# block 1

Figure 1. Routed metal per tile (block 1).
(4 px per um) The die is cut into 11 by 17 equal tiles; dark blue is low, red is high, scaled to the fullest tile. Values are wire area over tile area, all layers added.
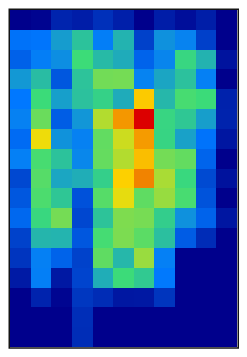
Figure 2. Register map, names as in the netlist (block 1).
(6 px per um) Other sequential cells in the stronger gray, the rest of the logic in the fainter gray.
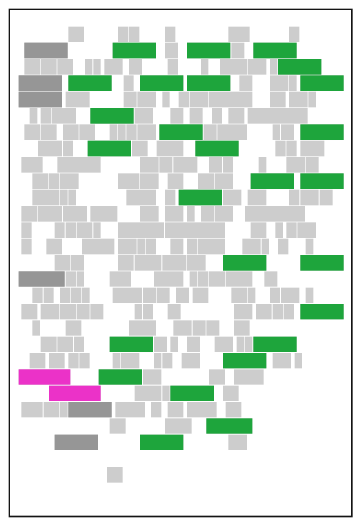
--- config.mk ---
export PLATFORM = sky130hd
export DESIGN_NAME = led_status_seq
export DESIGN_NICKNAME = d
export VERILOG_FILES = /design/src/rtl/led_status_seq.sv
export SDC_FILE = /design/constraint.sdc
export NUM_CORES = 1
export LEC_CHECK = 0
export ABC_CLOCK_PERIOD_IN_PS = 2200
export CAP_MARGIN = 40
export CORE_ASPECT_RATIO = 1.5
export CORE_UTILIZATION = 40
export DETAILED_ROUTE_END_ITERATION = 12
export SLEW_MARGIN = 20
export SYNTH_ARGS = -nofsm -noshare
export SYNTH_HDL_FRONTEND = slang
export SYNTH_SLANG_ARGS = --single-unit
--- constraint.sdc ---
create_clock -name clk -period 2.2 [get_ports clk]
set_clock_uncertainty 0.1 [all_clocks]
set_input_delay 0.66 -clock clk [delete_from_list [all_inputs] [get_ports clk]]
set_output_delay 0.66 -clock clk [all_outputs]
set_load 0.05 [all_outputs]
--- src/rtl/led_status_seq.sv ---
// LED status sequencer: queues dispense/change requests, runs timed LED holds and a fault state.
// Optional macro LED_SEQ_PREEMPT_EN lets fault_in abort a running hold.
module led_status_seq #(
    parameter int unsigned HOLD_DISP = 32'd40_000_000,
    parameter int unsigned HOLD_CHG  = 32'd20_000_000,
    parameter int unsigned CNT_W     = 32'd26
) (
    input  logic       clk,
    input  logic       rst,
    input  logic       req_disp,
    input  logic       req_chg,
    input  logic       fault_in,
    output logic [1:0] number_zhuangtai,
    output logic       busy,
    output logic       done,
    output logic       drop
);

    typedef enum logic [1:0] {
        ST_IDLE  = 2'd0,
        ST_DISP  = 2'd1,
        ST_CHG   = 2'd2,
        ST_FAULT = 2'd3
    } state_t;

    localparam logic [CNT_W-1:0] DISP_LAST = CNT_W'(HOLD_DISP - 32'd1);
    localparam logic [CNT_W-1:0] CHG_LAST  = CNT_W'(HOLD_CHG - 32'd1);
    localparam logic [CNT_W-1:0] CNT_MAX   = {CNT_W{1'b1}};

    state_t           state_q, state_d;
    logic [CNT_W-1:0] cnt_q, cnt_d;
    logic             pend_disp_q, pend_disp_d;
    logic             pend_chg_q, pend_chg_d;
    logic [1:0]       code_q, code_d;
    logic             busy_q, busy_d;
    logic             done_q, done_d;
    logic             drop_q, drop_d;

    logic             want_disp_s;
    logic             want_chg_s;
    logic             hold_exit_s;
    logic             preempt_s;
    logic             enter_s;

    // Requests arriving on this edge count as pending alongside the stored flags.
    assign want_disp_s = pend_disp_q | req_disp;
    assign want_chg_s  = pend_chg_q | req_chg;
    assign hold_exit_s = ((state_q == ST_DISP) && (cnt_q == DISP_LAST)) ||
                         ((state_q == ST_CHG)  && (cnt_q == CHG_LAST));

`ifdef LED_SEQ_PREEMPT_EN
    assign preempt_s = fault_in;
`else
    assign preempt_s = 1'b0;
`endif

    function automatic state_t pick_next(input logic fault, input logic want_disp,
                                         input logic want_chg);
        state_t nxt;
        if (fault) begin
            nxt = ST_FAULT;
        end else if (want_disp) begin
            nxt = ST_DISP;
        end else if (want_chg) begin
            nxt = ST_CHG;
        end else begin
            nxt = ST_IDLE;
        end
        return nxt;
    endfunction

    // State and output registers with synchronous reset.
    always_ff @(posedge clk) begin
        if (rst) begin
            state_q     <= ST_IDLE;
            cnt_q       <= '0;
            pend_disp_q <= 1'b0;
            pend_chg_q  <= 1'b0;
            code_q      <= 2'b00;
            busy_q      <= 1'b0;
            done_q      <= 1'b0;
            drop_q      <= 1'b0;
        end else begin
            state_q     <= state_d;
            cnt_q       <= cnt_d;
            pend_disp_q <= pend_disp_d;
            pend_chg_q  <= pend_chg_d;
            code_q      <= code_d;
            busy_q      <= busy_d;
            done_q      <= done_d;
            drop_q      <= drop_d;
        end
    end

    // Next-state selection.
    always_comb begin
        state_d = state_q;
        case (state_q)
            ST_IDLE: begin
                state_d = pick_next(fault_in, want_disp_s, want_chg_s);
            end
            ST_DISP, ST_CHG: begin
                if (preempt_s) begin
                    state_d = ST_FAULT;
                end else if (hold_exit_s) begin
                    state_d = pick_next(fault_in, want_disp_s, want_chg_s);
                end else begin
                    state_d = state_q;
                end
            end
            ST_FAULT: begin
                state_d = pick_next(fault_in, want_disp_s, want_chg_s);
            end
            default: begin
                state_d = ST_IDLE;
            end
        endcase
    end

    // Hold counter, pending flags and registered status outputs.
    always_comb begin
        // A hold exit re-enters a state even when it replays into the same one.
        enter_s = (state_d != state_q) | (hold_exit_s & ~preempt_s);

        if (enter_s) begin
            cnt_d = '0;
        end else if (cnt_q == CNT_MAX) begin
            cnt_d = cnt_q;
        end else begin
            cnt_d = cnt_q + {{(CNT_W-1){1'b0}}, 1'b1};
        end

        if (enter_s && (state_d == ST_DISP)) begin
            pend_disp_d = 1'b0;
        end else begin
            pend_disp_d = want_disp_s;
        end

        if (enter_s && (state_d == ST_CHG)) begin
            pend_chg_d = 1'b0;
        end else begin
            pend_chg_d = want_chg_s;
        end

        case (state_d)
            ST_IDLE:  code_d = 2'b00;
            ST_DISP:  code_d = 2'b11;
            ST_CHG:   code_d = 2'b01;
            ST_FAULT: code_d = 2'b01;
            default:  code_d = 2'b00;
        endcase

        busy_d = (state_d != ST_IDLE);
        done_d = hold_exit_s & ~preempt_s;
        drop_d = (req_disp & pend_disp_q) | (req_chg & pend_chg_q);
    end

    assign number_zhuangtai = code_q;
    assign busy             = busy_q;
    assign done             = done_q;
    assign drop             = drop_q;

endmodule

==> deck_impl_summary.md <==
Key Metrics from the Run

Outcome
  – Run status: complete, no violations

Synthesis
  – Number of unique standard cell types used by synthesis: 41
  – Number of cell instances after yosys synthesis: 214
  – Average footprint of a synthesized cell: 8.44 um2

GRT
  – Global Route met3 Usage: 4.31%

CTS
  – Clock buffers created by TritonCTS: 5
  – H-Tree Level Count: 2

Final layout
  – Largest registers: cnt_q x26, state_q x2
  – Area of all placed cells without fillers: 2350 um2
  – Number of sequential cells: 34

Timing
  – Final max-slew violation count: 0

Pwr
  – Cell internal power dissipation: 1.42 mW
  – Relative contribution of sequential cells to total power: 34.5%

Floorplan
  – Standard cell core area: 4280 um2
  – Row cnt: 29

Route
  – Pre-antenna DRT Iters: 4

Critical path
  – Data required time at the worst endpoint: 2320 ps
  – End point of the critical path: cnt_q[20]
  – Critical path cell sequence: clkbuf_2, or3_4, o31ai_2, nand2_1, a311o_2, buf_6, buf_12, a211oi_2

Hold path
  – Worst hold endpoint: cnt_q[21]
Notes on Figure 1 above:
fullest tile: 0.55
mean over tiles: 0.15
densest ninth of the die: middle
emptiest ninth of the die: bottom right
routed vias: 1702
Post-Route WL: 4.74 mm
average wire per cell in the routed design: 16.3 um

Notes on Figure 2 above:
| color | netlist name | flops |
|---|---|---|
| green | `cnt_q` | 26 |
| magenta | `state_q` | 2 |
not colored: 6

==> synth_stat cells, types with 4 or more instances <==
library cell and n:
dfxtp_1 34, nor2_1 26, a21oi_1 13, nand2_1 13
xnor2_1 11, nor3_1 10, and4_1 8, nand3_1 8
clkbuf_1 7, nand4_1 7, o21ai_0 7, a211oi_1 6
xor2_1 6, and2_1 5, nor4_1 5, or3_1 5
nand4b_1 4

# block 2

===== config.mk =====
export PLATFORM = sky130hd
export DESIGN_NAME = display_mem_arbiter_flat
export DESIGN_NICKNAME = d
export VERILOG_FILES = /design/src/rtl/vga_mem_pkg.sv /design/src/rtl/display_mem_arbiter_if.sv /design/src/rtl/display_mem_arbiter_wr_fifo.sv /design/src/rtl/display_mem_arbiter.sv /design/src/flat_wrapper.sv
export SDC_FILE = /design/constraint.sdc
export NUM_CORES = 1
export LEC_CHECK = 0
export CELL_PAD_IN_SITES_DETAIL_PLACEMENT = 1
export CELL_PAD_IN_SITES_GLOBAL_PLACEMENT = 1
export CORE_MARGIN = 5
export CORE_UTILIZATION = 47
export CTS_CLUSTER_DIAMETER = 150
export DETAILED_ROUTE_END_ITERATION = 8
export PLACE_DENSITY_LB_ADDON = 0.1
export REMOVE_ABC_BUFFERS = 1
export SETUP_SLACK_MARGIN = 0.5
export SYNTH_ARGS = -nofsm -noshare
export SYNTH_HDL_FRONTEND = slang
export SYNTH_SLANG_ARGS = --single-unit

===== constraint.sdc =====
create_clock -name CLK -period 3.1 [get_ports CLK]
set_input_delay 0.62 -clock CLK [delete_from_list [all_inputs] [get_ports CLK]]
set_output_delay 0.62 -clock CLK [all_outputs]
set_load 0.03 [all_outputs]

===== src/rtl/vga_mem_pkg.sv =====
// Shared constants and state encoding for the display-memory arbiter.
// Latency: n/a (declarations only).
// Backpressure: n/a.
package vga_mem_pkg;

  localparam int DEF_ADDR_W     = 4;
  localparam int DEF_DATA_W     = 8;
  localparam int DEF_FIFO_DEPTH = 4;

  // One pending write: {addr, data}
  localparam int ENTRY_W = DEF_ADDR_W + DEF_DATA_W;

  // The state names what the memory port is doing in the current cycle
  typedef enum logic [1:0] {
    S_ACTIVE     = 2'd0,
    S_DRAIN      = 2'd1,
    S_BLANK_IDLE = 2'd2
  } arb_state_t;

endpackage


===== src/rtl/display_mem_arbiter_if.sv =====
// Bundles the VGA read path, the writer handshake and the memory port.
// Latency: n/a (wires only).
// Backpressure: writer holds wr_req until wr_ack; VGA path is never stalled.
interface display_mem_arbiter_if
  import vga_mem_pkg::*;
#(
  parameter int ADDR_W = DEF_ADDR_W,
  parameter int DATA_W = DEF_DATA_W
);

  logic              Blank;
  logic [ADDR_W-1:0] vga_addr;
  logic [DATA_W-1:0] vga_data;
  logic              wr_req;
  logic [ADDR_W-1:0] wr_addr;
  logic [DATA_W-1:0] wr_data;
  logic              wr_ack;
  logic [ADDR_W-1:0] mem_addr;
  logic [DATA_W-1:0] mem_wdata;
  logic              mem_we;
  logic [DATA_W-1:0] mem_rdata;
  logic              fifo_full;
  logic              fifo_empty;

  // Arbiter side
  modport slave (
    input  Blank, vga_addr, wr_req, wr_addr, wr_data, mem_rdata,
    output vga_data, wr_ack, mem_addr, mem_wdata, mem_we, fifo_full, fifo_empty
  );

  // Surrounding logic side (sync/pointers, writer, memory)
  modport master (
    output Blank, vga_addr, wr_req, wr_addr, wr_data, mem_rdata,
    input  vga_data, wr_ack, mem_addr, mem_wdata, mem_we, fifo_full, fifo_empty
  );

endinterface


===== src/rtl/display_mem_arbiter_wr_fifo.sv =====
// Small synchronous FIFO holding writes that wait for the blanking interval.
// Latency: a push is visible at the head (and in empty) one cycle later.
// Backpressure: push ignored while full, pop ignored while empty; flags registered.
module wr_fifo
  import vga_mem_pkg::*;
#(
  parameter int WIDTH = ENTRY_W,
  parameter int DEPTH = DEF_FIFO_DEPTH
) (
  input  logic             clk,
  input  logic             rst_n,
  input  logic             push,
  input  logic [WIDTH-1:0] push_dat,
  input  logic             pop,
  output logic [WIDTH-1:0] head,
  output logic             full,
  output logic             empty
);

  localparam int PTR_W = (DEPTH > 1) ? $clog2(DEPTH) : 1;
  localparam int CNT_W = PTR_W + 1;

  logic [WIDTH-1:0] store [DEPTH];
  logic [PTR_W-1:0] wr_ptr;
  logic [PTR_W-1:0] rd_ptr;
  logic [CNT_W-1:0] count;
  logic [CNT_W-1:0] count_nxt;
  logic             push_ok;
  logic             pop_ok;

  assign push_ok = push && !full;
  assign pop_ok  = pop && !empty;
  assign head    = store[rd_ptr];

  // Occupancy after this edge; flags are derived from it so they move with the count
  always_comb begin
    count_nxt = count;
    if (push_ok && !pop_ok) begin
      count_nxt = count + CNT_W'(1);
    end else if (pop_ok && !push_ok) begin
      count_nxt = count - CNT_W'(1);
    end
  end

  // Entry storage, no reset needed: contents are only read when count says so
  always_ff @(posedge clk) begin
    if (push_ok) begin
      store[wr_ptr] <= push_dat;
    end
  end

  // Pointers wrap naturally at the power-of-two depth
  always_ff @(posedge clk or negedge rst_n) begin
    if (!rst_n) begin
      wr_ptr <= '0;
      rd_ptr <= '0;
      count  <= '0;
      full   <= 1'b0;
      empty  <= 1'b1;
    end else begin
      if (push_ok) wr_ptr <= wr_ptr + PTR_W'(1);
      if (pop_ok)  rd_ptr <= rd_ptr + PTR_W'(1);
      count <= count_nxt;
      full  <= (count_nxt == CNT_W'(DEPTH));
      empty <= (count_nxt == '0);
    end
  end

endmodule


===== src/rtl/display_mem_arbiter.sv =====
// Shares the display-character memory: VGA reads in active video, queued writes in blanking.
// Latency: mem port registered 1 cycle after inputs; vga_data 2 cycles after the read issue.
// Backpressure: wr_ack withheld while the write FIFO is full; reads are never stalled.
module display_mem_arbiter
  import vga_mem_pkg::*;
#(
  parameter int ADDR_W     = DEF_ADDR_W,
  parameter int DATA_W     = DEF_DATA_W,
  parameter int FIFO_DEPTH = DEF_FIFO_DEPTH
) (
  input logic                  CLK,
  input logic                  RESET,
  display_mem_arbiter_if.slave bus
);

  localparam int EW = ADDR_W + DATA_W;

  arb_state_t        state;
  arb_state_t        state_nxt;
  logic              push;
  logic              pop;
  logic              rd_vld;
  logic [EW-1:0]     head;
  logic [ADDR_W-1:0] addr_nxt;
  logic [DATA_W-1:0] wdata_nxt;
  logic              we_nxt;

  wr_fifo #(
    .WIDTH (EW),
    .DEPTH (FIFO_DEPTH)
  ) u_fifo (
    .clk      (CLK),
    .rst_n    (RESET),
    .push     (push),
    .push_dat ({bus.wr_addr, bus.wr_data}),
    .pop      (pop),
    .head     (head),
    .full     (bus.fifo_full),
    .empty    (bus.fifo_empty)
  );

  // The cycle right after an ack ignores wr_req, since the writer has not yet
  // had a chance to drop or change it; full is the pre-pop value, so no bypass.
  assign push = bus.wr_req && !bus.wr_ack && !bus.fifo_full;

  // Choose what the port does next: visible video always reads; blanking drains
  // the FIFO one entry per cycle, otherwise keeps reading so pointers can prefetch.
  always_comb begin
    state_nxt = state;
    pop       = 1'b0;
    addr_nxt  = bus.vga_addr;
    wdata_nxt = bus.mem_wdata;
    we_nxt    = 1'b0;
    if (!bus.Blank) begin
      state_nxt = S_ACTIVE;
    end else if (!bus.fifo_empty) begin
      state_nxt = S_DRAIN;
    end else begin
      state_nxt = S_BLANK_IDLE;
    end
    if (state_nxt == S_DRAIN) begin
      pop       = 1'b1;
      addr_nxt  = head[EW-1 -: ADDR_W];
      wdata_nxt = head[DATA_W-1:0];
      we_nxt    = 1'b1;
    end
  end

  // State register and registered memory port / handshake outputs
  always_ff @(posedge CLK or negedge RESET) begin
    if (!RESET) begin
      state         <= S_ACTIVE;
      bus.mem_addr  <= '0;
      bus.mem_wdata <= '0;
      bus.mem_we    <= 1'b0;
      bus.wr_ack    <= 1'b0;
    end else begin
      state         <= state_nxt;
      bus.mem_addr  <= addr_nxt;
      bus.mem_wdata <= wdata_nxt;
      bus.mem_we    <= we_nxt;
      bus.wr_ack    <= push;
    end
  end

  // Read return: rd_vld marks that the memory is returning data for a read,
  // so vga_data keeps its last value across write cycles.
  always_ff @(posedge CLK or negedge RESET) begin
    if (!RESET) begin
      rd_vld       <= 1'b0;
      bus.vga_data <= '0;
    end else begin
      rd_vld <= (state != S_DRAIN);
      if (rd_vld) begin
        bus.vga_data <= bus.mem_rdata;
      end
    end
  end

endmodule


===== src/flat_wrapper.sv =====
// flat-port wrapper written by rule: the top's interface ports become plain ports
module display_mem_arbiter_flat import vga_mem_pkg::*;
#(
  parameter int ADDR_W     = DEF_ADDR_W,
  parameter int DATA_W     = DEF_DATA_W,
  parameter int FIFO_DEPTH = DEF_FIFO_DEPTH
)
  (CLK, RESET, bus_Blank, bus_vga_addr, bus_wr_req, bus_wr_addr, bus_wr_data, bus_mem_rdata, bus_vga_data, bus_wr_ack, bus_mem_addr, bus_mem_wdata, bus_mem_we, bus_fifo_full, bus_fifo_empty);
  display_mem_arbiter_if #(.ADDR_W(ADDR_W), .DATA_W(DATA_W)) bus_i ();
  input logic CLK;
  input logic RESET;
  input wire logic [$bits(bus_i.Blank)-1:0] bus_Blank;
  input wire logic [$bits(bus_i.vga_addr)-1:0] bus_vga_addr;
  input wire logic [$bits(bus_i.wr_req)-1:0] bus_wr_req;
  input wire logic [$bits(bus_i.wr_addr)-1:0] bus_wr_addr;
  input wire logic [$bits(bus_i.wr_data)-1:0] bus_wr_data;
  input wire logic [$bits(bus_i.mem_rdata)-1:0] bus_mem_rdata;
  output wire logic [$bits(bus_i.vga_data)-1:0] bus_vga_data;
  output wire logic [$bits(bus_i.wr_ack)-1:0] bus_wr_ack;
  output wire logic [$bits(bus_i.mem_addr)-1:0] bus_mem_addr;
  output wire logic [$bits(bus_i.mem_wdata)-1:0] bus_mem_wdata;
  output wire logic [$bits(bus_i.mem_we)-1:0] bus_mem_we;
  output wire logic [$bits(bus_i.fifo_full)-1:0] bus_fifo_full;
  output wire logic [$bits(bus_i.fifo_empty)-1:0] bus_fifo_empty;
  assign bus_i.Blank = bus_Blank;
  assign bus_i.vga_addr = bus_vga_addr;
  assign bus_i.wr_req = bus_wr_req;
  assign bus_i.wr_addr = bus_wr_addr;
  assign bus_i.wr_data = bus_wr_data;
  assign bus_i.mem_rdata = bus_mem_rdata;
  assign bus_vga_data = bus_i.vga_data;
  assign bus_wr_ack = bus_i.wr_ack;
  assign bus_mem_addr = bus_i.mem_addr;
  assign bus_mem_wdata = bus_i.mem_wdata;
  assign bus_mem_we = bus_i.mem_we;
  assign bus_fifo_full = bus_i.fifo_full;
  assign bus_fifo_empty = bus_i.fifo_empty;
  display_mem_arbiter #(.ADDR_W(ADDR_W), .DATA_W(DATA_W), .FIFO_DEPTH(FIFO_DEPTH)) u_core (.CLK(CLK), .RESET(RESET), .bus(bus_i));
endmodule

Figure 3. Cell placement (block 2).
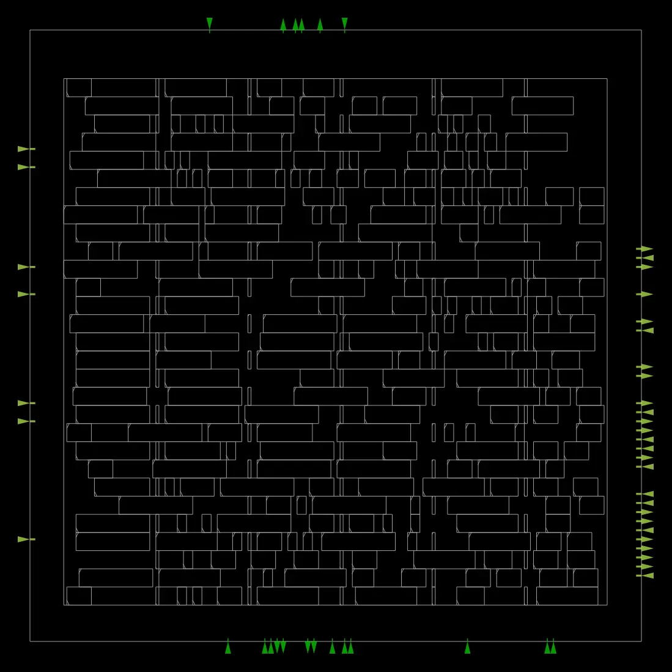
number of sequential cells: 81
standard cell core area: 6420 um2
row cnt: 29

==> metrics by stage <==
step,hold WS [ps],utilization [%]
2_1_floorplan,324,-
3_3_place_gp,427,57.7
3_5_place_dp,427,57.7
4_1_cts,437,61.5
5_1_grt,469,61.5
6_report,437,61.5
==> registers in the layout, indices dropped and copies added, names as in the netlist, 2 cells and up <==
name                  count
u_core.u_fifo.count       3
u_core.bus.mem_wdata      8
u_core.bus.vga_data       8
u_core.state              2
u_core.u_fifo.wr_ptr      2
u_core.u_fifo.store      48
u_core.u_fifo.rd_ptr      2
u_core.bus.mem_addr       4
==> deck_impl_summary.md <==
Key Metrics from the Run

Critical path
  – Data required time at the worst endpoint: 3070 ps
  – Number of cells on the critical path: 4
  – Bufs and invs on worst path: 2
  – CP startpoint kind: input pin

Final layout
  – Most frequent logic cell in the layout: clkdlybuf4s50_1
  – Top cells excl fill/tap: clkdlybuf4s50_1, edfxtp_1, nand2_1
  – Syn-to-layout area delta: 26.2%

CTS
  – CTS tree: built
  – Total of cells resized after clock tree synthesis: 0

Hold path
  – Count of cells along the worst hold path: 1

Timing
  – Unrepaired setup endpoints after global routing: no
  – Total setup violations reported at the end of the flow: 0
  – Final Hold Vio Count: 0
  – Part of the cycle the worst path needs: 72.0%
  – Peak Freq: 0.448 GHz

Outcome
  – Run status: complete, no violations

Placed design
  – Cell count after placement: 312

Floorplan
  – Die span in x: 91.6 um

Route
  – Remaining antenna violation count after routing: 0

Pwr
  – Clock network power share: 23.4%
  – Relative contribution of sequential cells to total power: 43.0%

Synthesis
  – Top logic cell family in the synthesized netlist: multiplexers

# block 3

Figure 4. Cell placement (block 3).
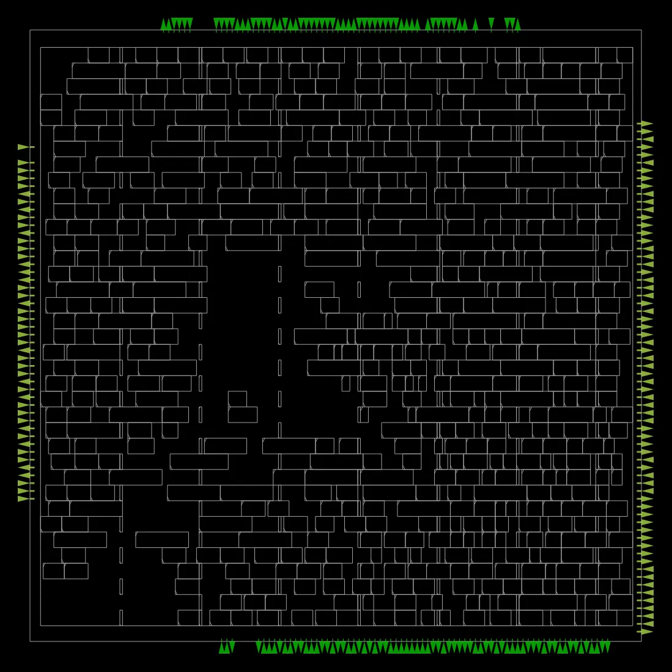
Figure 5. Register map, names as in the netlist (block 3).
(6 px per um) Other sequential cells in the stronger gray, the rest of the logic in the fainter gray.
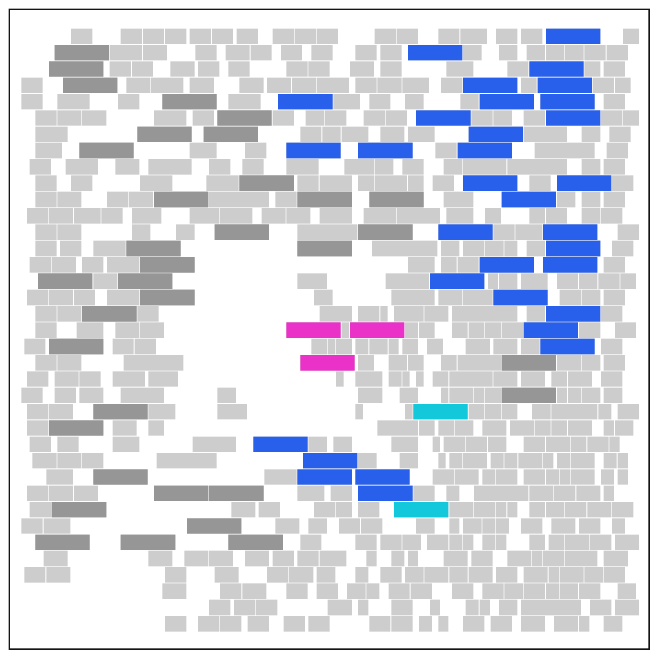
## src/rtl/dmem_port_arbiter_if.sv

```systemverilog
// dmem_port_arbiter_if: load pipe, SDQ issue and data-memory port signals shared by the arbiter and its environment; master = arbiter side, slave = environment side
interface dmem_port_arbiter_if;
    logic        ld_req_vld;
    logic [31:0] ld_req_addr;
    logic        ld_req_rdy;
    logic        ld_resp_vld;
    logic [31:0] ld_resp_data;
    logic        sdq_head_rdy;
    logic        sdq_issue_en;
    logic        sdq_issue_vld;
    logic [31:0] sdq_issue_addr;
    logic [31:0] sdq_issue_data;
    logic        mem_req_vld;
    logic        mem_req_we;
    logic [31:0] mem_req_addr;
    logic [31:0] mem_req_wdata;
    logic        mem_req_rdy;
    logic        mem_resp_vld;
    logic [31:0] mem_resp_data;
    logic        st_done;
    logic        busy;
    modport master (
        input  ld_req_vld, ld_req_addr, sdq_head_rdy, sdq_issue_vld, sdq_issue_addr, sdq_issue_data,
               mem_req_rdy, mem_resp_vld, mem_resp_data,
        output ld_req_rdy, ld_resp_vld, ld_resp_data, sdq_issue_en, mem_req_vld, mem_req_we,
               mem_req_addr, mem_req_wdata, st_done, busy
    );
    modport slave (
        output ld_req_vld, ld_req_addr, sdq_head_rdy, sdq_issue_vld, sdq_issue_addr, sdq_issue_data,
               mem_req_rdy, mem_resp_vld, mem_resp_data,
        input  ld_req_rdy, ld_resp_vld, ld_resp_data, sdq_issue_en, mem_req_vld, mem_req_we,
               mem_req_addr, mem_req_wdata, st_done, busy
    );
endinterface

```

## src/rtl/dmem_port_arbiter.sv

```systemverilog
// dmem_port_arbiter: shares one data-memory port between loads and SDQ store drain (clk_i, rst_ni async low, flush_i, bus = dmem_port_arbiter_if.master; DMEM_ARB_PERF_EN adds perf_ld_cnt_o/perf_st_cnt_o/perf_starve_cnt_o)
module dmem_port_arbiter #(
    parameter int ST_STARVE_LIMIT = 4
`ifdef DMEM_ARB_PERF_EN
    , parameter int CNT_W = 32
`endif
) (
    input logic clk_i,
    input logic rst_ni,
    input logic flush_i,
    dmem_port_arbiter_if.master bus
`ifdef DMEM_ARB_PERF_EN
    , output logic [CNT_W-1:0] perf_ld_cnt_o
    , output logic [CNT_W-1:0] perf_st_cnt_o
    , output logic [CNT_W-1:0] perf_starve_cnt_o
`endif
);
    localparam int SW = $clog2(ST_STARVE_LIMIT + 1);
    typedef enum logic [1:0] {IDLE, ST_FETCH, MEM_REQ, MEM_WAIT} state_t;
    state_t state, state_nxt;
    logic [SW-1:0] streak;
    logic squash, req_we;
    logic [31:0] req_addr, req_wdata;
    logic forced, store_win, idle, ld_grant, st_grant, mem_hs, resp;
    assign forced    = streak == SW'(ST_STARVE_LIMIT);
    assign store_win = bus.sdq_head_rdy & (~bus.ld_req_vld | forced);
    // reset gates the combinational grants so every output reads 0 while rst_ni is low
    assign idle      = (state == IDLE) & rst_ni;
    assign ld_grant  = idle & bus.ld_req_vld & ~store_win & ~flush_i;
    assign st_grant  = idle & store_win;
    assign mem_hs    = (state == MEM_REQ) & bus.mem_req_rdy;
    assign resp      = (state == MEM_WAIT) & bus.mem_resp_vld;
    always_comb begin
        state_nxt = state;
        case (state)
            IDLE:     state_nxt = ld_grant ? MEM_REQ : st_grant ? ST_FETCH : IDLE;
            ST_FETCH: state_nxt = bus.sdq_issue_vld ? MEM_REQ : IDLE;
            // an accepted request always waits for its response, even under flush, so a
            // stale response can never be credited to a later transaction
            MEM_REQ:  state_nxt = bus.mem_req_rdy ? MEM_WAIT : (flush_i & ~req_we) ? IDLE : MEM_REQ;
            MEM_WAIT: state_nxt = bus.mem_resp_vld ? IDLE : MEM_WAIT;
            default:  state_nxt = IDLE;
        endcase
        bus.ld_req_rdy    = ld_grant;
        bus.sdq_issue_en  = st_grant;
        bus.mem_req_vld   = state == MEM_REQ;
        bus.mem_req_we    = req_we;
        bus.mem_req_addr  = req_addr;
        bus.mem_req_wdata = req_wdata;
        bus.ld_resp_vld   = resp & ~req_we & ~squash & ~flush_i;
        bus.ld_resp_data  = bus.ld_resp_vld ? bus.mem_resp_data : 32'h0;
        bus.st_done       = resp & req_we;
        bus.busy          = state != IDLE;
    end
    always_ff @(posedge clk_i or negedge rst_ni) begin
        if (!rst_ni) begin
            state     <= IDLE;
            streak    <= '0;
            squash    <= 1'b0;
            req_we    <= 1'b0;
            req_addr  <= '0;
            req_wdata <= '0;
        end else begin
            state  <= state_nxt;
            streak <= (~bus.sdq_head_rdy | st_grant) ? '0 : (ld_grant & ~forced) ? streak + 1'b1 : streak;
            squash <= (state == MEM_REQ)  ? (mem_hs & flush_i & ~req_we) :
                      (state == MEM_WAIT) ? (~bus.mem_resp_vld & (squash | (flush_i & ~req_we))) : 1'b0;
            if (ld_grant) begin
                req_we    <= 1'b0;
                req_addr  <= bus.ld_req_addr;
                req_wdata <= '0;
            end
            if (state == ST_FETCH && bus.sdq_issue_vld) begin
                req_we    <= 1'b1;
                req_addr  <= bus.sdq_issue_addr;
                req_wdata <= bus.sdq_issue_data;
            end
        end
    end
`ifdef DMEM_ARB_PERF_EN
    always_ff @(posedge clk_i or negedge rst_ni) begin
        if (!rst_ni) begin
            perf_ld_cnt_o     <= '0;
            perf_st_cnt_o     <= '0;
            perf_starve_cnt_o <= '0;
        end else begin
            if (mem_hs & ~req_we) perf_ld_cnt_o <= perf_ld_cnt_o + 1'b1;
            if (mem_hs & req_we) perf_st_cnt_o <= perf_st_cnt_o + 1'b1;
            if (st_grant & forced) perf_starve_cnt_o <= perf_starve_cnt_o + 1'b1;
        end
    end
`endif
endmodule

```

## src/flat_wrapper.sv

```systemverilog
// flat-port wrapper written by rule: the top's interface ports become plain ports
module dmem_port_arbiter_flat 
#(
    parameter int ST_STARVE_LIMIT = 4

)
  (clk_i, rst_ni, flush_i, bus_ld_req_vld, bus_ld_req_addr, bus_sdq_head_rdy, bus_sdq_issue_vld, bus_sdq_issue_addr, bus_sdq_issue_data, bus_mem_req_rdy, bus_mem_resp_vld, bus_mem_resp_data, bus_ld_req_rdy, bus_ld_resp_vld, bus_ld_resp_data, bus_sdq_issue_en, bus_mem_req_vld, bus_mem_req_we, bus_mem_req_addr, bus_mem_req_wdata, bus_st_done, bus_busy);
  dmem_port_arbiter_if bus_i ();
  input logic clk_i;
  input logic rst_ni;
  input logic flush_i;
  input wire logic [$bits(bus_i.ld_req_vld)-1:0] bus_ld_req_vld;
  input wire logic [$bits(bus_i.ld_req_addr)-1:0] bus_ld_req_addr;
  input wire logic [$bits(bus_i.sdq_head_rdy)-1:0] bus_sdq_head_rdy;
  input wire logic [$bits(bus_i.sdq_issue_vld)-1:0] bus_sdq_issue_vld;
  input wire logic [$bits(bus_i.sdq_issue_addr)-1:0] bus_sdq_issue_addr;
  input wire logic [$bits(bus_i.sdq_issue_data)-1:0] bus_sdq_issue_data;
  input wire logic [$bits(bus_i.mem_req_rdy)-1:0] bus_mem_req_rdy;
  input wire logic [$bits(bus_i.mem_resp_vld)-1:0] bus_mem_resp_vld;
  input wire logic [$bits(bus_i.mem_resp_data)-1:0] bus_mem_resp_data;
  output wire logic [$bits(bus_i.ld_req_rdy)-1:0] bus_ld_req_rdy;
  output wire logic [$bits(bus_i.ld_resp_vld)-1:0] bus_ld_resp_vld;
  output wire logic [$bits(bus_i.ld_resp_data)-1:0] bus_ld_resp_data;
  output wire logic [$bits(bus_i.sdq_issue_en)-1:0] bus_sdq_issue_en;
  output wire logic [$bits(bus_i.mem_req_vld)-1:0] bus_mem_req_vld;
  output wire logic [$bits(bus_i.mem_req_we)-1:0] bus_mem_req_we;
  output wire logic [$bits(bus_i.mem_req_addr)-1:0] bus_mem_req_addr;
  output wire logic [$bits(bus_i.mem_req_wdata)-1:0] bus_mem_req_wdata;
  output wire logic [$bits(bus_i.st_done)-1:0] bus_st_done;
  output wire logic [$bits(bus_i.busy)-1:0] bus_busy;
  assign bus_i.ld_req_vld = bus_ld_req_vld;
  assign bus_i.ld_req_addr = bus_ld_req_addr;
  assign bus_i.sdq_head_rdy = bus_sdq_head_rdy;
  assign bus_i.sdq_issue_vld = bus_sdq_issue_vld;
  assign bus_i.sdq_issue_addr = bus_sdq_issue_addr;
  assign bus_i.sdq_issue_data = bus_sdq_issue_data;
  assign bus_i.mem_req_rdy = bus_mem_req_rdy;
  assign bus_i.mem_resp_vld = bus_mem_resp_vld;
  assign bus_i.mem_resp_data = bus_mem_resp_data;
  assign bus_ld_req_rdy = bus_i.ld_req_rdy;
  assign bus_ld_resp_vld = bus_i.ld_resp_vld;
  assign bus_ld_resp_data = bus_i.ld_resp_data;
  assign bus_sdq_issue_en = bus_i.sdq_issue_en;
  assign bus_mem_req_vld = bus_i.mem_req_vld;
  assign bus_mem_req_we = bus_i.mem_req_we;
  assign bus_mem_req_addr = bus_i.mem_req_addr;
  assign bus_mem_req_wdata = bus_i.mem_req_wdata;
  assign bus_st_done = bus_i.st_done;
  assign bus_busy = bus_i.busy;
  dmem_port_arbiter #(.ST_STARVE_LIMIT(ST_STARVE_LIMIT)) u_core (.clk_i(clk_i), .rst_ni(rst_ni), .flush_i(flush_i), .bus(bus_i));
endmodule
```

## config.mk

```make
export PLATFORM = sky130hd
export DESIGN_NAME = dmem_port_arbiter_flat
export DESIGN_NICKNAME = d
export VERILOG_FILES = /design/src/rtl/dmem_port_arbiter_if.sv /design/src/rtl/dmem_port_arbiter.sv /design/src/flat_wrapper.sv
export SDC_FILE = /design/constraint.sdc
export NUM_CORES = 1
export LEC_CHECK = 0
export CAP_MARGIN = 20
export CORE_MARGIN = 1.5
export CORE_UTILIZATION = 32
export DETAILED_ROUTE_END_ITERATION = 8
export GPL_ROUTABILITY_DRIVEN = 1
export PLACE_DENSITY = 0.74
export SETUP_SLACK_MARGIN = 0.05
export SYNTH_ARGS = -nofsm -noshare
export SYNTH_HDL_FRONTEND = slang
export SYNTH_SLANG_ARGS = --single-unit
```

## constraint.sdc

```tcl
create_clock -name clk_i -period 2.1 [get_ports clk_i]
set_clock_uncertainty 0.15 [all_clocks]
set_input_delay 0.63 -clock clk_i [delete_from_list [all_inputs] [get_ports clk_i]]
set_output_delay 0.63 -clock clk_i [all_outputs]
set_load 0.005 [all_outputs]
```

==> deck_impl_summary.md <==
Key Metrics from the Run

Outcome
  – Run status: complete, but fails checks
  – Violated checks: negative setup slack

Timing
  – Total setup violations reported at the end of the flow: 102
  – Peak Freq: 0.394 GHz
  – Setup slack after layout: -440 ps

Final layout
  – N_diodes: 0
  – Number of sequential cells: 71
  – Most frequent logic cell in the layout: clkdlybuf4s50_1
  – Non-clock buffer contribution to total cell area: 46.0%

Synthesis
  – Number of unique standard cell types used by synthesis: 28
  – Number of cell instances after yosys synthesis: 260
  – Mapped cell area: 3420 um2
  – Average footprint of a synthesized cell: 13.2 um2
  – Synthesis-stage register bit count: 71
  – Number of flops mapped to enable cells by yosys: 0

CTS
  – Clk latency late pin: 340 ps
  – Total of cells resized after clock tree synthesis: 204

Route
  – Post-Route WL: 12.4 mm
  – Average wire per cell in the routed design: 17.7 um
  – Drt first-iter violations: 98

Hold path
  – Hold wc startpoint: u_core.bus.mem_req_wdata[6]
  – Count of cells along the worst hold path: 1

GRT
  – Largest net degree at the start of global routing: 72

Floorplan
  – Chip Height: 106 um

Placed design
  – Cell count after placement: 644

Pwr
  – Cell internal power dissipation: 5.21 mW
  – Switching power total: 2.07 mW
  – Clock network power share: 17.2%
  – Power density relative to cell area: 1030 nW/um2

Critical path
  – Data required time at the worst endpoint: 1320 ps
About Figure 4:
share of the core filled with cells in the final layout: 68.0%
tapcells inserted: 136
row cnt: 37
register share of the cell area: 25.2%

About Figure 5:
| color | netlist name | flops |
|---|---|---|
| blue | `u_core.bus.mem_req_wdata` | 32 |
| cyan | `u_core.state` | 2 |
| magenta | `u_core.streak` | 3 |
sequential group power: 2.28 mW
combined flip-flop and latch cell area: 1780 um2

==> layer usage <==
metal  track usage [%]  vias to the layer above  wire length, um
li1                  -                     1525                -
met1              25.9                     1633             4960
met2              38.6                      147             6440
met3              6.50                       13              904
met4              3.76                        0              143
met5                 0                        -                0
==> flip-flops by register name (all words and copies together), names as in the netlist <==
name / count
u_core.state: 2
u_core.bus.mem_req_addr: 32
u_core.squash: 1
u_core.bus.mem_req_we: 1
u_core.streak: 3
u_core.bus.mem_req_wdata: 32

# block 4

--- config.mk ---
export PLATFORM = sky130hd
export DESIGN_NAME = compactor_diagnoser
export DESIGN_NICKNAME = d
export VERILOG_FILES = /design/src/rtl/compactor_diagnoser.sv
export SDC_FILE = /design/constraint.sdc
export NUM_CORES = 1
export LEC_CHECK = 0
export CAP_MARGIN = 20
export CORE_MARGIN = 2
export CORE_UTILIZATION = 57
export CTS_BUF_LIST = sky130_fd_sc_hd__clkbuf_16
export CTS_CLUSTER_DIAMETER = 200
export DETAILED_ROUTE_END_ITERATION = 8
export GPL_ROUTABILITY_DRIVEN = 0
export HOLD_SLACK_MARGIN = 0.05
export PLACE_DENSITY = 0.79
export SETUP_SLACK_MARGIN = 0.2
export SLEW_MARGIN = 20
export SYNTH_ARGS = -nofsm -noshare
export SYNTH_HDL_FRONTEND = slang
export SYNTH_SLANG_ARGS = --single-unit
--- constraint.sdc ---
create_clock -name clk -period 3.3 [get_ports clk]
set_input_delay 0.33 -clock clk [delete_from_list [all_inputs] [get_ports clk]]
set_output_delay 0.33 -clock clk [all_outputs]
set_load 0.02 [all_outputs]
--- src/rtl/compactor_diagnoser.sv ---
// compactor_diagnoser: decodes compacted-response syndromes to a failing adder bit and logs fails in a FIFO
module compactor_diagnoser #(
  parameter int PCNT_W    = 16,
  parameter int LOG_DEPTH = 4
) (
  input  logic              clk,
  input  logic              rst_n,
  input  logic              clear,
  input  logic              in_valid,
  output logic              in_ready,
  input  logic              in_last,
  input  logic [5:0]        obs,
  input  logic [5:0]        exp,
  output logic              log_valid,
  input  logic              log_ready,
  output logic [PCNT_W-1:0] log_pat,
  output logic [1:0]        log_kind,
  output logic [4:0]        log_loc,
  output logic [5:0]        log_syn,
  output logic [PCNT_W-1:0] pat_cnt,
  output logic [PCNT_W-1:0] fail_cnt,
  output logic [PCNT_W-1:0] multi_cnt,
  output logic              done
);
  localparam int AW = $clog2(LOG_DEPTH);
  localparam int EW = PCNT_W + 13;
  typedef enum logic [1:0] {IDLE, RUN, DRAIN, DONE} state_t;
  state_t              state;
  logic                s1_valid, s1_last;
  logic [5:0]          s1_syn;
  logic [PCNT_W-1:0]   s1_pat;
  logic [EW-1:0]       mem [LOG_DEPTH];
  logic [AW-1:0]       wr_ptr, rd_ptr;
  logic [AW:0]         count;
  logic [4:0]          loc;
  logic                single, push, pop, accept;
  always_comb begin
    case (s1_syn)
      6'h07: loc = 5'd0;
      6'h23: loc = 5'd1;
      6'h31: loc = 5'd2;
      6'h38: loc = 5'd3;
      6'h2A: loc = 5'd4;
      6'h26: loc = 5'd5;
      6'h1C: loc = 5'd6;
      6'h15: loc = 5'd7;
      6'h19: loc = 5'd8;
      6'h29: loc = 5'd9;
      6'h1A: loc = 5'd10;
      6'h34: loc = 5'd11;
      6'h2C: loc = 5'd12;
      6'h25: loc = 5'd13;
      6'h16: loc = 5'd14;
      6'h0B: loc = 5'd15;
      6'h13: loc = 5'd16;
      default: loc = 5'd31;
    endcase
  end
  assign single    = loc != 5'd31;
  assign push      = s1_valid && s1_syn != 6'd0;
  assign log_valid = count != '0;
  assign pop       = log_valid && log_ready;
  // stage 1 is counted as occupied so a decoded fail always has a FIFO slot
  assign in_ready  = (state == IDLE || state == RUN) &&
                     ({1'b0, count} + (AW+2)'(s1_valid) < (AW+2)'(LOG_DEPTH));
  assign accept    = in_valid && in_ready;
  assign {log_pat, log_kind, log_loc, log_syn} = log_valid ? mem[rd_ptr] : '0;
  always_ff @(posedge clk)
    if (push) mem[wr_ptr] <= {s1_pat, single ? 2'b01 : 2'b10, loc, s1_syn};
  always_ff @(posedge clk or negedge rst_n) begin
    if (!rst_n) begin
      state     <= IDLE;
      done      <= 1'b0;
      s1_valid  <= 1'b0;
      s1_last   <= 1'b0;
      s1_syn    <= '0;
      s1_pat    <= '0;
      wr_ptr    <= '0;
      rd_ptr    <= '0;
      count     <= '0;
      pat_cnt   <= '0;
      fail_cnt  <= '0;
      multi_cnt <= '0;
    end else if (clear) begin
      state     <= IDLE;
      done      <= 1'b0;
      s1_valid  <= 1'b0;
      s1_last   <= 1'b0;
      s1_syn    <= '0;
      s1_pat    <= '0;
      wr_ptr    <= '0;
      rd_ptr    <= '0;
      count     <= '0;
      pat_cnt   <= '0;
      fail_cnt  <= '0;
      multi_cnt <= '0;
    end else begin
      s1_valid <= accept;
      if (accept) begin
        s1_syn  <= obs ^ exp;
        s1_pat  <= pat_cnt;
        s1_last <= in_last;
      end
      if (accept && pat_cnt != '1) pat_cnt <= pat_cnt + 1'b1;
      if (push && fail_cnt != '1) fail_cnt <= fail_cnt + 1'b1;
      if (push && !single && multi_cnt != '1) multi_cnt <= multi_cnt + 1'b1;
      if (push) wr_ptr <= wr_ptr + 1'b1;
      if (pop) rd_ptr <= rd_ptr + 1'b1;
      count <= count + (AW+1)'(push) - (AW+1)'(pop);
      case (state)
        IDLE:  if (accept) state <= in_last ? DRAIN : RUN;
        RUN:   if (accept && in_last) state <= DRAIN;
        DRAIN: if (!(s1_valid && s1_last)) begin
          state <= DONE;
          done  <= 1'b1;
        end
        default: ;
      endcase
    end
  end
endmodule
==> deck_impl_summary.md <==
Key Metrics from the Run

Outcome
  – Run status: complete, no violations

Timing
  – Peak Freq: 0.339 GHz
  – Layout Skew: 11.1 ps
  – Unrepaired setup endpoints after global routing: no
  – Tightest slew margin relative to the limit: 35.0%

Critical path
  – Max FO, Critical Path: 19
  – Critical Path Source: s1_syn[4]
  – Number of cells on the worst reg-to-reg path: 7

Synthesis
  – Number of cell instances after yosys synthesis: 704
  – Top logic cell family in the synthesized netlist: simple AND/OR/NAND/NOR gates
  – Post-synth net total: 743
  – Top area cell types: edfxtp_1, dfrtp_1, mux4_2
  – Sequential cell area fraction in the yosys report: 61.3%

Pwr
  – Clock network power share: 26.3%

CTS
  – Post-CTS Hold Fix Bufs: 0
  – Cell at the root of the clock tree: clkbuf_16

Route
  – Count of unresolved DRC violations after routing: 0
  – Average wire per cell in the routed design: 18.2 um

GRT
  – Via count of the first global-routing pass: 5746

Final layout
  – Non-clock buffer contribution to total cell area: 10.2%
  – Multi-input combinational area share: 30.4%

Job
  – Maximum capacitance violations: 0

Hold path
  – Worst hold endpoint: done
[cells in the mapped netlist (4+ instances only)]
cell type	number
and3_1	9
ha_1	20
or4_1	4
nand4_1	11
mux4_2	29
a21oi_1	34
o31ai_1	5
dfrtp_1	82
inv_1	21
nor2_1	74
o21ai_0	10
buf_2	6
mux2i_1	10
nor3_1	11
nand3_1	22
nor2b_1	13
nand2b_1	5
or3_1	10
clkbuf_1	21
xor2_1	15
edfxtp_1	116
a211oi_1	7
and2_1	30
xnor2_1	20
buf_1	5
mux2_2	13
nand2_1	63
Figure 6. Cell placement (block 4).
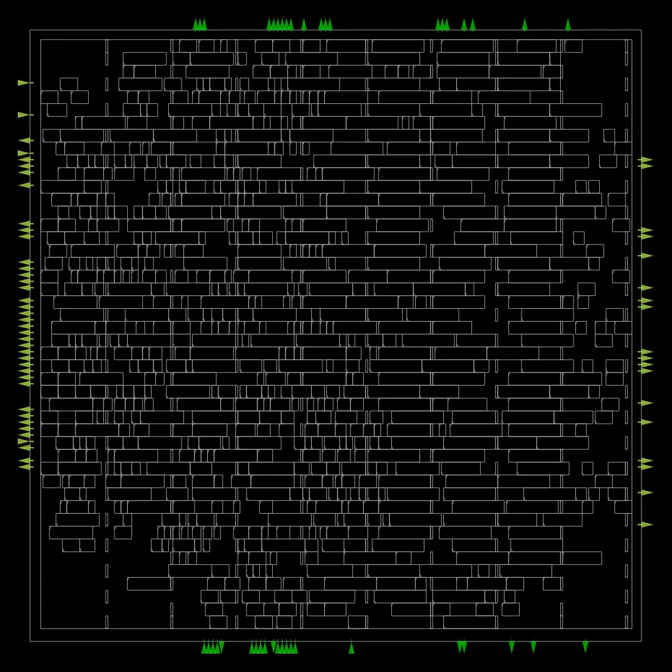
standard cell core area: 15700 um2
tally of filler cells in the layout: 1055
row cnt: 46
post-route insts no fill: 1030
share of the core filled with cells in the final layout: 69.4%

Figure 7. Register map, names as in the netlist (block 4).
(4 px per um) Other sequential cells in the stronger gray, the rest of the logic in the fainter gray.
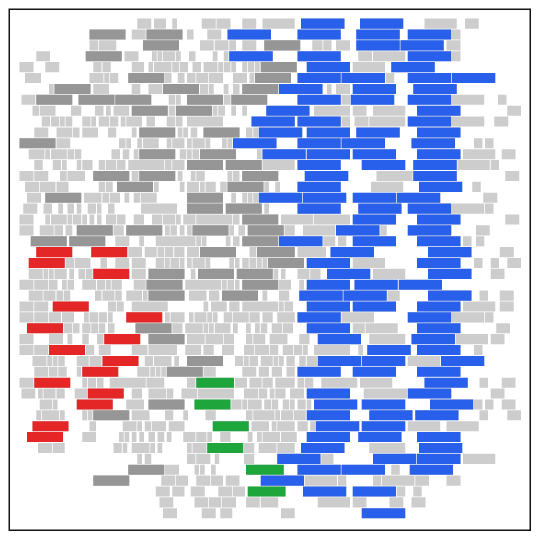
| color | netlist name | flops |
|---|---|---|
| green | `s1_syn` | 6 |
| blue | `mem` | 116 |
| red | `fail_cnt` | 16 |
combined flip-flop and latch cell area: 5540 um2
register share of the cell area: 50.8%
sequential group power: 3.09 mW

Figure 8. Routed metal, one color a layer (block 4).
(3 px per um) Only two layers are drawn.
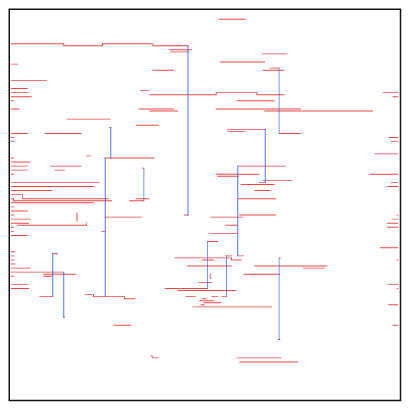
| color | layer | wire length |
|---|---|---|
| blue | met4 | 279 um |
| red | met3 | 1120 um |


# block 5

Figure 9. Routed metal per tile (block 5).
(6 px per um) The die is cut into 14 by 14 equal tiles; dark blue is low, red is high, scaled to the fullest tile. Values are wire area over tile area, all layers added.
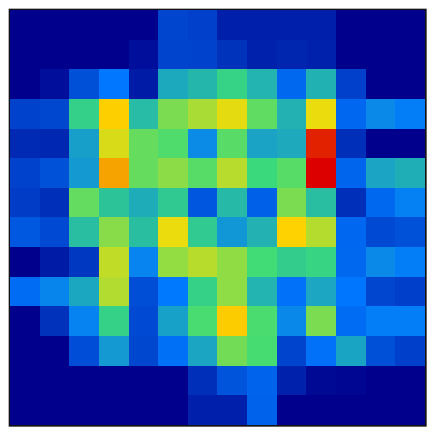
Figure 10. Register map, names as in the netlist (block 5).
(8 px per um) Other sequential cells in the stronger gray, the rest of the logic in the fainter gray.
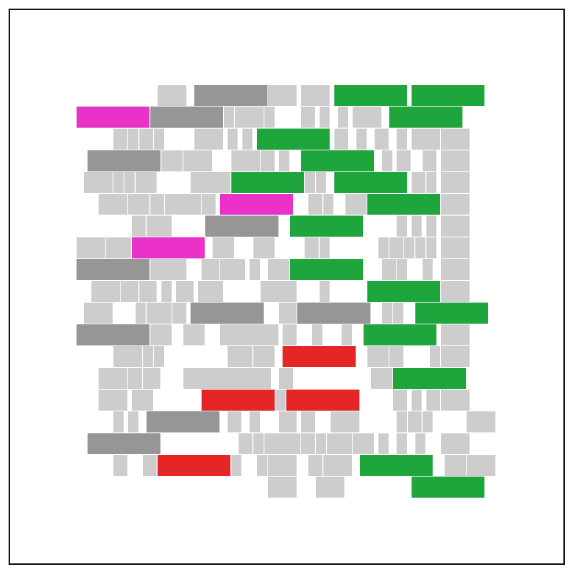
Figure 11. Routed metal, one color a layer (block 5).
(6 px per um) Only two layers are drawn.
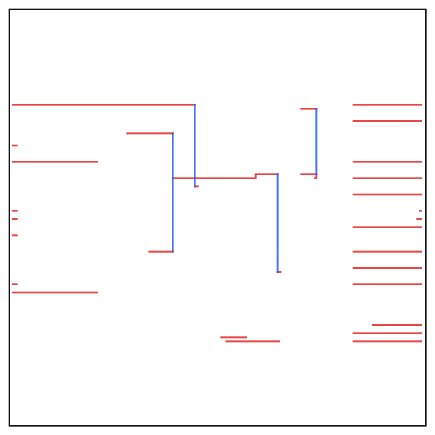
[src/rtl/exhaustive_vector_sequencer_pkg.sv]
// Shared types and helpers for the exhaustive vector sweep controller and the
// harness controllers that reuse the response signature.
package trojan_tb_pkg;

  typedef enum logic [2:0] {
    ST_IDLE,
    ST_APPLY,
    ST_SETTLE,
    ST_CAPTURE,
    ST_EMIT,
    ST_DONE
  } seq_state_e;

  localparam int W_DEF      = 3;
  localparam int SETTLE_DEF = 1;
  localparam int SIG_W_DEF  = 16;
  localparam int SIG_W_MAX  = 64;

  // Rotate-left within the low w bits, then fold the response into bit 0.
  // Callers zero-extend their signature to SIG_W_MAX and truncate the result.
  function automatic logic [SIG_W_MAX-1:0] sig_next(input logic [SIG_W_MAX-1:0] sig,
                                                    input logic                 b,
                                                    input int unsigned          w);
    logic [SIG_W_MAX-1:0] mask;
    logic [SIG_W_MAX-1:0] rot;
    mask = (w >= SIG_W_MAX) ? '1 : ((SIG_W_MAX'(1) << w) - SIG_W_MAX'(1));
    rot  = ((sig << 1) | ((sig >> (w - 1)) & SIG_W_MAX'(1))) & mask;
    return rot ^ {{(SIG_W_MAX-1){1'b0}}, b};
  endfunction

endpackage

[src/rtl/exhaustive_vector_sequencer_if.sv]
// Record handshake between the sweep controller and the downstream logger.
interface exhaustive_vector_sequencer_if #(parameter int W = 3) ();
  logic         rec_valid;
  logic         rec_ready;
  logic [W-1:0] rec_vec;
  logic         rec_resp;

  modport master (output rec_valid, output rec_vec, output rec_resp, input rec_ready);
  modport slave  (input rec_valid, input rec_vec, input rec_resp, output rec_ready);
endinterface

[src/rtl/exhaustive_vector_sequencer_response_signature.sv]
// Running rotate-xor response signature plus a count of 1-responses,
// with independent clear and update enables (clear wins).
module response_signature
  import trojan_tb_pkg::*;
#(
  parameter int W     = W_DEF,
  parameter int SIG_W = SIG_W_DEF
) (
  input  logic             CK,
  input  logic             reset,
  input  logic             clr,
  input  logic             upd,
  input  logic             bit_in,
  output logic [SIG_W-1:0] signature,
  output logic [W:0]       ones_cnt
);

  logic [SIG_W-1:0] sig_q, sig_d;
  logic [W:0]       ones_q, ones_d;

  always_comb begin
    sig_d  = sig_q;
    ones_d = ones_q;
    if (clr) begin
      sig_d  = '0;
      ones_d = '0;
    end else if (upd) begin
      sig_d  = SIG_W'(sig_next(SIG_W_MAX'(sig_q), bit_in, SIG_W));
      ones_d = ones_q + {{W{1'b0}}, bit_in};
    end
  end

  always_ff @(posedge CK or negedge reset) begin
    if (!reset) begin
      sig_q  <= '0;
      ones_q <= '0;
    end else begin
      sig_q  <= sig_d;
      ones_q <= ones_d;
    end
  end

  assign signature = sig_q;
  assign ones_cnt  = ones_q;

endmodule

[src/rtl/exhaustive_vector_sequencer.sv]
// Sweeps all 2^W input vectors through a single-output DUT, waits SETTLE
// cycles per vector, and hands each (vector, response) record to a logger.
module exhaustive_vector_sequencer
  import trojan_tb_pkg::*;
#(
  parameter int W      = W_DEF,
  parameter int SETTLE = SETTLE_DEF,
  parameter int SIG_W  = SIG_W_DEF
) (
  input  logic                          CK,
  input  logic                          reset,
  input  logic                          start,
  output logic [W-1:0]                  dut_in,
  input  logic                          dut_out,
  exhaustive_vector_sequencer_if.master rec,
  output logic                          busy,
  output logic                          done,
  output logic [SIG_W-1:0]              signature,
  output logic [W:0]                    ones_cnt
);

  localparam int CNT_W = (SETTLE > 1) ? $clog2(SETTLE) : 1;

  seq_state_e       state_q, state_d;
  logic [W-1:0]     vec_q, vec_d;
  logic [CNT_W-1:0] cnt_q, cnt_d;
  logic             valid_q, valid_d;
  logic [W-1:0]     rvec_q, rvec_d;
  logic             rresp_q, rresp_d;
  logic             busy_q, busy_d;
  logic             done_q, done_d;
  logic             sig_clr, sig_upd;

  always_comb begin
    state_d = state_q;
    vec_d   = vec_q;
    cnt_d   = cnt_q;
    valid_d = valid_q;
    rvec_d  = rvec_q;
    rresp_d = rresp_q;
    busy_d  = busy_q;
    done_d  = 1'b0;
    sig_clr = 1'b0;
    sig_upd = 1'b0;
    unique case (state_q)
      ST_IDLE, ST_DONE: begin
        if (start) begin
          vec_d   = '0;
          sig_clr = 1'b1;
          busy_d  = 1'b1;
          state_d = ST_APPLY;
        end
      end
      ST_APPLY: begin
        cnt_d   = CNT_W'(SETTLE - 1);
        state_d = ST_SETTLE;
      end
      ST_SETTLE: begin
        if (cnt_q == '0) state_d = ST_CAPTURE;
        else             cnt_d   = cnt_q - CNT_W'(1);
      end
      ST_CAPTURE: begin
        rresp_d = dut_out;
        rvec_d  = vec_q;
        sig_upd = 1'b1;
        valid_d = 1'b1;
        state_d = ST_EMIT;
      end
      ST_EMIT: begin
        // Termination compares against all-ones so the last vector is emitted once, never wrapped.
        if (valid_q && rec.rec_ready) begin
          valid_d = 1'b0;
          if (vec_q == {W{1'b1}}) begin
            busy_d  = 1'b0;
            done_d  = 1'b1;
            state_d = ST_DONE;
          end else begin
            vec_d   = vec_q + W'(1);
            state_d = ST_APPLY;
          end
        end
      end
      default: state_d = ST_IDLE;
    endcase
  end

  always_ff @(posedge CK or negedge reset) begin
    if (!reset) begin
      state_q <= ST_IDLE;
      vec_q   <= '0;
      cnt_q   <= '0;
      valid_q <= 1'b0;
      rvec_q  <= '0;
      rresp_q <= 1'b0;
      busy_q  <= 1'b0;
      done_q  <= 1'b0;
    end else begin
      state_q <= state_d;
      vec_q   <= vec_d;
      cnt_q   <= cnt_d;
      valid_q <= valid_d;
      rvec_q  <= rvec_d;
      rresp_q <= rresp_d;
      busy_q  <= busy_d;
      done_q  <= done_d;
    end
  end

  response_signature #(.W(W), .SIG_W(SIG_W)) u_sig (
    .CK        (CK),
    .reset     (reset),
    .clr       (sig_clr),
    .upd       (sig_upd),
    .bit_in    (dut_out),
    .signature (signature),
    .ones_cnt  (ones_cnt)
  );

  assign dut_in        = vec_q;
  assign rec.rec_valid = valid_q;
  assign rec.rec_vec   = rvec_q;
  assign rec.rec_resp  = rresp_q;
  assign busy          = busy_q;
  assign done          = done_q;

endmodule

[src/flat_wrapper.sv]
// flat-port wrapper written by rule: the top's interface ports become plain ports
module exhaustive_vector_sequencer_flat import trojan_tb_pkg::*;
#(
  parameter int W      = W_DEF,
  parameter int SETTLE = SETTLE_DEF,
  parameter int SIG_W  = SIG_W_DEF
)
  (CK, reset, start, dut_in, dut_out, busy, done, signature, ones_cnt, rec_rec_valid, rec_rec_vec, rec_rec_resp, rec_rec_ready);
  exhaustive_vector_sequencer_if #(.W(W)) rec_i ();
  input  logic CK;
  input  logic reset;
  input  logic start;
  output logic [W-1:0] dut_in;
  input  logic dut_out;
  output logic busy;
  output logic done;
  output logic [SIG_W-1:0] signature;
  output logic [W:0] ones_cnt;
  output wire logic [$bits(rec_i.rec_valid)-1:0] rec_rec_valid;
  output wire logic [$bits(rec_i.rec_vec)-1:0] rec_rec_vec;
  output wire logic [$bits(rec_i.rec_resp)-1:0] rec_rec_resp;
  input wire logic [$bits(rec_i.rec_ready)-1:0] rec_rec_ready;
  assign rec_rec_valid = rec_i.rec_valid;
  assign rec_rec_vec = rec_i.rec_vec;
  assign rec_rec_resp = rec_i.rec_resp;
  assign rec_i.rec_ready = rec_rec_ready;
  exhaustive_vector_sequencer #(.W(W), .SETTLE(SETTLE), .SIG_W(SIG_W)) u_core (.CK(CK), .reset(reset), .start(start), .dut_in(dut_in), .dut_out(dut_out), .rec(rec_i), .busy(busy), .done(done), .signature(signature), .ones_cnt(ones_cnt));
endmodule
[config.mk]
export PLATFORM = sky130hd
export DESIGN_NAME = exhaustive_vector_sequencer_flat
export DESIGN_NICKNAME = d
export VERILOG_FILES = /design/src/rtl/exhaustive_vector_sequencer_pkg.sv /design/src/rtl/exhaustive_vector_sequencer_if.sv /design/src/rtl/exhaustive_vector_sequencer_response_signature.sv /design/src/rtl/exhaustive_vector_sequencer.sv /design/src/flat_wrapper.sv
export SDC_FILE = /design/constraint.sdc
export NUM_CORES = 1
export LEC_CHECK = 0
export CORE_MARGIN = 8
export CORE_UTILIZATION = 52
export CTS_BUF_LIST = sky130_fd_sc_hd__clkbuf_4 sky130_fd_sc_hd__clkbuf_8 sky130_fd_sc_hd__clkbuf_16
export CTS_CLUSTER_SIZE = 28
export DETAILED_ROUTE_END_ITERATION = 10
export PLACE_DENSITY_LB_ADDON = 0.05
export SLEW_MARGIN = 0
export SYNTH_ARGS = -nofsm -noshare
export SYNTH_HDL_FRONTEND = slang
export SYNTH_SLANG_ARGS = --single-unit
[constraint.sdc]
create_clock -name CK -period 2.07 [get_ports CK]
set_input_delay 0.3105 -clock CK [delete_from_list [all_inputs] [get_ports CK]]
set_output_delay 0.3105 -clock CK [all_outputs]
set_load 0.02 [all_outputs]
==> deck_impl_summary.md <==
Key Metrics from the Run

Outcome
  – Run status: complete, no violations

Final layout
  – Gate Area: 572 um2

CTS
  – Post-CTS Hold Fix Bufs: 0

GRT
  – Global Route met3 Usage: 5.72%
  – Remaining global-route overflow: 0
  – Top Usage Layer GRT: met2

Critical path
  – Bufs and invs on worst path: 1
  – CP startpoint kind: flop

Synthesis
  – Predominant post-synthesis flop cell: dfrtp_1
  – Sequential cell area fraction in the yosys report: 56.2%
  – Synthesis-stage register bit count: 33
  – Number of unique standard cell types used by synthesis: 27

Timing
  – Final max-slew violation count: 0
  – Aggregate negative setup slack: 0 ps
  – Total setup violations reported at the end of the flow: 0

Route
  – Remaining antenna violation count after routing: 0

Floorplan
  – DIE AREA: 4780 um2

Pwr
  – Switching power total: 0.766 mW
Notes on Figure 9 above:
emptiest ninth of the die: bottom left
mean over tiles: 0.11
fullest tile: 0.42
tiles over half the peak: 19%
densest ninth of the die: middle
GRT Resource Usage Total: 13.2%
average wire per cell in the routed design: 14.4 um
routed vias: 1171
Post-Route WL: 3.17 mm

Notes on Figure 10 above:
| color | netlist name | flops |
|---|---|---|
| red | `u_core.u_sig.ones_cnt` | 4 |
| magenta | `u_core.dut_in` | 3 |
| green | `u_core.u_sig.signature` | 16 |
not colored: 10
register share of the cell area: 43.2%
combined flip-flop and latch cell area: 826 um2
share of the core filled with cells in the final layout: 70.5%
sequential group power: 0.901 mW

Notes on Figure 11 above:
| color | layer | wire length |
|---|---|---|
| blue | met4 | 60.5 um |
| red | met3 | 244 um |

==> synthesized netlist by cell type (3+ instances only) <==
library cell,count
a21oi_1,22
buf_2,7
dfrtp_1,33
ha_1,4
inv_1,4
nand2_1,44
nand3_1,3
nor2_1,5
o21ai_0,6
o31ai_1,3
or3_1,3
==> state kept, by name, summed over array words and instances (netlist names) <==
name / flops
u_core.u_sig.ones_cnt: 4
u_core.done: 1
u_core.rec.rec_vec: 3
u_core.dut_in: 3
u_core.rec.rec_valid: 1
u_core.rec.rec_resp: 1
u_core.u_sig.signature: 16
u_core.busy: 1
u_core.state_q: 3

# block 6

## config.mk

```make
export PLATFORM = sky130hd
export DESIGN_NAME = bootram_bus_bridge
export DESIGN_NICKNAME = d
export VERILOG_FILES = /design/src/rtl/bootram_bus_bridge.sv
export SDC_FILE = /design/constraint.sdc
export NUM_CORES = 1
export LEC_CHECK = 0
export ABC_AREA = 1
export CAP_MARGIN = 5
export CORE_MARGIN = 1
export CORE_UTILIZATION = 35
export DETAILED_ROUTE_END_ITERATION = 10
export PLACE_DENSITY = 0.79
export SLEW_MARGIN = 20
export SYNTH_ARGS = -nofsm -noshare
export SYNTH_HDL_FRONTEND = slang
export SYNTH_SLANG_ARGS = --single-unit
```

## constraint.sdc

```tcl
create_clock -name clk -period 1.9 [get_ports clk]
set_input_delay 0.475 -clock clk [delete_from_list [all_inputs] [get_ports clk]]
set_output_delay 0.475 -clock clk [all_outputs]
set_load 0.005 [all_outputs]
```

## src/rtl/bootram_bus_bridge.sv

```systemverilog
// Bridges the picorv32 32-bit native bus onto a 2Kx8 registered-output boot RAM, one byte per cycle.
// Latency: read mem_ready 6 cycles after acceptance, write 5 (1 when BOOTRAM_WRITE_EN is undefined).
// Backpressure: mem_ready is held off until the sequence finishes; requests seen in DONE are ignored.
module bootram_bus_bridge #(
    parameter int ADDR_W = 11
) (
    input  logic              clk,
    input  logic              resetn,
    input  logic              mem_valid,
    input  logic [31:0]       mem_addr,
    input  logic [31:0]       mem_wdata,
    input  logic [3:0]        mem_wstrb,
    output logic              mem_ready,
    output logic [31:0]       mem_rdata,
    output logic              ram_ce,
    output logic              ram_oce,
    output logic              ram_reset,
    output logic              ram_wre,
    output logic [ADDR_W-1:0] ram_ad,
    output logic [7:0]        ram_din,
    input  logic [7:0]        ram_dout
);

    typedef enum logic [2:0] {
        S_IDLE,
        S_RD,
        S_RLAST,
        S_WR,
        S_DONE
    } state_t;

    state_t      state_q, state_d;
    logic [1:0]  k_q, k_d;
    logic [31:0] rdata_q, rdata_d;

    logic [ADDR_W-3:0] word_addr;
    assign word_addr = mem_addr[ADDR_W-1:2];

`ifdef BOOTRAM_WRITE_EN
    logic unused_addr_bits;
    assign unused_addr_bits = ^{mem_addr[31:ADDR_W], mem_addr[1:0]};
`else
    logic unused_addr_bits;
    assign unused_addr_bits = ^{mem_addr[31:ADDR_W], mem_addr[1:0], mem_wdata};
`endif

    assign ram_oce   = 1'b1;
    assign ram_reset = ~resetn;
    assign mem_rdata = rdata_q;

    always_comb begin
        state_d   = state_q;
        k_d       = k_q;
        rdata_d   = rdata_q;
        mem_ready = 1'b0;
        ram_ce    = 1'b0;
        ram_wre   = 1'b0;
        ram_ad    = '0;
        ram_din   = '0;

        case (state_q)
            S_IDLE: begin
                k_d = 2'd0;
                if (mem_valid) begin
                    if (mem_wstrb == 4'b0000) begin
                        state_d = S_RD;
                    end else begin
`ifdef BOOTRAM_WRITE_EN
                        state_d = S_WR;
`else
                        state_d = S_DONE;
`endif
                    end
                end
            end
            S_RD: begin
                ram_ce = 1'b1;
                ram_ad = {word_addr, k_q};
                // RAM output lags the address by one cycle, so this cycle lands the previous byte
                if (k_q != 2'd0) begin
                    rdata_d[{k_q - 2'd1, 3'b000} +: 8] = ram_dout;
                end
                if (k_q == 2'd3) begin
                    state_d = S_RLAST;
                    k_d     = 2'd0;
                end else begin
                    k_d = k_q + 2'd1;
                end
            end
            S_RLAST: begin
                rdata_d[31:24] = ram_dout;
                state_d        = S_DONE;
            end
`ifdef BOOTRAM_WRITE_EN
            S_WR: begin
                ram_ce  = 1'b1;
                ram_ad  = {word_addr, k_q};
                ram_din = mem_wdata[{k_q, 3'b000} +: 8];
                ram_wre = mem_wstrb[k_q];
                if (k_q == 2'd3) begin
                    state_d = S_DONE;
                    k_d     = 2'd0;
                end else begin
                    k_d = k_q + 2'd1;
                end
            end
`endif
            S_DONE: begin
                mem_ready = 1'b1;
                state_d   = S_IDLE;
            end
            default: begin
                state_d = S_IDLE;
                k_d     = 2'd0;
            end
        endcase
    end

    always_ff @(posedge clk) begin
        if (!resetn) begin
            state_q <= S_IDLE;
            k_q     <= 2'd0;
            rdata_q <= 32'd0;
        end else begin
            state_q <= state_d;
            k_q     <= k_d;
            rdata_q <= rdata_d;
        end
    end

endmodule

```

Figure 12. Cell placement (block 6).
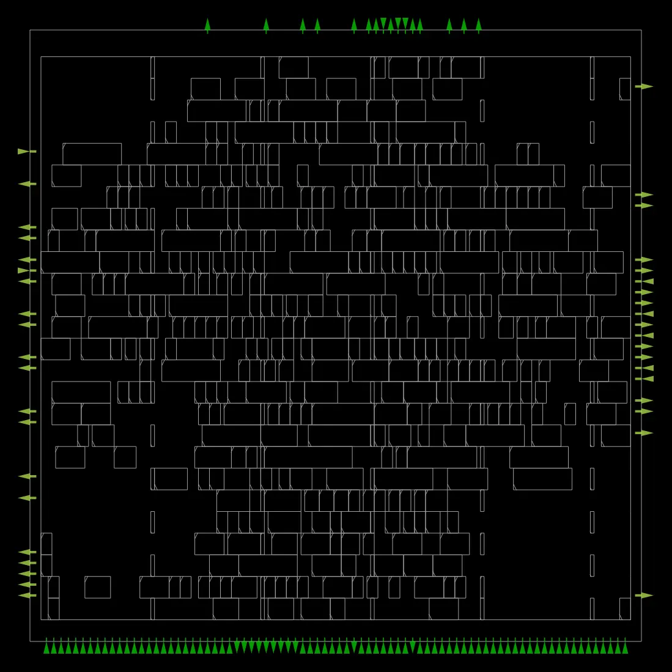
register share of the cell area: 26.1%
standard cell core area: 5240 um2
post-route insts no fill: 462
share of the core filled with cells in the final layout: 54.5%
number of sequential cells: 37

Figure 13. Routed metal per tile (block 6).
(4 px per um) The die is cut into 15 by 15 equal tiles; dark blue is low, red is high, scaled to the fullest tile. Values are wire area over tile area, all layers added.
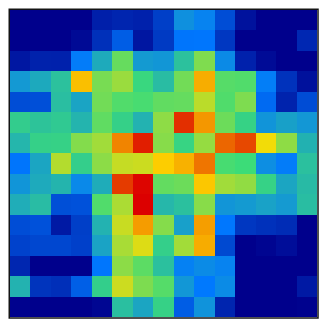
densest ninth of the die: middle
mean over tiles: 0.14
tiles over half the peak: 28%
routed vias: 1965
average wire per cell in the routed design: 10.8 um
GRT Resource Usage Total: 17.9%

==> deck_impl_summary.md <==
Key Metrics from the Run

Outcome
  – Run status: complete, no violations

Route
  – Number of vias per cell: 4.25
  – Count of unresolved DRC violations after routing: 0

Final layout
  – Area of all placed cells without fillers: 2850 um2
  – Number of combinational gates with multiple inputs: 217
  – Max-area cell class: combinational gates
  – Combined flip-flop and latch cell area: 746 um2

Pwr
  – Clock network power share: 38.5%
  – Logic gate share of total power: 18.8%
  – Total power of the final layout: 1.90 mW

Placed design
  – Placed wire-length estimate: 3.56 mm

Synthesis
  – Average footprint of a synthesized cell: 6.22 um2
  – AND-OR/OR-AND share of the synthesized area: 3.32%
  – Async set-or-reset flop fraction in the synthesized netlist: 0%
  – Top post-synthesis cells by count: nor2_1, nand2_1, inv_1
  – Yosys chip area: 1960 um2
  – Top area cell types: dfxtp_1, nor2_1, nand2_1
  – Synthesis-stage register bit count: 37

Floorplan
  – Top-Level Pins: 135

GRT
  – Global-route track usage on met1: 23.6%

CTS
  – CTS tree: built
Figure 14. Routed metal, one color a layer (block 6).
(4 px per um) Only two layers are drawn.
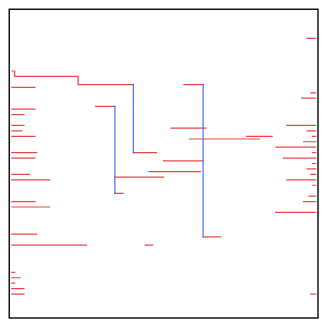
| color | layer | wire length |
|---|---|---|
| red | met3 | 292 um |
| blue | met4 | 76.8 um |
Post-Route WL: 4.97 mm

==> through the flow <==
step / setup WS, ps / setup TNS (ps) / std cells
floorplan: 420 / 0 / 323
global placement: -165 / -1270 / 451
detailed placement: -172 / -1350 / 451
CTS: -32.1 / -136 / 460
global route: -7.41 / -13.2 / 462
finish: 45.4 / 0 / 462
==> repair_timing <==
action	4_1_cts	5_1_grt
endpoints found under the hold margin	0	0
hold buffers	0	0
setup buffers	1	2
endpoints found under the setup margin	14	8
resized	27	11
==> flip-flops by register name (all words and copies together), names as in the netlist <==
| name | flops |
|---|---|
| mem_rdata | 32 |
| state_q | 3 |
| k_q | 2 |

# block 7

[src/rtl/alu_pkg.sv]
// Package shared by the ALU control decoder and the ALU execute block.
// Holds the aluop code constants and the execute-stage FSM state type.
package alu_pkg;

    localparam int unsigned ALU_W   = 32;
    localparam int unsigned SHAMT_W = 5;

    localparam logic [3:0] ALUOP_NOP = 4'd0;
    localparam logic [3:0] ALUOP_ADD = 4'd2;
    localparam logic [3:0] ALUOP_SLL = 4'd3;

    typedef enum logic [1:0] {
        ST_IDLE  = 2'd0,
        ST_SHIFT = 2'd1,
        ST_DONE  = 2'd2
    } alu_state_e;

endpackage

[src/rtl/alu_shift_iter.sv]
// Iterative left shifter: one bit position per clock.
// Ports:
//   clk, rst_n : clock, asynchronous active-low reset
//   load       : capture din/amt (start a new shift)
//   din, amt   : value to shift and number of positions
//   busy       : positions still outstanding (count != 0)
//   last       : the coming edge performs the final shift
//   result     : current shift register contents
module alu_shift_iter
    import alu_pkg::*;
(
    input  logic               clk,
    input  logic               rst_n,
    input  logic               load,
    input  logic [ALU_W-1:0]   din,
    input  logic [SHAMT_W-1:0] amt,
    output logic               busy,
    output logic               last,
    output logic [ALU_W-1:0]   result
);

    logic [ALU_W-1:0]   shift_r;
    logic [SHAMT_W-1:0] cnt_r;

    // Shift register and down-counter: load, then shift/decrement until zero.
    always_ff @(posedge clk or negedge rst_n) begin
        if (!rst_n) begin
            shift_r <= {ALU_W{1'b0}};
            cnt_r   <= {SHAMT_W{1'b0}};
        end else if (load) begin
            shift_r <= din;
            cnt_r   <= amt;
        end else if (cnt_r != {SHAMT_W{1'b0}}) begin
            // Zero fill at the LSB; bit 31 falls off the top.
            shift_r <= {shift_r[ALU_W-2:0], 1'b0};
            cnt_r   <= cnt_r - 5'd1;
        end else begin
            shift_r <= shift_r;
            cnt_r   <= cnt_r;
        end
    end

    assign busy   = (cnt_r != {SHAMT_W{1'b0}});
    assign last   = (cnt_r == 5'd1);
    assign result = shift_r;

endmodule

[src/rtl/alu_exec.sv]
// ALU execute block with valid/ready handshakes on both sides.
// Supports NOP, ADD and SLL (iterative, one bit per cycle); every other
// aluop completes as illegal with result 0.
// Ports:
//   clk, rst_n          : clock, asynchronous active-low reset
//   in_valid / in_ready : request handshake (in_ready only in IDLE)
//   aluop, a, b, shamt  : operation and operands, captured on accept
//   out_valid/out_ready : result handshake (out_valid only in DONE)
//   result, zero        : operation result and result==0 flag
//   illegal             : completed aluop was unsupported
module alu_exec
    import alu_pkg::*;
(
    input  logic               clk,
    input  logic               rst_n,
    input  logic               in_valid,
    output logic               in_ready,
    input  logic [3:0]         aluop,
    input  logic [ALU_W-1:0]   a,
    input  logic [ALU_W-1:0]   b,
    input  logic [SHAMT_W-1:0] shamt,
    output logic               out_valid,
    input  logic               out_ready,
    output logic [ALU_W-1:0]   result,
    output logic               zero,
    output logic               illegal
);

    alu_state_e         state_r;
    alu_state_e         state_s;
    logic [ALU_W-1:0]   result_r;
    logic [ALU_W-1:0]   result_s;
    logic               illegal_r;
    logic               illegal_s;
    // When set, the result lives in the shifter rather than result_r.
    logic               sel_shift_r;
    logic               sel_shift_s;
    logic               shift_load_s;
    logic               shift_busy_s;
    logic               shift_last_s;
    logic [ALU_W-1:0]   shift_q_s;

    alu_shift_iter u_shift (
        .clk    (clk),
        .rst_n  (rst_n),
        .load   (shift_load_s),
        .din    (b),
        .amt    (shamt),
        .busy   (shift_busy_s),
        .last   (shift_last_s),
        .result (shift_q_s)
    );

    // Next-state and result-register decode; inputs only matter in IDLE.
    always_comb begin
        state_s      = state_r;
        result_s     = result_r;
        illegal_s    = illegal_r;
        sel_shift_s  = sel_shift_r;
        shift_load_s = 1'b0;
        case (state_r)
            ST_IDLE: begin
                if (in_valid) begin
                    case (aluop)
                        ALUOP_NOP: begin
                            result_s    = {ALU_W{1'b0}};
                            illegal_s   = 1'b0;
                            sel_shift_s = 1'b0;
                            state_s     = ST_DONE;
                        end
                        ALUOP_ADD: begin
                            // Carry out is dropped; no overflow trap.
                            result_s    = a + b;
                            illegal_s   = 1'b0;
                            sel_shift_s = 1'b0;
                            state_s     = ST_DONE;
                        end
                        ALUOP_SLL: begin
                            illegal_s = 1'b0;
                            if (shamt == 5'd0) begin
                                result_s    = b;
                                sel_shift_s = 1'b0;
                                state_s     = ST_DONE;
                            end else begin
                                result_s     = {ALU_W{1'b0}};
                                sel_shift_s  = 1'b1;
                                shift_load_s = 1'b1;
                                state_s      = ST_SHIFT;
                            end
                        end
                        default: begin
                            result_s    = {ALU_W{1'b0}};
                            illegal_s   = 1'b1;
                            sel_shift_s = 1'b0;
                            state_s     = ST_DONE;
                        end
                    endcase
                end else begin
                    state_s = ST_IDLE;
                end
            end
            ST_SHIFT: begin
                // Move to DONE on the edge that performs the final shift;
                // an idle shifter here is unexpected, so finish rather than hang.
                if (shift_last_s || !shift_busy_s) begin
                    state_s = ST_DONE;
                end else begin
                    state_s = ST_SHIFT;
                end
            end
            ST_DONE: begin
                if (out_ready) begin
                    state_s = ST_IDLE;
                end else begin
                    state_s = ST_DONE;
                end
            end
            default: begin
                state_s = ST_IDLE;
            end
        endcase
    end

    // State and result registers.
    always_ff @(posedge clk or negedge rst_n) begin
        if (!rst_n) begin
            state_r     <= ST_IDLE;
            result_r    <= {ALU_W{1'b0}};
            illegal_r   <= 1'b0;
            sel_shift_r <= 1'b0;
        end else begin
            state_r     <= state_s;
            result_r    <= result_s;
            illegal_r   <= illegal_s;
            sel_shift_r <= sel_shift_s;
        end
    end

    // Both sources are registers and the shifter is idle in DONE, so the
    // output holds steady under backpressure.
    assign result    = sel_shift_r ? shift_q_s : result_r;
    assign zero      = (result == {ALU_W{1'b0}});
    assign illegal   = illegal_r;
    assign in_ready  = (state_r == ST_IDLE);
    assign out_valid = (state_r == ST_DONE);

endmodule

[config.mk]
export PLATFORM = sky130hd
export DESIGN_NAME = alu_exec
export DESIGN_NICKNAME = d
export VERILOG_FILES = /design/src/rtl/alu_pkg.sv /design/src/rtl/alu_shift_iter.sv /design/src/rtl/alu_exec.sv
export SDC_FILE = /design/constraint.sdc
export NUM_CORES = 1
export LEC_CHECK = 0
export ABC_AREA = 1
export CAP_MARGIN = 30
export CELL_PAD_IN_SITES_DETAIL_PLACEMENT = 1
export CELL_PAD_IN_SITES_GLOBAL_PLACEMENT = 2
export CORE_MARGIN = 5
export CORE_UTILIZATION = 28
export DETAILED_ROUTE_END_ITERATION = 10
export MAX_ROUTING_LAYER = met4
export PLACE_DENSITY_LB_ADDON = 0.2
export SETUP_SLACK_MARGIN = 0.2
export SYNTH_ARGS = -nofsm -noshare
export SYNTH_HDL_FRONTEND = slang
export SYNTH_SLANG_ARGS = --single-unit
export TNS_END_PERCENT = 30
[constraint.sdc]
create_clock -name clk -period 1.7 [get_ports clk]
set_input_delay 0.34 -clock clk [delete_from_list [all_inputs] [get_ports clk]]
set_output_delay 0.34 -clock clk [all_outputs]
set_load 0.01 [all_outputs]
Figure 15. Routed metal per tile (block 7).
(2 px per um) The die is cut into 32 by 32 equal tiles; dark blue is low, red is high, scaled to the fullest tile. Values are wire area over tile area, all layers added.
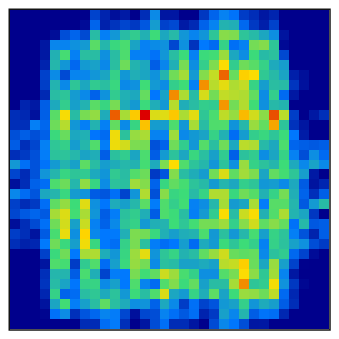
densest ninth of the die: middle
mean over tiles: 0.19
nearly empty tiles: 14%
tiles over half the peak: 21%
emptiest ninth of the die: top left

==> deck_impl_summary.md <==
Key Metrics from the Run

Placed design
  – Total placed instance area: 9400 um2
  – GP Congestion: 0.878

Pwr
  – Leakage Power: 5.98 nW
  – Clock network power: 1.73 mW
  – Relative contribution of sequential cells to total power: 23.4%
  – Power density relative to cell area: 983 nW/um2
  – Cell internal power dissipation: 6.93 mW

Final layout
  – Syn-to-layout area delta: 93.6%
  – Multi-input combinational area share: 46.9%
  – Non-Clock Buffer Count: 362
  – Share of the core filled with cells in the final layout: 55.3%

Synthesis
  – Number of cell instances after yosys synthesis: 1009
  – AND-OR/OR-AND share of the synthesized area: 16.6%
  – Synth mux share: 0%
  – Synthesized-area fraction occupied by and/or/nand/nor cells: 32.9%
  – Mapped cell area: 6270 um2

Critical path
  – CP startpoint kind: flop
  – Crit-path max cell delay: 400 ps

Floorplan
  – Row cnt: 54
  – Die span in x: 160 um
  – Standard cell core area: 22000 um2

Timing
  – Final max-slew violation count: 0
  – Setup slack after layout: -864 ps
  – Final worst path period need: 2560 ps
  – Total setup violations reported at the end of the flow: 33

Outcome
  – Violated checks: negative setup slack
  – Run status: complete, but fails checks

Job
  – Maximum capacitance violations: 0

Route
  – Post-Route WL: 32.1 mm

CTS
  – Largest buffer count on any clock path: 2
Figure 16. Routed metal, one color a layer (block 7).
(2 px per um) Only two layers are drawn.
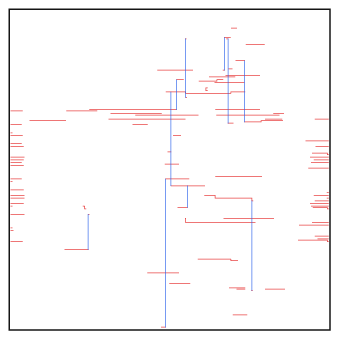
| color | layer | wire length |
|---|---|---|
| red | met3 | 921 um |
| blue | met4 | 328 um |
routed vias: 8053
GRT Resource Usage Total: 22.3%
average wire per cell in the routed design: 19.6 um

routing by layer:
layer | part of all wire [%] | up-vias | track usage, %
met5 | 0 | - | -
met3 | 2.9 | 21 | 1.70
met1 | 46 | 3982 | 31.0
li1 | - | 3920 | -
met4 | 1.0 | 0 | 4.22
met2 | 51 | 130 | 35.9
critical path, delay by kind of cell (launching register included):
kind	cells	cell delay, ps
simple gates	4	940
buf+inv	3	430
flops	1	400
compound gates	1	110

# block 8

**src/rtl/vend_pkg.sv**
```systemverilog
// Vending controller shared definitions: FSM state encodings and coin codes.
package vend_pkg;

  typedef enum logic [2:0] {
    ST_IDLE    = 3'd0,
    ST_COLLECT = 3'd1,
    ST_VEND    = 3'd2,
    ST_CHANGE  = 3'd3,
    ST_SOLDOUT = 3'd4
  } state_t;

  localparam logic [1:0] COIN_NONE = 2'b00;
  localparam logic [1:0] COIN_V1   = 2'b01;
  localparam logic [1:0] COIN_V2   = 2'b10;
  localparam logic [1:0] COIN_V3   = 2'b11;

endpackage

```
**src/rtl/vend_coin_dec.sv**
```systemverilog
// Coin code to credit value decoder (purely combinational).
module vend_coin_dec
  import vend_pkg::*;
#(
  parameter int VAL1     = 5,
  parameter int VAL2     = 10,
  parameter int VAL3     = 25,
  parameter int CREDIT_W = 8
) (
  input  logic [1:0]          i_code,
  output logic [CREDIT_W-1:0] o_value
);

  // map coin code to its credit value; no coin is worth nothing
  always_comb begin
    o_value = '0;
    case (i_code)
      COIN_V1: o_value = CREDIT_W'(VAL1);
      COIN_V2: o_value = CREDIT_W'(VAL2);
      COIN_V3: o_value = CREDIT_W'(VAL3);
      default: o_value = '0;
    endcase
  end

endmodule

```
**src/rtl/vend_ctrl.sv**
```systemverilog
// Vending machine controller: coin collection, vend, change return, stock.
// Build option: define VEND_CHANGE_EN to enable the CHANGE state, cancel
// refunds and change_coin pulses. Without it residual credit is kept.
//
// state   | meaning
// IDLE    | no credit session, waiting for a coin
// COLLECT | accumulating credit until price reached (or cancel)
// VEND    | one-cycle vend pulse, price and one item deducted
// CHANGE  | return credit one VAL1 unit per cycle
// SOLDOUT | stock empty, coins rejected until restock
module vend_ctrl
  import vend_pkg::*;
#(
  parameter int PRICE      = 15,
  parameter int VAL1       = 5,
  parameter int VAL2       = 10,
  parameter int VAL3       = 25,
  parameter int CREDIT_W   = 8,
  parameter int STOCK_W    = 4,
  parameter int STOCK_INIT = 8
) (
  input  logic                clk,
  input  logic                reset,
  input  logic [1:0]          in,
  input  logic                cancel,
  input  logic                restock,
  output logic                out,
  output logic                change_coin,
  output logic                coin_reject,
  output logic                sold_out,
  output logic [CREDIT_W-1:0] credit,
  output logic [2:0]          pre_s
);

  if (((PRICE % VAL1) != 0) || ((VAL2 % VAL1) != 0) || ((VAL3 % VAL1) != 0)) begin : g_bad_values
    $error("vend_ctrl: PRICE, VAL2 and VAL3 must be multiples of VAL1");
  end

  localparam logic [CREDIT_W-1:0] LP_PRICE = CREDIT_W'(PRICE);
`ifdef VEND_CHANGE_EN
  localparam logic [CREDIT_W-1:0] LP_VAL1  = CREDIT_W'(VAL1);
`endif

  state_t              r_state;
  state_t              w_state_nxt;
  logic [CREDIT_W-1:0] r_credit;
  logic [STOCK_W-1:0]  r_stock;
  logic [STOCK_W-1:0]  w_stock_nxt;
  logic                r_coin_reject;
  logic                r_sold_out;
  logic [CREDIT_W-1:0] w_coin_val;
  logic [CREDIT_W:0]   w_sum;
  logic [CREDIT_W-1:0] w_credit_after;
  logic                w_has_coin;
  logic                w_open;
  logic                w_accept;
  logic                w_last_item;

  vend_coin_dec #(
    .VAL1     (VAL1),
    .VAL2     (VAL2),
    .VAL3     (VAL3),
    .CREDIT_W (CREDIT_W)
  ) u_coin_dec (
    .i_code  (in),
    .o_value (w_coin_val)
  );

  // coin acceptance: open state, no carry out of the credit register, no cancel
  always_comb begin
    w_sum          = {1'b0, r_credit} + {1'b0, w_coin_val};
    w_has_coin     = (in != COIN_NONE);
    w_open         = (r_state == ST_IDLE) || (r_state == ST_COLLECT);
    w_accept       = w_has_coin && w_open && !cancel && !w_sum[CREDIT_W];
    w_credit_after = r_credit - LP_PRICE;
    w_last_item    = (r_stock <= STOCK_W'(1));
  end

  // state register
  always_ff @(posedge clk or posedge reset) begin
    if (reset) r_state <= ST_IDLE;
    else       r_state <= w_state_nxt;
  end

  // next-state logic; unknown encodings fall back to IDLE
  always_comb begin
    w_state_nxt = r_state;
    case (r_state)
      ST_IDLE: begin
        if (w_accept) w_state_nxt = ST_COLLECT;
      end
      ST_COLLECT: begin
`ifdef VEND_CHANGE_EN
        if (cancel)                     w_state_nxt = ST_CHANGE;
        else if (r_credit >= LP_PRICE)  w_state_nxt = ST_VEND;
`else
        if (r_credit >= LP_PRICE)       w_state_nxt = ST_VEND;
`endif
      end
      ST_VEND: begin
`ifdef VEND_CHANGE_EN
        if (w_credit_after != '0) w_state_nxt = ST_CHANGE;
        else if (w_last_item)     w_state_nxt = ST_SOLDOUT;
        else                      w_state_nxt = ST_IDLE;
`else
        if (w_last_item)               w_state_nxt = ST_SOLDOUT;
        else if (w_credit_after != '0) w_state_nxt = ST_COLLECT;
        else                           w_state_nxt = ST_IDLE;
`endif
      end
`ifdef VEND_CHANGE_EN
      ST_CHANGE: begin
        if (r_credit <= LP_VAL1) w_state_nxt = (r_stock == '0) ? ST_SOLDOUT : ST_IDLE;
      end
`endif
      ST_SOLDOUT: begin
        if (restock) w_state_nxt = ST_IDLE;
      end
      default: w_state_nxt = ST_IDLE;
    endcase
  end

  // credit accumulation, vend deduction and change payout
  always_ff @(posedge clk or posedge reset) begin
    if (reset) begin
      r_credit <= '0;
    end else if (w_accept) begin
      r_credit <= w_sum[CREDIT_W-1:0];
    end else if (r_state == ST_VEND) begin
      r_credit <= w_credit_after;
`ifdef VEND_CHANGE_EN
    end else if (r_state == ST_CHANGE) begin
      r_credit <= (r_credit > LP_VAL1) ? (r_credit - LP_VAL1) : '0;
`endif
    end
  end

  // next stock value: decrement on vend, reload only when idle or sold out
  always_comb begin
    w_stock_nxt = r_stock;
    if ((r_state == ST_VEND) && (r_stock != '0))
      w_stock_nxt = r_stock - STOCK_W'(1);
    else if (restock && ((r_state == ST_IDLE) || (r_state == ST_SOLDOUT)))
      w_stock_nxt = STOCK_W'(STOCK_INIT);
  end

  // stock, sold-out flag and coin-reject pulse registers
  always_ff @(posedge clk or posedge reset) begin
    if (reset) begin
      r_stock       <= STOCK_W'(STOCK_INIT);
      r_sold_out    <= 1'b0;
      r_coin_reject <= 1'b0;
    end else begin
      r_stock       <= w_stock_nxt;
      r_sold_out    <= (w_stock_nxt == '0);
      r_coin_reject <= w_has_coin && !w_accept;
    end
  end

  // Moore outputs decoded from the current state
  always_comb begin
    out         = (r_state == ST_VEND);
`ifdef VEND_CHANGE_EN
    change_coin = (r_state == ST_CHANGE) && (r_credit != '0);
`else
    change_coin = 1'b0;
`endif
    coin_reject = r_coin_reject;
    sold_out    = r_sold_out;
    credit      = r_credit;
    pre_s       = r_state;
  end

endmodule

```
**config.mk**
```make
export PLATFORM = sky130hd
export DESIGN_NAME = vend_ctrl
export DESIGN_NICKNAME = d
export VERILOG_FILES = /design/src/rtl/vend_pkg.sv /design/src/rtl/vend_coin_dec.sv /design/src/rtl/vend_ctrl.sv
export SDC_FILE = /design/constraint.sdc
export NUM_CORES = 1
export LEC_CHECK = 0
export CORE_MARGIN = 2
export CORE_UTILIZATION = 45
export CTS_CLUSTER_SIZE = 12
export DETAILED_ROUTE_END_ITERATION = 12
export PLACE_DENSITY = 0.69
export SYNTH_ARGS = -nofsm -noshare
export SYNTH_HDL_FRONTEND = slang
export SYNTH_SLANG_ARGS = --single-unit
```
**constraint.sdc**
```tcl
create_clock -name clk -period 2.7 [get_ports clk]
set_clock_uncertainty 0.2 [all_clocks]
set_input_delay 0.405 -clock clk [delete_from_list [all_inputs] [get_ports clk]]
set_output_delay 0.405 -clock clk [all_outputs]
set_load 0.005 [all_outputs]
```
Figure 17. Routed metal, one color a layer (block 8).
(6 px per um) Only two layers are drawn.
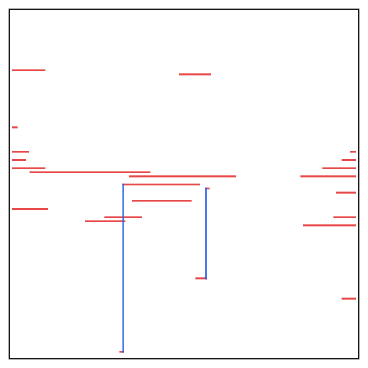
| color | layer | wire length |
|---|---|---|
| red | met3 | 135 um |
| blue | met4 | 42.8 um |
average wire per cell in the routed design: 14.1 um
GRT Resource Usage Total: 19.8%
Post-Route WL: 2.89 mm
routed vias: 1152

Figure 18. Register map, names as in the netlist (block 8).
(10 px per um) Other sequential cells in the stronger gray, the rest of the logic in the fainter gray.
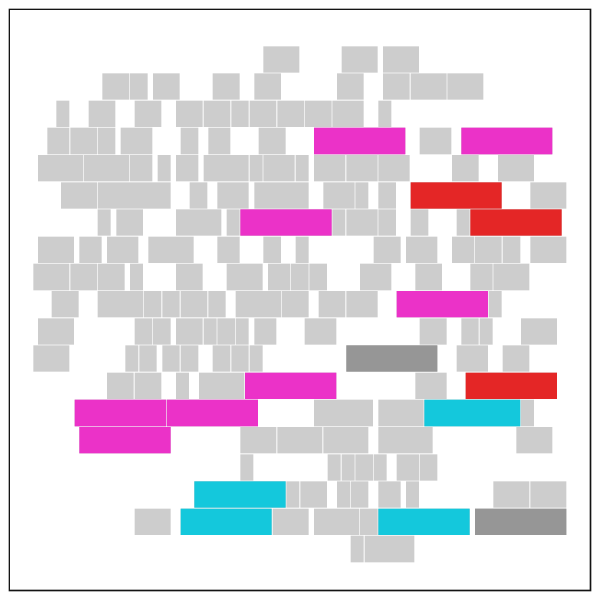
| color | netlist name | flops |
|---|---|---|
| magenta | `credit` | 8 |
| red | `pre_s` | 3 |
| cyan | `r_stock` | 4 |
not colored: 2
share of the core filled with cells in the final layout: 59.2%
combined flip-flop and latch cell area: 427 um2
sequential group power: 0.545 mW
register share of the cell area: 26.1%

==> deck_impl_summary.md <==
Key Metrics from the Run

Outcome
  – Run status: complete, no violations

Final layout
  – Multi-input combinational area share: 49.2%
  – Area of all placed cells without fillers: 1630 um2
  – Number of nets in the final layout: 192
  – Non-Clock Buffer Count: 34

Pwr
  – Peak supply drop: 0.680 mV
  – Clock network power share: 7.8%
  – Net Sw Frac: 43.7%
  – Power density relative to cell area: 1090 nW/um2

Critical path
  – Number of cells on the critical path: 9
  – FF-to-FF End: credit[7]
  – Critical path cell sequence: clkdlybuf4s50_1, ha_1, inv_1, fa_1, nand2b_1, a211oi_2, nor2_2, a41oi_1, xnor2_1

Route
  – Count of unresolved DRC violations after routing: 0
  – Max layer used: met4

Timing
  – Unrepaired setup endpoints after global routing: no
  – Final max-slew violation count: 0
  – Tightest slew margin relative to the limit: 57.0%

Synthesis
  – Count of mapped cells out of synthesis: 143
  – Top area cell types: dfrtp_1, ha_1, a21oi_1
  – Number of flops mapped to enable cells by yosys: 0

Floorplan
  – Tapcells inserted: 31

CTS
  – Post-CTS Hold Fix Bufs: 0
  – H-Tree Level Count: 1
  – CTS tree: built

Placed design
  – Pre-CTS setup slack: -118 ps

Job
  – Maximum capacitance violations: 0
Figure 19. Cell placement (block 8).
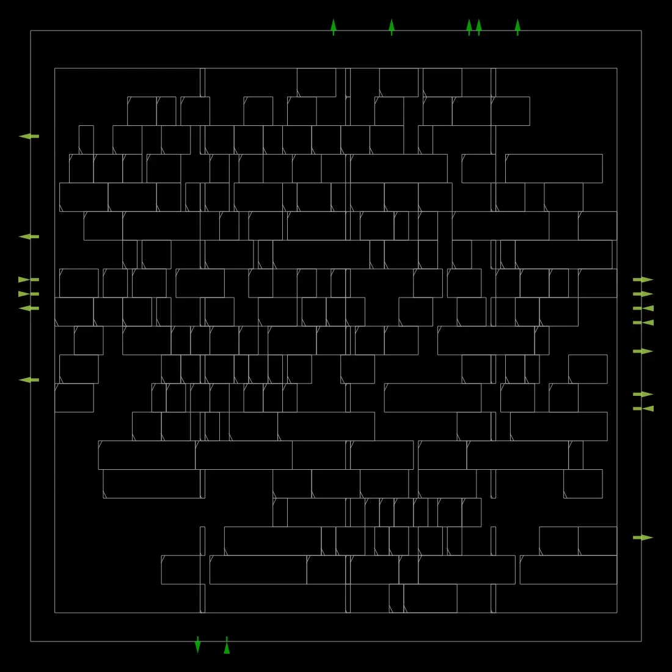
number of sequential cells: 17
tally of filler cells in the layout: 249
row cnt: 19
post-route insts no fill: 205

-- per-stage QoR --
step                TNS, ps  instances  power, mW  hold WS (ps)
detailed placement     -498        201       1.65           342
floorplan                 0        143       1.23           130
CTS                       0        205       1.80           318
finish                    0        205       1.79           293
global route              0        205       1.97           340
global placement       -139        201       1.63           334
-- logic make-up (layout without fill, tap and decap cells) --
group	count (synthesis)	count (layout)	synth area share, %
mux	3	3	2.58
compound gates	41	41	23.2
buf+inv	16	47	6.20
fa+ha+maj	11	11	11.1
simple gates	46	46	18.8
flops	17	17	32.5
xor+xnor	8	8	5.34
other cells	1	1	0.286

# block 9

Figure 20. Routed metal, one color a layer (block 9).
(2 px per um) Only two layers are drawn.
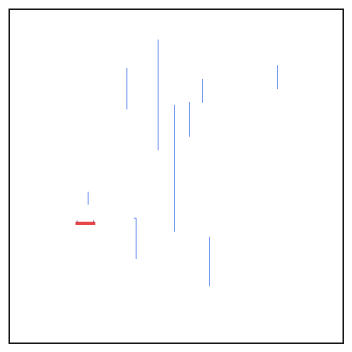
Figure 21. Register map, names as in the netlist (block 9).
(3 px per um) Other sequential cells in the stronger gray, the rest of the logic in the fainter gray.
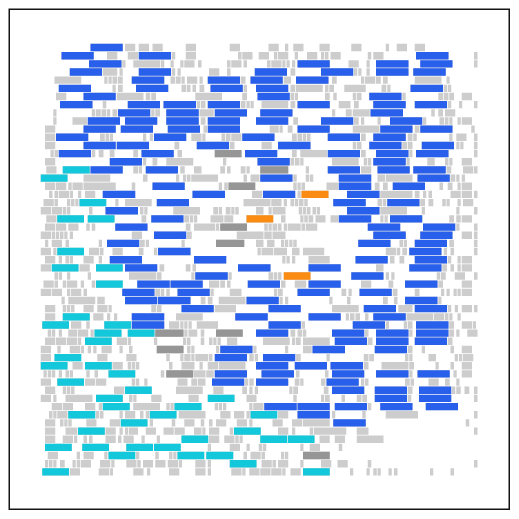
<file path="config.mk">
export PLATFORM = sky130hd
export DESIGN_NAME = quadtree_local_interface
export DESIGN_NICKNAME = d
export VERILOG_FILES = /design/src/rtl/quadtree_local_interface_pkg.sv /design/src/rtl/quadtree_ni_fifo.sv /design/src/rtl/quadtree_local_interface.sv
export SDC_FILE = /design/constraint.sdc
export NUM_CORES = 1
export LEC_CHECK = 0
export ABC_AREA = 1
export CAP_MARGIN = 20
export CORE_MARGIN = 10
export CORE_UTILIZATION = 45
export CTS_CLUSTER_DIAMETER = 40
export CTS_CLUSTER_SIZE = 25
export DETAILED_ROUTE_END_ITERATION = 7
export PLACE_DENSITY_LB_ADDON = 0.12
export SYNTH_ARGS = -nofsm -noshare
export SYNTH_HDL_FRONTEND = slang
export SYNTH_SLANG_ARGS = --single-unit
</file>
<file path="constraint.sdc">
create_clock -name clk -period 4.29 [get_ports clk]
set_clock_uncertainty 0.05 [all_clocks]
set_input_delay 1.287 -clock clk [delete_from_list [all_inputs] [get_ports clk]]
set_output_delay 1.287 -clock clk [all_outputs]
set_load 0.01 [all_outputs]
</file>
<file path="src/rtl/quadtree_local_interface_pkg.sv">
// quadtree_local_interface_pkg: router flit field widths, offsets and packing helper.
package quadtree_local_interface_pkg;
  localparam int ROUTER_INFO_WIDTH = 4;
  localparam int ROUTER_ADDR_WIDTH = 8;
  localparam int ROUTER_DATA_WIDTH = 32;
  localparam int ROUTER_WIDTH = ROUTER_INFO_WIDTH + ROUTER_ADDR_WIDTH + ROUTER_DATA_WIDTH;
  localparam int PAYLOAD_LSB = 0;
  localparam int ADDR_LSB = PAYLOAD_LSB + ROUTER_DATA_WIDTH;
  localparam int INFO_LSB = ADDR_LSB + ROUTER_ADDR_WIDTH;
  typedef logic [ROUTER_WIDTH-1:0] flit_t;
  function automatic flit_t pack_flit(input logic [ROUTER_INFO_WIDTH-1:0] info,
                                      input logic [ROUTER_ADDR_WIDTH-1:0] addr,
                                      input logic [ROUTER_DATA_WIDTH-1:0] payload);
    flit_t f;
    f = '0;
    f[INFO_LSB +: ROUTER_INFO_WIDTH] = info;
    f[ADDR_LSB +: ROUTER_ADDR_WIDTH] = addr;
    f[PAYLOAD_LSB +: ROUTER_DATA_WIDTH] = payload;
    return f;
  endfunction
endpackage

</file>
<file path="src/rtl/quadtree_ni_fifo.sv">
// quadtree_ni_fifo: synchronous FIFO with wrap-bit pointers; head reads as zero when empty.
module quadtree_ni_fifo #(
  parameter int DEPTH = 4,
  parameter int W = 8
) (
  input  logic         clk,
  input  logic         rst_n,
  input  logic         push,
  input  logic         pop,
  input  logic [W-1:0] wdata,
  output logic [W-1:0] rdata,
  output logic         full,
  output logic         empty
);
  localparam int AW = $clog2(DEPTH);
  logic [W-1:0] mem [DEPTH];
  logic [AW:0] wp, rp;
  assign empty = wp == rp;
  assign full = (wp[AW] != rp[AW]) && (wp[AW-1:0] == rp[AW-1:0]);
  assign rdata = empty ? '0 : mem[rp[AW-1:0]];
  always_ff @(posedge clk)
    if (push && !full) mem[wp[AW-1:0]] <= wdata;
  always_ff @(posedge clk or negedge rst_n)
    if (!rst_n) begin
      wp <= '0;
      rp <= '0;
    end else begin
      if (push && !full) wp <= wp + {{AW{1'b0}}, 1'b1};
      if (pop && !empty) rp <= rp + {{AW{1'b0}}, 1'b1};
    end
endmodule

</file>
<file path="src/rtl/quadtree_local_interface.sv">
// quadtree_local_interface: PE <-> router DIR_LOCAL network interface with credit flow control.
// Define QT_NI_STATS_EN to implement the tx/rx flit statistics counters.
module quadtree_local_interface
  import quadtree_local_interface_pkg::*;
#(
  parameter int CREDIT_NUM = 4,
  parameter int RX_DEPTH = 4
) (
  input  logic                         clk,
  input  logic                         rst_n,
  input  logic                         tx_valid,
  output logic                         tx_ready,
  input  logic [ROUTER_INFO_WIDTH-1:0] tx_info,
  input  logic [ROUTER_ADDR_WIDTH-1:0] tx_addr,
  input  logic [ROUTER_DATA_WIDTH-1:0] tx_payload,
  output logic                         inj_valid,
  output logic [ROUTER_WIDTH-1:0]      inj_data,
  input  logic                         inj_credit,
  input  logic                         ej_valid,
  input  logic [ROUTER_WIDTH-1:0]      ej_data,
  output logic                         ej_credit,
  output logic                         rx_valid,
  input  logic                         rx_ready,
  output logic [ROUTER_INFO_WIDTH-1:0] rx_info,
  output logic [ROUTER_ADDR_WIDTH-1:0] rx_addr,
  output logic [ROUTER_DATA_WIDTH-1:0] rx_payload,
  output logic                         credit_err,
  output logic                         rx_overflow,
  output logic [15:0]                  tx_flit_cnt,
  output logic [15:0]                  rx_flit_cnt
);
  localparam int CW = $clog2(CREDIT_NUM + 1);
  localparam logic [CW-1:0] CMAX = CW'(CREDIT_NUM);
  logic [CW-1:0] credit;
  logic send, pop, push, full, empty, over;
  flit_t head;
  assign tx_ready = credit != '0;
  assign send = tx_valid & tx_ready;
  // a surplus credit is rejected rather than wrapping the counter
  assign over = inj_credit & ~send & (credit == CMAX);
  assign push = ej_valid & ~full;
  assign rx_valid = ~empty;
  assign pop = rx_valid & rx_ready;
  assign rx_info = head[INFO_LSB +: ROUTER_INFO_WIDTH];
  assign rx_addr = head[ADDR_LSB +: ROUTER_ADDR_WIDTH];
  assign rx_payload = head[PAYLOAD_LSB +: ROUTER_DATA_WIDTH];
  always_ff @(posedge clk or negedge rst_n)
    if (!rst_n) begin
      credit <= CMAX;
      inj_valid <= 1'b0;
      inj_data <= '0;
      ej_credit <= 1'b0;
      credit_err <= 1'b0;
      rx_overflow <= 1'b0;
    end else begin
      credit <= over ? credit : credit - CW'(send) + CW'(inj_credit);
      inj_valid <= send;
      if (send) inj_data <= pack_flit(tx_info, tx_addr, tx_payload);
      ej_credit <= pop;
      credit_err <= credit_err | over;
      rx_overflow <= rx_overflow | (ej_valid & full);
    end
  quadtree_ni_fifo #(.DEPTH(RX_DEPTH), .W(ROUTER_WIDTH)) u_rx_fifo (
    .clk(clk), .rst_n(rst_n), .push(push), .pop(pop), .wdata(ej_data),
    .rdata(head), .full(full), .empty(empty)
  );
`ifdef QT_NI_STATS_EN
  always_ff @(posedge clk or negedge rst_n)
    if (!rst_n) begin
      tx_flit_cnt <= '0;
      rx_flit_cnt <= '0;
    end else begin
      tx_flit_cnt <= tx_flit_cnt + 16'(send);
      rx_flit_cnt <= rx_flit_cnt + 16'(pop);
    end
`else
  assign tx_flit_cnt = '0;
  assign rx_flit_cnt = '0;
`endif
endmodule

</file>
==> deck_impl_summary.md <==
Key Metrics from the Run

Placed design
  – Placed wire-length estimate: 14.6 mm
  – PortBufs: 187
  – Pre-CTS setup slack: 698 ps
  – Total placed instance area: 11700 um2

Floorplan
  – Die span in x: 166 um

Route
  – Drt first-iter violations: 363

Synthesis
  – Count of mapped cells out of synthesis: 877
  – Synth mux share: 0%
  – Largest type area fraction: 54.9%
  – Top area cell types: edfxtp_1, dfrtp_1, nand2_1

CTS
  – Clk latency late pin: 490 ps
  – CTS tree: built
  – Clock buffers created by TritonCTS: 34

Pwr
  – Total power of the final layout: 9.78 mW

Outcome
  – Run status: complete, no violations

Final layout
  – Post-route insts no fill: 1375
  – Number of nets in the final layout: 1176
  – Area of all placed cells without fillers: 12900 um2

Critical path
  – Data required time at the worst endpoint: 2950 ps

Timing
  – Final worst path period need: 4060 ps
  – Setup slack after layout: 228 ps
  – Peak Freq: 0.246 GHz

Hold path
  – Hold wc startpoint: inj_data[25]
About Figure 20:
| color | layer | wire length |
|---|---|---|
| blue | met4 | 234 um |
| red | met5 | 8.30 um |

About Figure 21:
| color | netlist name | flops |
|---|---|---|
| orange | `u_rx_fifo.wp` | 3 |
| cyan | `inj_data` | 44 |
| blue | `u_rx_fifo.mem` | 176 |

state kept, by name, summed over array words and instances, names as in the netlist, 3 cells and up:
register and count:
u_rx_fifo.mem 176, inj_data 44, credit 3, u_rx_fifo.rp 3, u_rx_fifo.wp 3
worst max-delay path, stage by stage, from the launching register on:
cell	delay, ps
dfrtp_2	570
inv_4	290
buf_12	290
nor2_1	70
o21ai_1	240
nand2_1	90
inv_1	70
clkdlybuf4s50_1	530
power by group:
group | total [mW] | internal (mW) | switching, mW
logic | 3.65 | 1.62 | 2.03
clock network | 2.90 | 1.84 | 1.06
registers | 3.23 | 3.01 | 0.221
total | 9.78 | 6.47 | 3.31

# block 10

Figure 22. Nets reached from selected ports (block 10).
(3 px per um)
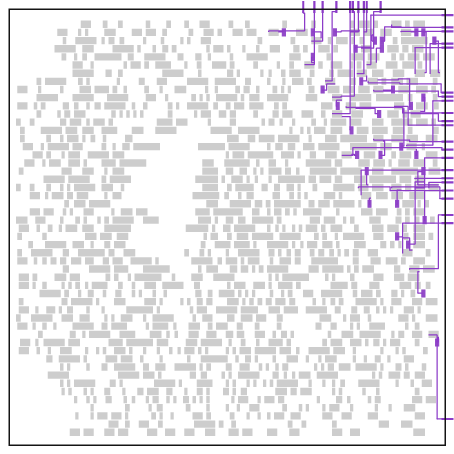
Figure 23. Register map, names as in the netlist (block 10).
(4 px per um) Other sequential cells in the stronger gray, the rest of the logic in the fainter gray.
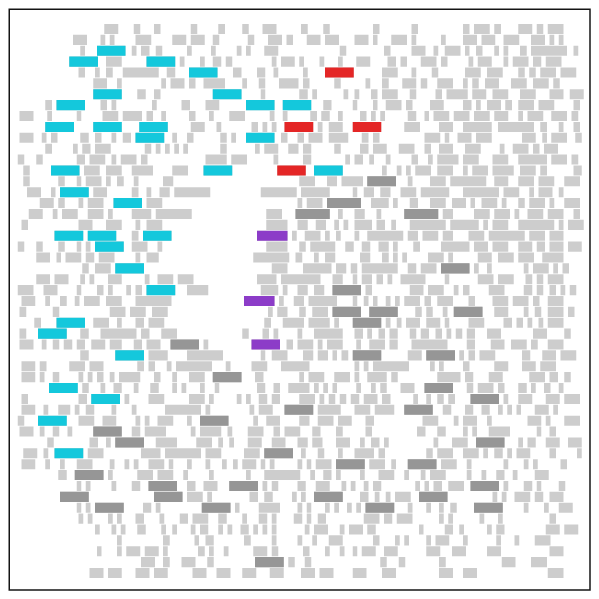
==> config.mk <==
export PLATFORM = sky130hd
export DESIGN_NAME = mem_arbiter
export DESIGN_NICKNAME = d
export VERILOG_FILES = /design/src/rtl/mem_arbiter_pkg.sv /design/src/rtl/mem_arb_grant.sv /design/src/rtl/mem_arbiter.sv
export SDC_FILE = /design/constraint.sdc
export NUM_CORES = 1
export LEC_CHECK = 0
export ABC_AREA = 1
export ABC_CLOCK_PERIOD_IN_PS = 1600
export CAP_MARGIN = 20
export CELL_PAD_IN_SITES_DETAIL_PLACEMENT = 1
export CELL_PAD_IN_SITES_GLOBAL_PLACEMENT = 1
export CORE_UTILIZATION = 22
export CTS_BUF_LIST = sky130_fd_sc_hd__clkbuf_8
export CTS_CLUSTER_SIZE = 30
export DETAILED_ROUTE_END_ITERATION = 12
export GPL_TIMING_DRIVEN = 0
export PLACE_DENSITY_LB_ADDON = 0.12
export SLEW_MARGIN = 0
export SYNTH_ARGS = -nofsm -noshare
export SYNTH_HDL_FRONTEND = slang
export SYNTH_SLANG_ARGS = --single-unit
==> constraint.sdc <==
create_clock -name clk -period 1.6 [get_ports clk]
set_input_delay 0.16 -clock clk [delete_from_list [all_inputs] [get_ports clk]]
set_output_delay 0.16 -clock clk [all_outputs]
set_load 0.005 [all_outputs]
==> src/rtl/mem_arbiter_pkg.sv <==
// Shared encodings for the fetch/LSU memory arbiter: FSM states, bus owner
// and the enable/disable levels used across the pipeline controller.
package mem_arbiter_pkg;

  typedef enum logic [1:0] {
    ST_IDLE  = 2'd0,
    ST_ISSUE = 2'd1,
    ST_WAIT  = 2'd2
  } arb_state_e;

  typedef enum logic {
    OWN_IFU = 1'b0,
    OWN_LSU = 1'b1
  } arb_owner_e;

  localparam logic ENABLE  = 1'b1;
  localparam logic DISABLE = 1'b0;

endpackage

==> src/rtl/mem_arb_grant.sv <==
// Grant selection for the shared memory bus: LSU wins ties until fetch has
// been passed over STARVE_LIMIT times in a row, then fetch is forced through.
module mem_arb_grant
  import mem_arbiter_pkg::*;
#(
  parameter int STARVE_LIMIT = 4
) (
  input  logic       clk,
  input  logic       rst_n,
  input  logic       en_i,
  input  logic       ifu_valid_i,
  input  logic       lsu_valid_i,
  output logic       grant_o,
  output arb_owner_e owner_o
);

  localparam int CNT_W = (STARVE_LIMIT < 1) ? 1 : $clog2(STARVE_LIMIT + 1);
  localparam logic [CNT_W-1:0] LIMIT = CNT_W'(STARVE_LIMIT);

  logic [CNT_W-1:0] starve_cnt_q, starve_cnt_d;
  logic             force_ifu;

  always_ff @(posedge clk) begin
    if (!rst_n) begin
      starve_cnt_q <= '0;
    end else begin
      starve_cnt_q <= starve_cnt_d;
    end
  end

  always_comb begin
    force_ifu    = (starve_cnt_q == LIMIT);
    grant_o      = en_i && (ifu_valid_i || lsu_valid_i);
    owner_o      = OWN_IFU;
    starve_cnt_d = starve_cnt_q;
    if (lsu_valid_i && !(ifu_valid_i && force_ifu)) begin
      owner_o = OWN_LSU;
    end
    // The counter only moves on arbitration cycles; it measures fetch waiting at IDLE.
    if (en_i) begin
      if (!ifu_valid_i || (grant_o && owner_o == OWN_IFU)) begin
        starve_cnt_d = '0;
      end else if (grant_o && owner_o == OWN_LSU && !force_ifu) begin
        starve_cnt_d = starve_cnt_q + CNT_W'(1);
      end
    end
  end

endmodule

==> src/rtl/mem_arbiter.sv <==
// Shares one single-port memory bus between instruction fetch and the LSU,
// one outstanding transaction at a time, with flush-based fetch discard.
module mem_arbiter
  import mem_arbiter_pkg::*;
#(
  parameter int ADDR_W       = 32,
  parameter int DATA_W       = 32,
  parameter int STARVE_LIMIT = 4
) (
  input  logic                clk,
  input  logic                rst_n,
  input  logic                ifu_req_valid_i,
  output logic                ifu_req_ready_o,
  input  logic [ADDR_W-1:0]   ifu_addr_i,
  input  logic                ifu_flush_i,
  output logic                ifu_rvalid_o,
  output logic [DATA_W-1:0]   ifu_rdata_o,
  input  logic                lsu_req_valid_i,
  output logic                lsu_req_ready_o,
  input  logic                lsu_we_i,
  input  logic [ADDR_W-1:0]   lsu_addr_i,
  input  logic [DATA_W-1:0]   lsu_wdata_i,
  input  logic [DATA_W/8-1:0] lsu_wstrb_i,
  output logic                lsu_rvalid_o,
  output logic [DATA_W-1:0]   lsu_rdata_o,
  output logic                m_valid_o,
  input  logic                m_ready_i,
  output logic                m_we_o,
  output logic [ADDR_W-1:0]   m_addr_o,
  output logic [DATA_W-1:0]   m_wdata_o,
  output logic [DATA_W/8-1:0] m_wstrb_o,
  input  logic                m_rvalid_i,
  input  logic [DATA_W-1:0]   m_rdata_i,
  output logic                if_stall_o
);

  localparam int STRB_W = DATA_W / 8;

  arb_state_e        state_q, state_d;
  arb_owner_e        owner_q, owner_d;
  arb_owner_e        grant_owner;
  logic              grant_valid;
  logic              we_q, we_d;
  logic [ADDR_W-1:0] addr_q, addr_d;
  logic [DATA_W-1:0] wdata_q, wdata_d;
  logic [STRB_W-1:0] wstrb_q, wstrb_d;
  logic              discard_q, discard_d;
  logic              active_q, active_d;
  logic              out_en, idle_en, ifu_cand;

  // active_q keeps every output quiet for one cycle after reset is released.
  assign active_d = ENABLE;
  assign out_en   = rst_n && active_q;
  assign idle_en  = out_en && (state_q == ST_IDLE);
  assign ifu_cand = ifu_req_valid_i && !ifu_flush_i;

  mem_arb_grant #(
    .STARVE_LIMIT(STARVE_LIMIT)
  ) u_grant (
    .clk        (clk),
    .rst_n      (rst_n),
    .en_i       (idle_en),
    .ifu_valid_i(ifu_cand),
    .lsu_valid_i(lsu_req_valid_i),
    .grant_o    (grant_valid),
    .owner_o    (grant_owner)
  );

  always_ff @(posedge clk) begin
    if (!rst_n) begin
      state_q   <= ST_IDLE;
      owner_q   <= OWN_IFU;
      we_q      <= 1'b0;
      addr_q    <= '0;
      wdata_q   <= '0;
      wstrb_q   <= '0;
      discard_q <= 1'b0;
      active_q  <= DISABLE;
    end else begin
      state_q   <= state_d;
      owner_q   <= owner_d;
      we_q      <= we_d;
      addr_q    <= addr_d;
      wdata_q   <= wdata_d;
      wstrb_q   <= wstrb_d;
      discard_q <= discard_d;
      active_q  <= active_d;
    end
  end

  always_comb begin
    state_d         = state_q;
    owner_d         = owner_q;
    we_d            = we_q;
    addr_d          = addr_q;
    wdata_d         = wdata_q;
    wstrb_d         = wstrb_q;
    discard_d       = discard_q;
    ifu_req_ready_o = 1'b0;
    lsu_req_ready_o = 1'b0;
    ifu_rvalid_o    = 1'b0;
    ifu_rdata_o     = '0;
    lsu_rvalid_o    = 1'b0;
    lsu_rdata_o     = '0;
    m_valid_o       = 1'b0;
    m_we_o          = 1'b0;
    m_addr_o        = '0;
    m_wdata_o       = '0;
    m_wstrb_o       = '0;
    if (out_en) begin
      case (state_q)
        ST_IDLE: begin
          if (grant_valid) begin
            owner_d   = grant_owner;
            state_d   = ST_ISSUE;
            discard_d = 1'b0;
            if (grant_owner == OWN_LSU) begin
              lsu_req_ready_o = 1'b1;
              we_d            = lsu_we_i;
              addr_d          = lsu_addr_i;
              wdata_d         = lsu_wdata_i;
              wstrb_d         = lsu_wstrb_i;
            end else begin
              ifu_req_ready_o = 1'b1;
              we_d            = 1'b0;
              addr_d          = ifu_addr_i;
              wdata_d         = '0;
              wstrb_d         = '0;
            end
          end
        end
        ST_ISSUE: begin
          m_valid_o = 1'b1;
          m_we_o    = we_q;
          m_addr_o  = addr_q;
          m_wdata_o = wdata_q;
          m_wstrb_o = wstrb_q;
          if (m_ready_i) begin
            state_d = ST_WAIT;
          end
          if (ifu_flush_i && owner_q == OWN_IFU) begin
            discard_d = 1'b1;
          end
        end
        ST_WAIT: begin
          if (ifu_flush_i && owner_q == OWN_IFU) begin
            discard_d = 1'b1;
          end
          if (m_rvalid_i) begin
            state_d   = ST_IDLE;
            discard_d = 1'b0;
            if (owner_q == OWN_LSU) begin
              lsu_rvalid_o = 1'b1;
              lsu_rdata_o  = we_q ? '0 : m_rdata_i;
            end else if (!discard_q) begin
              ifu_rvalid_o = 1'b1;
              ifu_rdata_o  = m_rdata_i;
            end
          end
        end
        default: state_d = ST_IDLE;
      endcase
    end
  end

  assign if_stall_o = out_en && ifu_req_valid_i && !ifu_req_ready_o;

endmodule
==> deck_impl_summary.md <==
Key Metrics from the Run

Floorplan
  – DIE AREA: 21000 um2

Timing
  – Layout Skew: 12.2 ps
  – Setup slack after layout: -341 ps
  – Total setup violations reported at the end of the flow: 214
  – Final Hold Vio Count: 0

Outcome
  – Run status: complete, but fails checks
  – Violated checks: negative setup slack

Critical path
  – Crit-path max cell delay: 360 ps

Hold path
  – Worst Hold Class: in -> reg

Placed design
  – Total placed instance area: 7590 um2

Pwr
  – Leakage Power: 4.81 nW

CTS
  – Cell at the root of the clock tree: clkbuf_8

Synthesis
  – Number of unique standard cell types used by synthesis: 24
  – Count of mapped cells out of synthesis: 768
  – Post-Synth XOR/XNOR Area: 0%

Route
  – Average wire per cell in the routed design: 17.2 um
  – Pre-antenna DRT Iters: 4

Final layout
  – Share of the core filled with cells in the final layout: 48.8%
  – N_diodes: 0
  – Post-route insts no fill: 1382

Job
  – Tally of OpenROAD warnings: 33

GRT
  – Global-route wire length before repair: 33.0 mm
## Picture notes: Figure 22
| color | port | bits | direction | edge | end cells | buffers | wire |
|---|---|---|---|---|---|---|---|
| purple | `m_rdata_i` | 32 | input | 22 right, 10 top | 32 | 32 | 990 um |
Top-Level Pins: 279
PortBufs: 277

## Picture notes: Figure 23
| color | netlist name | flops |
|---|---|---|
| purple | `u_grant.starve_cnt_q` | 3 |
| cyan | `wdata_q` | 32 |
| red | `wstrb_q` | 4 |

-- layout make-up --
class	instances	area (um2)	share of cell area, %
timing repair buffer	336	3080	32.1
clock buffer	10	138	1.43
multi-input combinational	556	3520	36.6
buffer	50	633	6.59
inverter	83	327	3.40
clock inverter	5	28.8	0.299
sequential	77	1560	16.2
tap	265	332	3.45
-- per-layer routing --
metal,wire length [um],GRT usage [%]
met4,429,6.65
met2,11900,36.8
met5,0,0
met3,1790,6.48
met1,9670,24.2
-- report_power, final --
part	switching, mW	internal (mW)
Combinational	0.622	0.683
Sequential	0.0694	1.99
Clock	0.801	0.586
Total	1.49	3.26

# block 11

===== config.mk =====
export PLATFORM = sky130hd
export DESIGN_NAME = fetch_buffer
export DESIGN_NICKNAME = d
export VERILOG_FILES = /design/src/rtl/fetch_buffer.sv
export SDC_FILE = /design/constraint.sdc
export NUM_CORES = 1
export LEC_CHECK = 0
export CAP_MARGIN = 15
export CELL_PAD_IN_SITES_DETAIL_PLACEMENT = 0
export CELL_PAD_IN_SITES_GLOBAL_PLACEMENT = 1
export CORE_MARGIN = 2
export CORE_UTILIZATION = 52
export DETAILED_ROUTE_END_ITERATION = 10
export PLACE_DENSITY_LB_ADDON = 0.1
export SETUP_SLACK_MARGIN = 0.5
export SYNTH_ARGS = -nofsm -noshare
export SYNTH_HDL_FRONTEND = slang
export SYNTH_SLANG_ARGS = --single-unit

===== constraint.sdc =====
create_clock -name fb_clk -period 12.25 [get_ports fb_clk]
set_clock_uncertainty 0.05 [all_clocks]
set_input_delay 3.675 -clock fb_clk [delete_from_list [all_inputs] [get_ports fb_clk]]
set_output_delay 3.675 -clock fb_clk [all_outputs]
set_load 0.005 [all_outputs]

===== src/rtl/fetch_buffer.sv =====
// Dual-issue instruction queue between imem and decode: circular FIFO that accepts
// up to two fetched instructions per cycle and presents the two oldest to decode.
module fetch_buffer #(
  parameter int unsigned IWIDTH   = 32,
  parameter int unsigned PC_WIDTH = 32,
  parameter int unsigned DEPTH    = 8
) (
  input  logic                     fb_clk,
  input  logic                     fb_rst,
  input  logic                     fb_i_flush,
  input  logic                     fb_i_ce,
  input  logic                     fb_i_valid_2,
  input  logic [PC_WIDTH-1:0]      fb_i_pc,
  input  logic [IWIDTH-1:0]        fb_i_instr_1,
  input  logic [IWIDTH-1:0]        fb_i_instr_2,
  output logic                     fb_o_ready,
  output logic                     fb_o_valid_1,
  output logic                     fb_o_valid_2,
  output logic [IWIDTH-1:0]        fb_o_instr_1,
  output logic [IWIDTH-1:0]        fb_o_instr_2,
  output logic [PC_WIDTH-1:0]      fb_o_pc_1,
  output logic [PC_WIDTH-1:0]      fb_o_pc_2,
  input  logic                     fb_i_deq_1,
  input  logic                     fb_i_deq_2,
  output logic [$clog2(DEPTH):0]   fb_o_count
);

  localparam int unsigned AW = $clog2(DEPTH);
  localparam int unsigned CW = AW + 1;

  logic [IWIDTH-1:0]   instr_mem [DEPTH];
  logic [PC_WIDTH-1:0] pc_mem    [DEPTH];

  logic [AW-1:0] rd_ptr, wr_ptr;
  logic [AW-1:0] rd_ptr_next, wr_ptr_next;
  logic [AW-1:0] rd_ptr_p1, wr_ptr_p1;
  logic [CW-1:0] count, count_next;
  logic          do_enq;
  logic [1:0]    n_enq, n_deq;

  // Status is derived from the registered count only, so ready has no path from deq.
  assign fb_o_ready   = (CW'(DEPTH) - count) >= CW'(2);
  assign fb_o_valid_1 = count != '0;
  assign fb_o_valid_2 = count >= CW'(2);
  assign fb_o_count   = count;

  assign rd_ptr_p1 = rd_ptr + AW'(1);
  assign wr_ptr_p1 = wr_ptr + AW'(1);

  // Show-ahead read of the two oldest entries.
  assign fb_o_instr_1 = instr_mem[rd_ptr];
  assign fb_o_instr_2 = instr_mem[rd_ptr_p1];
  assign fb_o_pc_1    = pc_mem[rd_ptr];
  assign fb_o_pc_2    = pc_mem[rd_ptr_p1];

  // Next-state: flush overrides any same-cycle enqueue or dequeue.
  always_comb begin
    do_enq      = fb_i_ce & fb_o_ready & ~fb_i_flush;
    n_enq       = 2'd0;
    n_deq       = 2'd0;
    rd_ptr_next = rd_ptr;
    wr_ptr_next = wr_ptr;
    count_next  = count;

    if (do_enq) begin
      n_enq = fb_i_valid_2 ? 2'd2 : 2'd1;
    end
    if (fb_i_deq_1 & fb_o_valid_1 & ~fb_i_flush) begin
      n_deq = (fb_i_deq_2 & fb_o_valid_2) ? 2'd2 : 2'd1;
    end

    if (fb_i_flush) begin
      rd_ptr_next = '0;
      wr_ptr_next = '0;
      count_next  = '0;
    end else begin
      rd_ptr_next = rd_ptr + AW'(n_deq);
      wr_ptr_next = wr_ptr + AW'(n_enq);
      count_next  = count + CW'(n_enq) - CW'(n_deq);
    end
  end

  always_ff @(posedge fb_clk or posedge fb_rst) begin
    if (fb_rst) begin
      rd_ptr <= '0;
      wr_ptr <= '0;
      count  <= '0;
    end else begin
      rd_ptr <= rd_ptr_next;
      wr_ptr <= wr_ptr_next;
      count  <= count_next;
    end
  end

  // Entry storage is not reset; validity is tracked by count alone.
  always_ff @(posedge fb_clk) begin
    if (do_enq) begin
      instr_mem[wr_ptr] <= fb_i_instr_1;
      pc_mem[wr_ptr]    <= fb_i_pc;
      if (fb_i_valid_2) begin
        instr_mem[wr_ptr_p1] <= fb_i_instr_2;
        pc_mem[wr_ptr_p1]    <= fb_i_pc + PC_WIDTH'(4);
      end
    end
  end

endmodule


Figure 24. Nets reached from selected ports (block 11).
(2 px per um)
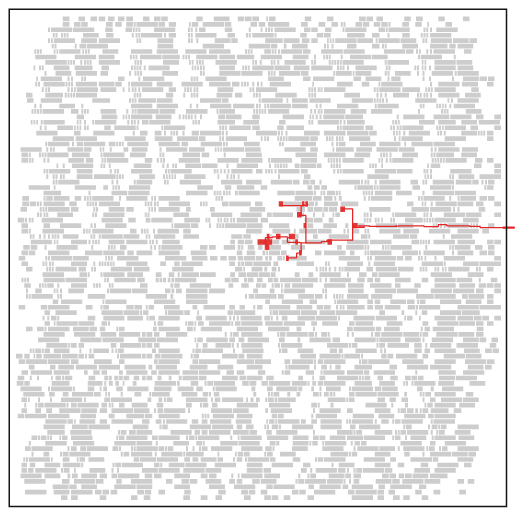
| color | port | bits | direction | edge | end cells | buffers | wire |
|---|---|---|---|---|---|---|---|
| red | `fb_i_flush` | 1 | input | right | 17 | 1 | 214 um |
Top-Level Pins: 238
PortBufs: 237

==> deck_impl_summary.md <==
Key Metrics from the Run

Synthesis
  – Sequential cell area fraction in the yosys report: 50.5%
  – Number of flops mapped to enable cells by yosys: 512
  – Mapped cell area: 30900 um2
  – Top area cell types: edfxtp_1, mux4_2, nand2_1
  – Largest type area fraction: 49.7%

Final layout
  – Share of the core filled with cells in the final layout: 60.2%
  – Syn-to-layout area delta: 14.7%

CTS
  – Clock-pin slew reported for the worst setup and hold paths after clock tree synthesis: 60 ps
  – Cell at the root of the clock tree: clkbuf_16

Job
  – Maximum capacitance violations: 0

Route
  – Post-Route WL: 95.1 mm

Critical path
  – Critical Path Source: rd_ptr[0]
  – Crit path capture type: output port
  – End point of the critical path: fb_o_pc_2[19]

Floorplan
  – Floorplan Utilization: 52.5%

Timing
  – Setup slack after layout: 3290 ps
  – Worst-Margin Slew: 1140 ps

Outcome
  – Run status: complete, no violations
==> state kept, by name (all words and copies together) (netlist names) <==
signal,cells
pc_mem,256
fb_o_count,4
wr_ptr,3
instr_mem,256
rd_ptr,3
==> final cells by class <==
type,instances,area [um2]
clock inverters,27,224
flip-flops and latches,522,15600
inverters,18,67.6
multi-input cells,1775,14300
diodes,3,7.51
repair buffers,271,2630
well taps,773,967
clock buffers,81,1650
fillers,4615,23400
==> power by group <==
part	internal [mW]	switching [mW]
Clock	1.02	0.726
Sequential	2.11	0.0665
Combinational	1.03	0.881

# block 12

$ cat config.mk
export PLATFORM = sky130hd
export DESIGN_NAME = rr_arb16_dec
export DESIGN_NICKNAME = d
export VERILOG_FILES = /design/src/rtl/rr_arb16_dec.sv
export SDC_FILE = /design/constraint.sdc
export NUM_CORES = 1
export LEC_CHECK = 0
export CAP_MARGIN = 20
export CORE_MARGIN = 5
export CORE_UTILIZATION = 35
export DETAILED_ROUTE_END_ITERATION = 8
export MAX_ROUTING_LAYER = met4
export PLACE_DENSITY_LB_ADDON = 0.25
export SLEW_MARGIN = 10
export SYNTH_ARGS = -nofsm -noshare
export SYNTH_HDL_FRONTEND = slang
export SYNTH_SLANG_ARGS = --single-unit
export TNS_END_PERCENT = 5
$ cat constraint.sdc
create_clock -name clk -period 3.85 [get_ports clk]
set_input_delay 0.5775 -clock clk [delete_from_list [all_inputs] [get_ports clk]]
set_output_delay 0.5775 -clock clk [all_outputs]
set_load 0.1 [all_outputs]
$ cat src/rtl/rr_arb16_dec.sv
// 16-requester round-robin arbiter with a bounded hold time. The registered
// owner index drives a 4-to-16 decoder to form the one-hot grant vector.

module dec4to16 (
   input  logic [3:0]  w,
   input  logic        en,
   output logic [15:0] y
);

   always_comb begin
      y = '0;
      if (en) y[w] = 1'b1;
   end

endmodule

module rr_arb16_dec #(
   parameter int unsigned HOLD_MAX = 8,
   parameter int unsigned CW       = 8
) (
   input  logic        clk,
   input  logic        rst_n,
   input  logic [15:0] req,
   output logic [15:0] gnt,
   output logic [3:0]  gnt_idx,
   output logic        gnt_vld,
   output logic        timeout
);

   typedef enum logic [0:0] {
      IDLE  = 1'b0,
      GRANT = 1'b1
   } state_t;

   localparam logic [CW-1:0] HOLD_LIM = CW'(HOLD_MAX);
   localparam logic [CW-1:0] CNT_ONE  = CW'(1);

   state_t        state, state_n;
   logic [3:0]    idx_n;
   logic [3:0]    ptr, ptr_n;
   logic [CW-1:0] cnt, cnt_n;
   logic          timeout_n;
   logic [3:0]    pick;

   // First requester at or after the pointer, wrapping modulo 16.
   function automatic logic [3:0] rr_pick(input logic [15:0] r, input logic [3:0] p);
      logic [3:0] sel;
      logic [3:0] cand;
      logic       found;
      sel   = p;
      found = 1'b0;
      for (int k = 0; k < 16; k++) begin
         cand = p + 4'(k);
         if (!found && r[cand]) begin
            sel   = cand;
            found = 1'b1;
         end
      end
      return sel;
   endfunction

   assign pick = rr_pick(req, ptr);

   always_comb begin
      // NOTE: every signal gets a default first so no path leaves it unassigned (no latch).
      state_n   = state;
      idx_n     = gnt_idx;
      ptr_n     = ptr;
      cnt_n     = cnt;
      timeout_n = 1'b0;
      unique case (state)
         IDLE: begin
            if (|req) begin
               idx_n   = pick;
               cnt_n   = CNT_ONE;
               state_n = GRANT;
            end
         end
         GRANT: begin
            if (!req[gnt_idx]) begin
               ptr_n   = gnt_idx + 4'd1;
               state_n = IDLE;
            end else if (cnt == HOLD_LIM) begin
               ptr_n     = gnt_idx + 4'd1;
               timeout_n = 1'b1;
               state_n   = IDLE;
            end else begin
               cnt_n = cnt + CNT_ONE;
            end
         end
         default: state_n = IDLE;
      endcase
   end

   always_ff @(posedge clk or negedge rst_n) begin
      if (!rst_n) begin
         state   <= IDLE;
         gnt_idx <= '0;
         ptr     <= '0;
         cnt     <= '0;
         timeout <= 1'b0;
      end else begin
         // NOTE: non-blocking so every register samples pre-edge values together.
         state   <= state_n;
         gnt_idx <= idx_n;
         ptr     <= ptr_n;
         cnt     <= cnt_n;
         timeout <= timeout_n;
      end
   end

   // The IDLE cycle between owners gives the mandatory one-cycle dead time.
   assign gnt_vld = (state == GRANT);

   dec4to16 u_dec (
      .w  (gnt_idx),
      .en (gnt_vld),
      .y  (gnt)
   );

endmodule

Figure 25. Register map, names as in the netlist (block 12).
(4 px per um) Other sequential cells in the stronger gray, the rest of the logic in the fainter gray.
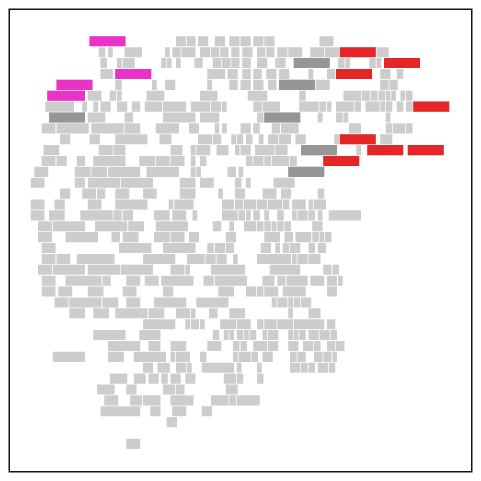
| color | netlist name | flops | where |
|---|---|---|---|
| red | `cnt` | 8 | top right |
| magenta | `ptr` | 4 | top left |
not colored: 6

==> deck_impl_summary.md <==
Key Metrics from the Run

Outcome
  – Run status: complete, no violations

Placed design
  – Placed wire-length estimate: 9.60 mm

Synthesis
  – Async set-or-reset flop fraction in the synthesized netlist: 100%
  – Predominant post-synthesis flop cell: dfrtp_1

Final layout
  – Number of sequential cells: 18

Critical path
  – Crit Path Category: in -> reg
  – End point of the critical path: gnt_idx[0]
  – CP startpoint kind: input pin
  – Dominant delay contributor by cell family on the critical path: multiplexers
  – Crit path capture type: flop

GRT
  – Remaining global-route overflow: 0

Timing
  – Part of the cycle the worst path needs: 91.5%
  – Total setup violations reported at the end of the flow: 0
  – Worst-Margin Slew: 980 ps

Route
  – Post-Route WL: 12.2 mm

Floorplan
  – Chip Height: 115 um

Hold path
  – Worst hold endpoint: cnt[4]
Figure 26. Routed metal, one color a layer (block 12).
(3 px per um) Only two layers are drawn.
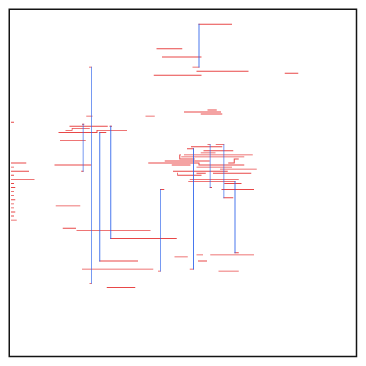
| color | layer | wire length |
|---|---|---|
| blue | met4 | 305 um |
| red | met3 | 585 um |

## cell families after synthesis
kind of cell	Yosys count	synth area share (%)
AND/OR/NAND/NOR	131	19.6
AND-OR/OR-AND	103	18.6
multiplexers	85	34.7
buffers and inverters	41	6.29
flip-flops	18	11.6
XOR/XNOR	16	4.87
adder cells (fa/ha/maj)	13	4.19
## sequential cells by signal, indices dropped and copies added (netlist names)
name / flops
cnt: 8
gnt_idx: 4
ptr: 4
gnt_vld: 1
timeout: 1

# block 13

Figure 27. Routed metal per tile (block 13).
(4 px per um) The die is cut into 18 by 18 equal tiles; dark blue is low, red is high, scaled to the fullest tile. Values are wire area over tile area, all layers added.
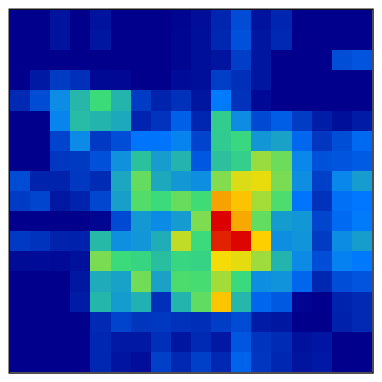
$ cat src/rtl/ctrl_sequencer.sv
// Multi-cycle Moore control sequencer for the 32-bit mini-SRC datapath.
// Fetch/decode/execute T-states with ready handshakes, wait timeout, single-step and clean stop.
module ctrl_sequencer #(
    parameter int NREGS    = 16,
    parameter int LINK_REG = 15,
    parameter int TIMEOUT  = 64
) (
    input  logic             Clock,
    input  logic             Reset,
    input  logic [31:0]      IR,
    input  logic             MemReady,
    input  logic             AluDone,
    input  logic             CON,
    input  logic             Stop,
    input  logic             StepMode,
    input  logic             Step,
    output logic             PCout, PCin, IncPC, MARin, MDRin, MDRout, Read, Write, IRin, Yin,
    output logic             ZlowIn, ZhighIn, Zlowout, Zhighout, HIin, LOin, HIout, LOout,
    output logic             Gra, Grb, Grc, Rin, Rout, BAout, Cout, CONin, Inportout, Outportin, AluStart,
    output logic [NREGS-1:0] R_enableIn,
    output logic             Run,
    output logic             Fault,
    output logic [7:0]       State
);

    localparam int CW = ($clog2(TIMEOUT + 1) < 1) ? 1 : $clog2(TIMEOUT + 1);

    typedef enum logic [7:0] {
        S_RESET = 8'h00, S_F0  = 8'h01, S_F1  = 8'h02, S_F2  = 8'h03, S_DEC = 8'h04,
        S_R3    = 8'h05, S_R4  = 8'h06, S_I4  = 8'h07, S_R5  = 8'h08,
        S_M3    = 8'h09, S_M4  = 8'h0A, S_MW  = 8'h0B, S_M5  = 8'h0C, S_M6  = 8'h0D,
        S_U3    = 8'h0E, S_U4  = 8'h0F,
        S_L3    = 8'h10, S_L4  = 8'h11, S_L5  = 8'h12, S_L6  = 8'h13, S_L7  = 8'h14,
        S_LI5   = 8'h15, S_S6  = 8'h16, S_S7  = 8'h17,
        S_B3    = 8'h18, S_B4  = 8'h19, S_B5  = 8'h1A, S_B6  = 8'h1B,
        S_J     = 8'h1C, S_JL3 = 8'h1D, S_JL4 = 8'h1E,
        S_IN    = 8'h1F, S_OUT = 8'h20, S_MFHI = 8'h21, S_MFLO = 8'h22, S_NOP = 8'h23,
        S_PAUSE = 8'h24, S_HALT = 8'h25, S_FAULT = 8'h26
    } state_t;

    state_t         state, state_nx, boundary_nx;
    logic [CW-1:0]  wait_cnt;
    logic [4:0]     opcode;
    logic           in_wait, ready, timed_out;
    logic           unused_ir_bits;

    assign opcode         = IR[31:27];
    assign unused_ir_bits = ^IR[26:0];

    always_comb begin
        in_wait   = (state == S_F1) || (state == S_L6) || (state == S_S7) || (state == S_MW);
        ready     = (state == S_MW) ? AluDone : MemReady;
        // Fault on the low-ready cycle that would bring the count up to TIMEOUT.
        timed_out = (TIMEOUT > 0) && in_wait && !ready && (wait_cnt == CW'(TIMEOUT - 1));
    end

    always_ff @(posedge Clock) begin
        if (Reset) begin
            state    <= S_RESET;
            wait_cnt <= '0;
        end else begin
            state <= state_nx;
            if (!in_wait || ready)
                wait_cnt <= '0;
            else if (wait_cnt != '1)
                wait_cnt <= wait_cnt + 1'b1;
        end
    end

    always_comb begin
        boundary_nx = Stop ? S_HALT : (StepMode ? S_PAUSE : S_F0);
        state_nx    = state;
        unique case (state)
            S_RESET: state_nx = S_F0;
            S_F0:    state_nx = S_F1;
            S_F1:    state_nx = ready ? S_F2 : (timed_out ? S_FAULT : S_F1);
            S_F2:    state_nx = S_DEC;
            S_DEC: begin
                case (opcode)
                    5'b00000, 5'b00001, 5'b00010: state_nx = S_L3;
                    5'b00011, 5'b00100, 5'b00101, 5'b00110, 5'b00111,
                    5'b01000, 5'b01001, 5'b01010, 5'b01011,
                    5'b01100, 5'b01101, 5'b01110: state_nx = S_R3;
                    5'b01111, 5'b10000:           state_nx = S_M3;
                    5'b10001, 5'b10010:           state_nx = S_U3;
                    5'b10011:                     state_nx = S_B3;
                    5'b10100:                     state_nx = S_J;
                    5'b10101:                     state_nx = S_JL3;
                    5'b10110:                     state_nx = S_IN;
                    5'b10111:                     state_nx = S_OUT;
                    5'b11000:                     state_nx = S_MFHI;
                    5'b11001:                     state_nx = S_MFLO;
                    5'b11010:                     state_nx = S_NOP;
                    5'b11011:                     state_nx = S_HALT;
                    default:                      state_nx = S_FAULT;
                endcase
            end
            S_R3:  state_nx = (opcode == 5'b01100 || opcode == 5'b01101 || opcode == 5'b01110) ? S_I4 : S_R4;
            S_R4, S_I4: state_nx = S_R5;
            S_M3:  state_nx = S_M4;
            S_M4:  state_nx = S_MW;
            S_MW:  state_nx = ready ? S_M5 : (timed_out ? S_FAULT : S_MW);
            S_M5:  state_nx = S_M6;
            S_U3:  state_nx = S_U4;
            S_L3:  state_nx = S_L4;
            S_L4:  state_nx = (opcode == 5'b00001) ? S_LI5 : S_L5;
            S_L5:  state_nx = (opcode == 5'b00010) ? S_S6 : S_L6;
            S_L6:  state_nx = ready ? S_L7 : (timed_out ? S_FAULT : S_L6);
            S_S6:  state_nx = S_S7;
            S_S7:  state_nx = ready ? boundary_nx : (timed_out ? S_FAULT : S_S7);
            S_B3:  state_nx = S_B4;
            S_B4:  state_nx = S_B5;
            S_B5:  state_nx = S_B6;
            S_JL3: state_nx = S_JL4;
            S_R5, S_M6, S_U4, S_L7, S_LI5, S_B6, S_J, S_JL4,
            S_IN, S_OUT, S_MFHI, S_MFLO, S_NOP: state_nx = boundary_nx;
            S_PAUSE: state_nx = Stop ? S_HALT : (Step ? S_F0 : S_PAUSE);
            S_HALT:  state_nx = S_HALT;
            S_FAULT: state_nx = S_FAULT;
            default: state_nx = S_FAULT;
        endcase
    end

    always_comb begin
        {PCout, PCin, IncPC, MARin, MDRin, MDRout, Read, Write, IRin, Yin} = '0;
        {ZlowIn, ZhighIn, Zlowout, Zhighout, HIin, LOin, HIout, LOout} = '0;
        {Gra, Grb, Grc, Rin, Rout, BAout, Cout, CONin, Inportout, Outportin, AluStart} = '0;
        R_enableIn = '0;
        case (state)
            S_F0:   begin PCout = 1'b1; MARin = 1'b1; IncPC = 1'b1; PCin = 1'b1; end
            S_F1, S_L6: begin Read = 1'b1; MDRin = 1'b1; end
            S_F2:   begin MDRout = 1'b1; IRin = 1'b1; end
            S_R3, S_M3: begin Grb = 1'b1; Rout = 1'b1; Yin = 1'b1; end
            S_R4:   begin Grc = 1'b1; Rout = 1'b1; ZlowIn = 1'b1; ZhighIn = 1'b1; end
            S_I4, S_L4, S_B5: begin Cout = 1'b1; ZlowIn = 1'b1; ZhighIn = 1'b1; end
            S_R5, S_U4, S_LI5: begin Zlowout = 1'b1; Gra = 1'b1; Rin = 1'b1; end
            S_M4:   begin Grc = 1'b1; Rout = 1'b1; AluStart = 1'b1; end
            S_MW:   begin Grc = 1'b1; Rout = 1'b1; ZlowIn = AluDone; ZhighIn = AluDone; end
            S_M5:   begin Zlowout = 1'b1; LOin = 1'b1; end
            S_M6:   begin Zhighout = 1'b1; HIin = 1'b1; end
            S_U3:   begin Grb = 1'b1; Rout = 1'b1; ZlowIn = 1'b1; ZhighIn = 1'b1; end
            S_L3:   begin Grb = 1'b1; BAout = 1'b1; Yin = 1'b1; end
            S_L5:   begin Zlowout = 1'b1; MARin = 1'b1; end
            S_L7:   begin MDRout = 1'b1; Gra = 1'b1; Rin = 1'b1; end
            S_S6:   begin Gra = 1'b1; Rout = 1'b1; MDRin = 1'b1; end
            S_S7:   begin MDRout = 1'b1; Write = 1'b1; end
            S_B3:   begin Gra = 1'b1; Rout = 1'b1; CONin = 1'b1; end
            S_B4:   begin PCout = 1'b1; Yin = 1'b1; end
            S_B6:   begin Zlowout = 1'b1; PCin = CON; end
            S_J, S_JL4: begin Gra = 1'b1; Rout = 1'b1; PCin = 1'b1; end
            S_JL3:  begin PCout = 1'b1; R_enableIn[LINK_REG] = 1'b1; end
            S_IN:   begin Inportout = 1'b1; Gra = 1'b1; Rin = 1'b1; end
            S_OUT:  begin Gra = 1'b1; Rout = 1'b1; Outportin = 1'b1; end
            S_MFHI: begin HIout = 1'b1; Gra = 1'b1; Rin = 1'b1; end
            S_MFLO: begin LOout = 1'b1; Gra = 1'b1; Rin = 1'b1; end
            default: ;
        endcase
    end

    assign Run   = !(state == S_RESET || state == S_HALT || state == S_FAULT || state == S_PAUSE);
    assign Fault = (state == S_FAULT);
    assign State = state;

endmodule

$ cat config.mk
export PLATFORM = sky130hd
export DESIGN_NAME = ctrl_sequencer
export DESIGN_NICKNAME = d
export VERILOG_FILES = /design/src/rtl/ctrl_sequencer.sv
export SDC_FILE = /design/constraint.sdc
export NUM_CORES = 1
export LEC_CHECK = 0
export ABC_AREA = 1
export CORE_MARGIN = 8
export CORE_UTILIZATION = 35
export DETAILED_ROUTE_END_ITERATION = 8
export PLACE_DENSITY = 0.71
export RECOVER_POWER = 100
export SYNTH_ARGS = -nofsm -noshare
export SYNTH_HDL_FRONTEND = slang
export SYNTH_SLANG_ARGS = --single-unit
$ cat constraint.sdc
create_clock -name Clock -period 4.8 [get_ports Clock]
set_input_delay 0.96 -clock Clock [delete_from_list [all_inputs] [get_ports Clock]]
set_output_delay 0.96 -clock Clock [all_outputs]
set_load 0.005 [all_outputs]
==> deck_impl_summary.md <==
Key Metrics from the Run

Critical path
  – End point of the critical path: Rout
  – Highest-delay cell along the critical path: nor2_1

Hold path
  – Hold wc startpoint: wait_cnt[6]

Route
  – Wire length on met2: 2.88 mm
  – Met3 routed WL: 462 um

Outcome
  – Run status: complete, no violations

Synthesis
  – Synth mux share: 0%

Timing
  – Aggregate negative setup slack: 0 ps
  – Peak Freq: 0.261 GHz
  – Layout Skew: 1.67 ps
  – Worst hold slack: 470 ps

Floorplan
  – Tapcells inserted: 72
  – Floorplan Utilization: 35.8%

Final layout
  – Tally of filler cells in the layout: 589
  – Combined flip-flop and latch cell area: 260 um2
  – Clock Buffer Count: 4

Placed design
  – Placed wire-length estimate: 5.11 mm
About Figure 27:
densest ninth of the die: middle
tiles over half the peak: 9.9%
fullest tile: 0.65
mean over tiles: 0.12
GRT Resource Usage Total: 14.3%
routed vias: 2336
average wire per cell in the routed design: 13.1 um
Post-Route WL: 6.13 mm

[metrics by stage]
| stage | total power, mW | worst slack, ps |
|---|---|---|
| after floorplan | 0.579 | 2180 |
| after global placement | 0.837 | 1450 |
| after detailed placement | 0.842 | 1440 |
| after CTS | 0.940 | 1420 |
| after global routing | 0.981 | 733 |
| final | 0.886 | 974 |
[flip-flops by register name, indices dropped and copies added, names as in the netlist]
| signal | count |
|---|---|
| State | 6 |
| wait_cnt | 7 |

# block 14

Figure 28. Cell placement (block 14).
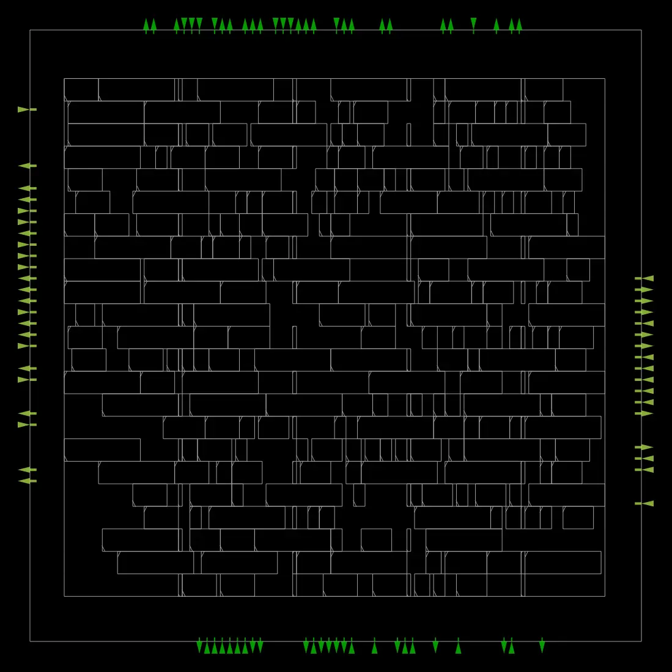
**config.mk**
```make
export PLATFORM = sky130hd
export DESIGN_NAME = pdp8_iot_master
export DESIGN_NICKNAME = d
export VERILOG_FILES = /design/src/rtl/pdp8_iot_master.sv
export SDC_FILE = /design/constraint.sdc
export NUM_CORES = 1
export LEC_CHECK = 0
export CAP_MARGIN = 0
export CORE_MARGIN = 4
export CORE_UTILIZATION = 65
export DETAILED_ROUTE_END_ITERATION = 10
export DONT_BUFFER_PORTS = 1
export GPL_ROUTABILITY_DRIVEN = 0
export PLACE_DENSITY = 0.82
export SLEW_MARGIN = 40
export SYNTH_ARGS = -nofsm -noshare
export SYNTH_HDL_FRONTEND = slang
export SYNTH_SLANG_ARGS = --single-unit
```
**constraint.sdc**
```tcl
create_clock -name clk -period 5.52 [get_ports clk]
set_input_delay 1.104 -clock clk [delete_from_list [all_inputs] [get_ports clk]]
set_output_delay 1.104 -clock clk [all_outputs]
set_load 0.02 [all_outputs]
```
**src/rtl/pdp8_iot_master.sv**
```systemverilog
// pdp8_iot_master
// CPU-side initiator of the PDP-8 IOT bus. Takes one IOT instruction and the
// current AC from the CPU sequencer, then walks the bus through the major
// states F0..F3 (STATE_CYCLES clocks each). It samples the peripheral's data
// and skip on the last F3 clock and returns the new AC and skip flag with a
// one-clock done pulse. Device 00 (SKON/ION/IOF) is executed locally with no
// bus cycle. The peripheral interrupt line is qualified into int_req.
//
// Ports:
//   clk, reset            clock, asynchronous active-high reset
//   req_valid/req_ready   request handshake (ready only in IDLE)
//   req_inst, req_ac      IOT instruction word and AC at request time
//   done                  one-clock pulse, rsp_ac/rsp_skip valid (held after)
//   rsp_ac, rsp_skip      resulting AC and skip flag
//   iot, state            bus cycle active / major state (F0..F3, idle=1111)
//   mb, io_select         instruction word and device code for the bus
//   io_data_out           AC presented to the peripheral
//   io_data_in/avail      data returned by the peripheral
//   io_skip               peripheral skip
//   io_interrupt          OR of peripheral interrupt requests
//   int_req, int_enable   qualified interrupt request / ION flip-flop
module pdp8_iot_master #(
  parameter int STATE_CYCLES = 1,
  parameter int SYNC_INT     = 1
) (
  input  logic        clk,
  input  logic        reset,
  input  logic        req_valid,
  output logic        req_ready,
  input  logic [11:0] req_inst,
  input  logic [11:0] req_ac,
  output logic        done,
  output logic [11:0] rsp_ac,
  output logic        rsp_skip,
  output logic        iot,
  output logic [3:0]  state,
  output logic [11:0] mb,
  output logic [5:0]  io_select,
  output logic [11:0] io_data_out,
  input  logic [11:0] io_data_in,
  input  logic        io_data_avail,
  input  logic        io_skip,
  input  logic        io_interrupt,
  output logic        int_req,
  output logic        int_enable
);

  localparam logic [3:0]  CNT_LAST  = 4'(STATE_CYCLES - 1);
  localparam logic [11:0] INST_SKON = 12'o6000;
  localparam logic [11:0] INST_ION  = 12'o6001;
  localparam logic [11:0] INST_IOF  = 12'o6002;

  typedef enum logic [2:0] {
    S_IDLE, S_F0, S_F1, S_F2, S_F3, S_DONE
  } fsm_t;

  fsm_t        fsm_q, fsm_d;
  logic [3:0]  cnt_q, cnt_d;
  logic [11:0] mb_q, mb_d;
  logic [11:0] dout_q, dout_d;
  logic [11:0] ac_hold_q, ac_hold_d;
  logic [11:0] rsp_ac_q, rsp_ac_d;
  logic        rsp_skip_q, rsp_skip_d;
  logic        ie_q, ie_d;
  logic        ion_delay_q, ion_delay_d;
  logic        bus_active, cnt_last, int_sync;
  logic [2:0]  fl_int, fl_bus;

  // Interrupt-flag effects of one completed instruction, as {skip, ie, delay}.
  // Any instruction other than ION/IOF/SKON completes a pending ION delay.
  function automatic logic [2:0] flag_update(input logic [11:0] inst,
                                             input logic        internal,
                                             input logic        ie,
                                             input logic        dly);
    logic [2:0] r;
    r = dly ? 3'b010 : {1'b0, ie, 1'b0};
    if (internal) begin
      if (inst == INST_ION)       r = {1'b0, ie, 1'b1};
      else if (inst == INST_IOF)  r = 3'b000;
      else if (inst == INST_SKON) r = {ie, 2'b00};
    end
    return r;
  endfunction

  assign bus_active = (fsm_q == S_F0) || (fsm_q == S_F1) ||
                      (fsm_q == S_F2) || (fsm_q == S_F3);
  assign cnt_last   = (cnt_q == CNT_LAST);
  assign cnt_d      = (bus_active && !cnt_last) ? cnt_q + 4'd1 : 4'd0;
  assign fl_int     = flag_update(req_inst, 1'b1, ie_q, ion_delay_q);
  assign fl_bus     = flag_update(mb_q, 1'b0, ie_q, ion_delay_q);

  // Results and flag updates are registered on the edge entering DONE, so
  // they are already visible while done is high.
  always_comb begin
    fsm_d       = fsm_q;
    mb_d        = mb_q;
    dout_d      = dout_q;
    ac_hold_d   = ac_hold_q;
    rsp_ac_d    = rsp_ac_q;
    rsp_skip_d  = rsp_skip_q;
    ie_d        = ie_q;
    ion_delay_d = ion_delay_q;
    case (fsm_q)
      S_IDLE: begin
        if (req_valid) begin
          mb_d      = req_inst;
          dout_d    = req_ac;
          ac_hold_d = req_ac;
          if (req_inst[8:3] == 6'd0) begin
            fsm_d       = S_DONE;
            rsp_ac_d    = req_ac;
            rsp_skip_d  = fl_int[2];
            ie_d        = fl_int[1];
            ion_delay_d = fl_int[0];
          end else begin
            fsm_d = S_F0;
          end
        end
      end
      S_F0: if (cnt_last) fsm_d = S_F1;
      S_F1: if (cnt_last) fsm_d = S_F2;
      S_F2: if (cnt_last) fsm_d = S_F3;
      S_F3: begin
        // Only the last F3 clock samples the peripheral.
        if (cnt_last) begin
          fsm_d       = S_DONE;
          ac_hold_d   = io_data_avail ? io_data_in : ac_hold_q;
          rsp_ac_d    = io_data_avail ? io_data_in : ac_hold_q;
          rsp_skip_d  = io_skip;
          ie_d        = fl_bus[1];
          ion_delay_d = fl_bus[0];
        end
      end
      S_DONE:  fsm_d = S_IDLE;
      default: fsm_d = S_IDLE;
    endcase
  end

  always_ff @(posedge clk or posedge reset) begin
    if (reset) begin
      fsm_q       <= S_IDLE;
      cnt_q       <= 4'd0;
      mb_q        <= 12'd0;
      dout_q      <= 12'd0;
      ac_hold_q   <= 12'd0;
      rsp_ac_q    <= 12'd0;
      rsp_skip_q  <= 1'b0;
      ie_q        <= 1'b0;
      ion_delay_q <= 1'b0;
    end else begin
      fsm_q       <= fsm_d;
      cnt_q       <= cnt_d;
      mb_q        <= mb_d;
      dout_q      <= dout_d;
      ac_hold_q   <= ac_hold_d;
      rsp_ac_q    <= rsp_ac_d;
      rsp_skip_q  <= rsp_skip_d;
      ie_q        <= ie_d;
      ion_delay_q <= ion_delay_d;
    end
  end

  generate
    if (SYNC_INT != 0) begin : g_sync
      logic [1:0] sync_q, sync_d;
      assign sync_d = {sync_q[0], io_interrupt};
      always_ff @(posedge clk or posedge reset) begin
        if (reset) sync_q <= 2'b00;
        else       sync_q <= sync_d;
      end
      assign int_sync = sync_q[1];
    end else begin : g_nosync
      assign int_sync = io_interrupt;
    end
  endgenerate

  always_comb begin
    state = 4'b1111;
    case (fsm_q)
      S_F0:    state = 4'b0000;
      S_F1:    state = 4'b0001;
      S_F2:    state = 4'b0010;
      S_F3:    state = 4'b0011;
      default: state = 4'b1111;
    endcase
  end

  assign req_ready   = (fsm_q == S_IDLE);
  assign done        = (fsm_q == S_DONE);
  assign iot         = bus_active;
  assign mb          = mb_q;
  assign io_select   = mb_q[8:3];
  assign io_data_out = dout_q;
  assign rsp_ac      = rsp_ac_q;
  assign rsp_skip    = rsp_skip_q;
  assign int_enable  = ie_q;
  assign int_req     = ie_q & int_sync;

endmodule

```
==> deck_impl_summary.md <==
Key Metrics from the Run

Outcome
  – Run status: complete, no violations

Route
  – Average wire per cell in the routed design: 18.0 um

Timing
  – Worst hold slack: 352 ps

CTS
  – CTS tree: built
  – Clk latency late pin: 320 ps

Hold path
  – Worst Hold Class: reg -> reg

Final layout
  – Combined flip-flop and latch cell area: 1500 um2
  – Area fraction of clock buffers and clock inverters: 5.51%
  – Most frequent logic cell in the layout: dfrtp_1
  – Number of nets in the final layout: 278

Synthesis
  – Post-Synth XOR/XNOR Area: 1.55%
  – Number of cell instances after yosys synthesis: 237
  – Top post-synthesis cells by count: dfrtp_1, mux2_2, nand2_1

Floorplan
  – Floorplan Utilization: 69.0%

Placed design
  – Placed wire-length estimate: 3.72 mm
  – Cell count after placement: 273
About Figure 28:
row cnt: 23
register share of the cell area: 50.8%
standard cell core area: 4090 um2

## path summary, 6_finish.rpt
path	startpoint	endpoint	slack [ps]	cells past startpoint
hold reg to reg	g_sync.sync_q[0]	g_sync.sync_q[1]	350	0
setup reg to reg	fsm_q[1]	rsp_ac[1]	3290	5
hold / removal	g_sync.sync_q[0]	g_sync.sync_q[1]	350	0
min in group asynchronous	reset	rsp_ac[9]	880	2
setup / recovery	fsm_q[1]	state[2]	2490	3
max in group asynchronous	reset	rsp_ac[3]	4160	2
## routing by layer
layer,wire (um),global-route usage (%)
met5,0,0
met4,71,9.66
met3,471,7.11
met2,2580,32.3
met1,2060,25.5

# block 15

==> src/rtl/ps2_pkg.sv <==
// Shared types and constants for the PS/2 Set-2 scan-code decoder.
package ps2_pkg;

    typedef enum logic [2:0] {
        ST_IDLE,
        ST_EXT,
        ST_BRK,
        ST_EXT_BRK,
        ST_SKIP
    } ps2_state_e;

    localparam logic [7:0] SC_E0    = 8'hE0;
    localparam logic [7:0] SC_E1    = 8'hE1;
    localparam logic [7:0] SC_F0    = 8'hF0;
    localparam logic [7:0] SC_FA    = 8'hFA;
    localparam logic [7:0] SC_AA    = 8'hAA;
    localparam logic [7:0] SC_EE    = 8'hEE;
    localparam logic [7:0] SC_FE    = 8'hFE;
    localparam logic [7:0] SC_ERR0  = 8'h00;
    localparam logic [7:0] SC_ERRF  = 8'hFF;
    localparam logic [7:0] SC_ESC   = 8'h76;
    localparam logic [7:0] SC_S     = 8'h1B;
    localparam logic [7:0] SC_P     = 8'h4D;
    localparam logic [7:0] SC_R     = 8'h2D;
    localparam logic [7:0] SC_UP    = 8'h75;
    localparam logic [7:0] SC_DOWN  = 8'h72;
    localparam logic [7:0] SC_LEFT  = 8'h6B;
    localparam logic [7:0] SC_RIGHT = 8'h74;

    localparam logic [2:0] KEY_ESC   = 3'd0;
    localparam logic [2:0] KEY_S     = 3'd1;
    localparam logic [2:0] KEY_P     = 3'd2;
    localparam logic [2:0] KEY_R     = 3'd3;
    localparam logic [2:0] KEY_UP    = 3'd4;
    localparam logic [2:0] KEY_DOWN  = 3'd5;
    localparam logic [2:0] KEY_LEFT  = 3'd6;
    localparam logic [2:0] KEY_RIGHT = 3'd7;

endpackage

==> src/rtl/ps2_key_map.sv <==
// Maps a scan code to its game-key slot in KEYS_HELD; ext is ignored so
// keypad keys alias the arrow keys.
module ps2_key_map
    import ps2_pkg::*;
(
    input  logic [7:0] code_i,
    output logic       hit_o,
    output logic [2:0] idx_o
);

    always_comb begin
        hit_o = 1'b1;
        idx_o = KEY_ESC;
        case (code_i)
            SC_ESC:   idx_o = KEY_ESC;
            SC_S:     idx_o = KEY_S;
            SC_P:     idx_o = KEY_P;
            SC_R:     idx_o = KEY_R;
            SC_UP:    idx_o = KEY_UP;
            SC_DOWN:  idx_o = KEY_DOWN;
            SC_LEFT:  idx_o = KEY_LEFT;
            SC_RIGHT: idx_o = KEY_RIGHT;
            default:  hit_o = 1'b0;
        endcase
    end

endmodule

==> src/rtl/ps2_scancode_decoder.sv <==
// Set-2 prefix parser: one registered key event per make/break sequence plus
// held flags for the game keys. PS2_TYPEMATIC_FILTER_EN drops repeated makes.
module ps2_scancode_decoder
    import ps2_pkg::*;
#(
    parameter int TIMEOUT_CYCLES = 100000,
    parameter int PAUSE_SKIP     = 7
) (
    input  logic       CLK,
    input  logic       RESET_N,
    input  logic [7:0] RX_DATA,
    input  logic       RX_VALID,
    output logic [7:0] KEY_CODE,
    output logic       KEY_EXT,
    output logic       KEY_BREAK,
    output logic       KEY_EVENT,
    output logic [7:0] KEYS_HELD,
    output logic       RX_ERROR
);

    localparam int TW = $clog2(TIMEOUT_CYCLES);
    localparam int SW = $clog2(PAUSE_SKIP + 1);
    localparam logic [TW-1:0] TMAX = TW'(TIMEOUT_CYCLES - 1);

    ps2_state_e     state_q, state_d;
    logic [TW-1:0]  timer_q, timer_d;
    logic [SW-1:0]  skip_q, skip_d;
    logic           timeout;

    logic           ev, ev_ext, ev_brk, err_d, emit;
    logic           hit;
    logic [2:0]     idx;
    logic [7:0]     held_q, held_d;
    logic [7:0]     code_q;
    logic           ext_q, brk_q, event_q, err_q;

    ps2_key_map u_key_map (
        .code_i (RX_DATA),
        .hit_o  (hit),
        .idx_o  (idx)
    );

    always_ff @(posedge CLK or negedge RESET_N) begin
        if (!RESET_N) begin
            state_q <= ST_IDLE;
            timer_q <= '0;
            skip_q  <= '0;
        end else begin
            state_q <= state_d;
            timer_q <= timer_d;
            skip_q  <= skip_d;
        end
    end

    // A byte arriving on the expiry cycle takes priority over the timeout.
    always_comb begin
        state_d = state_q;
        timer_d = '0;
        skip_d  = skip_q;
        timeout = 1'b0;
        if (state_q != ST_IDLE && !RX_VALID) begin
            if (timer_q == TMAX) begin
                state_d = ST_IDLE;
                skip_d  = '0;
                timeout = 1'b1;
            end else begin
                timer_d = timer_q + 1'b1;
            end
        end
        if (RX_VALID) begin
            case (state_q)
                ST_IDLE: begin
                    if (RX_DATA == SC_E0) state_d = ST_EXT;
                    else if (RX_DATA == SC_F0) state_d = ST_BRK;
                    else if (RX_DATA == SC_E1) begin
                        state_d = ST_SKIP;
                        skip_d  = SW'(PAUSE_SKIP);
                    end
                end
                ST_EXT:     state_d = (RX_DATA == SC_F0) ? ST_EXT_BRK : ST_IDLE;
                ST_BRK,
                ST_EXT_BRK: state_d = ST_IDLE;
                ST_SKIP: begin
                    if (skip_q <= SW'(1)) begin
                        skip_d  = '0;
                        state_d = ST_IDLE;
                    end else begin
                        skip_d = skip_q - 1'b1;
                    end
                end
                default:    state_d = ST_IDLE;
            endcase
        end
    end

    always_comb begin
        ev     = 1'b0;
        ev_ext = 1'b0;
        ev_brk = 1'b0;
        err_d  = timeout;
        if (RX_VALID) begin
            case (state_q)
                ST_IDLE: begin
                    case (RX_DATA)
                        SC_E0, SC_F0, SC_E1, SC_FA, SC_AA, SC_EE, SC_FE: ;
                        SC_ERR0, SC_ERRF: err_d = 1'b1;
                        default: ev = 1'b1;
                    endcase
                end
                ST_EXT: begin
                    ev     = (RX_DATA != SC_F0);
                    ev_ext = 1'b1;
                end
                ST_BRK: begin
                    ev     = 1'b1;
                    ev_brk = 1'b1;
                end
                ST_EXT_BRK: begin
                    ev     = 1'b1;
                    ev_ext = 1'b1;
                    ev_brk = 1'b1;
                end
                default: ;
            endcase
        end
    end

    always_comb begin
        held_d = held_q;
        if (ev && hit) held_d[idx] = !ev_brk;
    end

`ifdef PS2_TYPEMATIC_FILTER_EN
    // Zero is a safe "empty" marker: 00 is an error byte, never a make.
    logic [8:0] last_q, last_d;
    logic       rep;

    always_comb begin
        rep    = ev && !ev_brk && (last_q == {ev_ext, RX_DATA});
        last_d = last_q;
        if (ev && !ev_brk) last_d = {ev_ext, RX_DATA};
        else if (ev && ev_brk && last_q == {ev_ext, RX_DATA}) last_d = '0;
        emit = ev && !rep;
    end

    always_ff @(posedge CLK or negedge RESET_N) begin
        if (!RESET_N) last_q <= '0;
        else          last_q <= last_d;
    end
`else
    assign emit = ev;
`endif

    always_ff @(posedge CLK or negedge RESET_N) begin
        if (!RESET_N) begin
            code_q  <= '0;
            ext_q   <= 1'b0;
            brk_q   <= 1'b0;
            event_q <= 1'b0;
            err_q   <= 1'b0;
            held_q  <= '0;
        end else begin
            event_q <= emit;
            err_q   <= err_d;
            held_q  <= held_d;
            if (emit) begin
                code_q <= RX_DATA;
                ext_q  <= ev_ext;
                brk_q  <= ev_brk;
            end
        end
    end

    assign KEY_CODE  = code_q;
    assign KEY_EXT   = ext_q;
    assign KEY_BREAK = brk_q;
    assign KEY_EVENT = event_q;
    assign KEYS_HELD = held_q;
    assign RX_ERROR  = err_q;

endmodule

==> config.mk <==
export PLATFORM = sky130hd
export DESIGN_NAME = ps2_scancode_decoder
export DESIGN_NICKNAME = d
export VERILOG_FILES = /design/src/rtl/ps2_pkg.sv /design/src/rtl/ps2_key_map.sv /design/src/rtl/ps2_scancode_decoder.sv
export SDC_FILE = /design/constraint.sdc
export NUM_CORES = 1
export LEC_CHECK = 0
export CORE_MARGIN = 2
export CORE_UTILIZATION = 40
export CTS_CLUSTER_SIZE = 12
export DETAILED_ROUTE_END_ITERATION = 12
export HOLD_SLACK_MARGIN = 0.06
export MAX_ROUTING_LAYER = met4
export PLACE_DENSITY = 0.68
export SETUP_SLACK_MARGIN = 0.4
export SLEW_MARGIN = 20
export SYNTH_ARGS = -nofsm -noshare
export SYNTH_HDL_FRONTEND = slang
export SYNTH_SLANG_ARGS = --single-unit
export TNS_END_PERCENT = 50
==> constraint.sdc <==
create_clock -name CLK -period 2.45 [get_ports CLK]
set_input_delay 0.49 -clock CLK [delete_from_list [all_inputs] [get_ports CLK]]
set_output_delay 0.49 -clock CLK [all_outputs]
set_load 0.005 [all_outputs]
Figure 29. Cell placement (block 15).
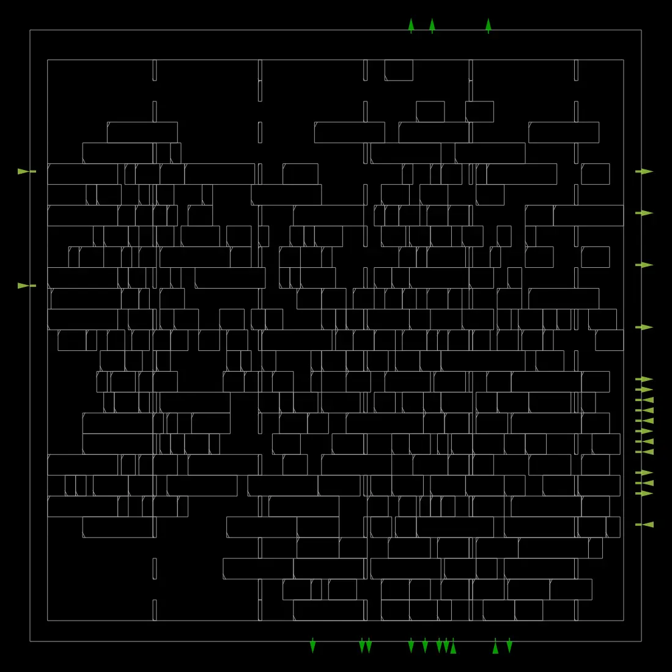
number of sequential cells: 43
standard cell core area: 5540 um2
row cnt: 27
tapcells inserted: 72
tally of filler cells in the layout: 487

Figure 30. Routed metal per tile (block 15).
(4 px per um) The die is cut into 16 by 16 equal tiles; dark blue is low, red is high, scaled to the fullest tile. Values are wire area over tile area, all layers added.
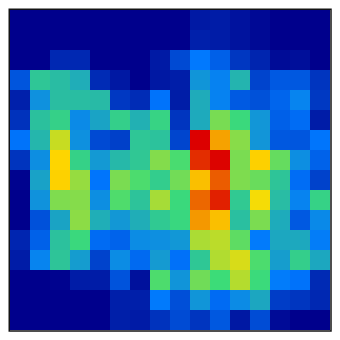
nearly empty tiles: 20%
fullest tile: 0.47
densest ninth of the die: middle

==> deck_impl_summary.md <==
Key Metrics from the Run

Final layout
  – Area fraction of clock buffers and clock inverters: 3.40%
  – Post-route insts no fill: 361
  – Reg with most FFs: timer_q

Synthesis
  – Sequential cell area fraction in the yosys report: 46.5%
  – AND-OR/OR-AND share of the synthesized area: 12.4%
  – Average footprint of a synthesized cell: 10.3 um2
  – Synth Area in Adders: 1.62%
  – Top logic cell family in the synthesized netlist: simple AND/OR/NAND/NOR gates

Outcome
  – Run status: complete, no violations

CTS
  – Clk latency late pin: 300 ps
  – Post-CTS Hold Fix Bufs: 0
  – Clock buffers created by TritonCTS: 5

Critical path
  – Crit Path Category: in -> reg

Floorplan
  – Die span in x: 80.1 um

Route
  – Met3 routed WL: 250 um

Pwr
  – Clock network power share: 32.2%
  – Leakage Power: 1.40 nW

Job
  – Tally of OpenROAD warnings: 30
power groups by stage:
stage               sequential (mW)  combinational, mW  clock [mW]
floorplan                     0.805              0.167           0
global placement              0.812              0.308           0
detailed placement            0.813              0.314           0
CTS                           0.799              0.344       0.561
global route                  0.804              0.380       0.592
finish                        0.799              0.346       0.543
stage by stage:
stage	worst slack [ps]	utilization [%]	hold WS, ps
after global routing	294	56.4	114
final	328	56.4	93.6
after global placement	-385	51.6	433
after floorplan	23.0	-	194
after detailed placement	-426	51.7	433
after CTS	302	55.9	103

# block 16

`config.mk`:
```
export PLATFORM = sky130hd
export DESIGN_NAME = soc_boot_sequencer
export DESIGN_NICKNAME = d
export VERILOG_FILES = /design/src/rtl/soc_boot_pkg.sv /design/src/rtl/hold_injector.sv /design/src/rtl/soc_boot_sequencer.sv
export SDC_FILE = /design/constraint.sdc
export NUM_CORES = 1
export LEC_CHECK = 0
export CORE_AREA = 5 5 127 129
export CTS_CLUSTER_SIZE = 16
export DETAILED_ROUTE_END_ITERATION = 10
export DIE_AREA = 0 0 132 134
export PLACE_DENSITY = 0.68
export SYNTH_ARGS = -nofsm -noshare
export SYNTH_HDL_FRONTEND = slang
export SYNTH_HIERARCHICAL = 1
export SYNTH_SLANG_ARGS = --single-unit
```
`constraint.sdc`:
```
create_clock -name clk_100MHz -period 5.18 [get_ports clk_100MHz]
set_clock_uncertainty 0.15 [all_clocks]
set_input_delay 0.777 -clock clk_100MHz [delete_from_list [all_inputs] [get_ports clk_100MHz]]
set_output_delay 0.777 -clock clk_100MHz [all_outputs]
set_load 0.1 [all_outputs]
```
`src/rtl/soc_boot_pkg.sv`:
```
// ============================================================================
// Module      : soc_boot_pkg
// Description : Shared state encoding and counter widths for the boot
//               sequencer.
// Revision    : 1.0 - initial release
// ============================================================================
`default_nettype none

package soc_boot_pkg;

    localparam int C_RUN_CNT_W = 32;

    localparam logic [1:0] C_ST_LOAD  = 2'd0;
    localparam logic [1:0] C_ST_RESET = 2'd1;
    localparam logic [1:0] C_ST_RUN   = 2'd2;
    localparam logic [1:0] C_ST_DONE  = 2'd3;

    typedef enum logic [1:0] {
        ST_LOAD  = C_ST_LOAD,
        ST_RESET = C_ST_RESET,
        ST_RUN   = C_ST_RUN,
        ST_DONE  = C_ST_DONE
    } boot_state_t;

endpackage

`default_nettype wire

```
`src/rtl/hold_injector.sv`:
```
// ============================================================================
// Module      : hold_injector
// Description : Periodic hold-window generator, phase-aligned to RUN entry.
// Revision    : 1.0 - initial release
// ============================================================================
`default_nettype none

module hold_injector #(
    parameter int HOLD_PERIOD = 0,
    parameter int HOLD_LEN    = 1
) (
    input  logic clk_100MHz,
    input  logic arst,
    input  logic enable,
    output logic inj_hold
);

    generate
        if (HOLD_PERIOD == 0) begin : g_disabled
            logic w_unused_inputs;
            assign w_unused_inputs = ^{clk_100MHz, arst, enable};
            assign inj_hold        = 1'b0;
        end else begin : g_enabled
            localparam int PH_W = (HOLD_PERIOD > 1) ? $clog2(HOLD_PERIOD) : 1;
            localparam logic [PH_W-1:0] C_PH_LAST = PH_W'(HOLD_PERIOD - 1);
            localparam logic [PH_W:0]   C_LEN     = (PH_W + 1)'(HOLD_LEN);
            localparam logic            C_INJ_IDLE = (HOLD_LEN > 0);

            logic [PH_W-1:0] r_phase;
            logic [PH_W-1:0] w_phase_nxt;
            logic            r_inj;
            logic            w_inj_nxt;

            // The flag is decoded from the next phase so it lines up with RUN cycle numbering.
            always_comb begin
                w_phase_nxt = '0;
                if (enable) begin
                    w_phase_nxt = (r_phase == C_PH_LAST) ? '0 : r_phase + PH_W'(1);
                end
                w_inj_nxt = ({1'b0, w_phase_nxt} < C_LEN);
            end

            always_ff @(posedge clk_100MHz or posedge arst) begin
                if (arst) begin
                    r_phase <= '0;
                    r_inj   <= C_INJ_IDLE;
                end else begin
                    r_phase <= w_phase_nxt;
                    r_inj   <= w_inj_nxt;
                end
            end

            assign inj_hold = r_inj;
        end
    endgenerate

endmodule

`default_nettype wire

```
`src/rtl/soc_boot_sequencer.sv`:
```
// ============================================================================
// Module      : soc_boot_sequencer
// Description : Streams a program image into ROM, sequences core reset and
//               supervises the run with budget, halt and hold injection.
// Revision    : 1.0 - initial release
// ============================================================================
`default_nettype none

module soc_boot_sequencer
    import soc_boot_pkg::*;
#(
    parameter int ADDR_W      = 10,
    parameter int DATA_W      = 32,
    parameter int RST_CYCLES  = 2,
    parameter int RUN_LIMIT   = 400,
    parameter int HOLD_PERIOD = 0,
    parameter int HOLD_LEN    = 1
) (
    input  logic                   clk_100MHz,
    input  logic                   arst,
    input  logic                   load_valid,
    output logic                   load_ready,
    input  logic [DATA_W-1:0]      load_data,
    input  logic                   load_last,
    output logic                   rom_we,
    output logic [ADDR_W-1:0]      rom_addr,
    output logic [DATA_W-1:0]      rom_wdata,
    output logic                   core_rst_n,
    input  logic                   ext_hold,
    output logic                   hold,
    input  logic                   halt_req,
    input  logic                   restart,
    output logic [C_RUN_CNT_W-1:0] run_cycles,
    output logic [1:0]             state,
    output logic                   done,
    output logic                   timeout
);

    localparam logic [ADDR_W-1:0]      C_PTR_LAST   = '1;
    localparam logic [31:0]            C_RST_CYCLES = 32'(RST_CYCLES);
    localparam logic [C_RUN_CNT_W-1:0] C_RUN_LIMIT  = C_RUN_CNT_W'(RUN_LIMIT);

    boot_state_t            r_state, w_state_nxt;
    logic [ADDR_W-1:0]      r_ptr, w_ptr_nxt;
    logic [31:0]            r_rst_cnt, w_rst_cnt_nxt;
    logic [C_RUN_CNT_W-1:0] r_run_cycles, w_run_nxt, w_run_sat;
    logic                   r_timeout, w_timeout_nxt;
    logic                   w_accept;
    logic                   w_inj_hold;

    hold_injector #(
        .HOLD_PERIOD (HOLD_PERIOD),
        .HOLD_LEN    (HOLD_LEN)
    ) u_hold_injector (
        .clk_100MHz (clk_100MHz),
        .arst       (arst),
        .enable     (r_state == ST_RUN),
        .inj_hold   (w_inj_hold)
    );

    always_ff @(posedge clk_100MHz or posedge arst) begin
        if (arst) begin
            r_state      <= ST_LOAD;
            r_ptr        <= '0;
            r_rst_cnt    <= '0;
            r_run_cycles <= '0;
            r_timeout    <= 1'b0;
        end else begin
            r_state      <= w_state_nxt;
            r_ptr        <= w_ptr_nxt;
            r_rst_cnt    <= w_rst_cnt_nxt;
            r_run_cycles <= w_run_nxt;
            r_timeout    <= w_timeout_nxt;
        end
    end

    always_comb begin
        w_accept      = load_valid & (r_state == ST_LOAD);
        w_run_sat     = (&r_run_cycles) ? r_run_cycles : r_run_cycles + C_RUN_CNT_W'(1);
        w_state_nxt   = r_state;
        w_ptr_nxt     = r_ptr;
        w_rst_cnt_nxt = r_rst_cnt;
        w_run_nxt     = r_run_cycles;
        w_timeout_nxt = r_timeout;

        if (restart) begin
            w_state_nxt   = ST_LOAD;
            w_ptr_nxt     = '0;
            w_rst_cnt_nxt = '0;
            w_run_nxt     = '0;
            w_timeout_nxt = 1'b0;
        end else begin
            unique case (r_state)
                ST_LOAD: begin
                    if (w_accept) begin
                        // Pointer parks at the last address; a full ROM is an implicit last beat.
                        if (r_ptr != C_PTR_LAST) begin
                            w_ptr_nxt = r_ptr + ADDR_W'(1);
                        end
                        if (load_last || (r_ptr == C_PTR_LAST)) begin
                            w_state_nxt   = ST_RESET;
                            w_rst_cnt_nxt = C_RST_CYCLES;
                        end
                    end
                end
                ST_RESET: begin
                    if (r_rst_cnt <= 32'd1) begin
                        w_state_nxt   = ST_RUN;
                        w_rst_cnt_nxt = '0;
                        w_run_nxt     = '0;
                    end else begin
                        w_rst_cnt_nxt = r_rst_cnt - 32'd1;
                    end
                end
                ST_RUN: begin
                    w_run_nxt = w_run_sat;
                    if (halt_req) begin
                        w_state_nxt   = ST_DONE;
                        w_timeout_nxt = 1'b0;
                    end else if ((RUN_LIMIT != 0) && (w_run_sat == C_RUN_LIMIT)) begin
                        w_state_nxt   = ST_DONE;
                        w_timeout_nxt = 1'b1;
                    end
                end
                ST_DONE: begin
                    w_state_nxt = ST_DONE;
                end
                default: begin
                    w_state_nxt = ST_LOAD;
                end
            endcase
        end
    end

    always_comb begin
        load_ready = (r_state == ST_LOAD);
        rom_we     = w_accept;
        rom_addr   = r_ptr;
        rom_wdata  = load_data;
        core_rst_n = (r_state == ST_RUN) || (r_state == ST_DONE);
        done       = (r_state == ST_DONE);
        timeout    = r_timeout;
        run_cycles = r_run_cycles;
        state      = r_state;
        hold       = 1'b0;
        if (r_state == ST_RUN) begin
            hold = ext_hold | w_inj_hold;
        end else if (r_state == ST_DONE) begin
            hold = 1'b1;
        end
    end

endmodule

`default_nettype wire

```
Figure 31. Nets reached from selected ports (block 16).
(4 px per um)
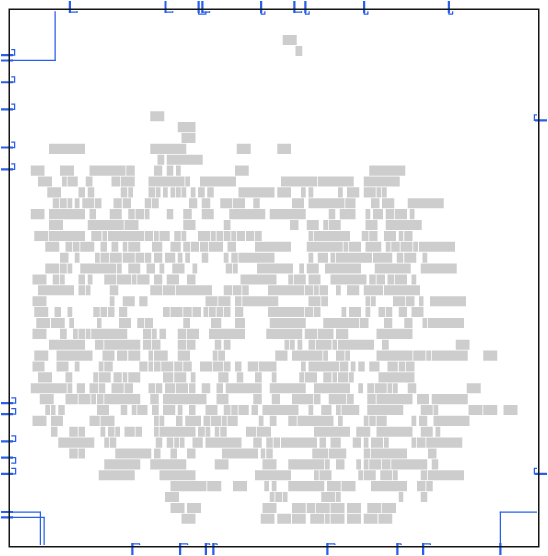
| color | port | bits | direction | edge | end cells | buffers | wire |
|---|---|---|---|---|---|---|---|
| blue | `load_data` | 32 | input | 13 left, 9 top, 8 bottom, 2 right | 0 | 0 | 138 um |
Top-Level Pins: 121
PortBufs: 56

==> deck_impl_summary.md <==
Key Metrics from the Run

Route
  – Post-Route WL: 13.0 mm
  – Count of unresolved DRC violations after routing: 0

CTS
  – Largest buffer count on any clock path: 2
  – Clock buffers created by TritonCTS: 9
  – H-Tree Level Count: 3

Job
  – Tally of OpenROAD warnings: 27

GRT
  – Via count of the first global-routing pass: 4217
  – GRT Resource Usage Total: 14.8%

Synthesis
  – Async set-or-reset flop fraction in the synthesized netlist: 100%
  – Synth Area in Adders: 0.982%
  – Sequential cell area fraction in the yosys report: 37.8%

Outcome
  – Run status: complete, no violations

Final layout
  – N_diodes: 0
  – Share of post-route cells with drive strength above 1: 6.05%
  – Combined flip-flop and latch cell area: 1930 um2
  – Tally of filler cells in the layout: 1481

Critical path
  – R2R Path Start: r_rst_cnt[8]
  – Arrival time reported for the critical path endpoint: 3840 ps

Timing
  – Aggregate negative setup slack: 0 ps
  – Unrepaired setup endpoints after global routing: no
  – Final worst path period need: 3760 ps

Pwr
  – Power density relative to cell area: 391 nW/um2
  – Cell internal power dissipation: 1.37 mW
  – Leakage Power: 2.29 nW
  – Relative contribution of sequential cells to total power: 32.0%

Hold path
  – Hold wc startpoint: r_rst_cnt[12]
Figure 32. Register map, names as in the netlist (block 16).
(4 px per um) Other sequential cells in the stronger gray, the rest of the logic in the fainter gray.
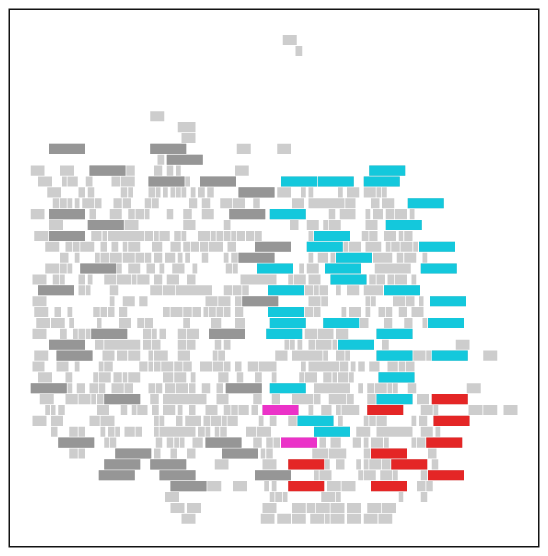
| color | netlist name | flops |
|---|---|---|
| red | `rom_addr` | 10 |
| cyan | `r_rst_cnt` | 32 |
| magenta | `state` | 2 |
not colored: 33

[layout make-up]
cell class	count	area share (%)
multi-input cells	448	46.6
clock buffers	11	4.17
inverters	8	0.538
repair buffers	63	10.5
flip-flops and latches	77	33.1
well taps	188	4.04
clock inverters	5	1.03
[per-stage QoR]
step | hold WS [ps] | total power [mW] | area (um2)
after floorplan | 348 | 1.62 | 5100
after detailed placement | 385 | 1.63 | 5520
after CTS | 396 | 2.29 | 5820
after global placement | 372 | 1.63 | 5520
final | 393 | 2.27 | 5820
after global routing | 428 | 2.41 | 5820

# block 17

Figure 33. Routed metal per tile (block 17).
(2 px per um) The die is cut into 29 by 29 equal tiles; dark blue is low, red is high, scaled to the fullest tile. Values are wire area over tile area, all layers added.
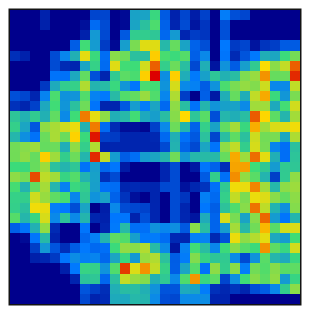
===== src/rtl/hs32_mulseq.sv =====
// hs32_mulseq: 32x32 shift-add multiplier (low 32 bits) that borrows a shared ALU for each add.
// One iteration per granted cycle; optionally stops once the remaining multiplier bits are zero.
module hs32_mulseq #(
  parameter bit EARLY_EXIT = 1'b1
) (
  input  logic        i_clk,
  input  logic        i_reset_n,
  input  logic        i_valid,
  output logic        o_ready,
  input  logic [31:0] i_a,
  input  logic [31:0] i_b,
  input  logic [3:0]  i_fl,
  output logic        o_valid,
  input  logic        i_ready,
  output logic [31:0] o_r,
  output logic [3:0]  o_fl,
  input  logic        i_flush,
  output logic        o_alu_req,
  input  logic        i_alu_gnt,
  output logic [31:0] o_alu_a,
  output logic [31:0] o_alu_b,
  output logic [3:0]  o_alu_op,
  input  logic [31:0] i_alu_r
);
  localparam logic [3:0] HS32A_ADD = 4'h0;
  typedef enum logic [1:0] {IDLE, MUL, DONE} state_t;
  state_t state, state_nx;
  logic [31:0] acc, mcand, mplier;
  logic [3:0] fl_hold;
  logic [4:0] cnt;
  logic accept, step, last;
  assign accept = state == IDLE && i_valid && !i_flush;
  assign step = state == MUL && i_alu_gnt && !i_flush;
  // the current iteration is the final one when nothing is left above bit 0, or on the 32nd step
  assign last = EARLY_EXIT ? (mplier[31:1] == 31'd0) : (cnt == 5'd31);
  always_ff @(posedge i_clk or negedge i_reset_n)
    if (!i_reset_n) state <= IDLE;
    else state <= state_nx;
  always_comb begin
    state_nx = state;
    if (i_flush) state_nx = IDLE;
    else
      case (state)
        IDLE: if (i_valid) state_nx = (EARLY_EXIT && i_b == 32'd0) ? DONE : MUL;
        MUL: if (i_alu_gnt && last) state_nx = DONE;
        DONE: if (i_ready) state_nx = IDLE;
        default: state_nx = IDLE;
      endcase
  end
  always_comb begin
    o_ready = state == IDLE;
    o_valid = state == DONE;
    o_alu_req = state == MUL;
    o_r = state == DONE ? acc : 32'd0;
    o_fl = state == DONE ? {acc[31], acc == 32'd0, fl_hold[1:0]} : 4'd0;
    o_alu_a = acc;
    o_alu_b = mcand;
    o_alu_op = HS32A_ADD;
  end
  always_ff @(posedge i_clk or negedge i_reset_n)
    if (!i_reset_n) begin
      acc <= 32'd0;
      mcand <= 32'd0;
      mplier <= 32'd0;
      fl_hold <= 4'd0;
      cnt <= 5'd0;
    end else if (accept) begin
      acc <= 32'd0;
      mcand <= i_a;
      mplier <= i_b;
      fl_hold <= i_fl;
      cnt <= 5'd0;
    end else if (step) begin
      if (mplier[0]) acc <= i_alu_r;
      mcand <= mcand << 1;
      mplier <= mplier >> 1;
      cnt <= cnt + 5'd1;
    end
endmodule


===== config.mk =====
export PLATFORM = sky130hd
export DESIGN_NAME = hs32_mulseq
export DESIGN_NICKNAME = d
export VERILOG_FILES = /design/src/rtl/hs32_mulseq.sv
export SDC_FILE = /design/constraint.sdc
export NUM_CORES = 1
export LEC_CHECK = 0
export CAP_MARGIN = 5
export CORE_AREA = 8 8 137 139
export CTS_CLUSTER_SIZE = 40
export DETAILED_ROUTE_END_ITERATION = 6
export DIE_AREA = 0 0 145 147
export PLACE_DENSITY = 0.65
export SLEW_MARGIN = 25
export SYNTH_ARGS = -nofsm -noshare
export SYNTH_HDL_FRONTEND = slang
export SYNTH_SLANG_ARGS = --single-unit
export TNS_END_PERCENT = 5

===== constraint.sdc =====
create_clock -name i_clk -period 1.8 [get_ports i_clk]
set_input_delay 0.36 -clock i_clk [delete_from_list [all_inputs] [get_ports i_clk]]
set_output_delay 0.36 -clock i_clk [all_outputs]
set_load 0.02 [all_outputs]

==> deck_impl_summary.md <==
Key Metrics from the Run

Synthesis
  – Synthesized-area fraction occupied by and/or/nand/nor cells: 20.2%
  – Sequential cell area fraction in the yosys report: 51.6%
  – Predominant post-synthesis flop cell: dfrtp_1
  – Number of unique standard cell types used by synthesis: 26

Final layout
  – Top cells excl fill/tap: nand2_1, clkdlybuf4s50_1, dfrtp_1
  – Combined flip-flop and latch cell area: 2500 um2
  – Clock Buffer Count: 15
  – Inverter tally of the final layout excluding the clock network: 1

Floorplan
  – Tapcells inserted: 225

Outcome
  – Violated checks: negative setup slack
  – Run status: complete, but fails checks

Job
  – Tally of OpenROAD warnings: 32
  – Maximum capacitance violations: 0

Critical path
  – Critical path cell sequence: nor4_2, buf_4, nand3_1, nor3_2, buf_4

Timing
  – Tightest slew margin relative to the limit: 64.1%
  – Worst hold slack: 77.3 ps
  – Total setup violations reported at the end of the flow: 2
  – Final worst path period need: 1940 ps
  – Unrepaired setup endpoints after global routing: yes
  – Setup slack after layout: -139 ps

GRT
  – GRT Resource Usage Total: 14.6%
  – Global routing met2 resource utilization: 22.2%
  – Global-route wire length before repair: 25.0 mm
  – Top Usage Layer GRT: met2

Pwr
  – Peak supply drop: 0.477 mV
  – Total power of the final layout: 6.97 mW

CTS
  – Largest buffer count on any clock path: 2

Placed design
  – GP Congestion: 0.789
About Figure 33:
nearly empty tiles: 15%
fullest tile: 0.36
mean over tiles: 0.12
tiles over half the peak: 27%
Post-Route WL: 15.8 mm
average wire per cell in the routed design: 15.9 um

-- report_power, final --
part           internal, mW  switching, mW
sequential             2.68          0.335
combinational          1.10           1.02
clock                  1.05          0.788
total                  4.83           2.14
-- metal layers --
metal	up-vias	routed length (um)	share of wire, %
met5	-	0	0
met4	0	187	1.2
met3	12	1070	6.8
met2	146	7140	45
met1	2059	7440	47
li1	2263	-	-
-- critical path: cells and delay by family, from the launching register on --
kind	cells	cell delay [ps]
buf+inv	2	320
simple gates	3	530
flops	1	390

# block 18

<file path="src/rtl/sobel_window_scheduler.sv">
// Sobel sequencer: scans the image row-major, fetches each interior 3x3 window from b0 port 1
// and writes saturated |Gx|+|Gy| (0 on the border) to b1 port 1.
module sobel_window_scheduler #(
    parameter int DATA_WIDTH   = 8,
    parameter int ADDR_WIDTH   = 16,
    parameter int IMAGE_WIDTH  = 100,
    parameter int IMAGE_HEIGHT = 100
) (
    input  logic                  clk,
    input  logic                  rst_n,
    input  logic                  i_run,
    output logic                  o_idle,
    output logic                  o_read,
    output logic                  o_write,
    output logic                  o_done,
    output logic                  b0_ce1,
    output logic                  b0_we1,
    output logic [ADDR_WIDTH-1:0] b0_addr1,
    input  logic [DATA_WIDTH-1:0] b0_q1,
    output logic                  b1_ce1,
    output logic                  b1_we1,
    output logic [ADDR_WIDTH-1:0] b1_addr1,
    output logic [DATA_WIDTH-1:0] b1_d1
);
    localparam int XW = $clog2(IMAGE_WIDTH);
    localparam int YW = $clog2(IMAGE_HEIGHT);
    localparam int SW = DATA_WIDTH + 3;
    localparam logic [ADDR_WIDTH-1:0] ROW      = ADDR_WIDTH'(IMAGE_WIDTH);
    localparam logic [ADDR_WIDTH-1:0] ROW_STEP = ADDR_WIDTH'(IMAGE_WIDTH - 2);

    typedef enum logic [2:0] {S_IDLE, S_READ, S_CALC, S_WRITE, S_DONE} state_t;

    state_t                state_q, state_d;
    logic [XW-1:0]         x_q, x_d;
    logic [YW-1:0]         y_q, y_d;
    logic [ADDR_WIDTH-1:0] pix_q, pix_d;
    logic [3:0]            tap_q, tap_d;
    logic [DATA_WIDTH-1:0] p_q [9];
    logic                  b0_ce_q, b0_ce_d;
    logic [ADDR_WIDTH-1:0] b0_addr_q, b0_addr_d;
    logic                  b1_we_q, b1_we_d;
    logic [ADDR_WIDTH-1:0] b1_addr_q, b1_addr_d;
    logic [DATA_WIDTH-1:0] b1_data_q, b1_data_d;
    logic                  idle_q, read_q, write_q, done_q;

    logic signed [SW-1:0]  gx, gy;
    logic [SW-1:0]         ax, ay;
    logic [SW:0]           mag;
    logic [DATA_WIDTH-1:0] result;

    logic                  last_col, last_pix, next_border;
    logic [XW-1:0]         nx;
    logic [YW-1:0]         ny;

    function automatic logic signed [SW-1:0] ext(input logic [DATA_WIDTH-1:0] v);
        return $signed({3'b000, v});
    endfunction

    always_comb begin
        gx = (ext(p_q[2]) + (ext(p_q[5]) <<< 1) + ext(p_q[8]))
           - (ext(p_q[0]) + (ext(p_q[3]) <<< 1) + ext(p_q[6]));
        gy = (ext(p_q[6]) + (ext(p_q[7]) <<< 1) + ext(p_q[8]))
           - (ext(p_q[0]) + (ext(p_q[1]) <<< 1) + ext(p_q[2]));
        ax = gx[SW-1] ? $unsigned(-gx) : $unsigned(gx);
        ay = gy[SW-1] ? $unsigned(-gy) : $unsigned(gy);
        mag = {1'b0, ax} + {1'b0, ay};
        result = (|mag[SW:DATA_WIDTH]) ? '1 : mag[DATA_WIDTH-1:0];
    end

    // Pixel address is a running counter; the scan is contiguous so no y*W product is needed.
    always_comb begin
        last_col    = (x_q == XW'(IMAGE_WIDTH - 1));
        last_pix    = last_col && (y_q == YW'(IMAGE_HEIGHT - 1));
        nx          = last_col ? '0 : x_q + 1'b1;
        ny          = last_col ? y_q + 1'b1 : y_q;
        next_border = (nx == '0) || (nx == XW'(IMAGE_WIDTH - 1)) ||
                      (ny == '0) || (ny == YW'(IMAGE_HEIGHT - 1));
    end

    always_comb begin
        state_d   = state_q;
        x_d       = x_q;
        y_d       = y_q;
        pix_d     = pix_q;
        tap_d     = tap_q;
        b0_ce_d   = 1'b0;
        b0_addr_d = b0_addr_q;
        b1_we_d   = 1'b0;
        b1_addr_d = b1_addr_q;
        b1_data_d = b1_data_q;
        case (state_q)
            S_IDLE: begin
                if (i_run) begin
                    state_d   = S_WRITE;
                    b1_we_d   = 1'b1;
                    b1_addr_d = pix_q;
                    b1_data_d = '0;
                end
            end
            S_READ: begin
                if (tap_q == 4'd9) begin
                    state_d = S_CALC;
                end else begin
                    tap_d = tap_q + 4'd1;
                    // Window walk: +1 along a row, +W-2 to jump to the next row's left tap.
                    if (tap_q < 4'd8) begin
                        b0_ce_d   = 1'b1;
                        b0_addr_d = b0_addr_q + ((tap_q == 4'd2 || tap_q == 4'd5) ? ROW_STEP : ADDR_WIDTH'(1));
                    end
                end
            end
            S_CALC: begin
                state_d   = S_WRITE;
                b1_we_d   = 1'b1;
                b1_addr_d = pix_q;
                b1_data_d = result;
            end
            S_WRITE: begin
                if (last_pix) begin
                    state_d = S_DONE;
                end else begin
                    x_d   = nx;
                    y_d   = ny;
                    pix_d = pix_q + 1'b1;
                    if (next_border) begin
                        state_d   = S_WRITE;
                        b1_we_d   = 1'b1;
                        b1_addr_d = pix_q + 1'b1;
                        b1_data_d = '0;
                    end else begin
                        state_d   = S_READ;
                        tap_d     = '0;
                        b0_ce_d   = 1'b1;
                        b0_addr_d = pix_q - ROW;
                    end
                end
            end
            S_DONE: begin
                state_d = S_IDLE;
                x_d     = '0;
                y_d     = '0;
                pix_d   = '0;
                tap_d   = '0;
            end
            default: state_d = S_IDLE;
        endcase
    end

    always_ff @(posedge clk or negedge rst_n) begin
        if (!rst_n) begin
            state_q   <= S_IDLE;
            x_q       <= '0;
            y_q       <= '0;
            pix_q     <= '0;
            tap_q     <= '0;
            p_q       <= '{default: '0};
            b0_ce_q   <= 1'b0;
            b0_addr_q <= '0;
            b1_we_q   <= 1'b0;
            b1_addr_q <= '0;
            b1_data_q <= '0;
            idle_q    <= 1'b1;
            read_q    <= 1'b0;
            write_q   <= 1'b0;
            done_q    <= 1'b0;
        end else begin
            state_q   <= state_d;
            x_q       <= x_d;
            y_q       <= y_d;
            pix_q     <= pix_d;
            tap_q     <= tap_d;
            b0_ce_q   <= b0_ce_d;
            b0_addr_q <= b0_addr_d;
            b1_we_q   <= b1_we_d;
            b1_addr_q <= b1_addr_d;
            b1_data_q <= b1_data_d;
            idle_q    <= (state_d == S_IDLE);
            read_q    <= (state_d == S_READ);
            write_q   <= (state_d == S_WRITE);
            done_q    <= (state_d == S_DONE);
            if (state_q == S_READ && tap_q != 4'd0)
                p_q[tap_q - 4'd1] <= b0_q1;
        end
    end

    assign o_idle   = idle_q;
    assign o_read   = read_q;
    assign o_write  = write_q;
    assign o_done   = done_q;
    assign b0_ce1   = b0_ce_q;
    assign b0_we1   = 1'b0;
    assign b0_addr1 = b0_addr_q;
    assign b1_ce1   = b1_we_q;
    assign b1_we1   = b1_we_q;
    assign b1_addr1 = b1_addr_q;
    assign b1_d1    = b1_data_q;

endmodule

</file>
<file path="config.mk">
export PLATFORM = sky130hd
export DESIGN_NAME = sobel_window_scheduler
export DESIGN_NICKNAME = d
export VERILOG_FILES = /design/src/rtl/sobel_window_scheduler.sv
export SDC_FILE = /design/constraint.sdc
export NUM_CORES = 1
export LEC_CHECK = 0
export CORE_ASPECT_RATIO = 0.6
export CORE_UTILIZATION = 50
export DETAILED_ROUTE_END_ITERATION = 10
export HOLD_SLACK_MARGIN = 0.02
export PLACE_DENSITY = 0.71
export SYNTH_ARGS = -nofsm -noshare
export SYNTH_HDL_FRONTEND = slang
export SYNTH_SLANG_ARGS = --single-unit
export TNS_END_PERCENT = 5
</file>
<file path="constraint.sdc">
create_clock -name clk -period 6.15 [get_ports clk]
set_input_delay 0.615 -clock clk [delete_from_list [all_inputs] [get_ports clk]]
set_output_delay 0.615 -clock clk [all_outputs]
set_load 0.01 [all_outputs]
</file>
Figure 34. Routed metal per tile (block 18).
(2 px per um) The die is cut into 38 by 23 equal tiles; dark blue is low, red is high, scaled to the fullest tile. Values are wire area over tile area, all layers added.
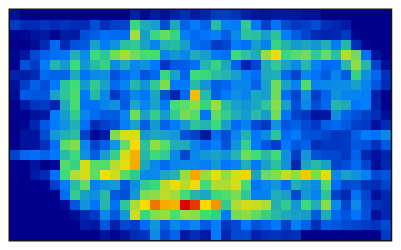
mean over tiles: 0.19
nearly empty tiles: 11%
fullest tile: 0.69
densest ninth of the die: bottom middle
average wire per cell in the routed design: 17.4 um
routed vias: 8205
GRT Resource Usage Total: 24.4%
Post-Route WL: 25.5 mm

==> deck_impl_summary.md <==
Key Metrics from the Run

Synthesis
  – Synthesis warning total: 0
  – Cell with the most instances after synthesis: inv_1
  – AND-OR/OR-AND share of the synthesized area: 15.3%
  – Number of unique standard cell types used by synthesis: 74
  – Top post-synthesis cells by count: inv_1, dfrtp_1, nand2_1
  – Post-Synth XOR/XNOR Area: 5.43%
  – Mapped cell area: 10600 um2

Final layout
  – Reg with most FFs: p_q
  – Share of post-route cells with drive strength above 1: 9.50%

Critical path
  – Bufs and invs on worst path: 2
  – CP startpoint kind: flop
  – FF-to-FF End: b1_d1[4]

Placed design
  – GP Congestion: 0.854
  – Placed wire-length estimate: 18.7 mm

GRT
  – Top Usage Layer GRT: met1
  – Global-route wire length before repair: 41.2 mm

CTS
  – Total of cells resized after clock tree synthesis: 3
  – Clock-pin slew reported for the worst setup and hold paths after clock tree synthesis: 70 ps
  – Largest buffer count on any clock path: 2

Job
  – Tally of OpenROAD warnings: 35

Outcome
  – Run status: complete, no violations
Figure 35. Cell placement (block 18).
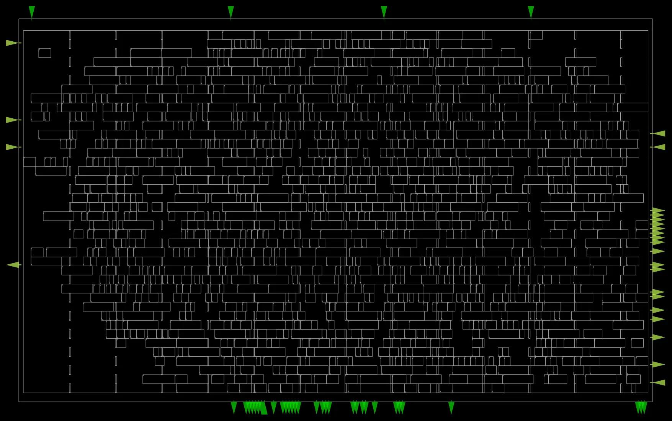
standard cell core area: 20400 um2
tapcells inserted: 273
tally of filler cells in the layout: 1761
row cnt: 40

[layout make-up]
class	instances	share of cell area [%]
Clock inverter	12	1.48
Tap cell	273	2.82
Sequential cell	147	30.4
Clock buffer	20	3.78
Multi-Input combinational cell	795	51.5
Inverter	148	4.59
Timing Repair Buffer	68	5.41
[cells by family (layout without fill, tap and decap cells)]
kind of cell,Yosys count,in the layout
simple gates,319,319
compound gates,251,251
buf+inv,208,248
flops,147,147
fa+ha+maj,118,118
xor+xnor,66,66
mux,40,40
other cells,1,1

# block 19

**src/rtl/sobel_ctrl_pkg.sv**
```systemverilog
// -----------------------------------------------------------------------------
// sobel_ctrl_pkg
// Shared definitions for the Sobel threshold controller:
//   - statistics FSM state type
//   - edge-counter width and saturation value
//   - threshold constants (reset value, auto-mode bounds, target band, step)
//   - auto_step(): one closed-loop threshold decision from a frame edge count
// -----------------------------------------------------------------------------
package sobel_ctrl_pkg;

  // Frame geometry; informational, the counter is sized independently.
  localparam logic [10:0] IMG_HDISP = 11'd640;
  localparam logic [10:0] IMG_VDISP = 11'd480;

  localparam int CNT_W = 22;
  localparam logic [CNT_W-1:0] CNT_MAX = {CNT_W{1'b1}};

  localparam logic [7:0]       THR_DEFAULT = 8'd40;
  localparam logic [7:0]       THR_MIN     = 8'd8;
  localparam logic [CNT_W-1:0] TARGET_LO   = 22'd5000;
  localparam logic [CNT_W-1:0] TARGET_HI   = 22'd20000;
  localparam logic [7:0]       STEP        = 8'd1;

  typedef enum logic [1:0] {
    S_WAITLOW = 2'd0,
    S_ARMED   = 2'd1,
    S_COUNT   = 2'd2,
    S_EVAL    = 2'd3
  } stats_state_t;

  // Returns {change, next_threshold}. Arithmetic is done in 9 bits so that
  // overflow above 255 and borrow below 0 are both visible before clamping.
  function automatic logic [8:0] auto_step(input logic [7:0]       thr,
                                           input logic [CNT_W-1:0] cnt);
    logic [8:0] w_inc;
    logic [8:0] w_dec;
    logic [8:0] w_res;
    w_inc = {1'b0, thr} + {1'b0, STEP};
    w_dec = {1'b0, thr} - {1'b0, STEP};
    w_res = {1'b0, thr};
    if (cnt > TARGET_HI) begin
      w_res = {1'b1, (w_inc[8] ? 8'hFF : w_inc[7:0])};
    end else if (cnt < TARGET_LO) begin
      // w_dec[8] flags a borrow, i.e. the result went below zero.
      w_res = {1'b1, ((w_dec[8] || (w_dec[7:0] < THR_MIN)) ? THR_MIN : w_dec[7:0])};
    end
    return w_res;
  endfunction

endpackage

```
**src/rtl/sobel_threshold_ctrl_if.sv**
```systemverilog
// -----------------------------------------------------------------------------
// sobel_threshold_ctrl_if
// Threshold configuration bus between host and controller.
//   cfg_valid     host -> ctrl  write request
//   cfg_ready     ctrl -> host  write can be accepted
//   cfg_threshold host -> ctrl  requested threshold
//   cfg_auto      host -> ctrl  level, enables closed-loop adjustment
//
// Handshake: a write transfers on every rising clk edge where cfg_valid and
// cfg_ready are both high. The host holds cfg_valid and cfg_threshold stable
// until that edge; cfg_ready may fall without a transfer and says nothing
// about cfg_valid. cfg_auto is a plain level and is not part of the handshake.
// -----------------------------------------------------------------------------
interface sobel_threshold_ctrl_if;
  logic       cfg_valid;
  logic       cfg_ready;
  logic [7:0] cfg_threshold;
  logic       cfg_auto;

  modport master (output cfg_valid, output cfg_threshold, output cfg_auto,
                  input  cfg_ready);
  modport slave  (input  cfg_valid, input  cfg_threshold, input  cfg_auto,
                  output cfg_ready);
endinterface

```
**src/rtl/sync_edge_detect.sv**
```systemverilog
// -----------------------------------------------------------------------------
// sync_edge_detect
// Registers a level and reports its edges against the registered copy.
//   clk, rst_n  clock / async active-low reset (copy resets low)
//   i_level     level to watch (already synchronous to clk)
//   o_rise      i_level high while the registered copy is low
//   o_fall      i_level low while the registered copy is high
// The pulses are combinational so the consumer acts on the very edge that
// first samples the new level.
// -----------------------------------------------------------------------------
module sync_edge_detect (
  input  logic clk,
  input  logic rst_n,
  input  logic i_level,
  output logic o_rise,
  output logic o_fall
);
  logic r_level_q;

  always_ff @(posedge clk or negedge rst_n) begin
    if (!rst_n) r_level_q <= 1'b0;
    else        r_level_q <= i_level;
  end

  assign o_rise = i_level & ~r_level_q;
  assign o_fall = ~i_level & r_level_q;
endmodule

```
**src/rtl/sobel_threshold_ctrl.sv**
```systemverilog
// -----------------------------------------------------------------------------
// sobel_threshold_ctrl
// Frame-synchronous threshold controller for the Sobel edge detector.
//   clk, rst_n         pixel clock / async active-low reset
//   per_frame_vsync    detector input vsync; threshold changes on its rise
//   post_frame_vsync   detector output vsync; frames edge-pixel statistics
//   post_frame_href    detector output href; only href-high pixels count
//   post_img_Bit       detector edge flag
//   cfg                configuration bus (slave side)
//   Sobel_Threshold    threshold driven into the detector
//   frame_edge_cnt     edge count of the last completed frame
//   frame_done         one-cycle pulse, frame_edge_cnt just updated
//   dbg_state          statistics FSM state
//
// Build option: SOBEL_AUTO_THR_EN adds the closed-loop auto threshold
// (cfg_auto, pending auto value). Without it cfg_auto is ignored.
// -----------------------------------------------------------------------------
module sobel_threshold_ctrl
  import sobel_ctrl_pkg::*;
(
  input  logic                   clk,
  input  logic                   rst_n,
  input  logic                   per_frame_vsync,
  input  logic                   post_frame_vsync,
  input  logic                   post_frame_href,
  input  logic                   post_img_Bit,
  sobel_threshold_ctrl_if.slave  cfg,
  output logic [7:0]             Sobel_Threshold,
  output logic [CNT_W-1:0]       frame_edge_cnt,
  output logic                   frame_done,
  output stats_state_t           dbg_state
);

  logic w_pf_rise;
  logic w_pf_fall;
  logic w_po_rise;
  logic w_po_fall;

  sync_edge_detect u_pf_edge (
    .clk     (clk),
    .rst_n   (rst_n),
    .i_level (per_frame_vsync),
    .o_rise  (w_pf_rise),
    .o_fall  (w_pf_fall)
  );

  sync_edge_detect u_po_edge (
    .clk     (clk),
    .rst_n   (rst_n),
    .i_level (post_frame_vsync),
    .o_rise  (w_po_rise),
    .o_fall  (w_po_fall)
  );

  // Only the rise of the input vsync matters for threshold timing.
  logic w_pf_fall_unused;
  assign w_pf_fall_unused = w_pf_fall;

  // ---------------------------------------------------------------------------
  // Statistics FSM
  // ---------------------------------------------------------------------------
  stats_state_t     r_state;
  logic [CNT_W-1:0] r_cnt;
  logic [CNT_W-1:0] r_frame_edge_cnt;
  logic             r_frame_done;

  always_ff @(posedge clk or negedge rst_n) begin
    if (!rst_n) begin
      r_state          <= S_WAITLOW;
      r_cnt            <= '0;
      r_frame_edge_cnt <= '0;
      r_frame_done     <= 1'b0;
    end else begin
      r_frame_done <= 1'b0;
      case (r_state)
        // A frame already in progress (e.g. at reset release) is skipped.
        S_WAITLOW: if (!post_frame_vsync) r_state <= S_ARMED;
        S_ARMED: begin
          if (w_po_rise) begin
            r_cnt   <= '0;
            r_state <= S_COUNT;
          end
        end
        S_COUNT: begin
          if (w_po_fall) begin
            // Latched here so the result and the pulse are both visible
            // during the S_EVAL cycle.
            r_frame_edge_cnt <= r_cnt;
            r_frame_done     <= 1'b1;
            r_state          <= S_EVAL;
          end else if (post_frame_href && post_img_Bit && (r_cnt != CNT_MAX)) begin
            r_cnt <= r_cnt + 1'b1;
          end
        end
        S_EVAL:  r_state <= S_ARMED;
        default: r_state <= S_WAITLOW;
      endcase
    end
  end

  // ---------------------------------------------------------------------------
  // Threshold register, manual pending path and optional auto pending path
  // ---------------------------------------------------------------------------
  logic [7:0] r_thr;
  logic [7:0] r_pend_thr;
  logic       r_pend_man;
  logic       w_accept;

  assign w_accept = cfg.cfg_valid && !r_pend_man;

`ifdef SOBEL_AUTO_THR_EN
  logic       r_pend_auto;
  logic [7:0] r_auto_thr;
  logic [8:0] w_auto;
  logic       w_eval_auto;

  // Decision uses the count latched on entry to S_EVAL.
  assign w_auto      = auto_step(r_thr, r_frame_edge_cnt);
  assign w_eval_auto = (r_state == S_EVAL) && cfg.cfg_auto && !r_pend_man;

  always_ff @(posedge clk or negedge rst_n) begin
    if (!rst_n) begin
      r_thr       <= THR_DEFAULT;
      r_pend_thr  <= '0;
      r_pend_man  <= 1'b0;
      r_pend_auto <= 1'b0;
      r_auto_thr  <= '0;
    end else begin
      if (w_pf_rise && r_pend_man) begin
        r_thr      <= r_pend_thr;
        r_pend_man <= 1'b0;
      end else if (w_pf_rise && r_pend_auto) begin
        r_thr       <= r_auto_thr;
        r_pend_auto <= 1'b0;
      end
      if (w_accept) begin
        r_pend_thr  <= cfg.cfg_threshold;
        r_pend_man  <= 1'b1;
        // A manual write always supersedes a pending auto step.
        r_pend_auto <= 1'b0;
      end else if (w_eval_auto && w_auto[8]) begin
        r_auto_thr  <= w_auto[7:0];
        r_pend_auto <= 1'b1;
      end
    end
  end
`else
  always_ff @(posedge clk or negedge rst_n) begin
    if (!rst_n) begin
      r_thr      <= THR_DEFAULT;
      r_pend_thr <= '0;
      r_pend_man <= 1'b0;
    end else begin
      if (w_pf_rise && r_pend_man) begin
        r_thr      <= r_pend_thr;
        r_pend_man <= 1'b0;
      end
      if (w_accept) begin
        r_pend_thr <= cfg.cfg_threshold;
        r_pend_man <= 1'b1;
      end
    end
  end
`endif

  assign cfg.cfg_ready    = !r_pend_man;
  assign Sobel_Threshold  = r_thr;
  assign frame_edge_cnt   = r_frame_edge_cnt;
  assign frame_done       = r_frame_done;
  assign dbg_state        = r_state;

endmodule
```
**src/flat_wrapper.sv**
```systemverilog
// flat-port wrapper written by rule: the top's interface ports become plain ports
module sobel_threshold_ctrl_flat import sobel_ctrl_pkg::*;
  (clk, rst_n, per_frame_vsync, post_frame_vsync, post_frame_href, post_img_Bit, Sobel_Threshold, frame_edge_cnt, frame_done, dbg_state, cfg_cfg_valid, cfg_cfg_threshold, cfg_cfg_auto, cfg_cfg_ready);
  sobel_threshold_ctrl_if cfg_i ();
  input  logic clk;
  input  logic rst_n;
  input  logic per_frame_vsync;
  input  logic post_frame_vsync;
  input  logic post_frame_href;
  input  logic post_img_Bit;
  output logic [7:0] Sobel_Threshold;
  output logic [CNT_W-1:0] frame_edge_cnt;
  output logic frame_done;
  output stats_state_t dbg_state;
  input wire logic [$bits(cfg_i.cfg_valid)-1:0] cfg_cfg_valid;
  input wire logic [$bits(cfg_i.cfg_threshold)-1:0] cfg_cfg_threshold;
  input wire logic [$bits(cfg_i.cfg_auto)-1:0] cfg_cfg_auto;
  output wire logic [$bits(cfg_i.cfg_ready)-1:0] cfg_cfg_ready;
  assign cfg_i.cfg_valid = cfg_cfg_valid;
  assign cfg_i.cfg_threshold = cfg_cfg_threshold;
  assign cfg_i.cfg_auto = cfg_cfg_auto;
  assign cfg_cfg_ready = cfg_i.cfg_ready;
  sobel_threshold_ctrl u_core (.clk(clk), .rst_n(rst_n), .per_frame_vsync(per_frame_vsync), .post_frame_vsync(post_frame_vsync), .post_frame_href(post_frame_href), .post_img_Bit(post_img_Bit), .cfg(cfg_i), .Sobel_Threshold(Sobel_Threshold), .frame_edge_cnt(frame_edge_cnt), .frame_done(frame_done), .dbg_state(dbg_state));
endmodule
```
**config.mk**
```make
export PLATFORM = sky130hd
export DESIGN_NAME = sobel_threshold_ctrl_flat
export DESIGN_NICKNAME = d
export VERILOG_FILES = /design/src/rtl/sobel_ctrl_pkg.sv /design/src/rtl/sobel_threshold_ctrl_if.sv /design/src/rtl/sync_edge_detect.sv /design/src/rtl/sobel_threshold_ctrl.sv /design/src/flat_wrapper.sv
export SDC_FILE = /design/constraint.sdc
export NUM_CORES = 1
export LEC_CHECK = 0
export ABC_CLOCK_PERIOD_IN_PS = 2450
export CAP_MARGIN = 40
export CORE_UTILIZATION = 30
export DETAILED_ROUTE_END_ITERATION = 8
export GPL_TIMING_DRIVEN = 0
export PLACE_DENSITY_LB_ADDON = 0.08
export SETUP_SLACK_MARGIN = 0.02
export SLEW_MARGIN = 10
export SYNTH_ARGS = -nofsm -noshare
export SYNTH_HDL_FRONTEND = slang
export SYNTH_SLANG_ARGS = --single-unit
```
**constraint.sdc**
```tcl
create_clock -name clk -period 2.45 [get_ports clk]
set_clock_uncertainty 0.15 [all_clocks]
set_input_delay 0.49 -clock clk [delete_from_list [all_inputs] [get_ports clk]]
set_output_delay 0.49 -clock clk [all_outputs]
set_load 0.02 [all_outputs]
```
Figure 36. Register map, names as in the netlist (block 19).
(6 px per um) Other sequential cells in the stronger gray, the rest of the logic in the fainter gray.
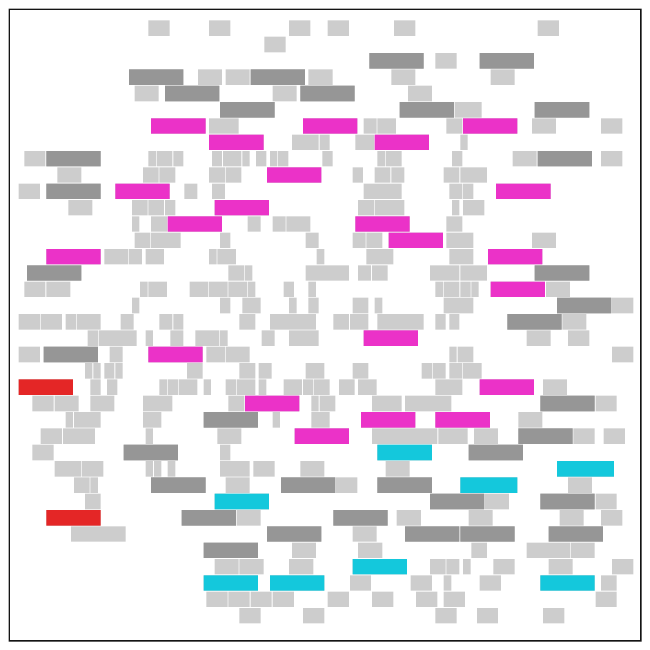
| color | netlist name | flops |
|---|---|---|
| magenta | `u_core.r_cnt` | 22 |
| red | `u_core.dbg_state` | 2 |
| cyan | `u_core.Sobel_Threshold` | 8 |
not colored: 34
combined flip-flop and latch cell area: 1650 um2
sequential group power: 1.65 mW

Figure 37. Routed metal per tile (block 19).
(4 px per um) The die is cut into 21 by 21 equal tiles; dark blue is low, red is high, scaled to the fullest tile. Values are wire area over tile area, all layers added.
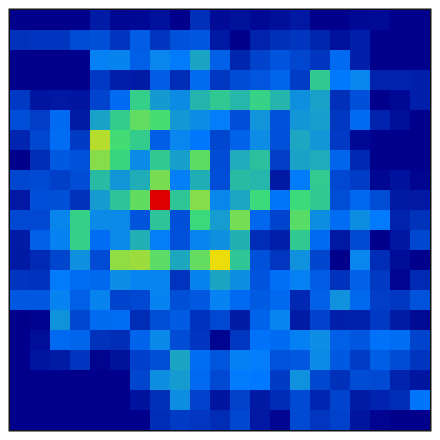
emptiest ninth of the die: bottom left
nearly empty tiles: 17%
fullest tile: 0.54
mean over tiles: 0.097
tiles over half the peak: 3.9%
densest ninth of the die: middle

==> deck_impl_summary.md <==
Key Metrics from the Run

Final layout
  – Non-Clock Buffer Count: 74
  – Post-route insts no fill: 467
  – Inverter tally of the final layout excluding the clock network: 8

Synthesis
  – AND-OR/OR-AND share of the synthesized area: 14.9%
  – Number of cell instances after yosys synthesis: 261

Floorplan
  – DIE AREA: 11000 um2
  – Die span in x: 105 um
  – Top-Level Pins: 50

Outcome
  – Run status: complete, no violations

Route
  – Count of unresolved DRC violations after routing: 0
  – Met3 routed WL: 246 um

GRT
  – Remaining global-route overflow: 0

CTS
  – Post-CTS Hold Fix Bufs: 1

Pwr
  – Clock network power share: 22.5%
  – Combinational group power: 1.53 mW

Placed design
  – Pre-CTS setup slack: -331 ps

Critical path
  – Bufs and invs on worst path: 4
  – FF-to-FF End: u_core.r_cnt[6]

Timing
  – Final worst path period need: 2350 ps
## worst register-to-register path, cell delays in order (launching register included)
cell and delay, ps:
dfrtp_1 400, buf_4 150, ha_4 170, maj3_2 310, o22a_4 240, or3_1 320, buf_6 150, buf_12 150
o31ai_2 200
## layer usage
layer  GRT usage, %  vias to the layer above
li1               -                     1107
met1           17.8                     1173
met2           20.3                       48
met3           3.18                        8
met4           6.34                        0
met5              0                        -

# block 20

## src/rtl/result_serializer_24to1_pkg.sv

```systemverilog
// Shared constants and state encoding for the 24-word result return path.
// The address numbering matches the 24-way parameter loader.
package result_serializer_24to1_pkg;

  localparam int N_WORDS   = 24;
  localparam int WIDTH     = 32;
  localparam int ADDR_W    = 7;
  localparam int BASE_ADDR = 1;
  localparam int IDX_W     = 5;

  localparam logic [IDX_W-1:0] LAST_IDX = IDX_W'(N_WORDS - 1);

  typedef enum logic [1:0] {
    ST_IDLE = 2'd0,
    ST_SEND = 2'd1,
    ST_DONE = 2'd2
  } state_e;

  // Address tag carried by the word at bank position idx.
  function automatic logic [ADDR_W-1:0] addr_of(input logic [IDX_W-1:0] idx);
    return ADDR_W'(BASE_ADDR) + ADDR_W'(idx);
  endfunction

endpackage

```

## src/rtl/result_serializer_24to1_snapshot_bank_24x32.sv

```systemverilog
// 24 x 32-bit snapshot register bank: captures every word on load,
// and returns one word selected by rd_idx.
module snapshot_bank_24x32
  import result_serializer_24to1_pkg::*;
(
  input  logic                       clk,
  input  logic                       load,
  input  logic [N_WORDS*WIDTH-1:0]   wr_data,
  input  logic [IDX_W-1:0]           rd_idx,
  output logic [WIDTH-1:0]           rd_data
);

  logic [WIDTH-1:0] mem_r [N_WORDS];

  // Capture all words together on the load strobe.
  always_ff @(posedge clk) begin
    if (load) begin
      for (int k = 0; k < N_WORDS; k++) begin
        mem_r[k] <= wr_data[k*WIDTH +: WIDTH];
      end
    end
  end

  // Index-selected read; positions beyond the bank read as zero.
  always_comb begin
    rd_data = '0;
    if (rd_idx < IDX_W'(N_WORDS)) begin
      rd_data = mem_r[rd_idx];
    end else begin
      rd_data = '0;
    end
  end

endmodule

```

## src/rtl/result_serializer_24to1.sv

```systemverilog
// Snapshots 24 signed result lines on start and streams them out one
// address-tagged word per accepted valid/ready beat.
module result_serializer_24to1
  import result_serializer_24to1_pkg::*;
(
  input  logic                     clk,
  input  logic                     rst,
  input  logic                     start,
  input  logic signed [WIDTH-1:0]  line0,
  input  logic signed [WIDTH-1:0]  line1,
  input  logic signed [WIDTH-1:0]  line2,
  input  logic signed [WIDTH-1:0]  line3,
  input  logic signed [WIDTH-1:0]  line4,
  input  logic signed [WIDTH-1:0]  line5,
  input  logic signed [WIDTH-1:0]  line6,
  input  logic signed [WIDTH-1:0]  line7,
  input  logic signed [WIDTH-1:0]  line8,
  input  logic signed [WIDTH-1:0]  line9,
  input  logic signed [WIDTH-1:0]  line10,
  input  logic signed [WIDTH-1:0]  line11,
  input  logic signed [WIDTH-1:0]  line12,
  input  logic signed [WIDTH-1:0]  line13,
  input  logic signed [WIDTH-1:0]  line14,
  input  logic signed [WIDTH-1:0]  line15,
  input  logic signed [WIDTH-1:0]  line16,
  input  logic signed [WIDTH-1:0]  line17,
  input  logic signed [WIDTH-1:0]  line18,
  input  logic signed [WIDTH-1:0]  line19,
  input  logic signed [WIDTH-1:0]  line20,
  input  logic signed [WIDTH-1:0]  line21,
  input  logic signed [WIDTH-1:0]  line22,
  input  logic signed [WIDTH-1:0]  line23,
  output logic signed [WIDTH-1:0]  dout,
  output logic [ADDR_W-1:0]        addr_out,
  output logic                     valid,
  input  logic                     ready,
  output logic                     busy,
  output logic                     done
);

  state_e                   state_r;
  logic [IDX_W-1:0]         index_r;
  logic [IDX_W-1:0]         rd_idx_s;
  logic [WIDTH-1:0]         bank_word_s;
  logic [N_WORDS*WIDTH-1:0] lines_flat_s;
  logic                     load_s;

  assign lines_flat_s = {line23, line22, line21, line20, line19, line18,
                         line17, line16, line15, line14, line13, line12,
                         line11, line10, line9,  line8,  line7,  line6,
                         line5,  line4,  line3,  line2,  line1,  line0};

  assign load_s = (state_r == ST_IDLE) && start;

  // Word presented after the current one is accepted.
  always_comb begin
    rd_idx_s = '0;
    if (index_r == LAST_IDX) begin
      rd_idx_s = '0;
    end else begin
      rd_idx_s = index_r + 5'd1;
    end
  end

  snapshot_bank_24x32 u_bank (
    .clk     (clk),
    .load    (load_s),
    .wr_data (lines_flat_s),
    .rd_idx  (rd_idx_s),
    .rd_data (bank_word_s)
  );

  // Transfer FSM, index counter and registered handshake outputs.
  always_ff @(posedge clk) begin
    if (rst) begin
      state_r  <= ST_IDLE;
      index_r  <= 5'd0;
      dout     <= 32'sd0;
      addr_out <= 7'd0;
      valid    <= 1'b0;
      busy     <= 1'b0;
      done     <= 1'b0;
    end else begin
      case (state_r)
        ST_IDLE: begin
          done <= 1'b0;
          if (start) begin
            // The bank is only written at this edge, so word 0 comes straight from line0.
            state_r  <= ST_SEND;
            index_r  <= 5'd0;
            dout     <= line0;
            addr_out <= addr_of(5'd0);
            valid    <= 1'b1;
            busy     <= 1'b1;
          end
        end
        ST_SEND: begin
          if (valid && ready) begin
            if (index_r == LAST_IDX) begin
              state_r <= ST_DONE;
              index_r <= 5'd0;
              valid   <= 1'b0;
              busy    <= 1'b0;
              done    <= 1'b1;
            end else begin
              index_r  <= rd_idx_s;
              dout     <= bank_word_s;
              addr_out <= addr_of(rd_idx_s);
            end
          end
        end
        ST_DONE: begin
          state_r <= ST_IDLE;
          done    <= 1'b0;
          valid   <= 1'b0;
          busy    <= 1'b0;
        end
        default: begin
          state_r <= ST_IDLE;
          index_r <= 5'd0;
          valid   <= 1'b0;
          busy    <= 1'b0;
          done    <= 1'b0;
        end
      endcase
    end
  end

endmodule

```

## config.mk

```make
export PLATFORM = sky130hd
export DESIGN_NAME = result_serializer_24to1
export DESIGN_NICKNAME = d
export VERILOG_FILES = /design/src/rtl/result_serializer_24to1_pkg.sv /design/src/rtl/result_serializer_24to1_snapshot_bank_24x32.sv /design/src/rtl/result_serializer_24to1.sv
export SDC_FILE = /design/constraint.sdc
export NUM_CORES = 1
export LEC_CHECK = 0
export ABC_AREA = 1
export CAP_MARGIN = 20
export CORE_AREA = 3 3 312 314
export DETAILED_ROUTE_END_ITERATION = 6
export DIE_AREA = 0 0 315 317
export HOLD_SLACK_MARGIN = 0.1
export PLACE_DENSITY = 0.63
export SYNTH_ARGS = -nofsm -noshare
export SYNTH_HDL_FRONTEND = slang
export SYNTH_SLANG_ARGS = --single-unit
```

## constraint.sdc

```tcl
create_clock -name clk -period 17.4 [get_ports clk]
set_input_delay 1.74 -clock clk [delete_from_list [all_inputs] [get_ports clk]]
set_output_delay 1.74 -clock clk [all_outputs]
set_load 0.03 [all_outputs]
```

==> deck_impl_summary.md <==
Key Metrics from the Run

Outcome
  – Run status: complete, no violations

Synthesis
  – Leading area contributor after synthesis: edfxtp_1
  – Synthesis-stage register bit count: 814
  – Async set-or-reset flop fraction in the synthesized netlist: 0%

GRT
  – Global Route met3 Usage: 6.41%
  – Top Usage Layer GRT: met2
  – Initial antenna violation count: 27
  – Largest net degree at the start of global routing: 196

CTS
  – Cell at the root of the clock tree: clkbuf_16
  – Number of buffers inserted to repair setup after CTS: 0

Critical path
  – Dominant delay contributor by cell family on the critical path: buffers and inverters
  – Max FO, Critical Path: 181
  – Bufs and invs on worst path: 5
  – Data required time at the worst endpoint: 17680 ps

Floorplan
  – Tapcells inserted: 1265

Timing
  – Total setup violations reported at the end of the flow: 0
  – Worst hold slack: 467 ps
  – Part of the cycle the worst path needs: 25.7%

Pwr
  – Clock network power share: 36.9%
  – Relative contribution of sequential cells to total power: 47.3%
  – Peak supply drop: 0.0652 mV

Hold path
  – Worst hold endpoint: addr_out[3]
  – Worst Hold Class: reg -> reg

Route
  – Number of vias per cell: 5.18
  – Average wire per cell in the routed design: 26.5 um
  – Count of unresolved DRC violations after routing: 0

Final layout
  – Combined flip-flop and latch cell area: 24000 um2
[logic make-up (layout without fill, tap and decap cells)]
family | count (synthesis) | in the layout | synth area share (%)
adders and majority gates | 2 | 2 | 0.0743
buffers and inverters | 305 | 1091 | 4.20
DFF | 814 | 814 | 71.3
AOI/OAI and AO/OA | 136 | 136 | 2.08
and+or+nand+nor | 1629 | 1629 | 22.3
other | 1 | 20 | 0.0111
xor gates and xnor gates | 2 | 2 | 0.0521
[state kept, by name (all words and copies together), names as in the netlist]
name          cells
u_bank.mem_r    768
dout             32
addr_out          6
index_r           5
state_r           2
done              1
Figure 38. Register map, names as in the netlist (block 20).
(2 px per um) Other sequential cells in the stronger gray, the rest of the logic in the fainter gray.
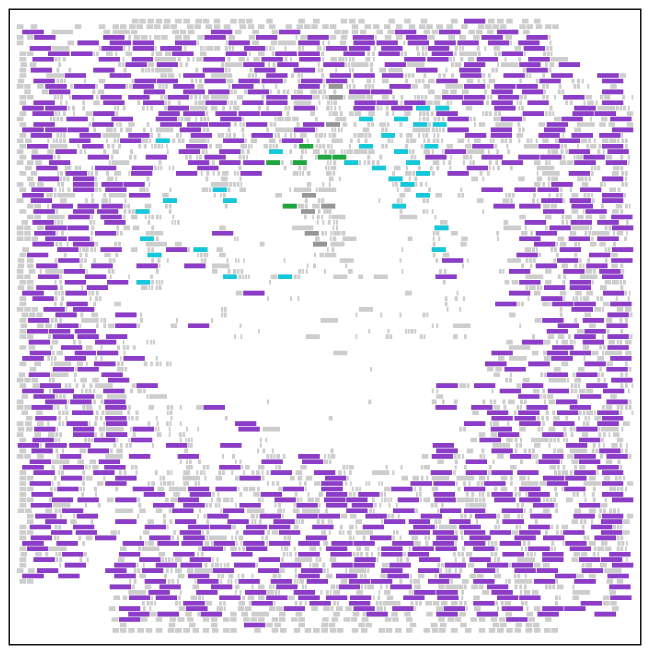
| color | netlist name | flops |
|---|---|---|
| green | `addr_out` | 6 |
| purple | `u_bank.mem_r` | 768 |
| cyan | `dout` | 32 |
not colored: 8
register share of the cell area: 52.7%
share of the core filled with cells in the final layout: 48.0%

Figure 39. Nets reached from selected ports (block 20).
(1.5 px per um)
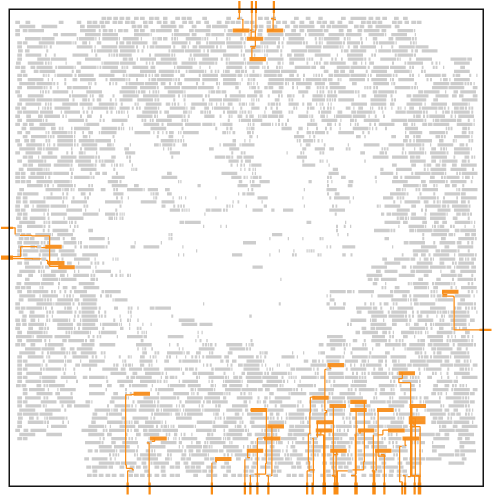
| color | port | bits | direction | edge | end cells | buffers | wire |
|---|---|---|---|---|---|---|---|
| orange | `line14` | 32 | input | 24 bottom, 4 top, 3 left, 1 right | 32 | 32 | 1470 um |
Top-Level Pins: 814
PortBufs: 812


# block 21

`config.mk`:
```
export PLATFORM = sky130hd
export DESIGN_NAME = inst_encoder
export DESIGN_NICKNAME = d
export VERILOG_FILES = /design/src/rtl/inst_encoder.sv
export SDC_FILE = /design/constraint.sdc
export NUM_CORES = 1
export LEC_CHECK = 0
export ABC_AREA = 0
export CAP_MARGIN = 25
export CORE_UTILIZATION = 49
export CTS_CLUSTER_DIAMETER = 100
export DETAILED_ROUTE_END_ITERATION = 8
export PLACE_DENSITY = 0.85
export SYNTH_ARGS = -nofsm -noshare
export SYNTH_HDL_FRONTEND = slang
export SYNTH_SLANG_ARGS = --single-unit
```
`constraint.sdc`:
```
create_clock -name CLK -period 3 [get_ports CLK]
set_input_delay 0.6 -clock CLK [delete_from_list [all_inputs] [get_ports CLK]]
set_output_delay 0.6 -clock CLK [all_outputs]
set_load 0.05 [all_outputs]
```
`src/rtl/inst_encoder.sv`:
```
// inst_encoder
//   Encodes raw RISC-V instruction fields into a 32-bit instruction word and
//   range-checks the immediate. Each encoded word travels with its error flag
//   through a 2-entry FIFO that uses a valid/ready handshake on both sides.
//
// Ports
//   CLK, Reset          clock and synchronous active-high reset
//   in_valid/in_ready   request handshake (in_ready = FIFO not full)
//   fmt                 0=I 1=S 2=B 3=U 4=J 5=R, 6..7 illegal
//   opcode..funct7      raw instruction fields
//   imm                 unshifted immediate, as produced by the decoder
//   ExtSel              1 = signed range check, 0 = unsigned range check
//   out_valid/out_ready output handshake; inst/err show the FIFO head
//   count               completed output handshakes, wraps at 16 bits
module inst_encoder (
    input  logic        CLK,
    input  logic        Reset,
    input  logic        in_valid,
    output logic        in_ready,
    input  logic [2:0]  fmt,
    input  logic [6:0]  opcode,
    input  logic [4:0]  rd,
    input  logic [4:0]  rs1,
    input  logic [4:0]  rs2,
    input  logic [2:0]  funct3,
    input  logic [6:0]  funct7,
    input  logic [31:0] imm,
    input  logic        ExtSel,
    output logic        out_valid,
    input  logic        out_ready,
    output logic [31:0] inst,
    output logic        err,
    output logic [15:0] count
);

    typedef struct packed {
        logic [31:0] inst;
        logic        err;
    } entry_t;

    entry_t     enc;
    entry_t     mem [2];
    logic       wptr, rptr;
    logic [1:0] occ;
    logic       full, push, pop;

    // Bits above the field are a pure sign extension: all ones or all zeros.
    function automatic logic not_sext(input logic [20:0] v, input int unsigned w);
        logic all1, all0;
        all1 = 1'b1;
        all0 = 1'b1;
        for (int i = 0; i < 21; i++) begin
            if (i < w) begin
                all1 &= v[i];
                all0 &= ~v[i];
            end
        end
        return !(all1 | all0);
    endfunction

    always_comb begin
        enc.inst = 32'h0;
        enc.err  = 1'b0;
        case (fmt)
            3'd0: begin
                enc.inst = {imm[11:0], rs1, funct3, rd, opcode};
                enc.err  = ExtSel ? not_sext(imm[31:11], 21) : |imm[31:12];
            end
            3'd1: begin
                enc.inst = {imm[11:5], rs2, rs1, funct3, imm[4:0], opcode};
                enc.err  = ExtSel ? not_sext(imm[31:11], 21) : |imm[31:12];
            end
            3'd2: begin
                enc.inst = {imm[12], imm[10:5], rs2, rs1, funct3, imm[4:1], imm[11], opcode};
                enc.err  = imm[0] | (ExtSel ? not_sext({1'b0, imm[31:12]}, 20) : |imm[31:13]);
            end
            3'd3: begin
                enc.inst = {imm[19:0], rd, opcode};
                enc.err  = |imm[31:20];
            end
            3'd4: begin
                enc.inst = {imm[20], imm[10:1], imm[11], imm[19:12], rd, opcode};
                enc.err  = imm[0] | (ExtSel ? not_sext({9'b0, imm[31:20]}, 12) : |imm[31:21]);
            end
            3'd5: begin
                enc.inst = {funct7, rs2, rs1, funct3, rd, opcode};
                enc.err  = 1'b0;
            end
            default: begin
                enc.inst = 32'h0;
                enc.err  = 1'b1;
            end
        endcase
    end

    // in_ready looks only at the registered occupancy, so a pop in the full
    // cycle never frees a slot for a same-cycle push. Reset forces it high.
    assign full      = (occ == 2'd2);
    assign in_ready  = Reset | ~full;
    assign push      = in_valid & ~full;
    assign out_valid = (occ != 2'd0);
    assign pop       = out_valid & out_ready;
    assign inst      = mem[rptr].inst;
    assign err       = mem[rptr].err;

    always_ff @(posedge CLK) begin
        if (Reset) begin
            // Storage is cleared too so the idle head reads as zero.
            mem[0] <= '0;
            mem[1] <= '0;
            wptr   <= 1'b0;
            rptr   <= 1'b0;
            occ    <= 2'd0;
            count  <= 16'h0;
        end else begin
            if (push) begin
                mem[wptr] <= enc;
                wptr      <= ~wptr;
            end
            if (pop) begin
                rptr  <= ~rptr;
                count <= count + 16'h1;
            end
            occ <= occ + {1'b0, push} - {1'b0, pop};
        end
    end

endmodule

```
Figure 40. Cell placement (block 21).
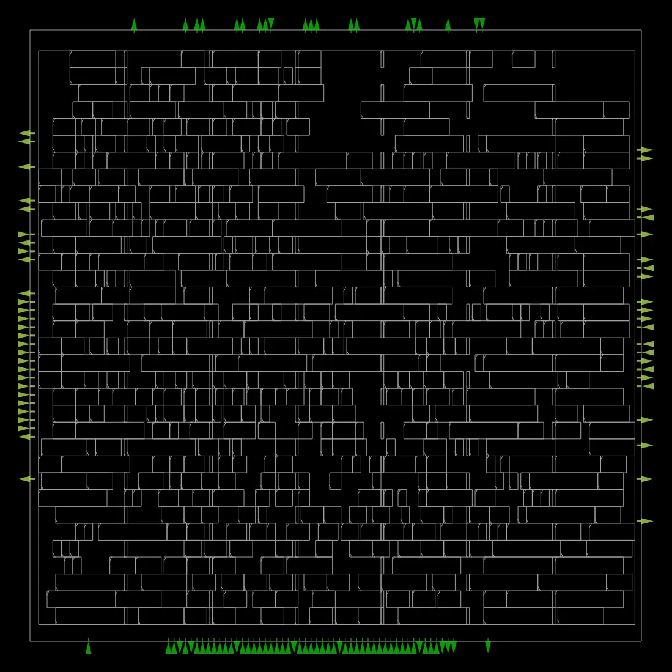
register share of the cell area: 37.4%
share of the core filled with cells in the final layout: 72.2%

Figure 41. Nets reached from selected ports (block 21).
(4 px per um)
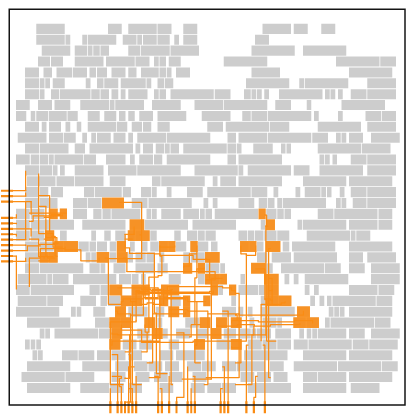
| color | port | bits | direction | edge | end cells | buffers | wire |
|---|---|---|---|---|---|---|---|
| orange | `imm` | 32 | input | 20 bottom, 12 left | 62 | 32 | 1380 um |

==> deck_impl_summary.md <==
Key Metrics from the Run

Outcome
  – Run status: complete, no violations

Critical path
  – Highest-delay cell along the critical path: clkdlybuf4s50_1
  – Crit Path Category: in -> out
  – Bufs and invs on worst path: 2

Hold path
  – Hold wc startpoint: count[8]

Route
  – Routed vias: 3793

Final layout
  – Number of nets in the final layout: 623
  – Syn-to-layout area delta: 40.5%
  – Area of all placed cells without fillers: 6420 um2
  – Combined flip-flop and latch cell area: 2400 um2
  – Most frequent logic cell in the layout: clkdlybuf4s50_1

Synthesis
  – Top area cell types: edfxtp_1, dfxtp_1, mux2_2
  – Cell with the most instances after synthesis: nor2_1
  – Synth mux share: 9.88%
  – AND-OR/OR-AND share of the synthesized area: 13.2%
  – Count of mapped cells out of synthesis: 430
  – Post-synth net total: 505
  – Mapped cell area: 4570 um2

Timing
  – Final worst path period need: 2410 ps
  – Tightest slew margin relative to the limit: 60.3%

CTS
  – H-Tree Level Count: 3
  – Clock-pin slew reported for the worst setup and hold paths after clock tree synthesis: 90 ps
  – Post-CTS Hold Fix Bufs: 0

Pwr
  – Logic gate share of total power: 47.9%
  – Relative contribution of sequential cells to total power: 35.1%

Job
  – Maximum capacitance violations: 0

Floorplan
  – DIE AREA: 9720 um2
Figure 42. Routed metal per tile (block 21).
(4 px per um) The die is cut into 20 by 20 equal tiles; dark blue is low, red is high, scaled to the fullest tile. Values are wire area over tile area, all layers added.
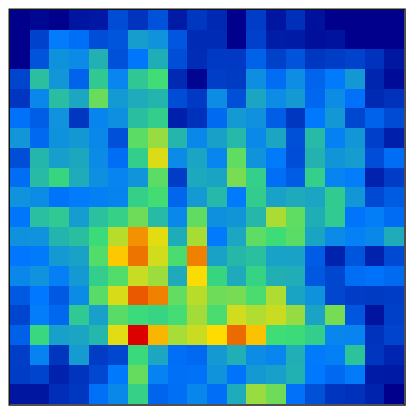
mean over tiles: 0.19
fullest tile: 0.63
nearly empty tiles: 4.0%
densest ninth of the die: bottom middle
tiles over half the peak: 15%
emptiest ninth of the die: top right

final timing paths:
kind | endpoint | slack, ps | depth (start not counted)
worst max-delay path | in_ready | 590 | 3
worst min-delay path | count[8] | 520 | 2
worst max register to register | mem[0][29] | 1180 | 5
worst min register to register | count[8] | 520 | 2
per-layer routing:
metal	GRT usage [%]	wire [um]	part of all wire [%]
met5	0	0	0
met4	8.04	168	1.4
met3	4.82	654	5.5
met2	45.0	6160	52
met1	30.8	4970	42
flip-flops by register name, indices dropped and copies added, names as in the netlist, named ones only:
name and cells:
occ 2, count 16, wptr 1, rptr 1, mem 66

# block 22

Figure 43. Routed metal, one color a layer (block 22).
(4 px per um) Only two layers are drawn.
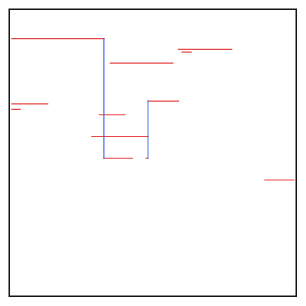
Figure 44. Routed metal per tile (block 22).
(4 px per um) The die is cut into 14 by 14 equal tiles; dark blue is low, red is high, scaled to the fullest tile. Values are wire area over tile area, all layers added.
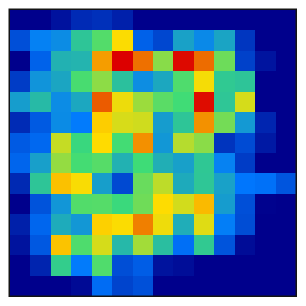
`src/rtl/fsk_demodulate.sv`:
```
// FSK receiver: times carrier half-periods, votes high/low tone per bit window,
// strobes the recovered bit one clock after each window closes.
module fsk_demodulate #(
  parameter int HALF_HI  = 4,
  parameter int HALF_LO  = 8,
  parameter int THRESH   = 6,
  parameter int MIN_HALF = 2,
  parameter int MAX_HALF = 12,
  parameter int BIT_CLKS = 32,
  parameter int TIMEOUT  = 24
) (
  input  logic clk,
  input  logic rst,
  input  logic wave_in,
  input  logic in_valid,
  output logic bit_out,
  output logic bit_valid,
  output logic locked,
  output logic vote_err
);
  localparam int CW = $clog2(TIMEOUT + 1);
  localparam int VW = $clog2(BIT_CLKS / MIN_HALF + 1);
  localparam int WW = $clog2(BIT_CLKS);

  if (HALF_HI > THRESH || HALF_LO <= THRESH || TIMEOUT <= MAX_HALF) begin : g_bad_cfg
    $error("fsk_demodulate: tone/threshold/timeout parameters are inconsistent");
  end

  typedef enum logic [1:0] {IDLE, ACQUIRE, TRACK} state_t;

  state_t        r_state;
  logic          r_wave_d;
  logic [CW-1:0] r_half_cnt;
  logic [WW-1:0] r_win_cnt;
  logic [VW-1:0] r_hi_votes;
  logic [VW-1:0] r_lo_votes;
  logic          r_bit_out;
  logic          r_bit_valid;
  logic          r_locked;
  logic          r_vote_err;

  logic          w_edge;
  logic          w_vote_hi;
  logic          w_vote_lo;
  logic          w_timeout;
  logic          w_win_end;
  logic [CW-1:0] w_half_inc;
  logic [VW-1:0] w_hi_next;
  logic [VW-1:0] w_lo_next;

  assign w_edge     = wave_in ^ r_wave_d;
  assign w_half_inc = (r_half_cnt == CW'(TIMEOUT)) ? r_half_cnt : r_half_cnt + 1'b1;
  assign w_vote_hi  = w_edge && (r_half_cnt >= CW'(MIN_HALF)) && (r_half_cnt <= CW'(THRESH));
  assign w_vote_lo  = w_edge && (r_half_cnt > CW'(THRESH)) && (r_half_cnt <= CW'(MAX_HALF));
  assign w_hi_next  = (w_vote_hi && r_hi_votes != '1) ? r_hi_votes + 1'b1 : r_hi_votes;
  assign w_lo_next  = (w_vote_lo && r_lo_votes != '1) ? r_lo_votes + 1'b1 : r_lo_votes;
  assign w_timeout  = (r_half_cnt == CW'(TIMEOUT));
  assign w_win_end  = (r_win_cnt == WW'(BIT_CLKS - 1));

  always_ff @(posedge clk or posedge rst) begin
    if (rst) begin
      r_state     <= IDLE;
      r_wave_d    <= 1'b0;
      r_half_cnt  <= '0;
      r_win_cnt   <= '0;
      r_hi_votes  <= '0;
      r_lo_votes  <= '0;
      r_bit_out   <= 1'b0;
      r_bit_valid <= 1'b0;
      r_locked    <= 1'b0;
      r_vote_err  <= 1'b0;
    end else begin
      r_wave_d    <= wave_in;
      r_bit_valid <= 1'b0;
      if (!in_valid) begin
        r_state    <= IDLE;
        r_half_cnt <= '0;
        r_win_cnt  <= '0;
        r_hi_votes <= '0;
        r_lo_votes <= '0;
        r_locked   <= 1'b0;
      end else begin
        case (r_state)
          IDLE: begin
            r_state    <= ACQUIRE;
            r_half_cnt <= '0;
          end
          // The acquiring edge only sets the phase reference; it casts no vote.
          ACQUIRE: begin
            if (w_edge) begin
              r_state    <= TRACK;
              r_locked   <= 1'b1;
              r_half_cnt <= CW'(1);
              r_win_cnt  <= '0;
              r_hi_votes <= '0;
              r_lo_votes <= '0;
            end
          end
          TRACK: begin
            if (w_timeout) begin
              r_state    <= ACQUIRE;
              r_locked   <= 1'b0;
              r_half_cnt <= '0;
              r_win_cnt  <= '0;
              r_hi_votes <= '0;
              r_lo_votes <= '0;
            end else begin
              r_half_cnt <= w_edge ? CW'(1) : w_half_inc;
              if (w_win_end) begin
                r_win_cnt   <= '0;
                r_hi_votes  <= '0;
                r_lo_votes  <= '0;
                r_bit_valid <= 1'b1;
                r_bit_out   <= (w_hi_next > w_lo_next);
                r_vote_err  <= (w_hi_next == w_lo_next);
              end else begin
                r_win_cnt  <= r_win_cnt + 1'b1;
                r_hi_votes <= w_hi_next;
                r_lo_votes <= w_lo_next;
              end
            end
          end
          default: r_state <= IDLE;
        endcase
      end
    end
  end

  assign bit_out   = r_bit_out;
  assign bit_valid = r_bit_valid;
  assign locked    = r_locked;
  assign vote_err  = r_vote_err;
endmodule

```
`config.mk`:
```
export PLATFORM = sky130hd
export DESIGN_NAME = fsk_demodulate
export DESIGN_NICKNAME = d
export VERILOG_FILES = /design/src/rtl/fsk_demodulate.sv
export SDC_FILE = /design/constraint.sdc
export NUM_CORES = 1
export LEC_CHECK = 0
export ABC_AREA = 1
export CORE_MARGIN = 1
export CORE_UTILIZATION = 40
export CTS_CLUSTER_DIAMETER = 100
export DETAILED_ROUTE_END_ITERATION = 7
export GPL_TIMING_DRIVEN = 0
export HOLD_SLACK_MARGIN = 0.03
export PLACE_DENSITY = 0.63
export SYNTH_ARGS = -nofsm -noshare
export SYNTH_HDL_FRONTEND = slang
export SYNTH_SLANG_ARGS = --single-unit
```
`constraint.sdc`:
```
create_clock -name clk -period 6.4 [get_ports clk]
set_input_delay 1.28 -clock clk [delete_from_list [all_inputs] [get_ports clk]]
set_output_delay 1.28 -clock clk [all_outputs]
set_load 0.01 [all_outputs]
```
==> deck_impl_summary.md <==
Key Metrics from the Run

Timing
  – Layout Skew: 3.57 ps
  – Part of the cycle the worst path needs: 50.9%
  – Total setup violations reported at the end of the flow: 0

Placed design
  – GP Congestion: 0.791

CTS
  – Total of cells resized after clock tree synthesis: 0
  – Clock buffers created by TritonCTS: 3
  – # clock sinks: 27

Critical path
  – CP startpoint kind: input pin
  – Data required time at the worst endpoint: 6580 ps
  – FF-to-FF End: bit_out
  – Critical Path Source: wave_in

Hold path
  – Worst Hold Class: reg -> reg

Final layout
  – Non-Clock Buffer Count: 9
  – Number of combinational gates with multiple inputs: 186
  – Top cells excl fill/tap: nand2_1, inv_1, dfrtp_1

Route
  – Met3 routed WL: 108 um
  – Pre-antenna DRT Iters: 4

Outcome
  – Run status: complete, no violations

Pwr
  – Cell internal power dissipation: 0.250 mW

Synthesis
  – Mapped cell area: 1930 um2

Floorplan
  – Die span in x: 71.4 um

GRT
  – Global Route met3 Usage: 3.52%
Notes on Figure 43 above:
| color | layer | wire length |
|---|---|---|
| red | met3 | 108 um |
| blue | met4 | 44.2 um |
routed vias: 1585
average wire per cell in the routed design: 11.0 um
Post-Route WL: 3.51 mm
GRT Resource Usage Total: 16.7%

Notes on Figure 44 above:
tiles over half the peak: 28%
fullest tile: 0.34
mean over tiles: 0.11
nearly empty tiles: 23%

## metrics by stage
stage	cells	setup slack, ps	area, um2
after floorplan	257	3630	1930
after global placement	315	2810	2050
after detailed placement	315	2820	2050
after CTS	319	3130	2100
after global routing	319	2870	2100
final	319	3140	2100
## critical path, stage by stage
cell and delay [ps]:
clkdlybuf4s50_1 500, inv_1 60, nand2_2 100, nand3_1 90, nor2_2 200, nand3_1 200, nand2_1 130, nand2_1 60
ha_1 290, nand2_1 90, nor3b_1 230, nor2_1 90, nand2_1 70, nand2_1 50

# block 23

## src/rtl/decoder_scan_sequencer.sv

```systemverilog
// Row-select sequencer feeding a 4-to-16 decoder: steps sel through 0..last with
// a fixed dwell per row and optional blanking gaps, single-pass or continuous.
//
// state   | meaning
// S_IDLE  | waiting for start, outputs quiet
// S_SCAN  | current row held active for DWELL cycles
// S_BLANK | decoder gated off while sel settles on the next row
// S_DONE  | one-cycle termination pulse, sel still holds the final row
module decoder_scan_sequencer #(
    parameter int DWELL = 8,
    parameter int BLANK = 1
) (
    input  logic       clk,
    input  logic       rst,
    input  logic       start,
    input  logic       stop,
    input  logic       cont,
    input  logic [3:0] last,
    output logic [3:0] sel,
    output logic       active,
    output logic       row_tick,
    output logic       busy,
    output logic       done
);

    typedef enum logic [1:0] {S_IDLE, S_SCAN, S_BLANK, S_DONE} state_t;

    // Down-counters load N-1 and terminate on zero.
    localparam logic [7:0] DWELL_LOAD = 8'(DWELL - 1);
    localparam logic [7:0] BLANK_LOAD = 8'(BLANK - 1);
    localparam bit         HAS_BLANK  = (BLANK > 0);

    state_t     state, state_nx;
    logic [3:0] sel_nx, last_q, last_nx, next_row;
    logic       cont_q, cont_nx, stop_q, stop_nx, stop_seen;
    logic [7:0] cnt, cnt_nx;
    logic       active_nx, row_tick_nx, busy_nx, done_nx;

    assign next_row  = (sel == last_q) ? 4'd0 : sel + 4'd1;
    assign stop_seen = stop_q | stop;

    always_comb begin
        state_nx    = state;
        sel_nx      = sel;
        last_nx     = last_q;
        cont_nx     = cont_q;
        stop_nx     = stop_q;
        cnt_nx      = cnt;
        active_nx   = 1'b0;
        row_tick_nx = 1'b0;
        busy_nx     = 1'b0;
        done_nx     = 1'b0;
        case (state)
            S_IDLE: begin
                sel_nx  = 4'd0;
                stop_nx = 1'b0;
                if (start) begin
                    last_nx     = last;
                    cont_nx     = cont;
                    stop_nx     = stop;
                    state_nx    = S_SCAN;
                    cnt_nx      = DWELL_LOAD;
                    active_nx   = 1'b1;
                    row_tick_nx = 1'b1;
                    busy_nx     = 1'b1;
                end
            end
            S_SCAN: begin
                busy_nx = 1'b1;
                stop_nx = stop_seen;
                if (cnt != 8'd0) begin
                    cnt_nx    = cnt - 8'd1;
                    active_nx = 1'b1;
                end else if (stop_seen || (sel == last_q && !cont_q)) begin
                    state_nx = S_DONE;
                    done_nx  = 1'b1;
                end else if (HAS_BLANK) begin
                    state_nx = S_BLANK;
                    sel_nx   = next_row;
                    cnt_nx   = BLANK_LOAD;
                end else begin
                    sel_nx      = next_row;
                    cnt_nx      = DWELL_LOAD;
                    active_nx   = 1'b1;
                    row_tick_nx = 1'b1;
                end
            end
            S_BLANK: begin
                busy_nx = 1'b1;
                stop_nx = stop_seen;
                if (cnt != 8'd0) begin
                    cnt_nx = cnt - 8'd1;
                end else begin
                    state_nx    = S_SCAN;
                    cnt_nx      = DWELL_LOAD;
                    active_nx   = 1'b1;
                    row_tick_nx = 1'b1;
                end
            end
            S_DONE: begin
                state_nx = S_IDLE;
                sel_nx   = 4'd0;
                stop_nx  = 1'b0;
            end
            default: state_nx = S_IDLE;
        endcase
    end

    always_ff @(posedge clk) begin
        if (rst) begin
            state    <= S_IDLE;
            sel      <= 4'd0;
            last_q   <= 4'd0;
            cont_q   <= 1'b0;
            stop_q   <= 1'b0;
            cnt      <= 8'd0;
            active   <= 1'b0;
            row_tick <= 1'b0;
            busy     <= 1'b0;
            done     <= 1'b0;
        end else begin
            state    <= state_nx;
            sel      <= sel_nx;
            last_q   <= last_nx;
            cont_q   <= cont_nx;
            stop_q   <= stop_nx;
            cnt      <= cnt_nx;
            active   <= active_nx;
            row_tick <= row_tick_nx;
            busy     <= busy_nx;
            done     <= done_nx;
        end
    end

endmodule

```

## config.mk

```make
export PLATFORM = sky130hd
export DESIGN_NAME = decoder_scan_sequencer
export DESIGN_NICKNAME = d
export VERILOG_FILES = /design/src/rtl/decoder_scan_sequencer.sv
export SDC_FILE = /design/constraint.sdc
export NUM_CORES = 1
export LEC_CHECK = 0
export ABC_AREA = 1
export CORE_MARGIN = 2
export CORE_UTILIZATION = 49
export DETAILED_ROUTE_END_ITERATION = 6
export GPL_TIMING_DRIVEN = 0
export PLACE_DENSITY = 0.81
export SLEW_MARGIN = 20
export SYNTH_ARGS = -nofsm -noshare
export SYNTH_HDL_FRONTEND = slang
export SYNTH_SLANG_ARGS = --single-unit
```

## constraint.sdc

```tcl
create_clock -name clk -period 1.35 [get_ports clk]
set_input_delay 0.27 -clock clk [delete_from_list [all_inputs] [get_ports clk]]
set_output_delay 0.27 -clock clk [all_outputs]
set_load 0.005 [all_outputs]
```

Figure 45. Cell placement (block 23).
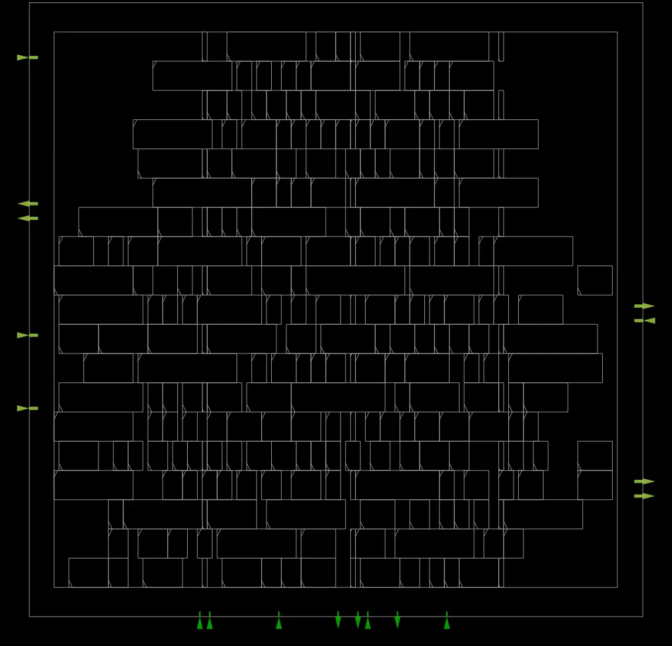
register share of the cell area: 26.3%
number of sequential cells: 24
share of the core filled with cells in the final layout: 69.8%

Figure 46. Routed metal, one color a layer (block 23).
(6 px per um) Only two layers are drawn.
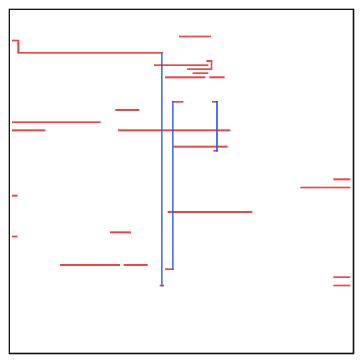
| color | layer | wire length |
|---|---|---|
| blue | met4 | 74.8 um |
| red | met3 | 160 um |

==> deck_impl_summary.md <==
Key Metrics from the Run

Outcome
  – Run status: complete, but fails checks
  – Violated checks: negative setup slack

CTS
  – # clock sinks: 24
  – Post-CTS Hold Fix Bufs: 0
  – Number of buffers inserted to repair setup after CTS: 12

Critical path
  – Critical path cell sequence: inv_2, ha_4, nand3b_4, nor2_4, inv_2, o21ai_4, o21ai_4, nor2_1, a211oi_2
  – Crit-path max cell delay: 340 ps
  – Number of cells on the worst reg-to-reg path: 9
  – Bufs and invs on worst path: 2
  – Number of cells on the critical path: 9
  – Dominant delay contributor by cell family on the critical path: simple AND/OR/NAND/NOR gates

Final layout
  – Max-area cell class: combinational gates
  – Number of nets in the final layout: 255

Route
  – Average wire per cell in the routed design: 13.0 um
  – Routed vias: 1402

Timing
  – Tightest slew margin relative to the limit: 69.8%
  – Total setup violations reported at the end of the flow: 16
  – Setup slack after layout: -179 ps

Synthesis
  – Synth mux share: 0%

Floorplan
  – DIE AREA: 3260 um2

Pwr
  – Leakage Power: 0.907 nW

Placed design
  – PortBufs: 15
report_power, final:
| group | internal [mW] | switching [mW] | total (mW) |
|---|---|---|---|
| combinational | 1.27 | 1.75 | 3.01 |
| clock | 0.165 | 0.230 | 0.395 |
| sequential | 0.973 | 0.219 | 1.19 |
metal layers:
metal,routed length [um],vias up
met3,159,6
met1,1520,644
li1,-,713
met4,74,0
met5,0,-
met2,1730,39
registers in the layout, summed over array words and instances (netlist names):
signal    flops
stop_q        1
cnt           8
sel           4
state         2
row_tick      1
last_q        4
done          1
active        1
cont_q        1
busy          1

# block 24

<file path="config.mk">
export PLATFORM = sky130hd
export DESIGN_NAME = rv_multicycle_seq
export DESIGN_NICKNAME = d
export VERILOG_FILES = /design/src/rtl/rv_pkg.sv /design/src/rtl/rv_opcode_class.sv /design/src/rtl/rv_multicycle_seq.sv
export SDC_FILE = /design/constraint.sdc
export NUM_CORES = 1
export LEC_CHECK = 0
export CORE_UTILIZATION = 52
export CTS_BUF_LIST = sky130_fd_sc_hd__clkbuf_4 sky130_fd_sc_hd__clkbuf_8 sky130_fd_sc_hd__clkbuf_16
export DETAILED_ROUTE_END_ITERATION = 7
export PLACE_DENSITY = 0.85
export REMOVE_ABC_BUFFERS = 1
export SLEW_MARGIN = 10
export SYNTH_ARGS = -nofsm -noshare
export SYNTH_HDL_FRONTEND = slang
export SYNTH_HIERARCHICAL = 1
export SYNTH_SLANG_ARGS = --single-unit
</file>
<file path="constraint.sdc">
create_clock -name clk -period 4.51 [get_ports clk]
set_input_delay 0.902 -clock clk [delete_from_list [all_inputs] [get_ports clk]]
set_output_delay 0.902 -clock clk [all_outputs]
set_load 0.02 [all_outputs]
</file>
<file path="src/rtl/rv_pkg.sv">
// Shared definitions for the multicycle RV control sequencer: opcode constants,
// FSM state encoding and the latched instruction-class encoding.
package rv_pkg;

  localparam logic [6:0] OP_R      = 7'b0110011;
  localparam logic [6:0] OP_LOAD   = 7'b0000011;
  localparam logic [6:0] OP_STORE  = 7'b0100011;
  localparam logic [6:0] OP_BRANCH = 7'b1100011;

  typedef enum logic [2:0] {
    S_IDLE,
    S_FETCH,
    S_DECODE,
    S_EXEC,
    S_MEM,
    S_WB,
    S_TRAP
  } state_t;

  typedef enum logic [1:0] {
    CLS_R,
    CLS_LOAD,
    CLS_STORE,
    CLS_BRANCH
  } iclass_t;

endpackage

</file>
<file path="src/rtl/rv_opcode_class.sv">
// Combinational opcode classifier: maps a 7-bit opcode to an instruction class
// and a legal flag. Unknown opcodes report legal=0 with class R as a don't-care.
module rv_opcode_class
  import rv_pkg::*;
(
  input  logic [6:0] opcode,
  output iclass_t    cls,
  output logic       legal
);

  always_comb begin
    cls   = CLS_R;
    legal = 1'b1;
    case (opcode)
      OP_R:      cls = CLS_R;
      OP_LOAD:   cls = CLS_LOAD;
      OP_STORE:  cls = CLS_STORE;
      OP_BRANCH: cls = CLS_BRANCH;
      default:   legal = 1'b0;
    endcase
  end

endmodule

</file>
<file path="src/rtl/rv_multicycle_seq.sv">
// Multicycle control sequencer: FETCH/DECODE/EXEC/MEM/WB FSM with a sticky
// illegal-opcode trap and a wrapping retired-instruction counter.
module rv_multicycle_seq
  import rv_pkg::*;
(
  input  logic        clk,
  input  logic        rst,
  input  logic        run,
  output logic        imem_req,
  input  logic        imem_ack,
  input  logic [6:0]  opcode,
  input  logic        branch_cond,
  input  logic        dmem_ack,
  output logic        ir_we,
  output logic        pc_we,
  output logic        pc_src,
  output logic        reg_write,
  output logic        alu_src,
  output logic        mem_to_reg,
  output logic        mem_read,
  output logic        mem_write,
  output logic        halted,
  output logic [31:0] retired_cnt
);

  state_t  state, state_nxt;
  iclass_t cls_q, dec_cls;
  logic    dec_legal;
  logic    retire;

  rv_opcode_class u_class (
    .opcode (opcode),
    .cls    (dec_cls),
    .legal  (dec_legal)
  );

  always_ff @(posedge clk) begin
    if (rst) begin
      state       <= S_IDLE;
      cls_q       <= CLS_R;
      halted      <= 1'b0;
      retired_cnt <= '0;
    end else begin
      state <= state_nxt;
      if (state == S_DECODE) begin
        if (dec_legal) cls_q  <= dec_cls;
        else           halted <= 1'b1;
      end
      if (retire) retired_cnt <= retired_cnt + 32'd1;
    end
  end

  always_comb begin
    state_nxt  = state;
    retire     = 1'b0;
    imem_req   = 1'b0;
    ir_we      = 1'b0;
    pc_we      = 1'b0;
    pc_src     = 1'b0;
    reg_write  = 1'b0;
    alu_src    = 1'b0;
    mem_to_reg = 1'b0;
    mem_read   = 1'b0;
    mem_write  = 1'b0;

    case (state)
      S_IDLE: begin
        if (run) state_nxt = S_FETCH;
      end

      S_FETCH: begin
        imem_req = 1'b1;
        if (imem_ack) begin
          ir_we     = 1'b1;
          pc_we     = 1'b1;
          state_nxt = S_DECODE;
        end
      end

      S_DECODE: begin
        state_nxt = dec_legal ? S_EXEC : S_TRAP;
      end

      S_EXEC: begin
        case (cls_q)
          CLS_R:      state_nxt = S_WB;
          CLS_LOAD,
          CLS_STORE: begin
            alu_src   = 1'b1;
            state_nxt = S_MEM;
          end
          CLS_BRANCH: begin
            pc_src = 1'b1;
            pc_we  = branch_cond;
            retire = 1'b1;
          end
          default:    state_nxt = S_TRAP;
        endcase
      end

      S_MEM: begin
        mem_read  = (cls_q == CLS_LOAD);
        mem_write = (cls_q == CLS_STORE);
        if (dmem_ack) begin
          if (cls_q == CLS_LOAD) state_nxt = S_WB;
          else                   retire    = 1'b1;
        end
      end

      S_WB: begin
        reg_write  = 1'b1;
        mem_to_reg = (cls_q == CLS_LOAD);
        retire     = 1'b1;
      end

      S_TRAP: ;

      default: state_nxt = S_IDLE;
    endcase

    // Retirement is the only point where run is re-sampled mid-stream.
    if (retire) state_nxt = run ? S_FETCH : S_IDLE;
  end

endmodule

</file>
Figure 47. Register map, names as in the netlist (block 24).
(10 px per um) Other sequential cells in the stronger gray, the rest of the logic in the fainter gray.
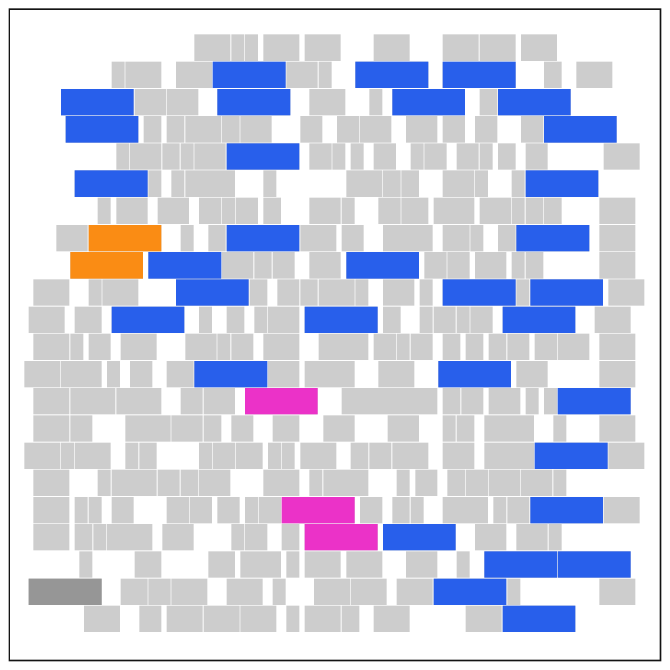
| color | netlist name | flops |
|---|---|---|
| magenta | `state` | 3 |
| orange | `cls_q` | 2 |
| blue | `retired_cnt` | 32 |
not colored: 1

Figure 48. Routed metal, one color a layer (block 24).
(6 px per um) Only two layers are drawn.
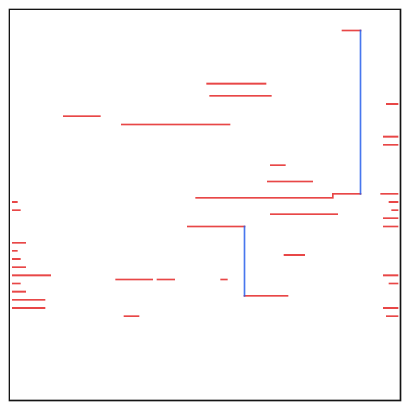
| color | layer | wire length |
|---|---|---|
| blue | met4 | 38.8 um |
| red | met3 | 178 um |

==> deck_impl_summary.md <==
Key Metrics from the Run

Hold path
  – Hold wc startpoint: halted

Critical path
  – CP startpoint kind: flop
  – Crit Path Category: reg -> out
  – FF-to-FF End: retired_cnt[26]

Timing
  – Layout Skew: 6.20 ps

GRT
  – Global-route wire length before repair: 7.77 mm

Job
  – Maximum capacitance violations: 0
  – Tally of OpenROAD warnings: 28

Pwr
  – Net Sw Frac: 28.6%
  – Relative contribution of sequential cells to total power: 50.4%
  – Total power of the final layout: 0.755 mW
  – Logic gate share of total power: 17.7%

Synthesis
  – Mapped cell area: 2060 um2
  – Synth mux share: 1.52%
  – Top area cell types: dfxtp_1, xnor2_1, nor2_1
  – Number of cell instances after yosys synthesis: 250

Final layout
  – Number of sequential cells: 38
  – Tally of filler cells in the layout: 325

CTS
  – Clk latency late pin: 290 ps
  – Cell at the root of the clock tree: clkbuf_8
  – # clock sinks: 38

Outcome
  – Run status: complete, no violations

Route
  – Number of vias per cell: 5.50

Floorplan
  – Die span in x: 65.0 um
-- sequential cells by signal (all words and copies together), names as in the netlist --
signal / count
cls_q: 2
halted: 1
retired_cnt: 32
state: 3
-- metrics by stage --
stage / utilization [%] / hold WS [ps] / setup WS (ps) / instance area [um2] / instances
after global routing: 72.5 / 526 / 1240 / 2720 / 349
after global placement: 70.0 / 459 / 1470 / 2620 / 341
final: 72.5 / 481 / 1380 / 2720 / 349
after floorplan: - / 532 / 2030 / 2010 / 238
after detailed placement: 70.0 / 462 / 1440 / 2620 / 341
after CTS: 72.5 / 494 / 1380 / 2720 / 349


==> notes/layouts.md <==
Pictures saved along the way, in no particular order.

Routed metal, one color a layer.
picture 1
(4 px per um) Only two layers are drawn.
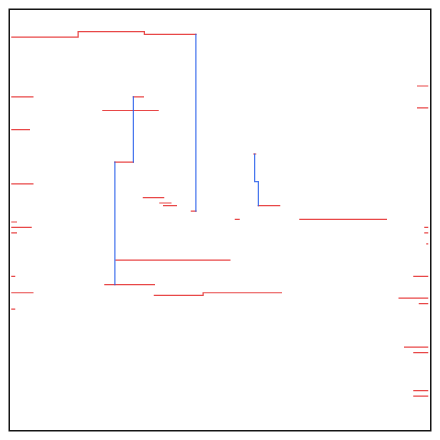
picture 2
(4 px per um) Only two layers are drawn.
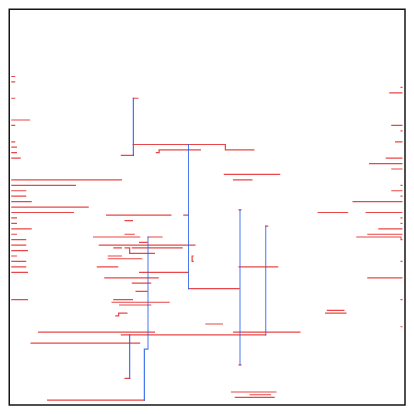
picture 3
(3 px per um) Only two layers are drawn.
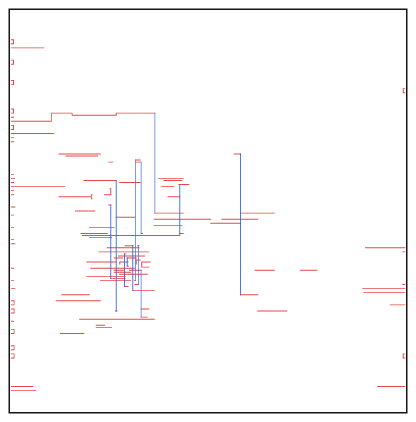
picture 4
(2 px per um) Only two layers are drawn.
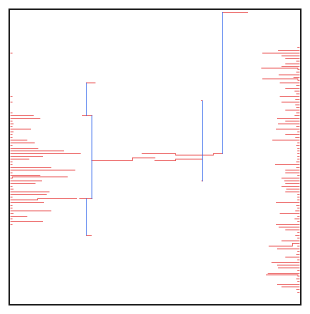
picture 5
(2 px per um) Only two layers are drawn.
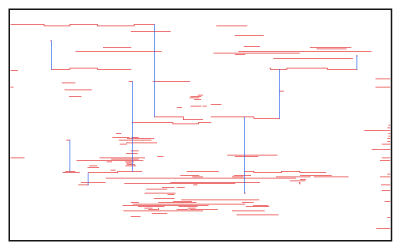
picture 6
(4 px per um) Only two layers are drawn.
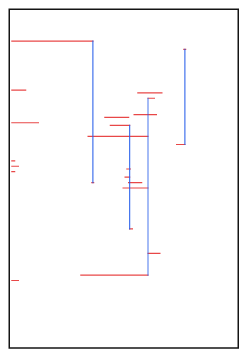
The one with the least wire is picture 6.
The one with the most wire is picture 5.
Block 18 is picture 5.
Block 21 is picture 2.
Block 16 is picture 3.
Block 1 is picture 6.
Block 17 is picture 4.
Block 19 is picture 1.

Key to picture 6:
| color | layer | wire length |
|---|---|---|
| red | met3 | 108 um |
| blue | met4 | 129 um |


==> layout pictures side by side <==
Register map, names as in the netlist.
shot_01.png
(4 px per um) Other sequential cells in the stronger gray, the rest of the logic in the fainter gray.
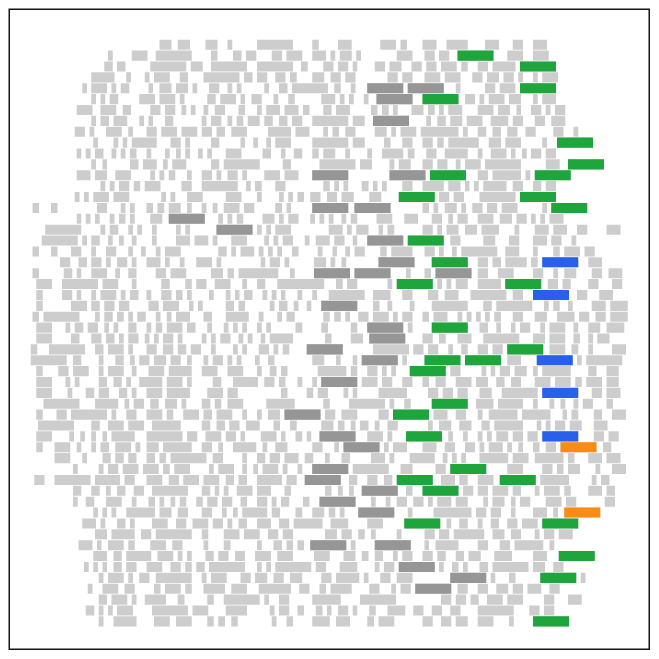
shot_02.png
(6 px per um) Other sequential cells in the stronger gray, the rest of the logic in the fainter gray.
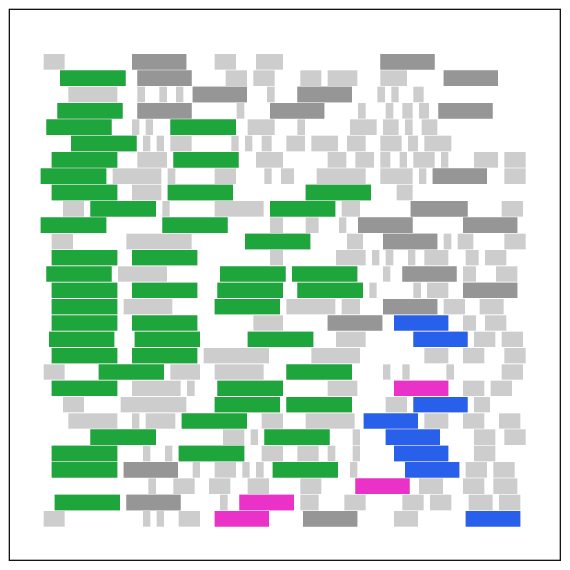
shot_03.png
(6 px per um) Other sequential cells in the stronger gray, the rest of the logic in the fainter gray.
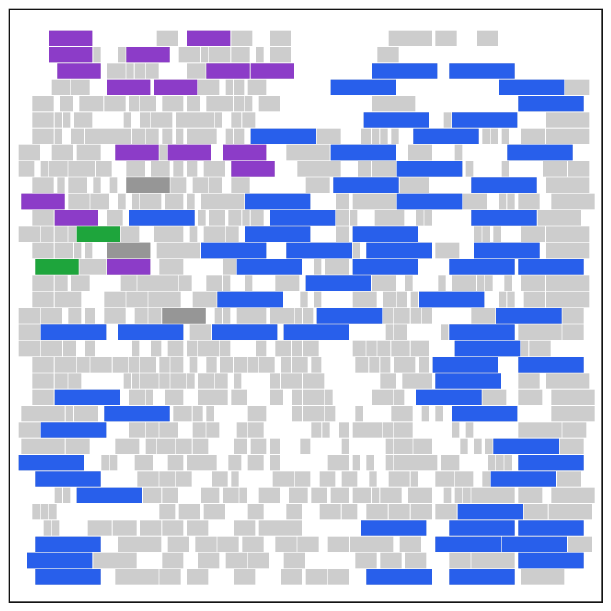
shot_04.png
(2 px per um) Other sequential cells in the stronger gray, the rest of the logic in the fainter gray.
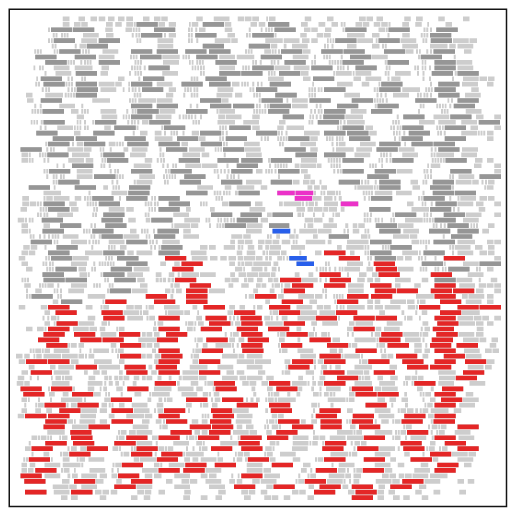
shot_05.png
(6 px per um) Other cells in gray.
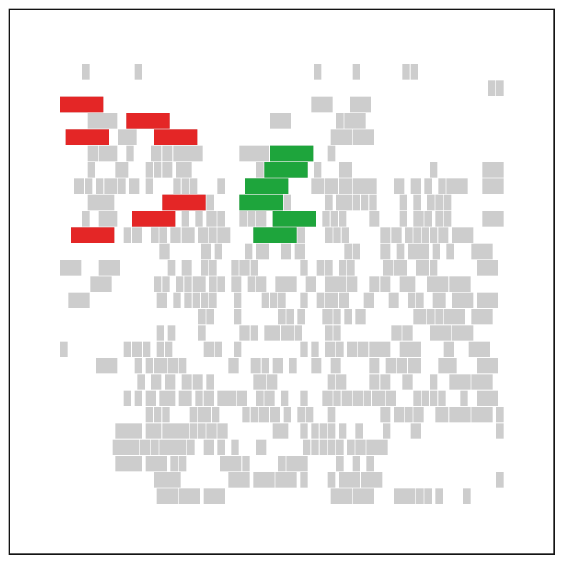
shot_06.png
(4 px per um) Other sequential cells in the stronger gray, the rest of the logic in the fainter gray.
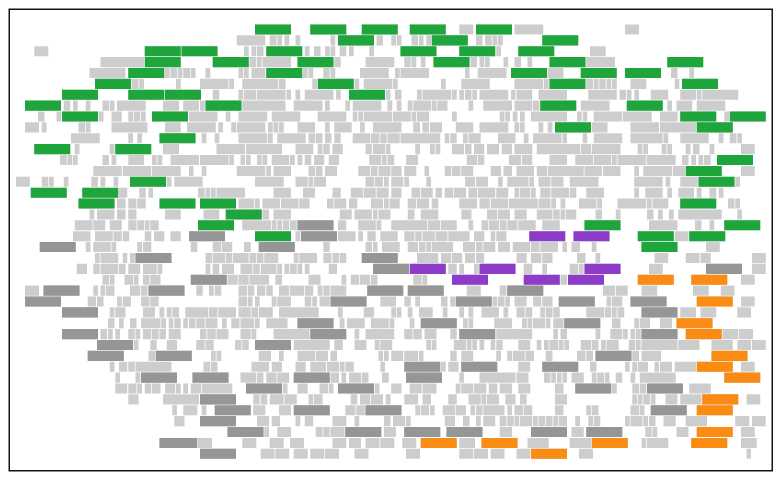
block 13 -> shot_05.png
block 2 -> shot_02.png
block 18 -> shot_06.png
block 7 -> shot_01.png
block 11 -> shot_04.png
block 21 -> shot_03.png
- most sequential cells: shot_04.png
- fewest cells: shot_02.png

Key to shot_06.png:
| color | netlist name | flops |
|---|---|---|
| purple | `b1_d1` | 8 |
| orange | `b1_addr1` | 16 |
| green | `p_q` | 64 |

Power figures rest on the tool's default switching activity, not on a simulated workload.
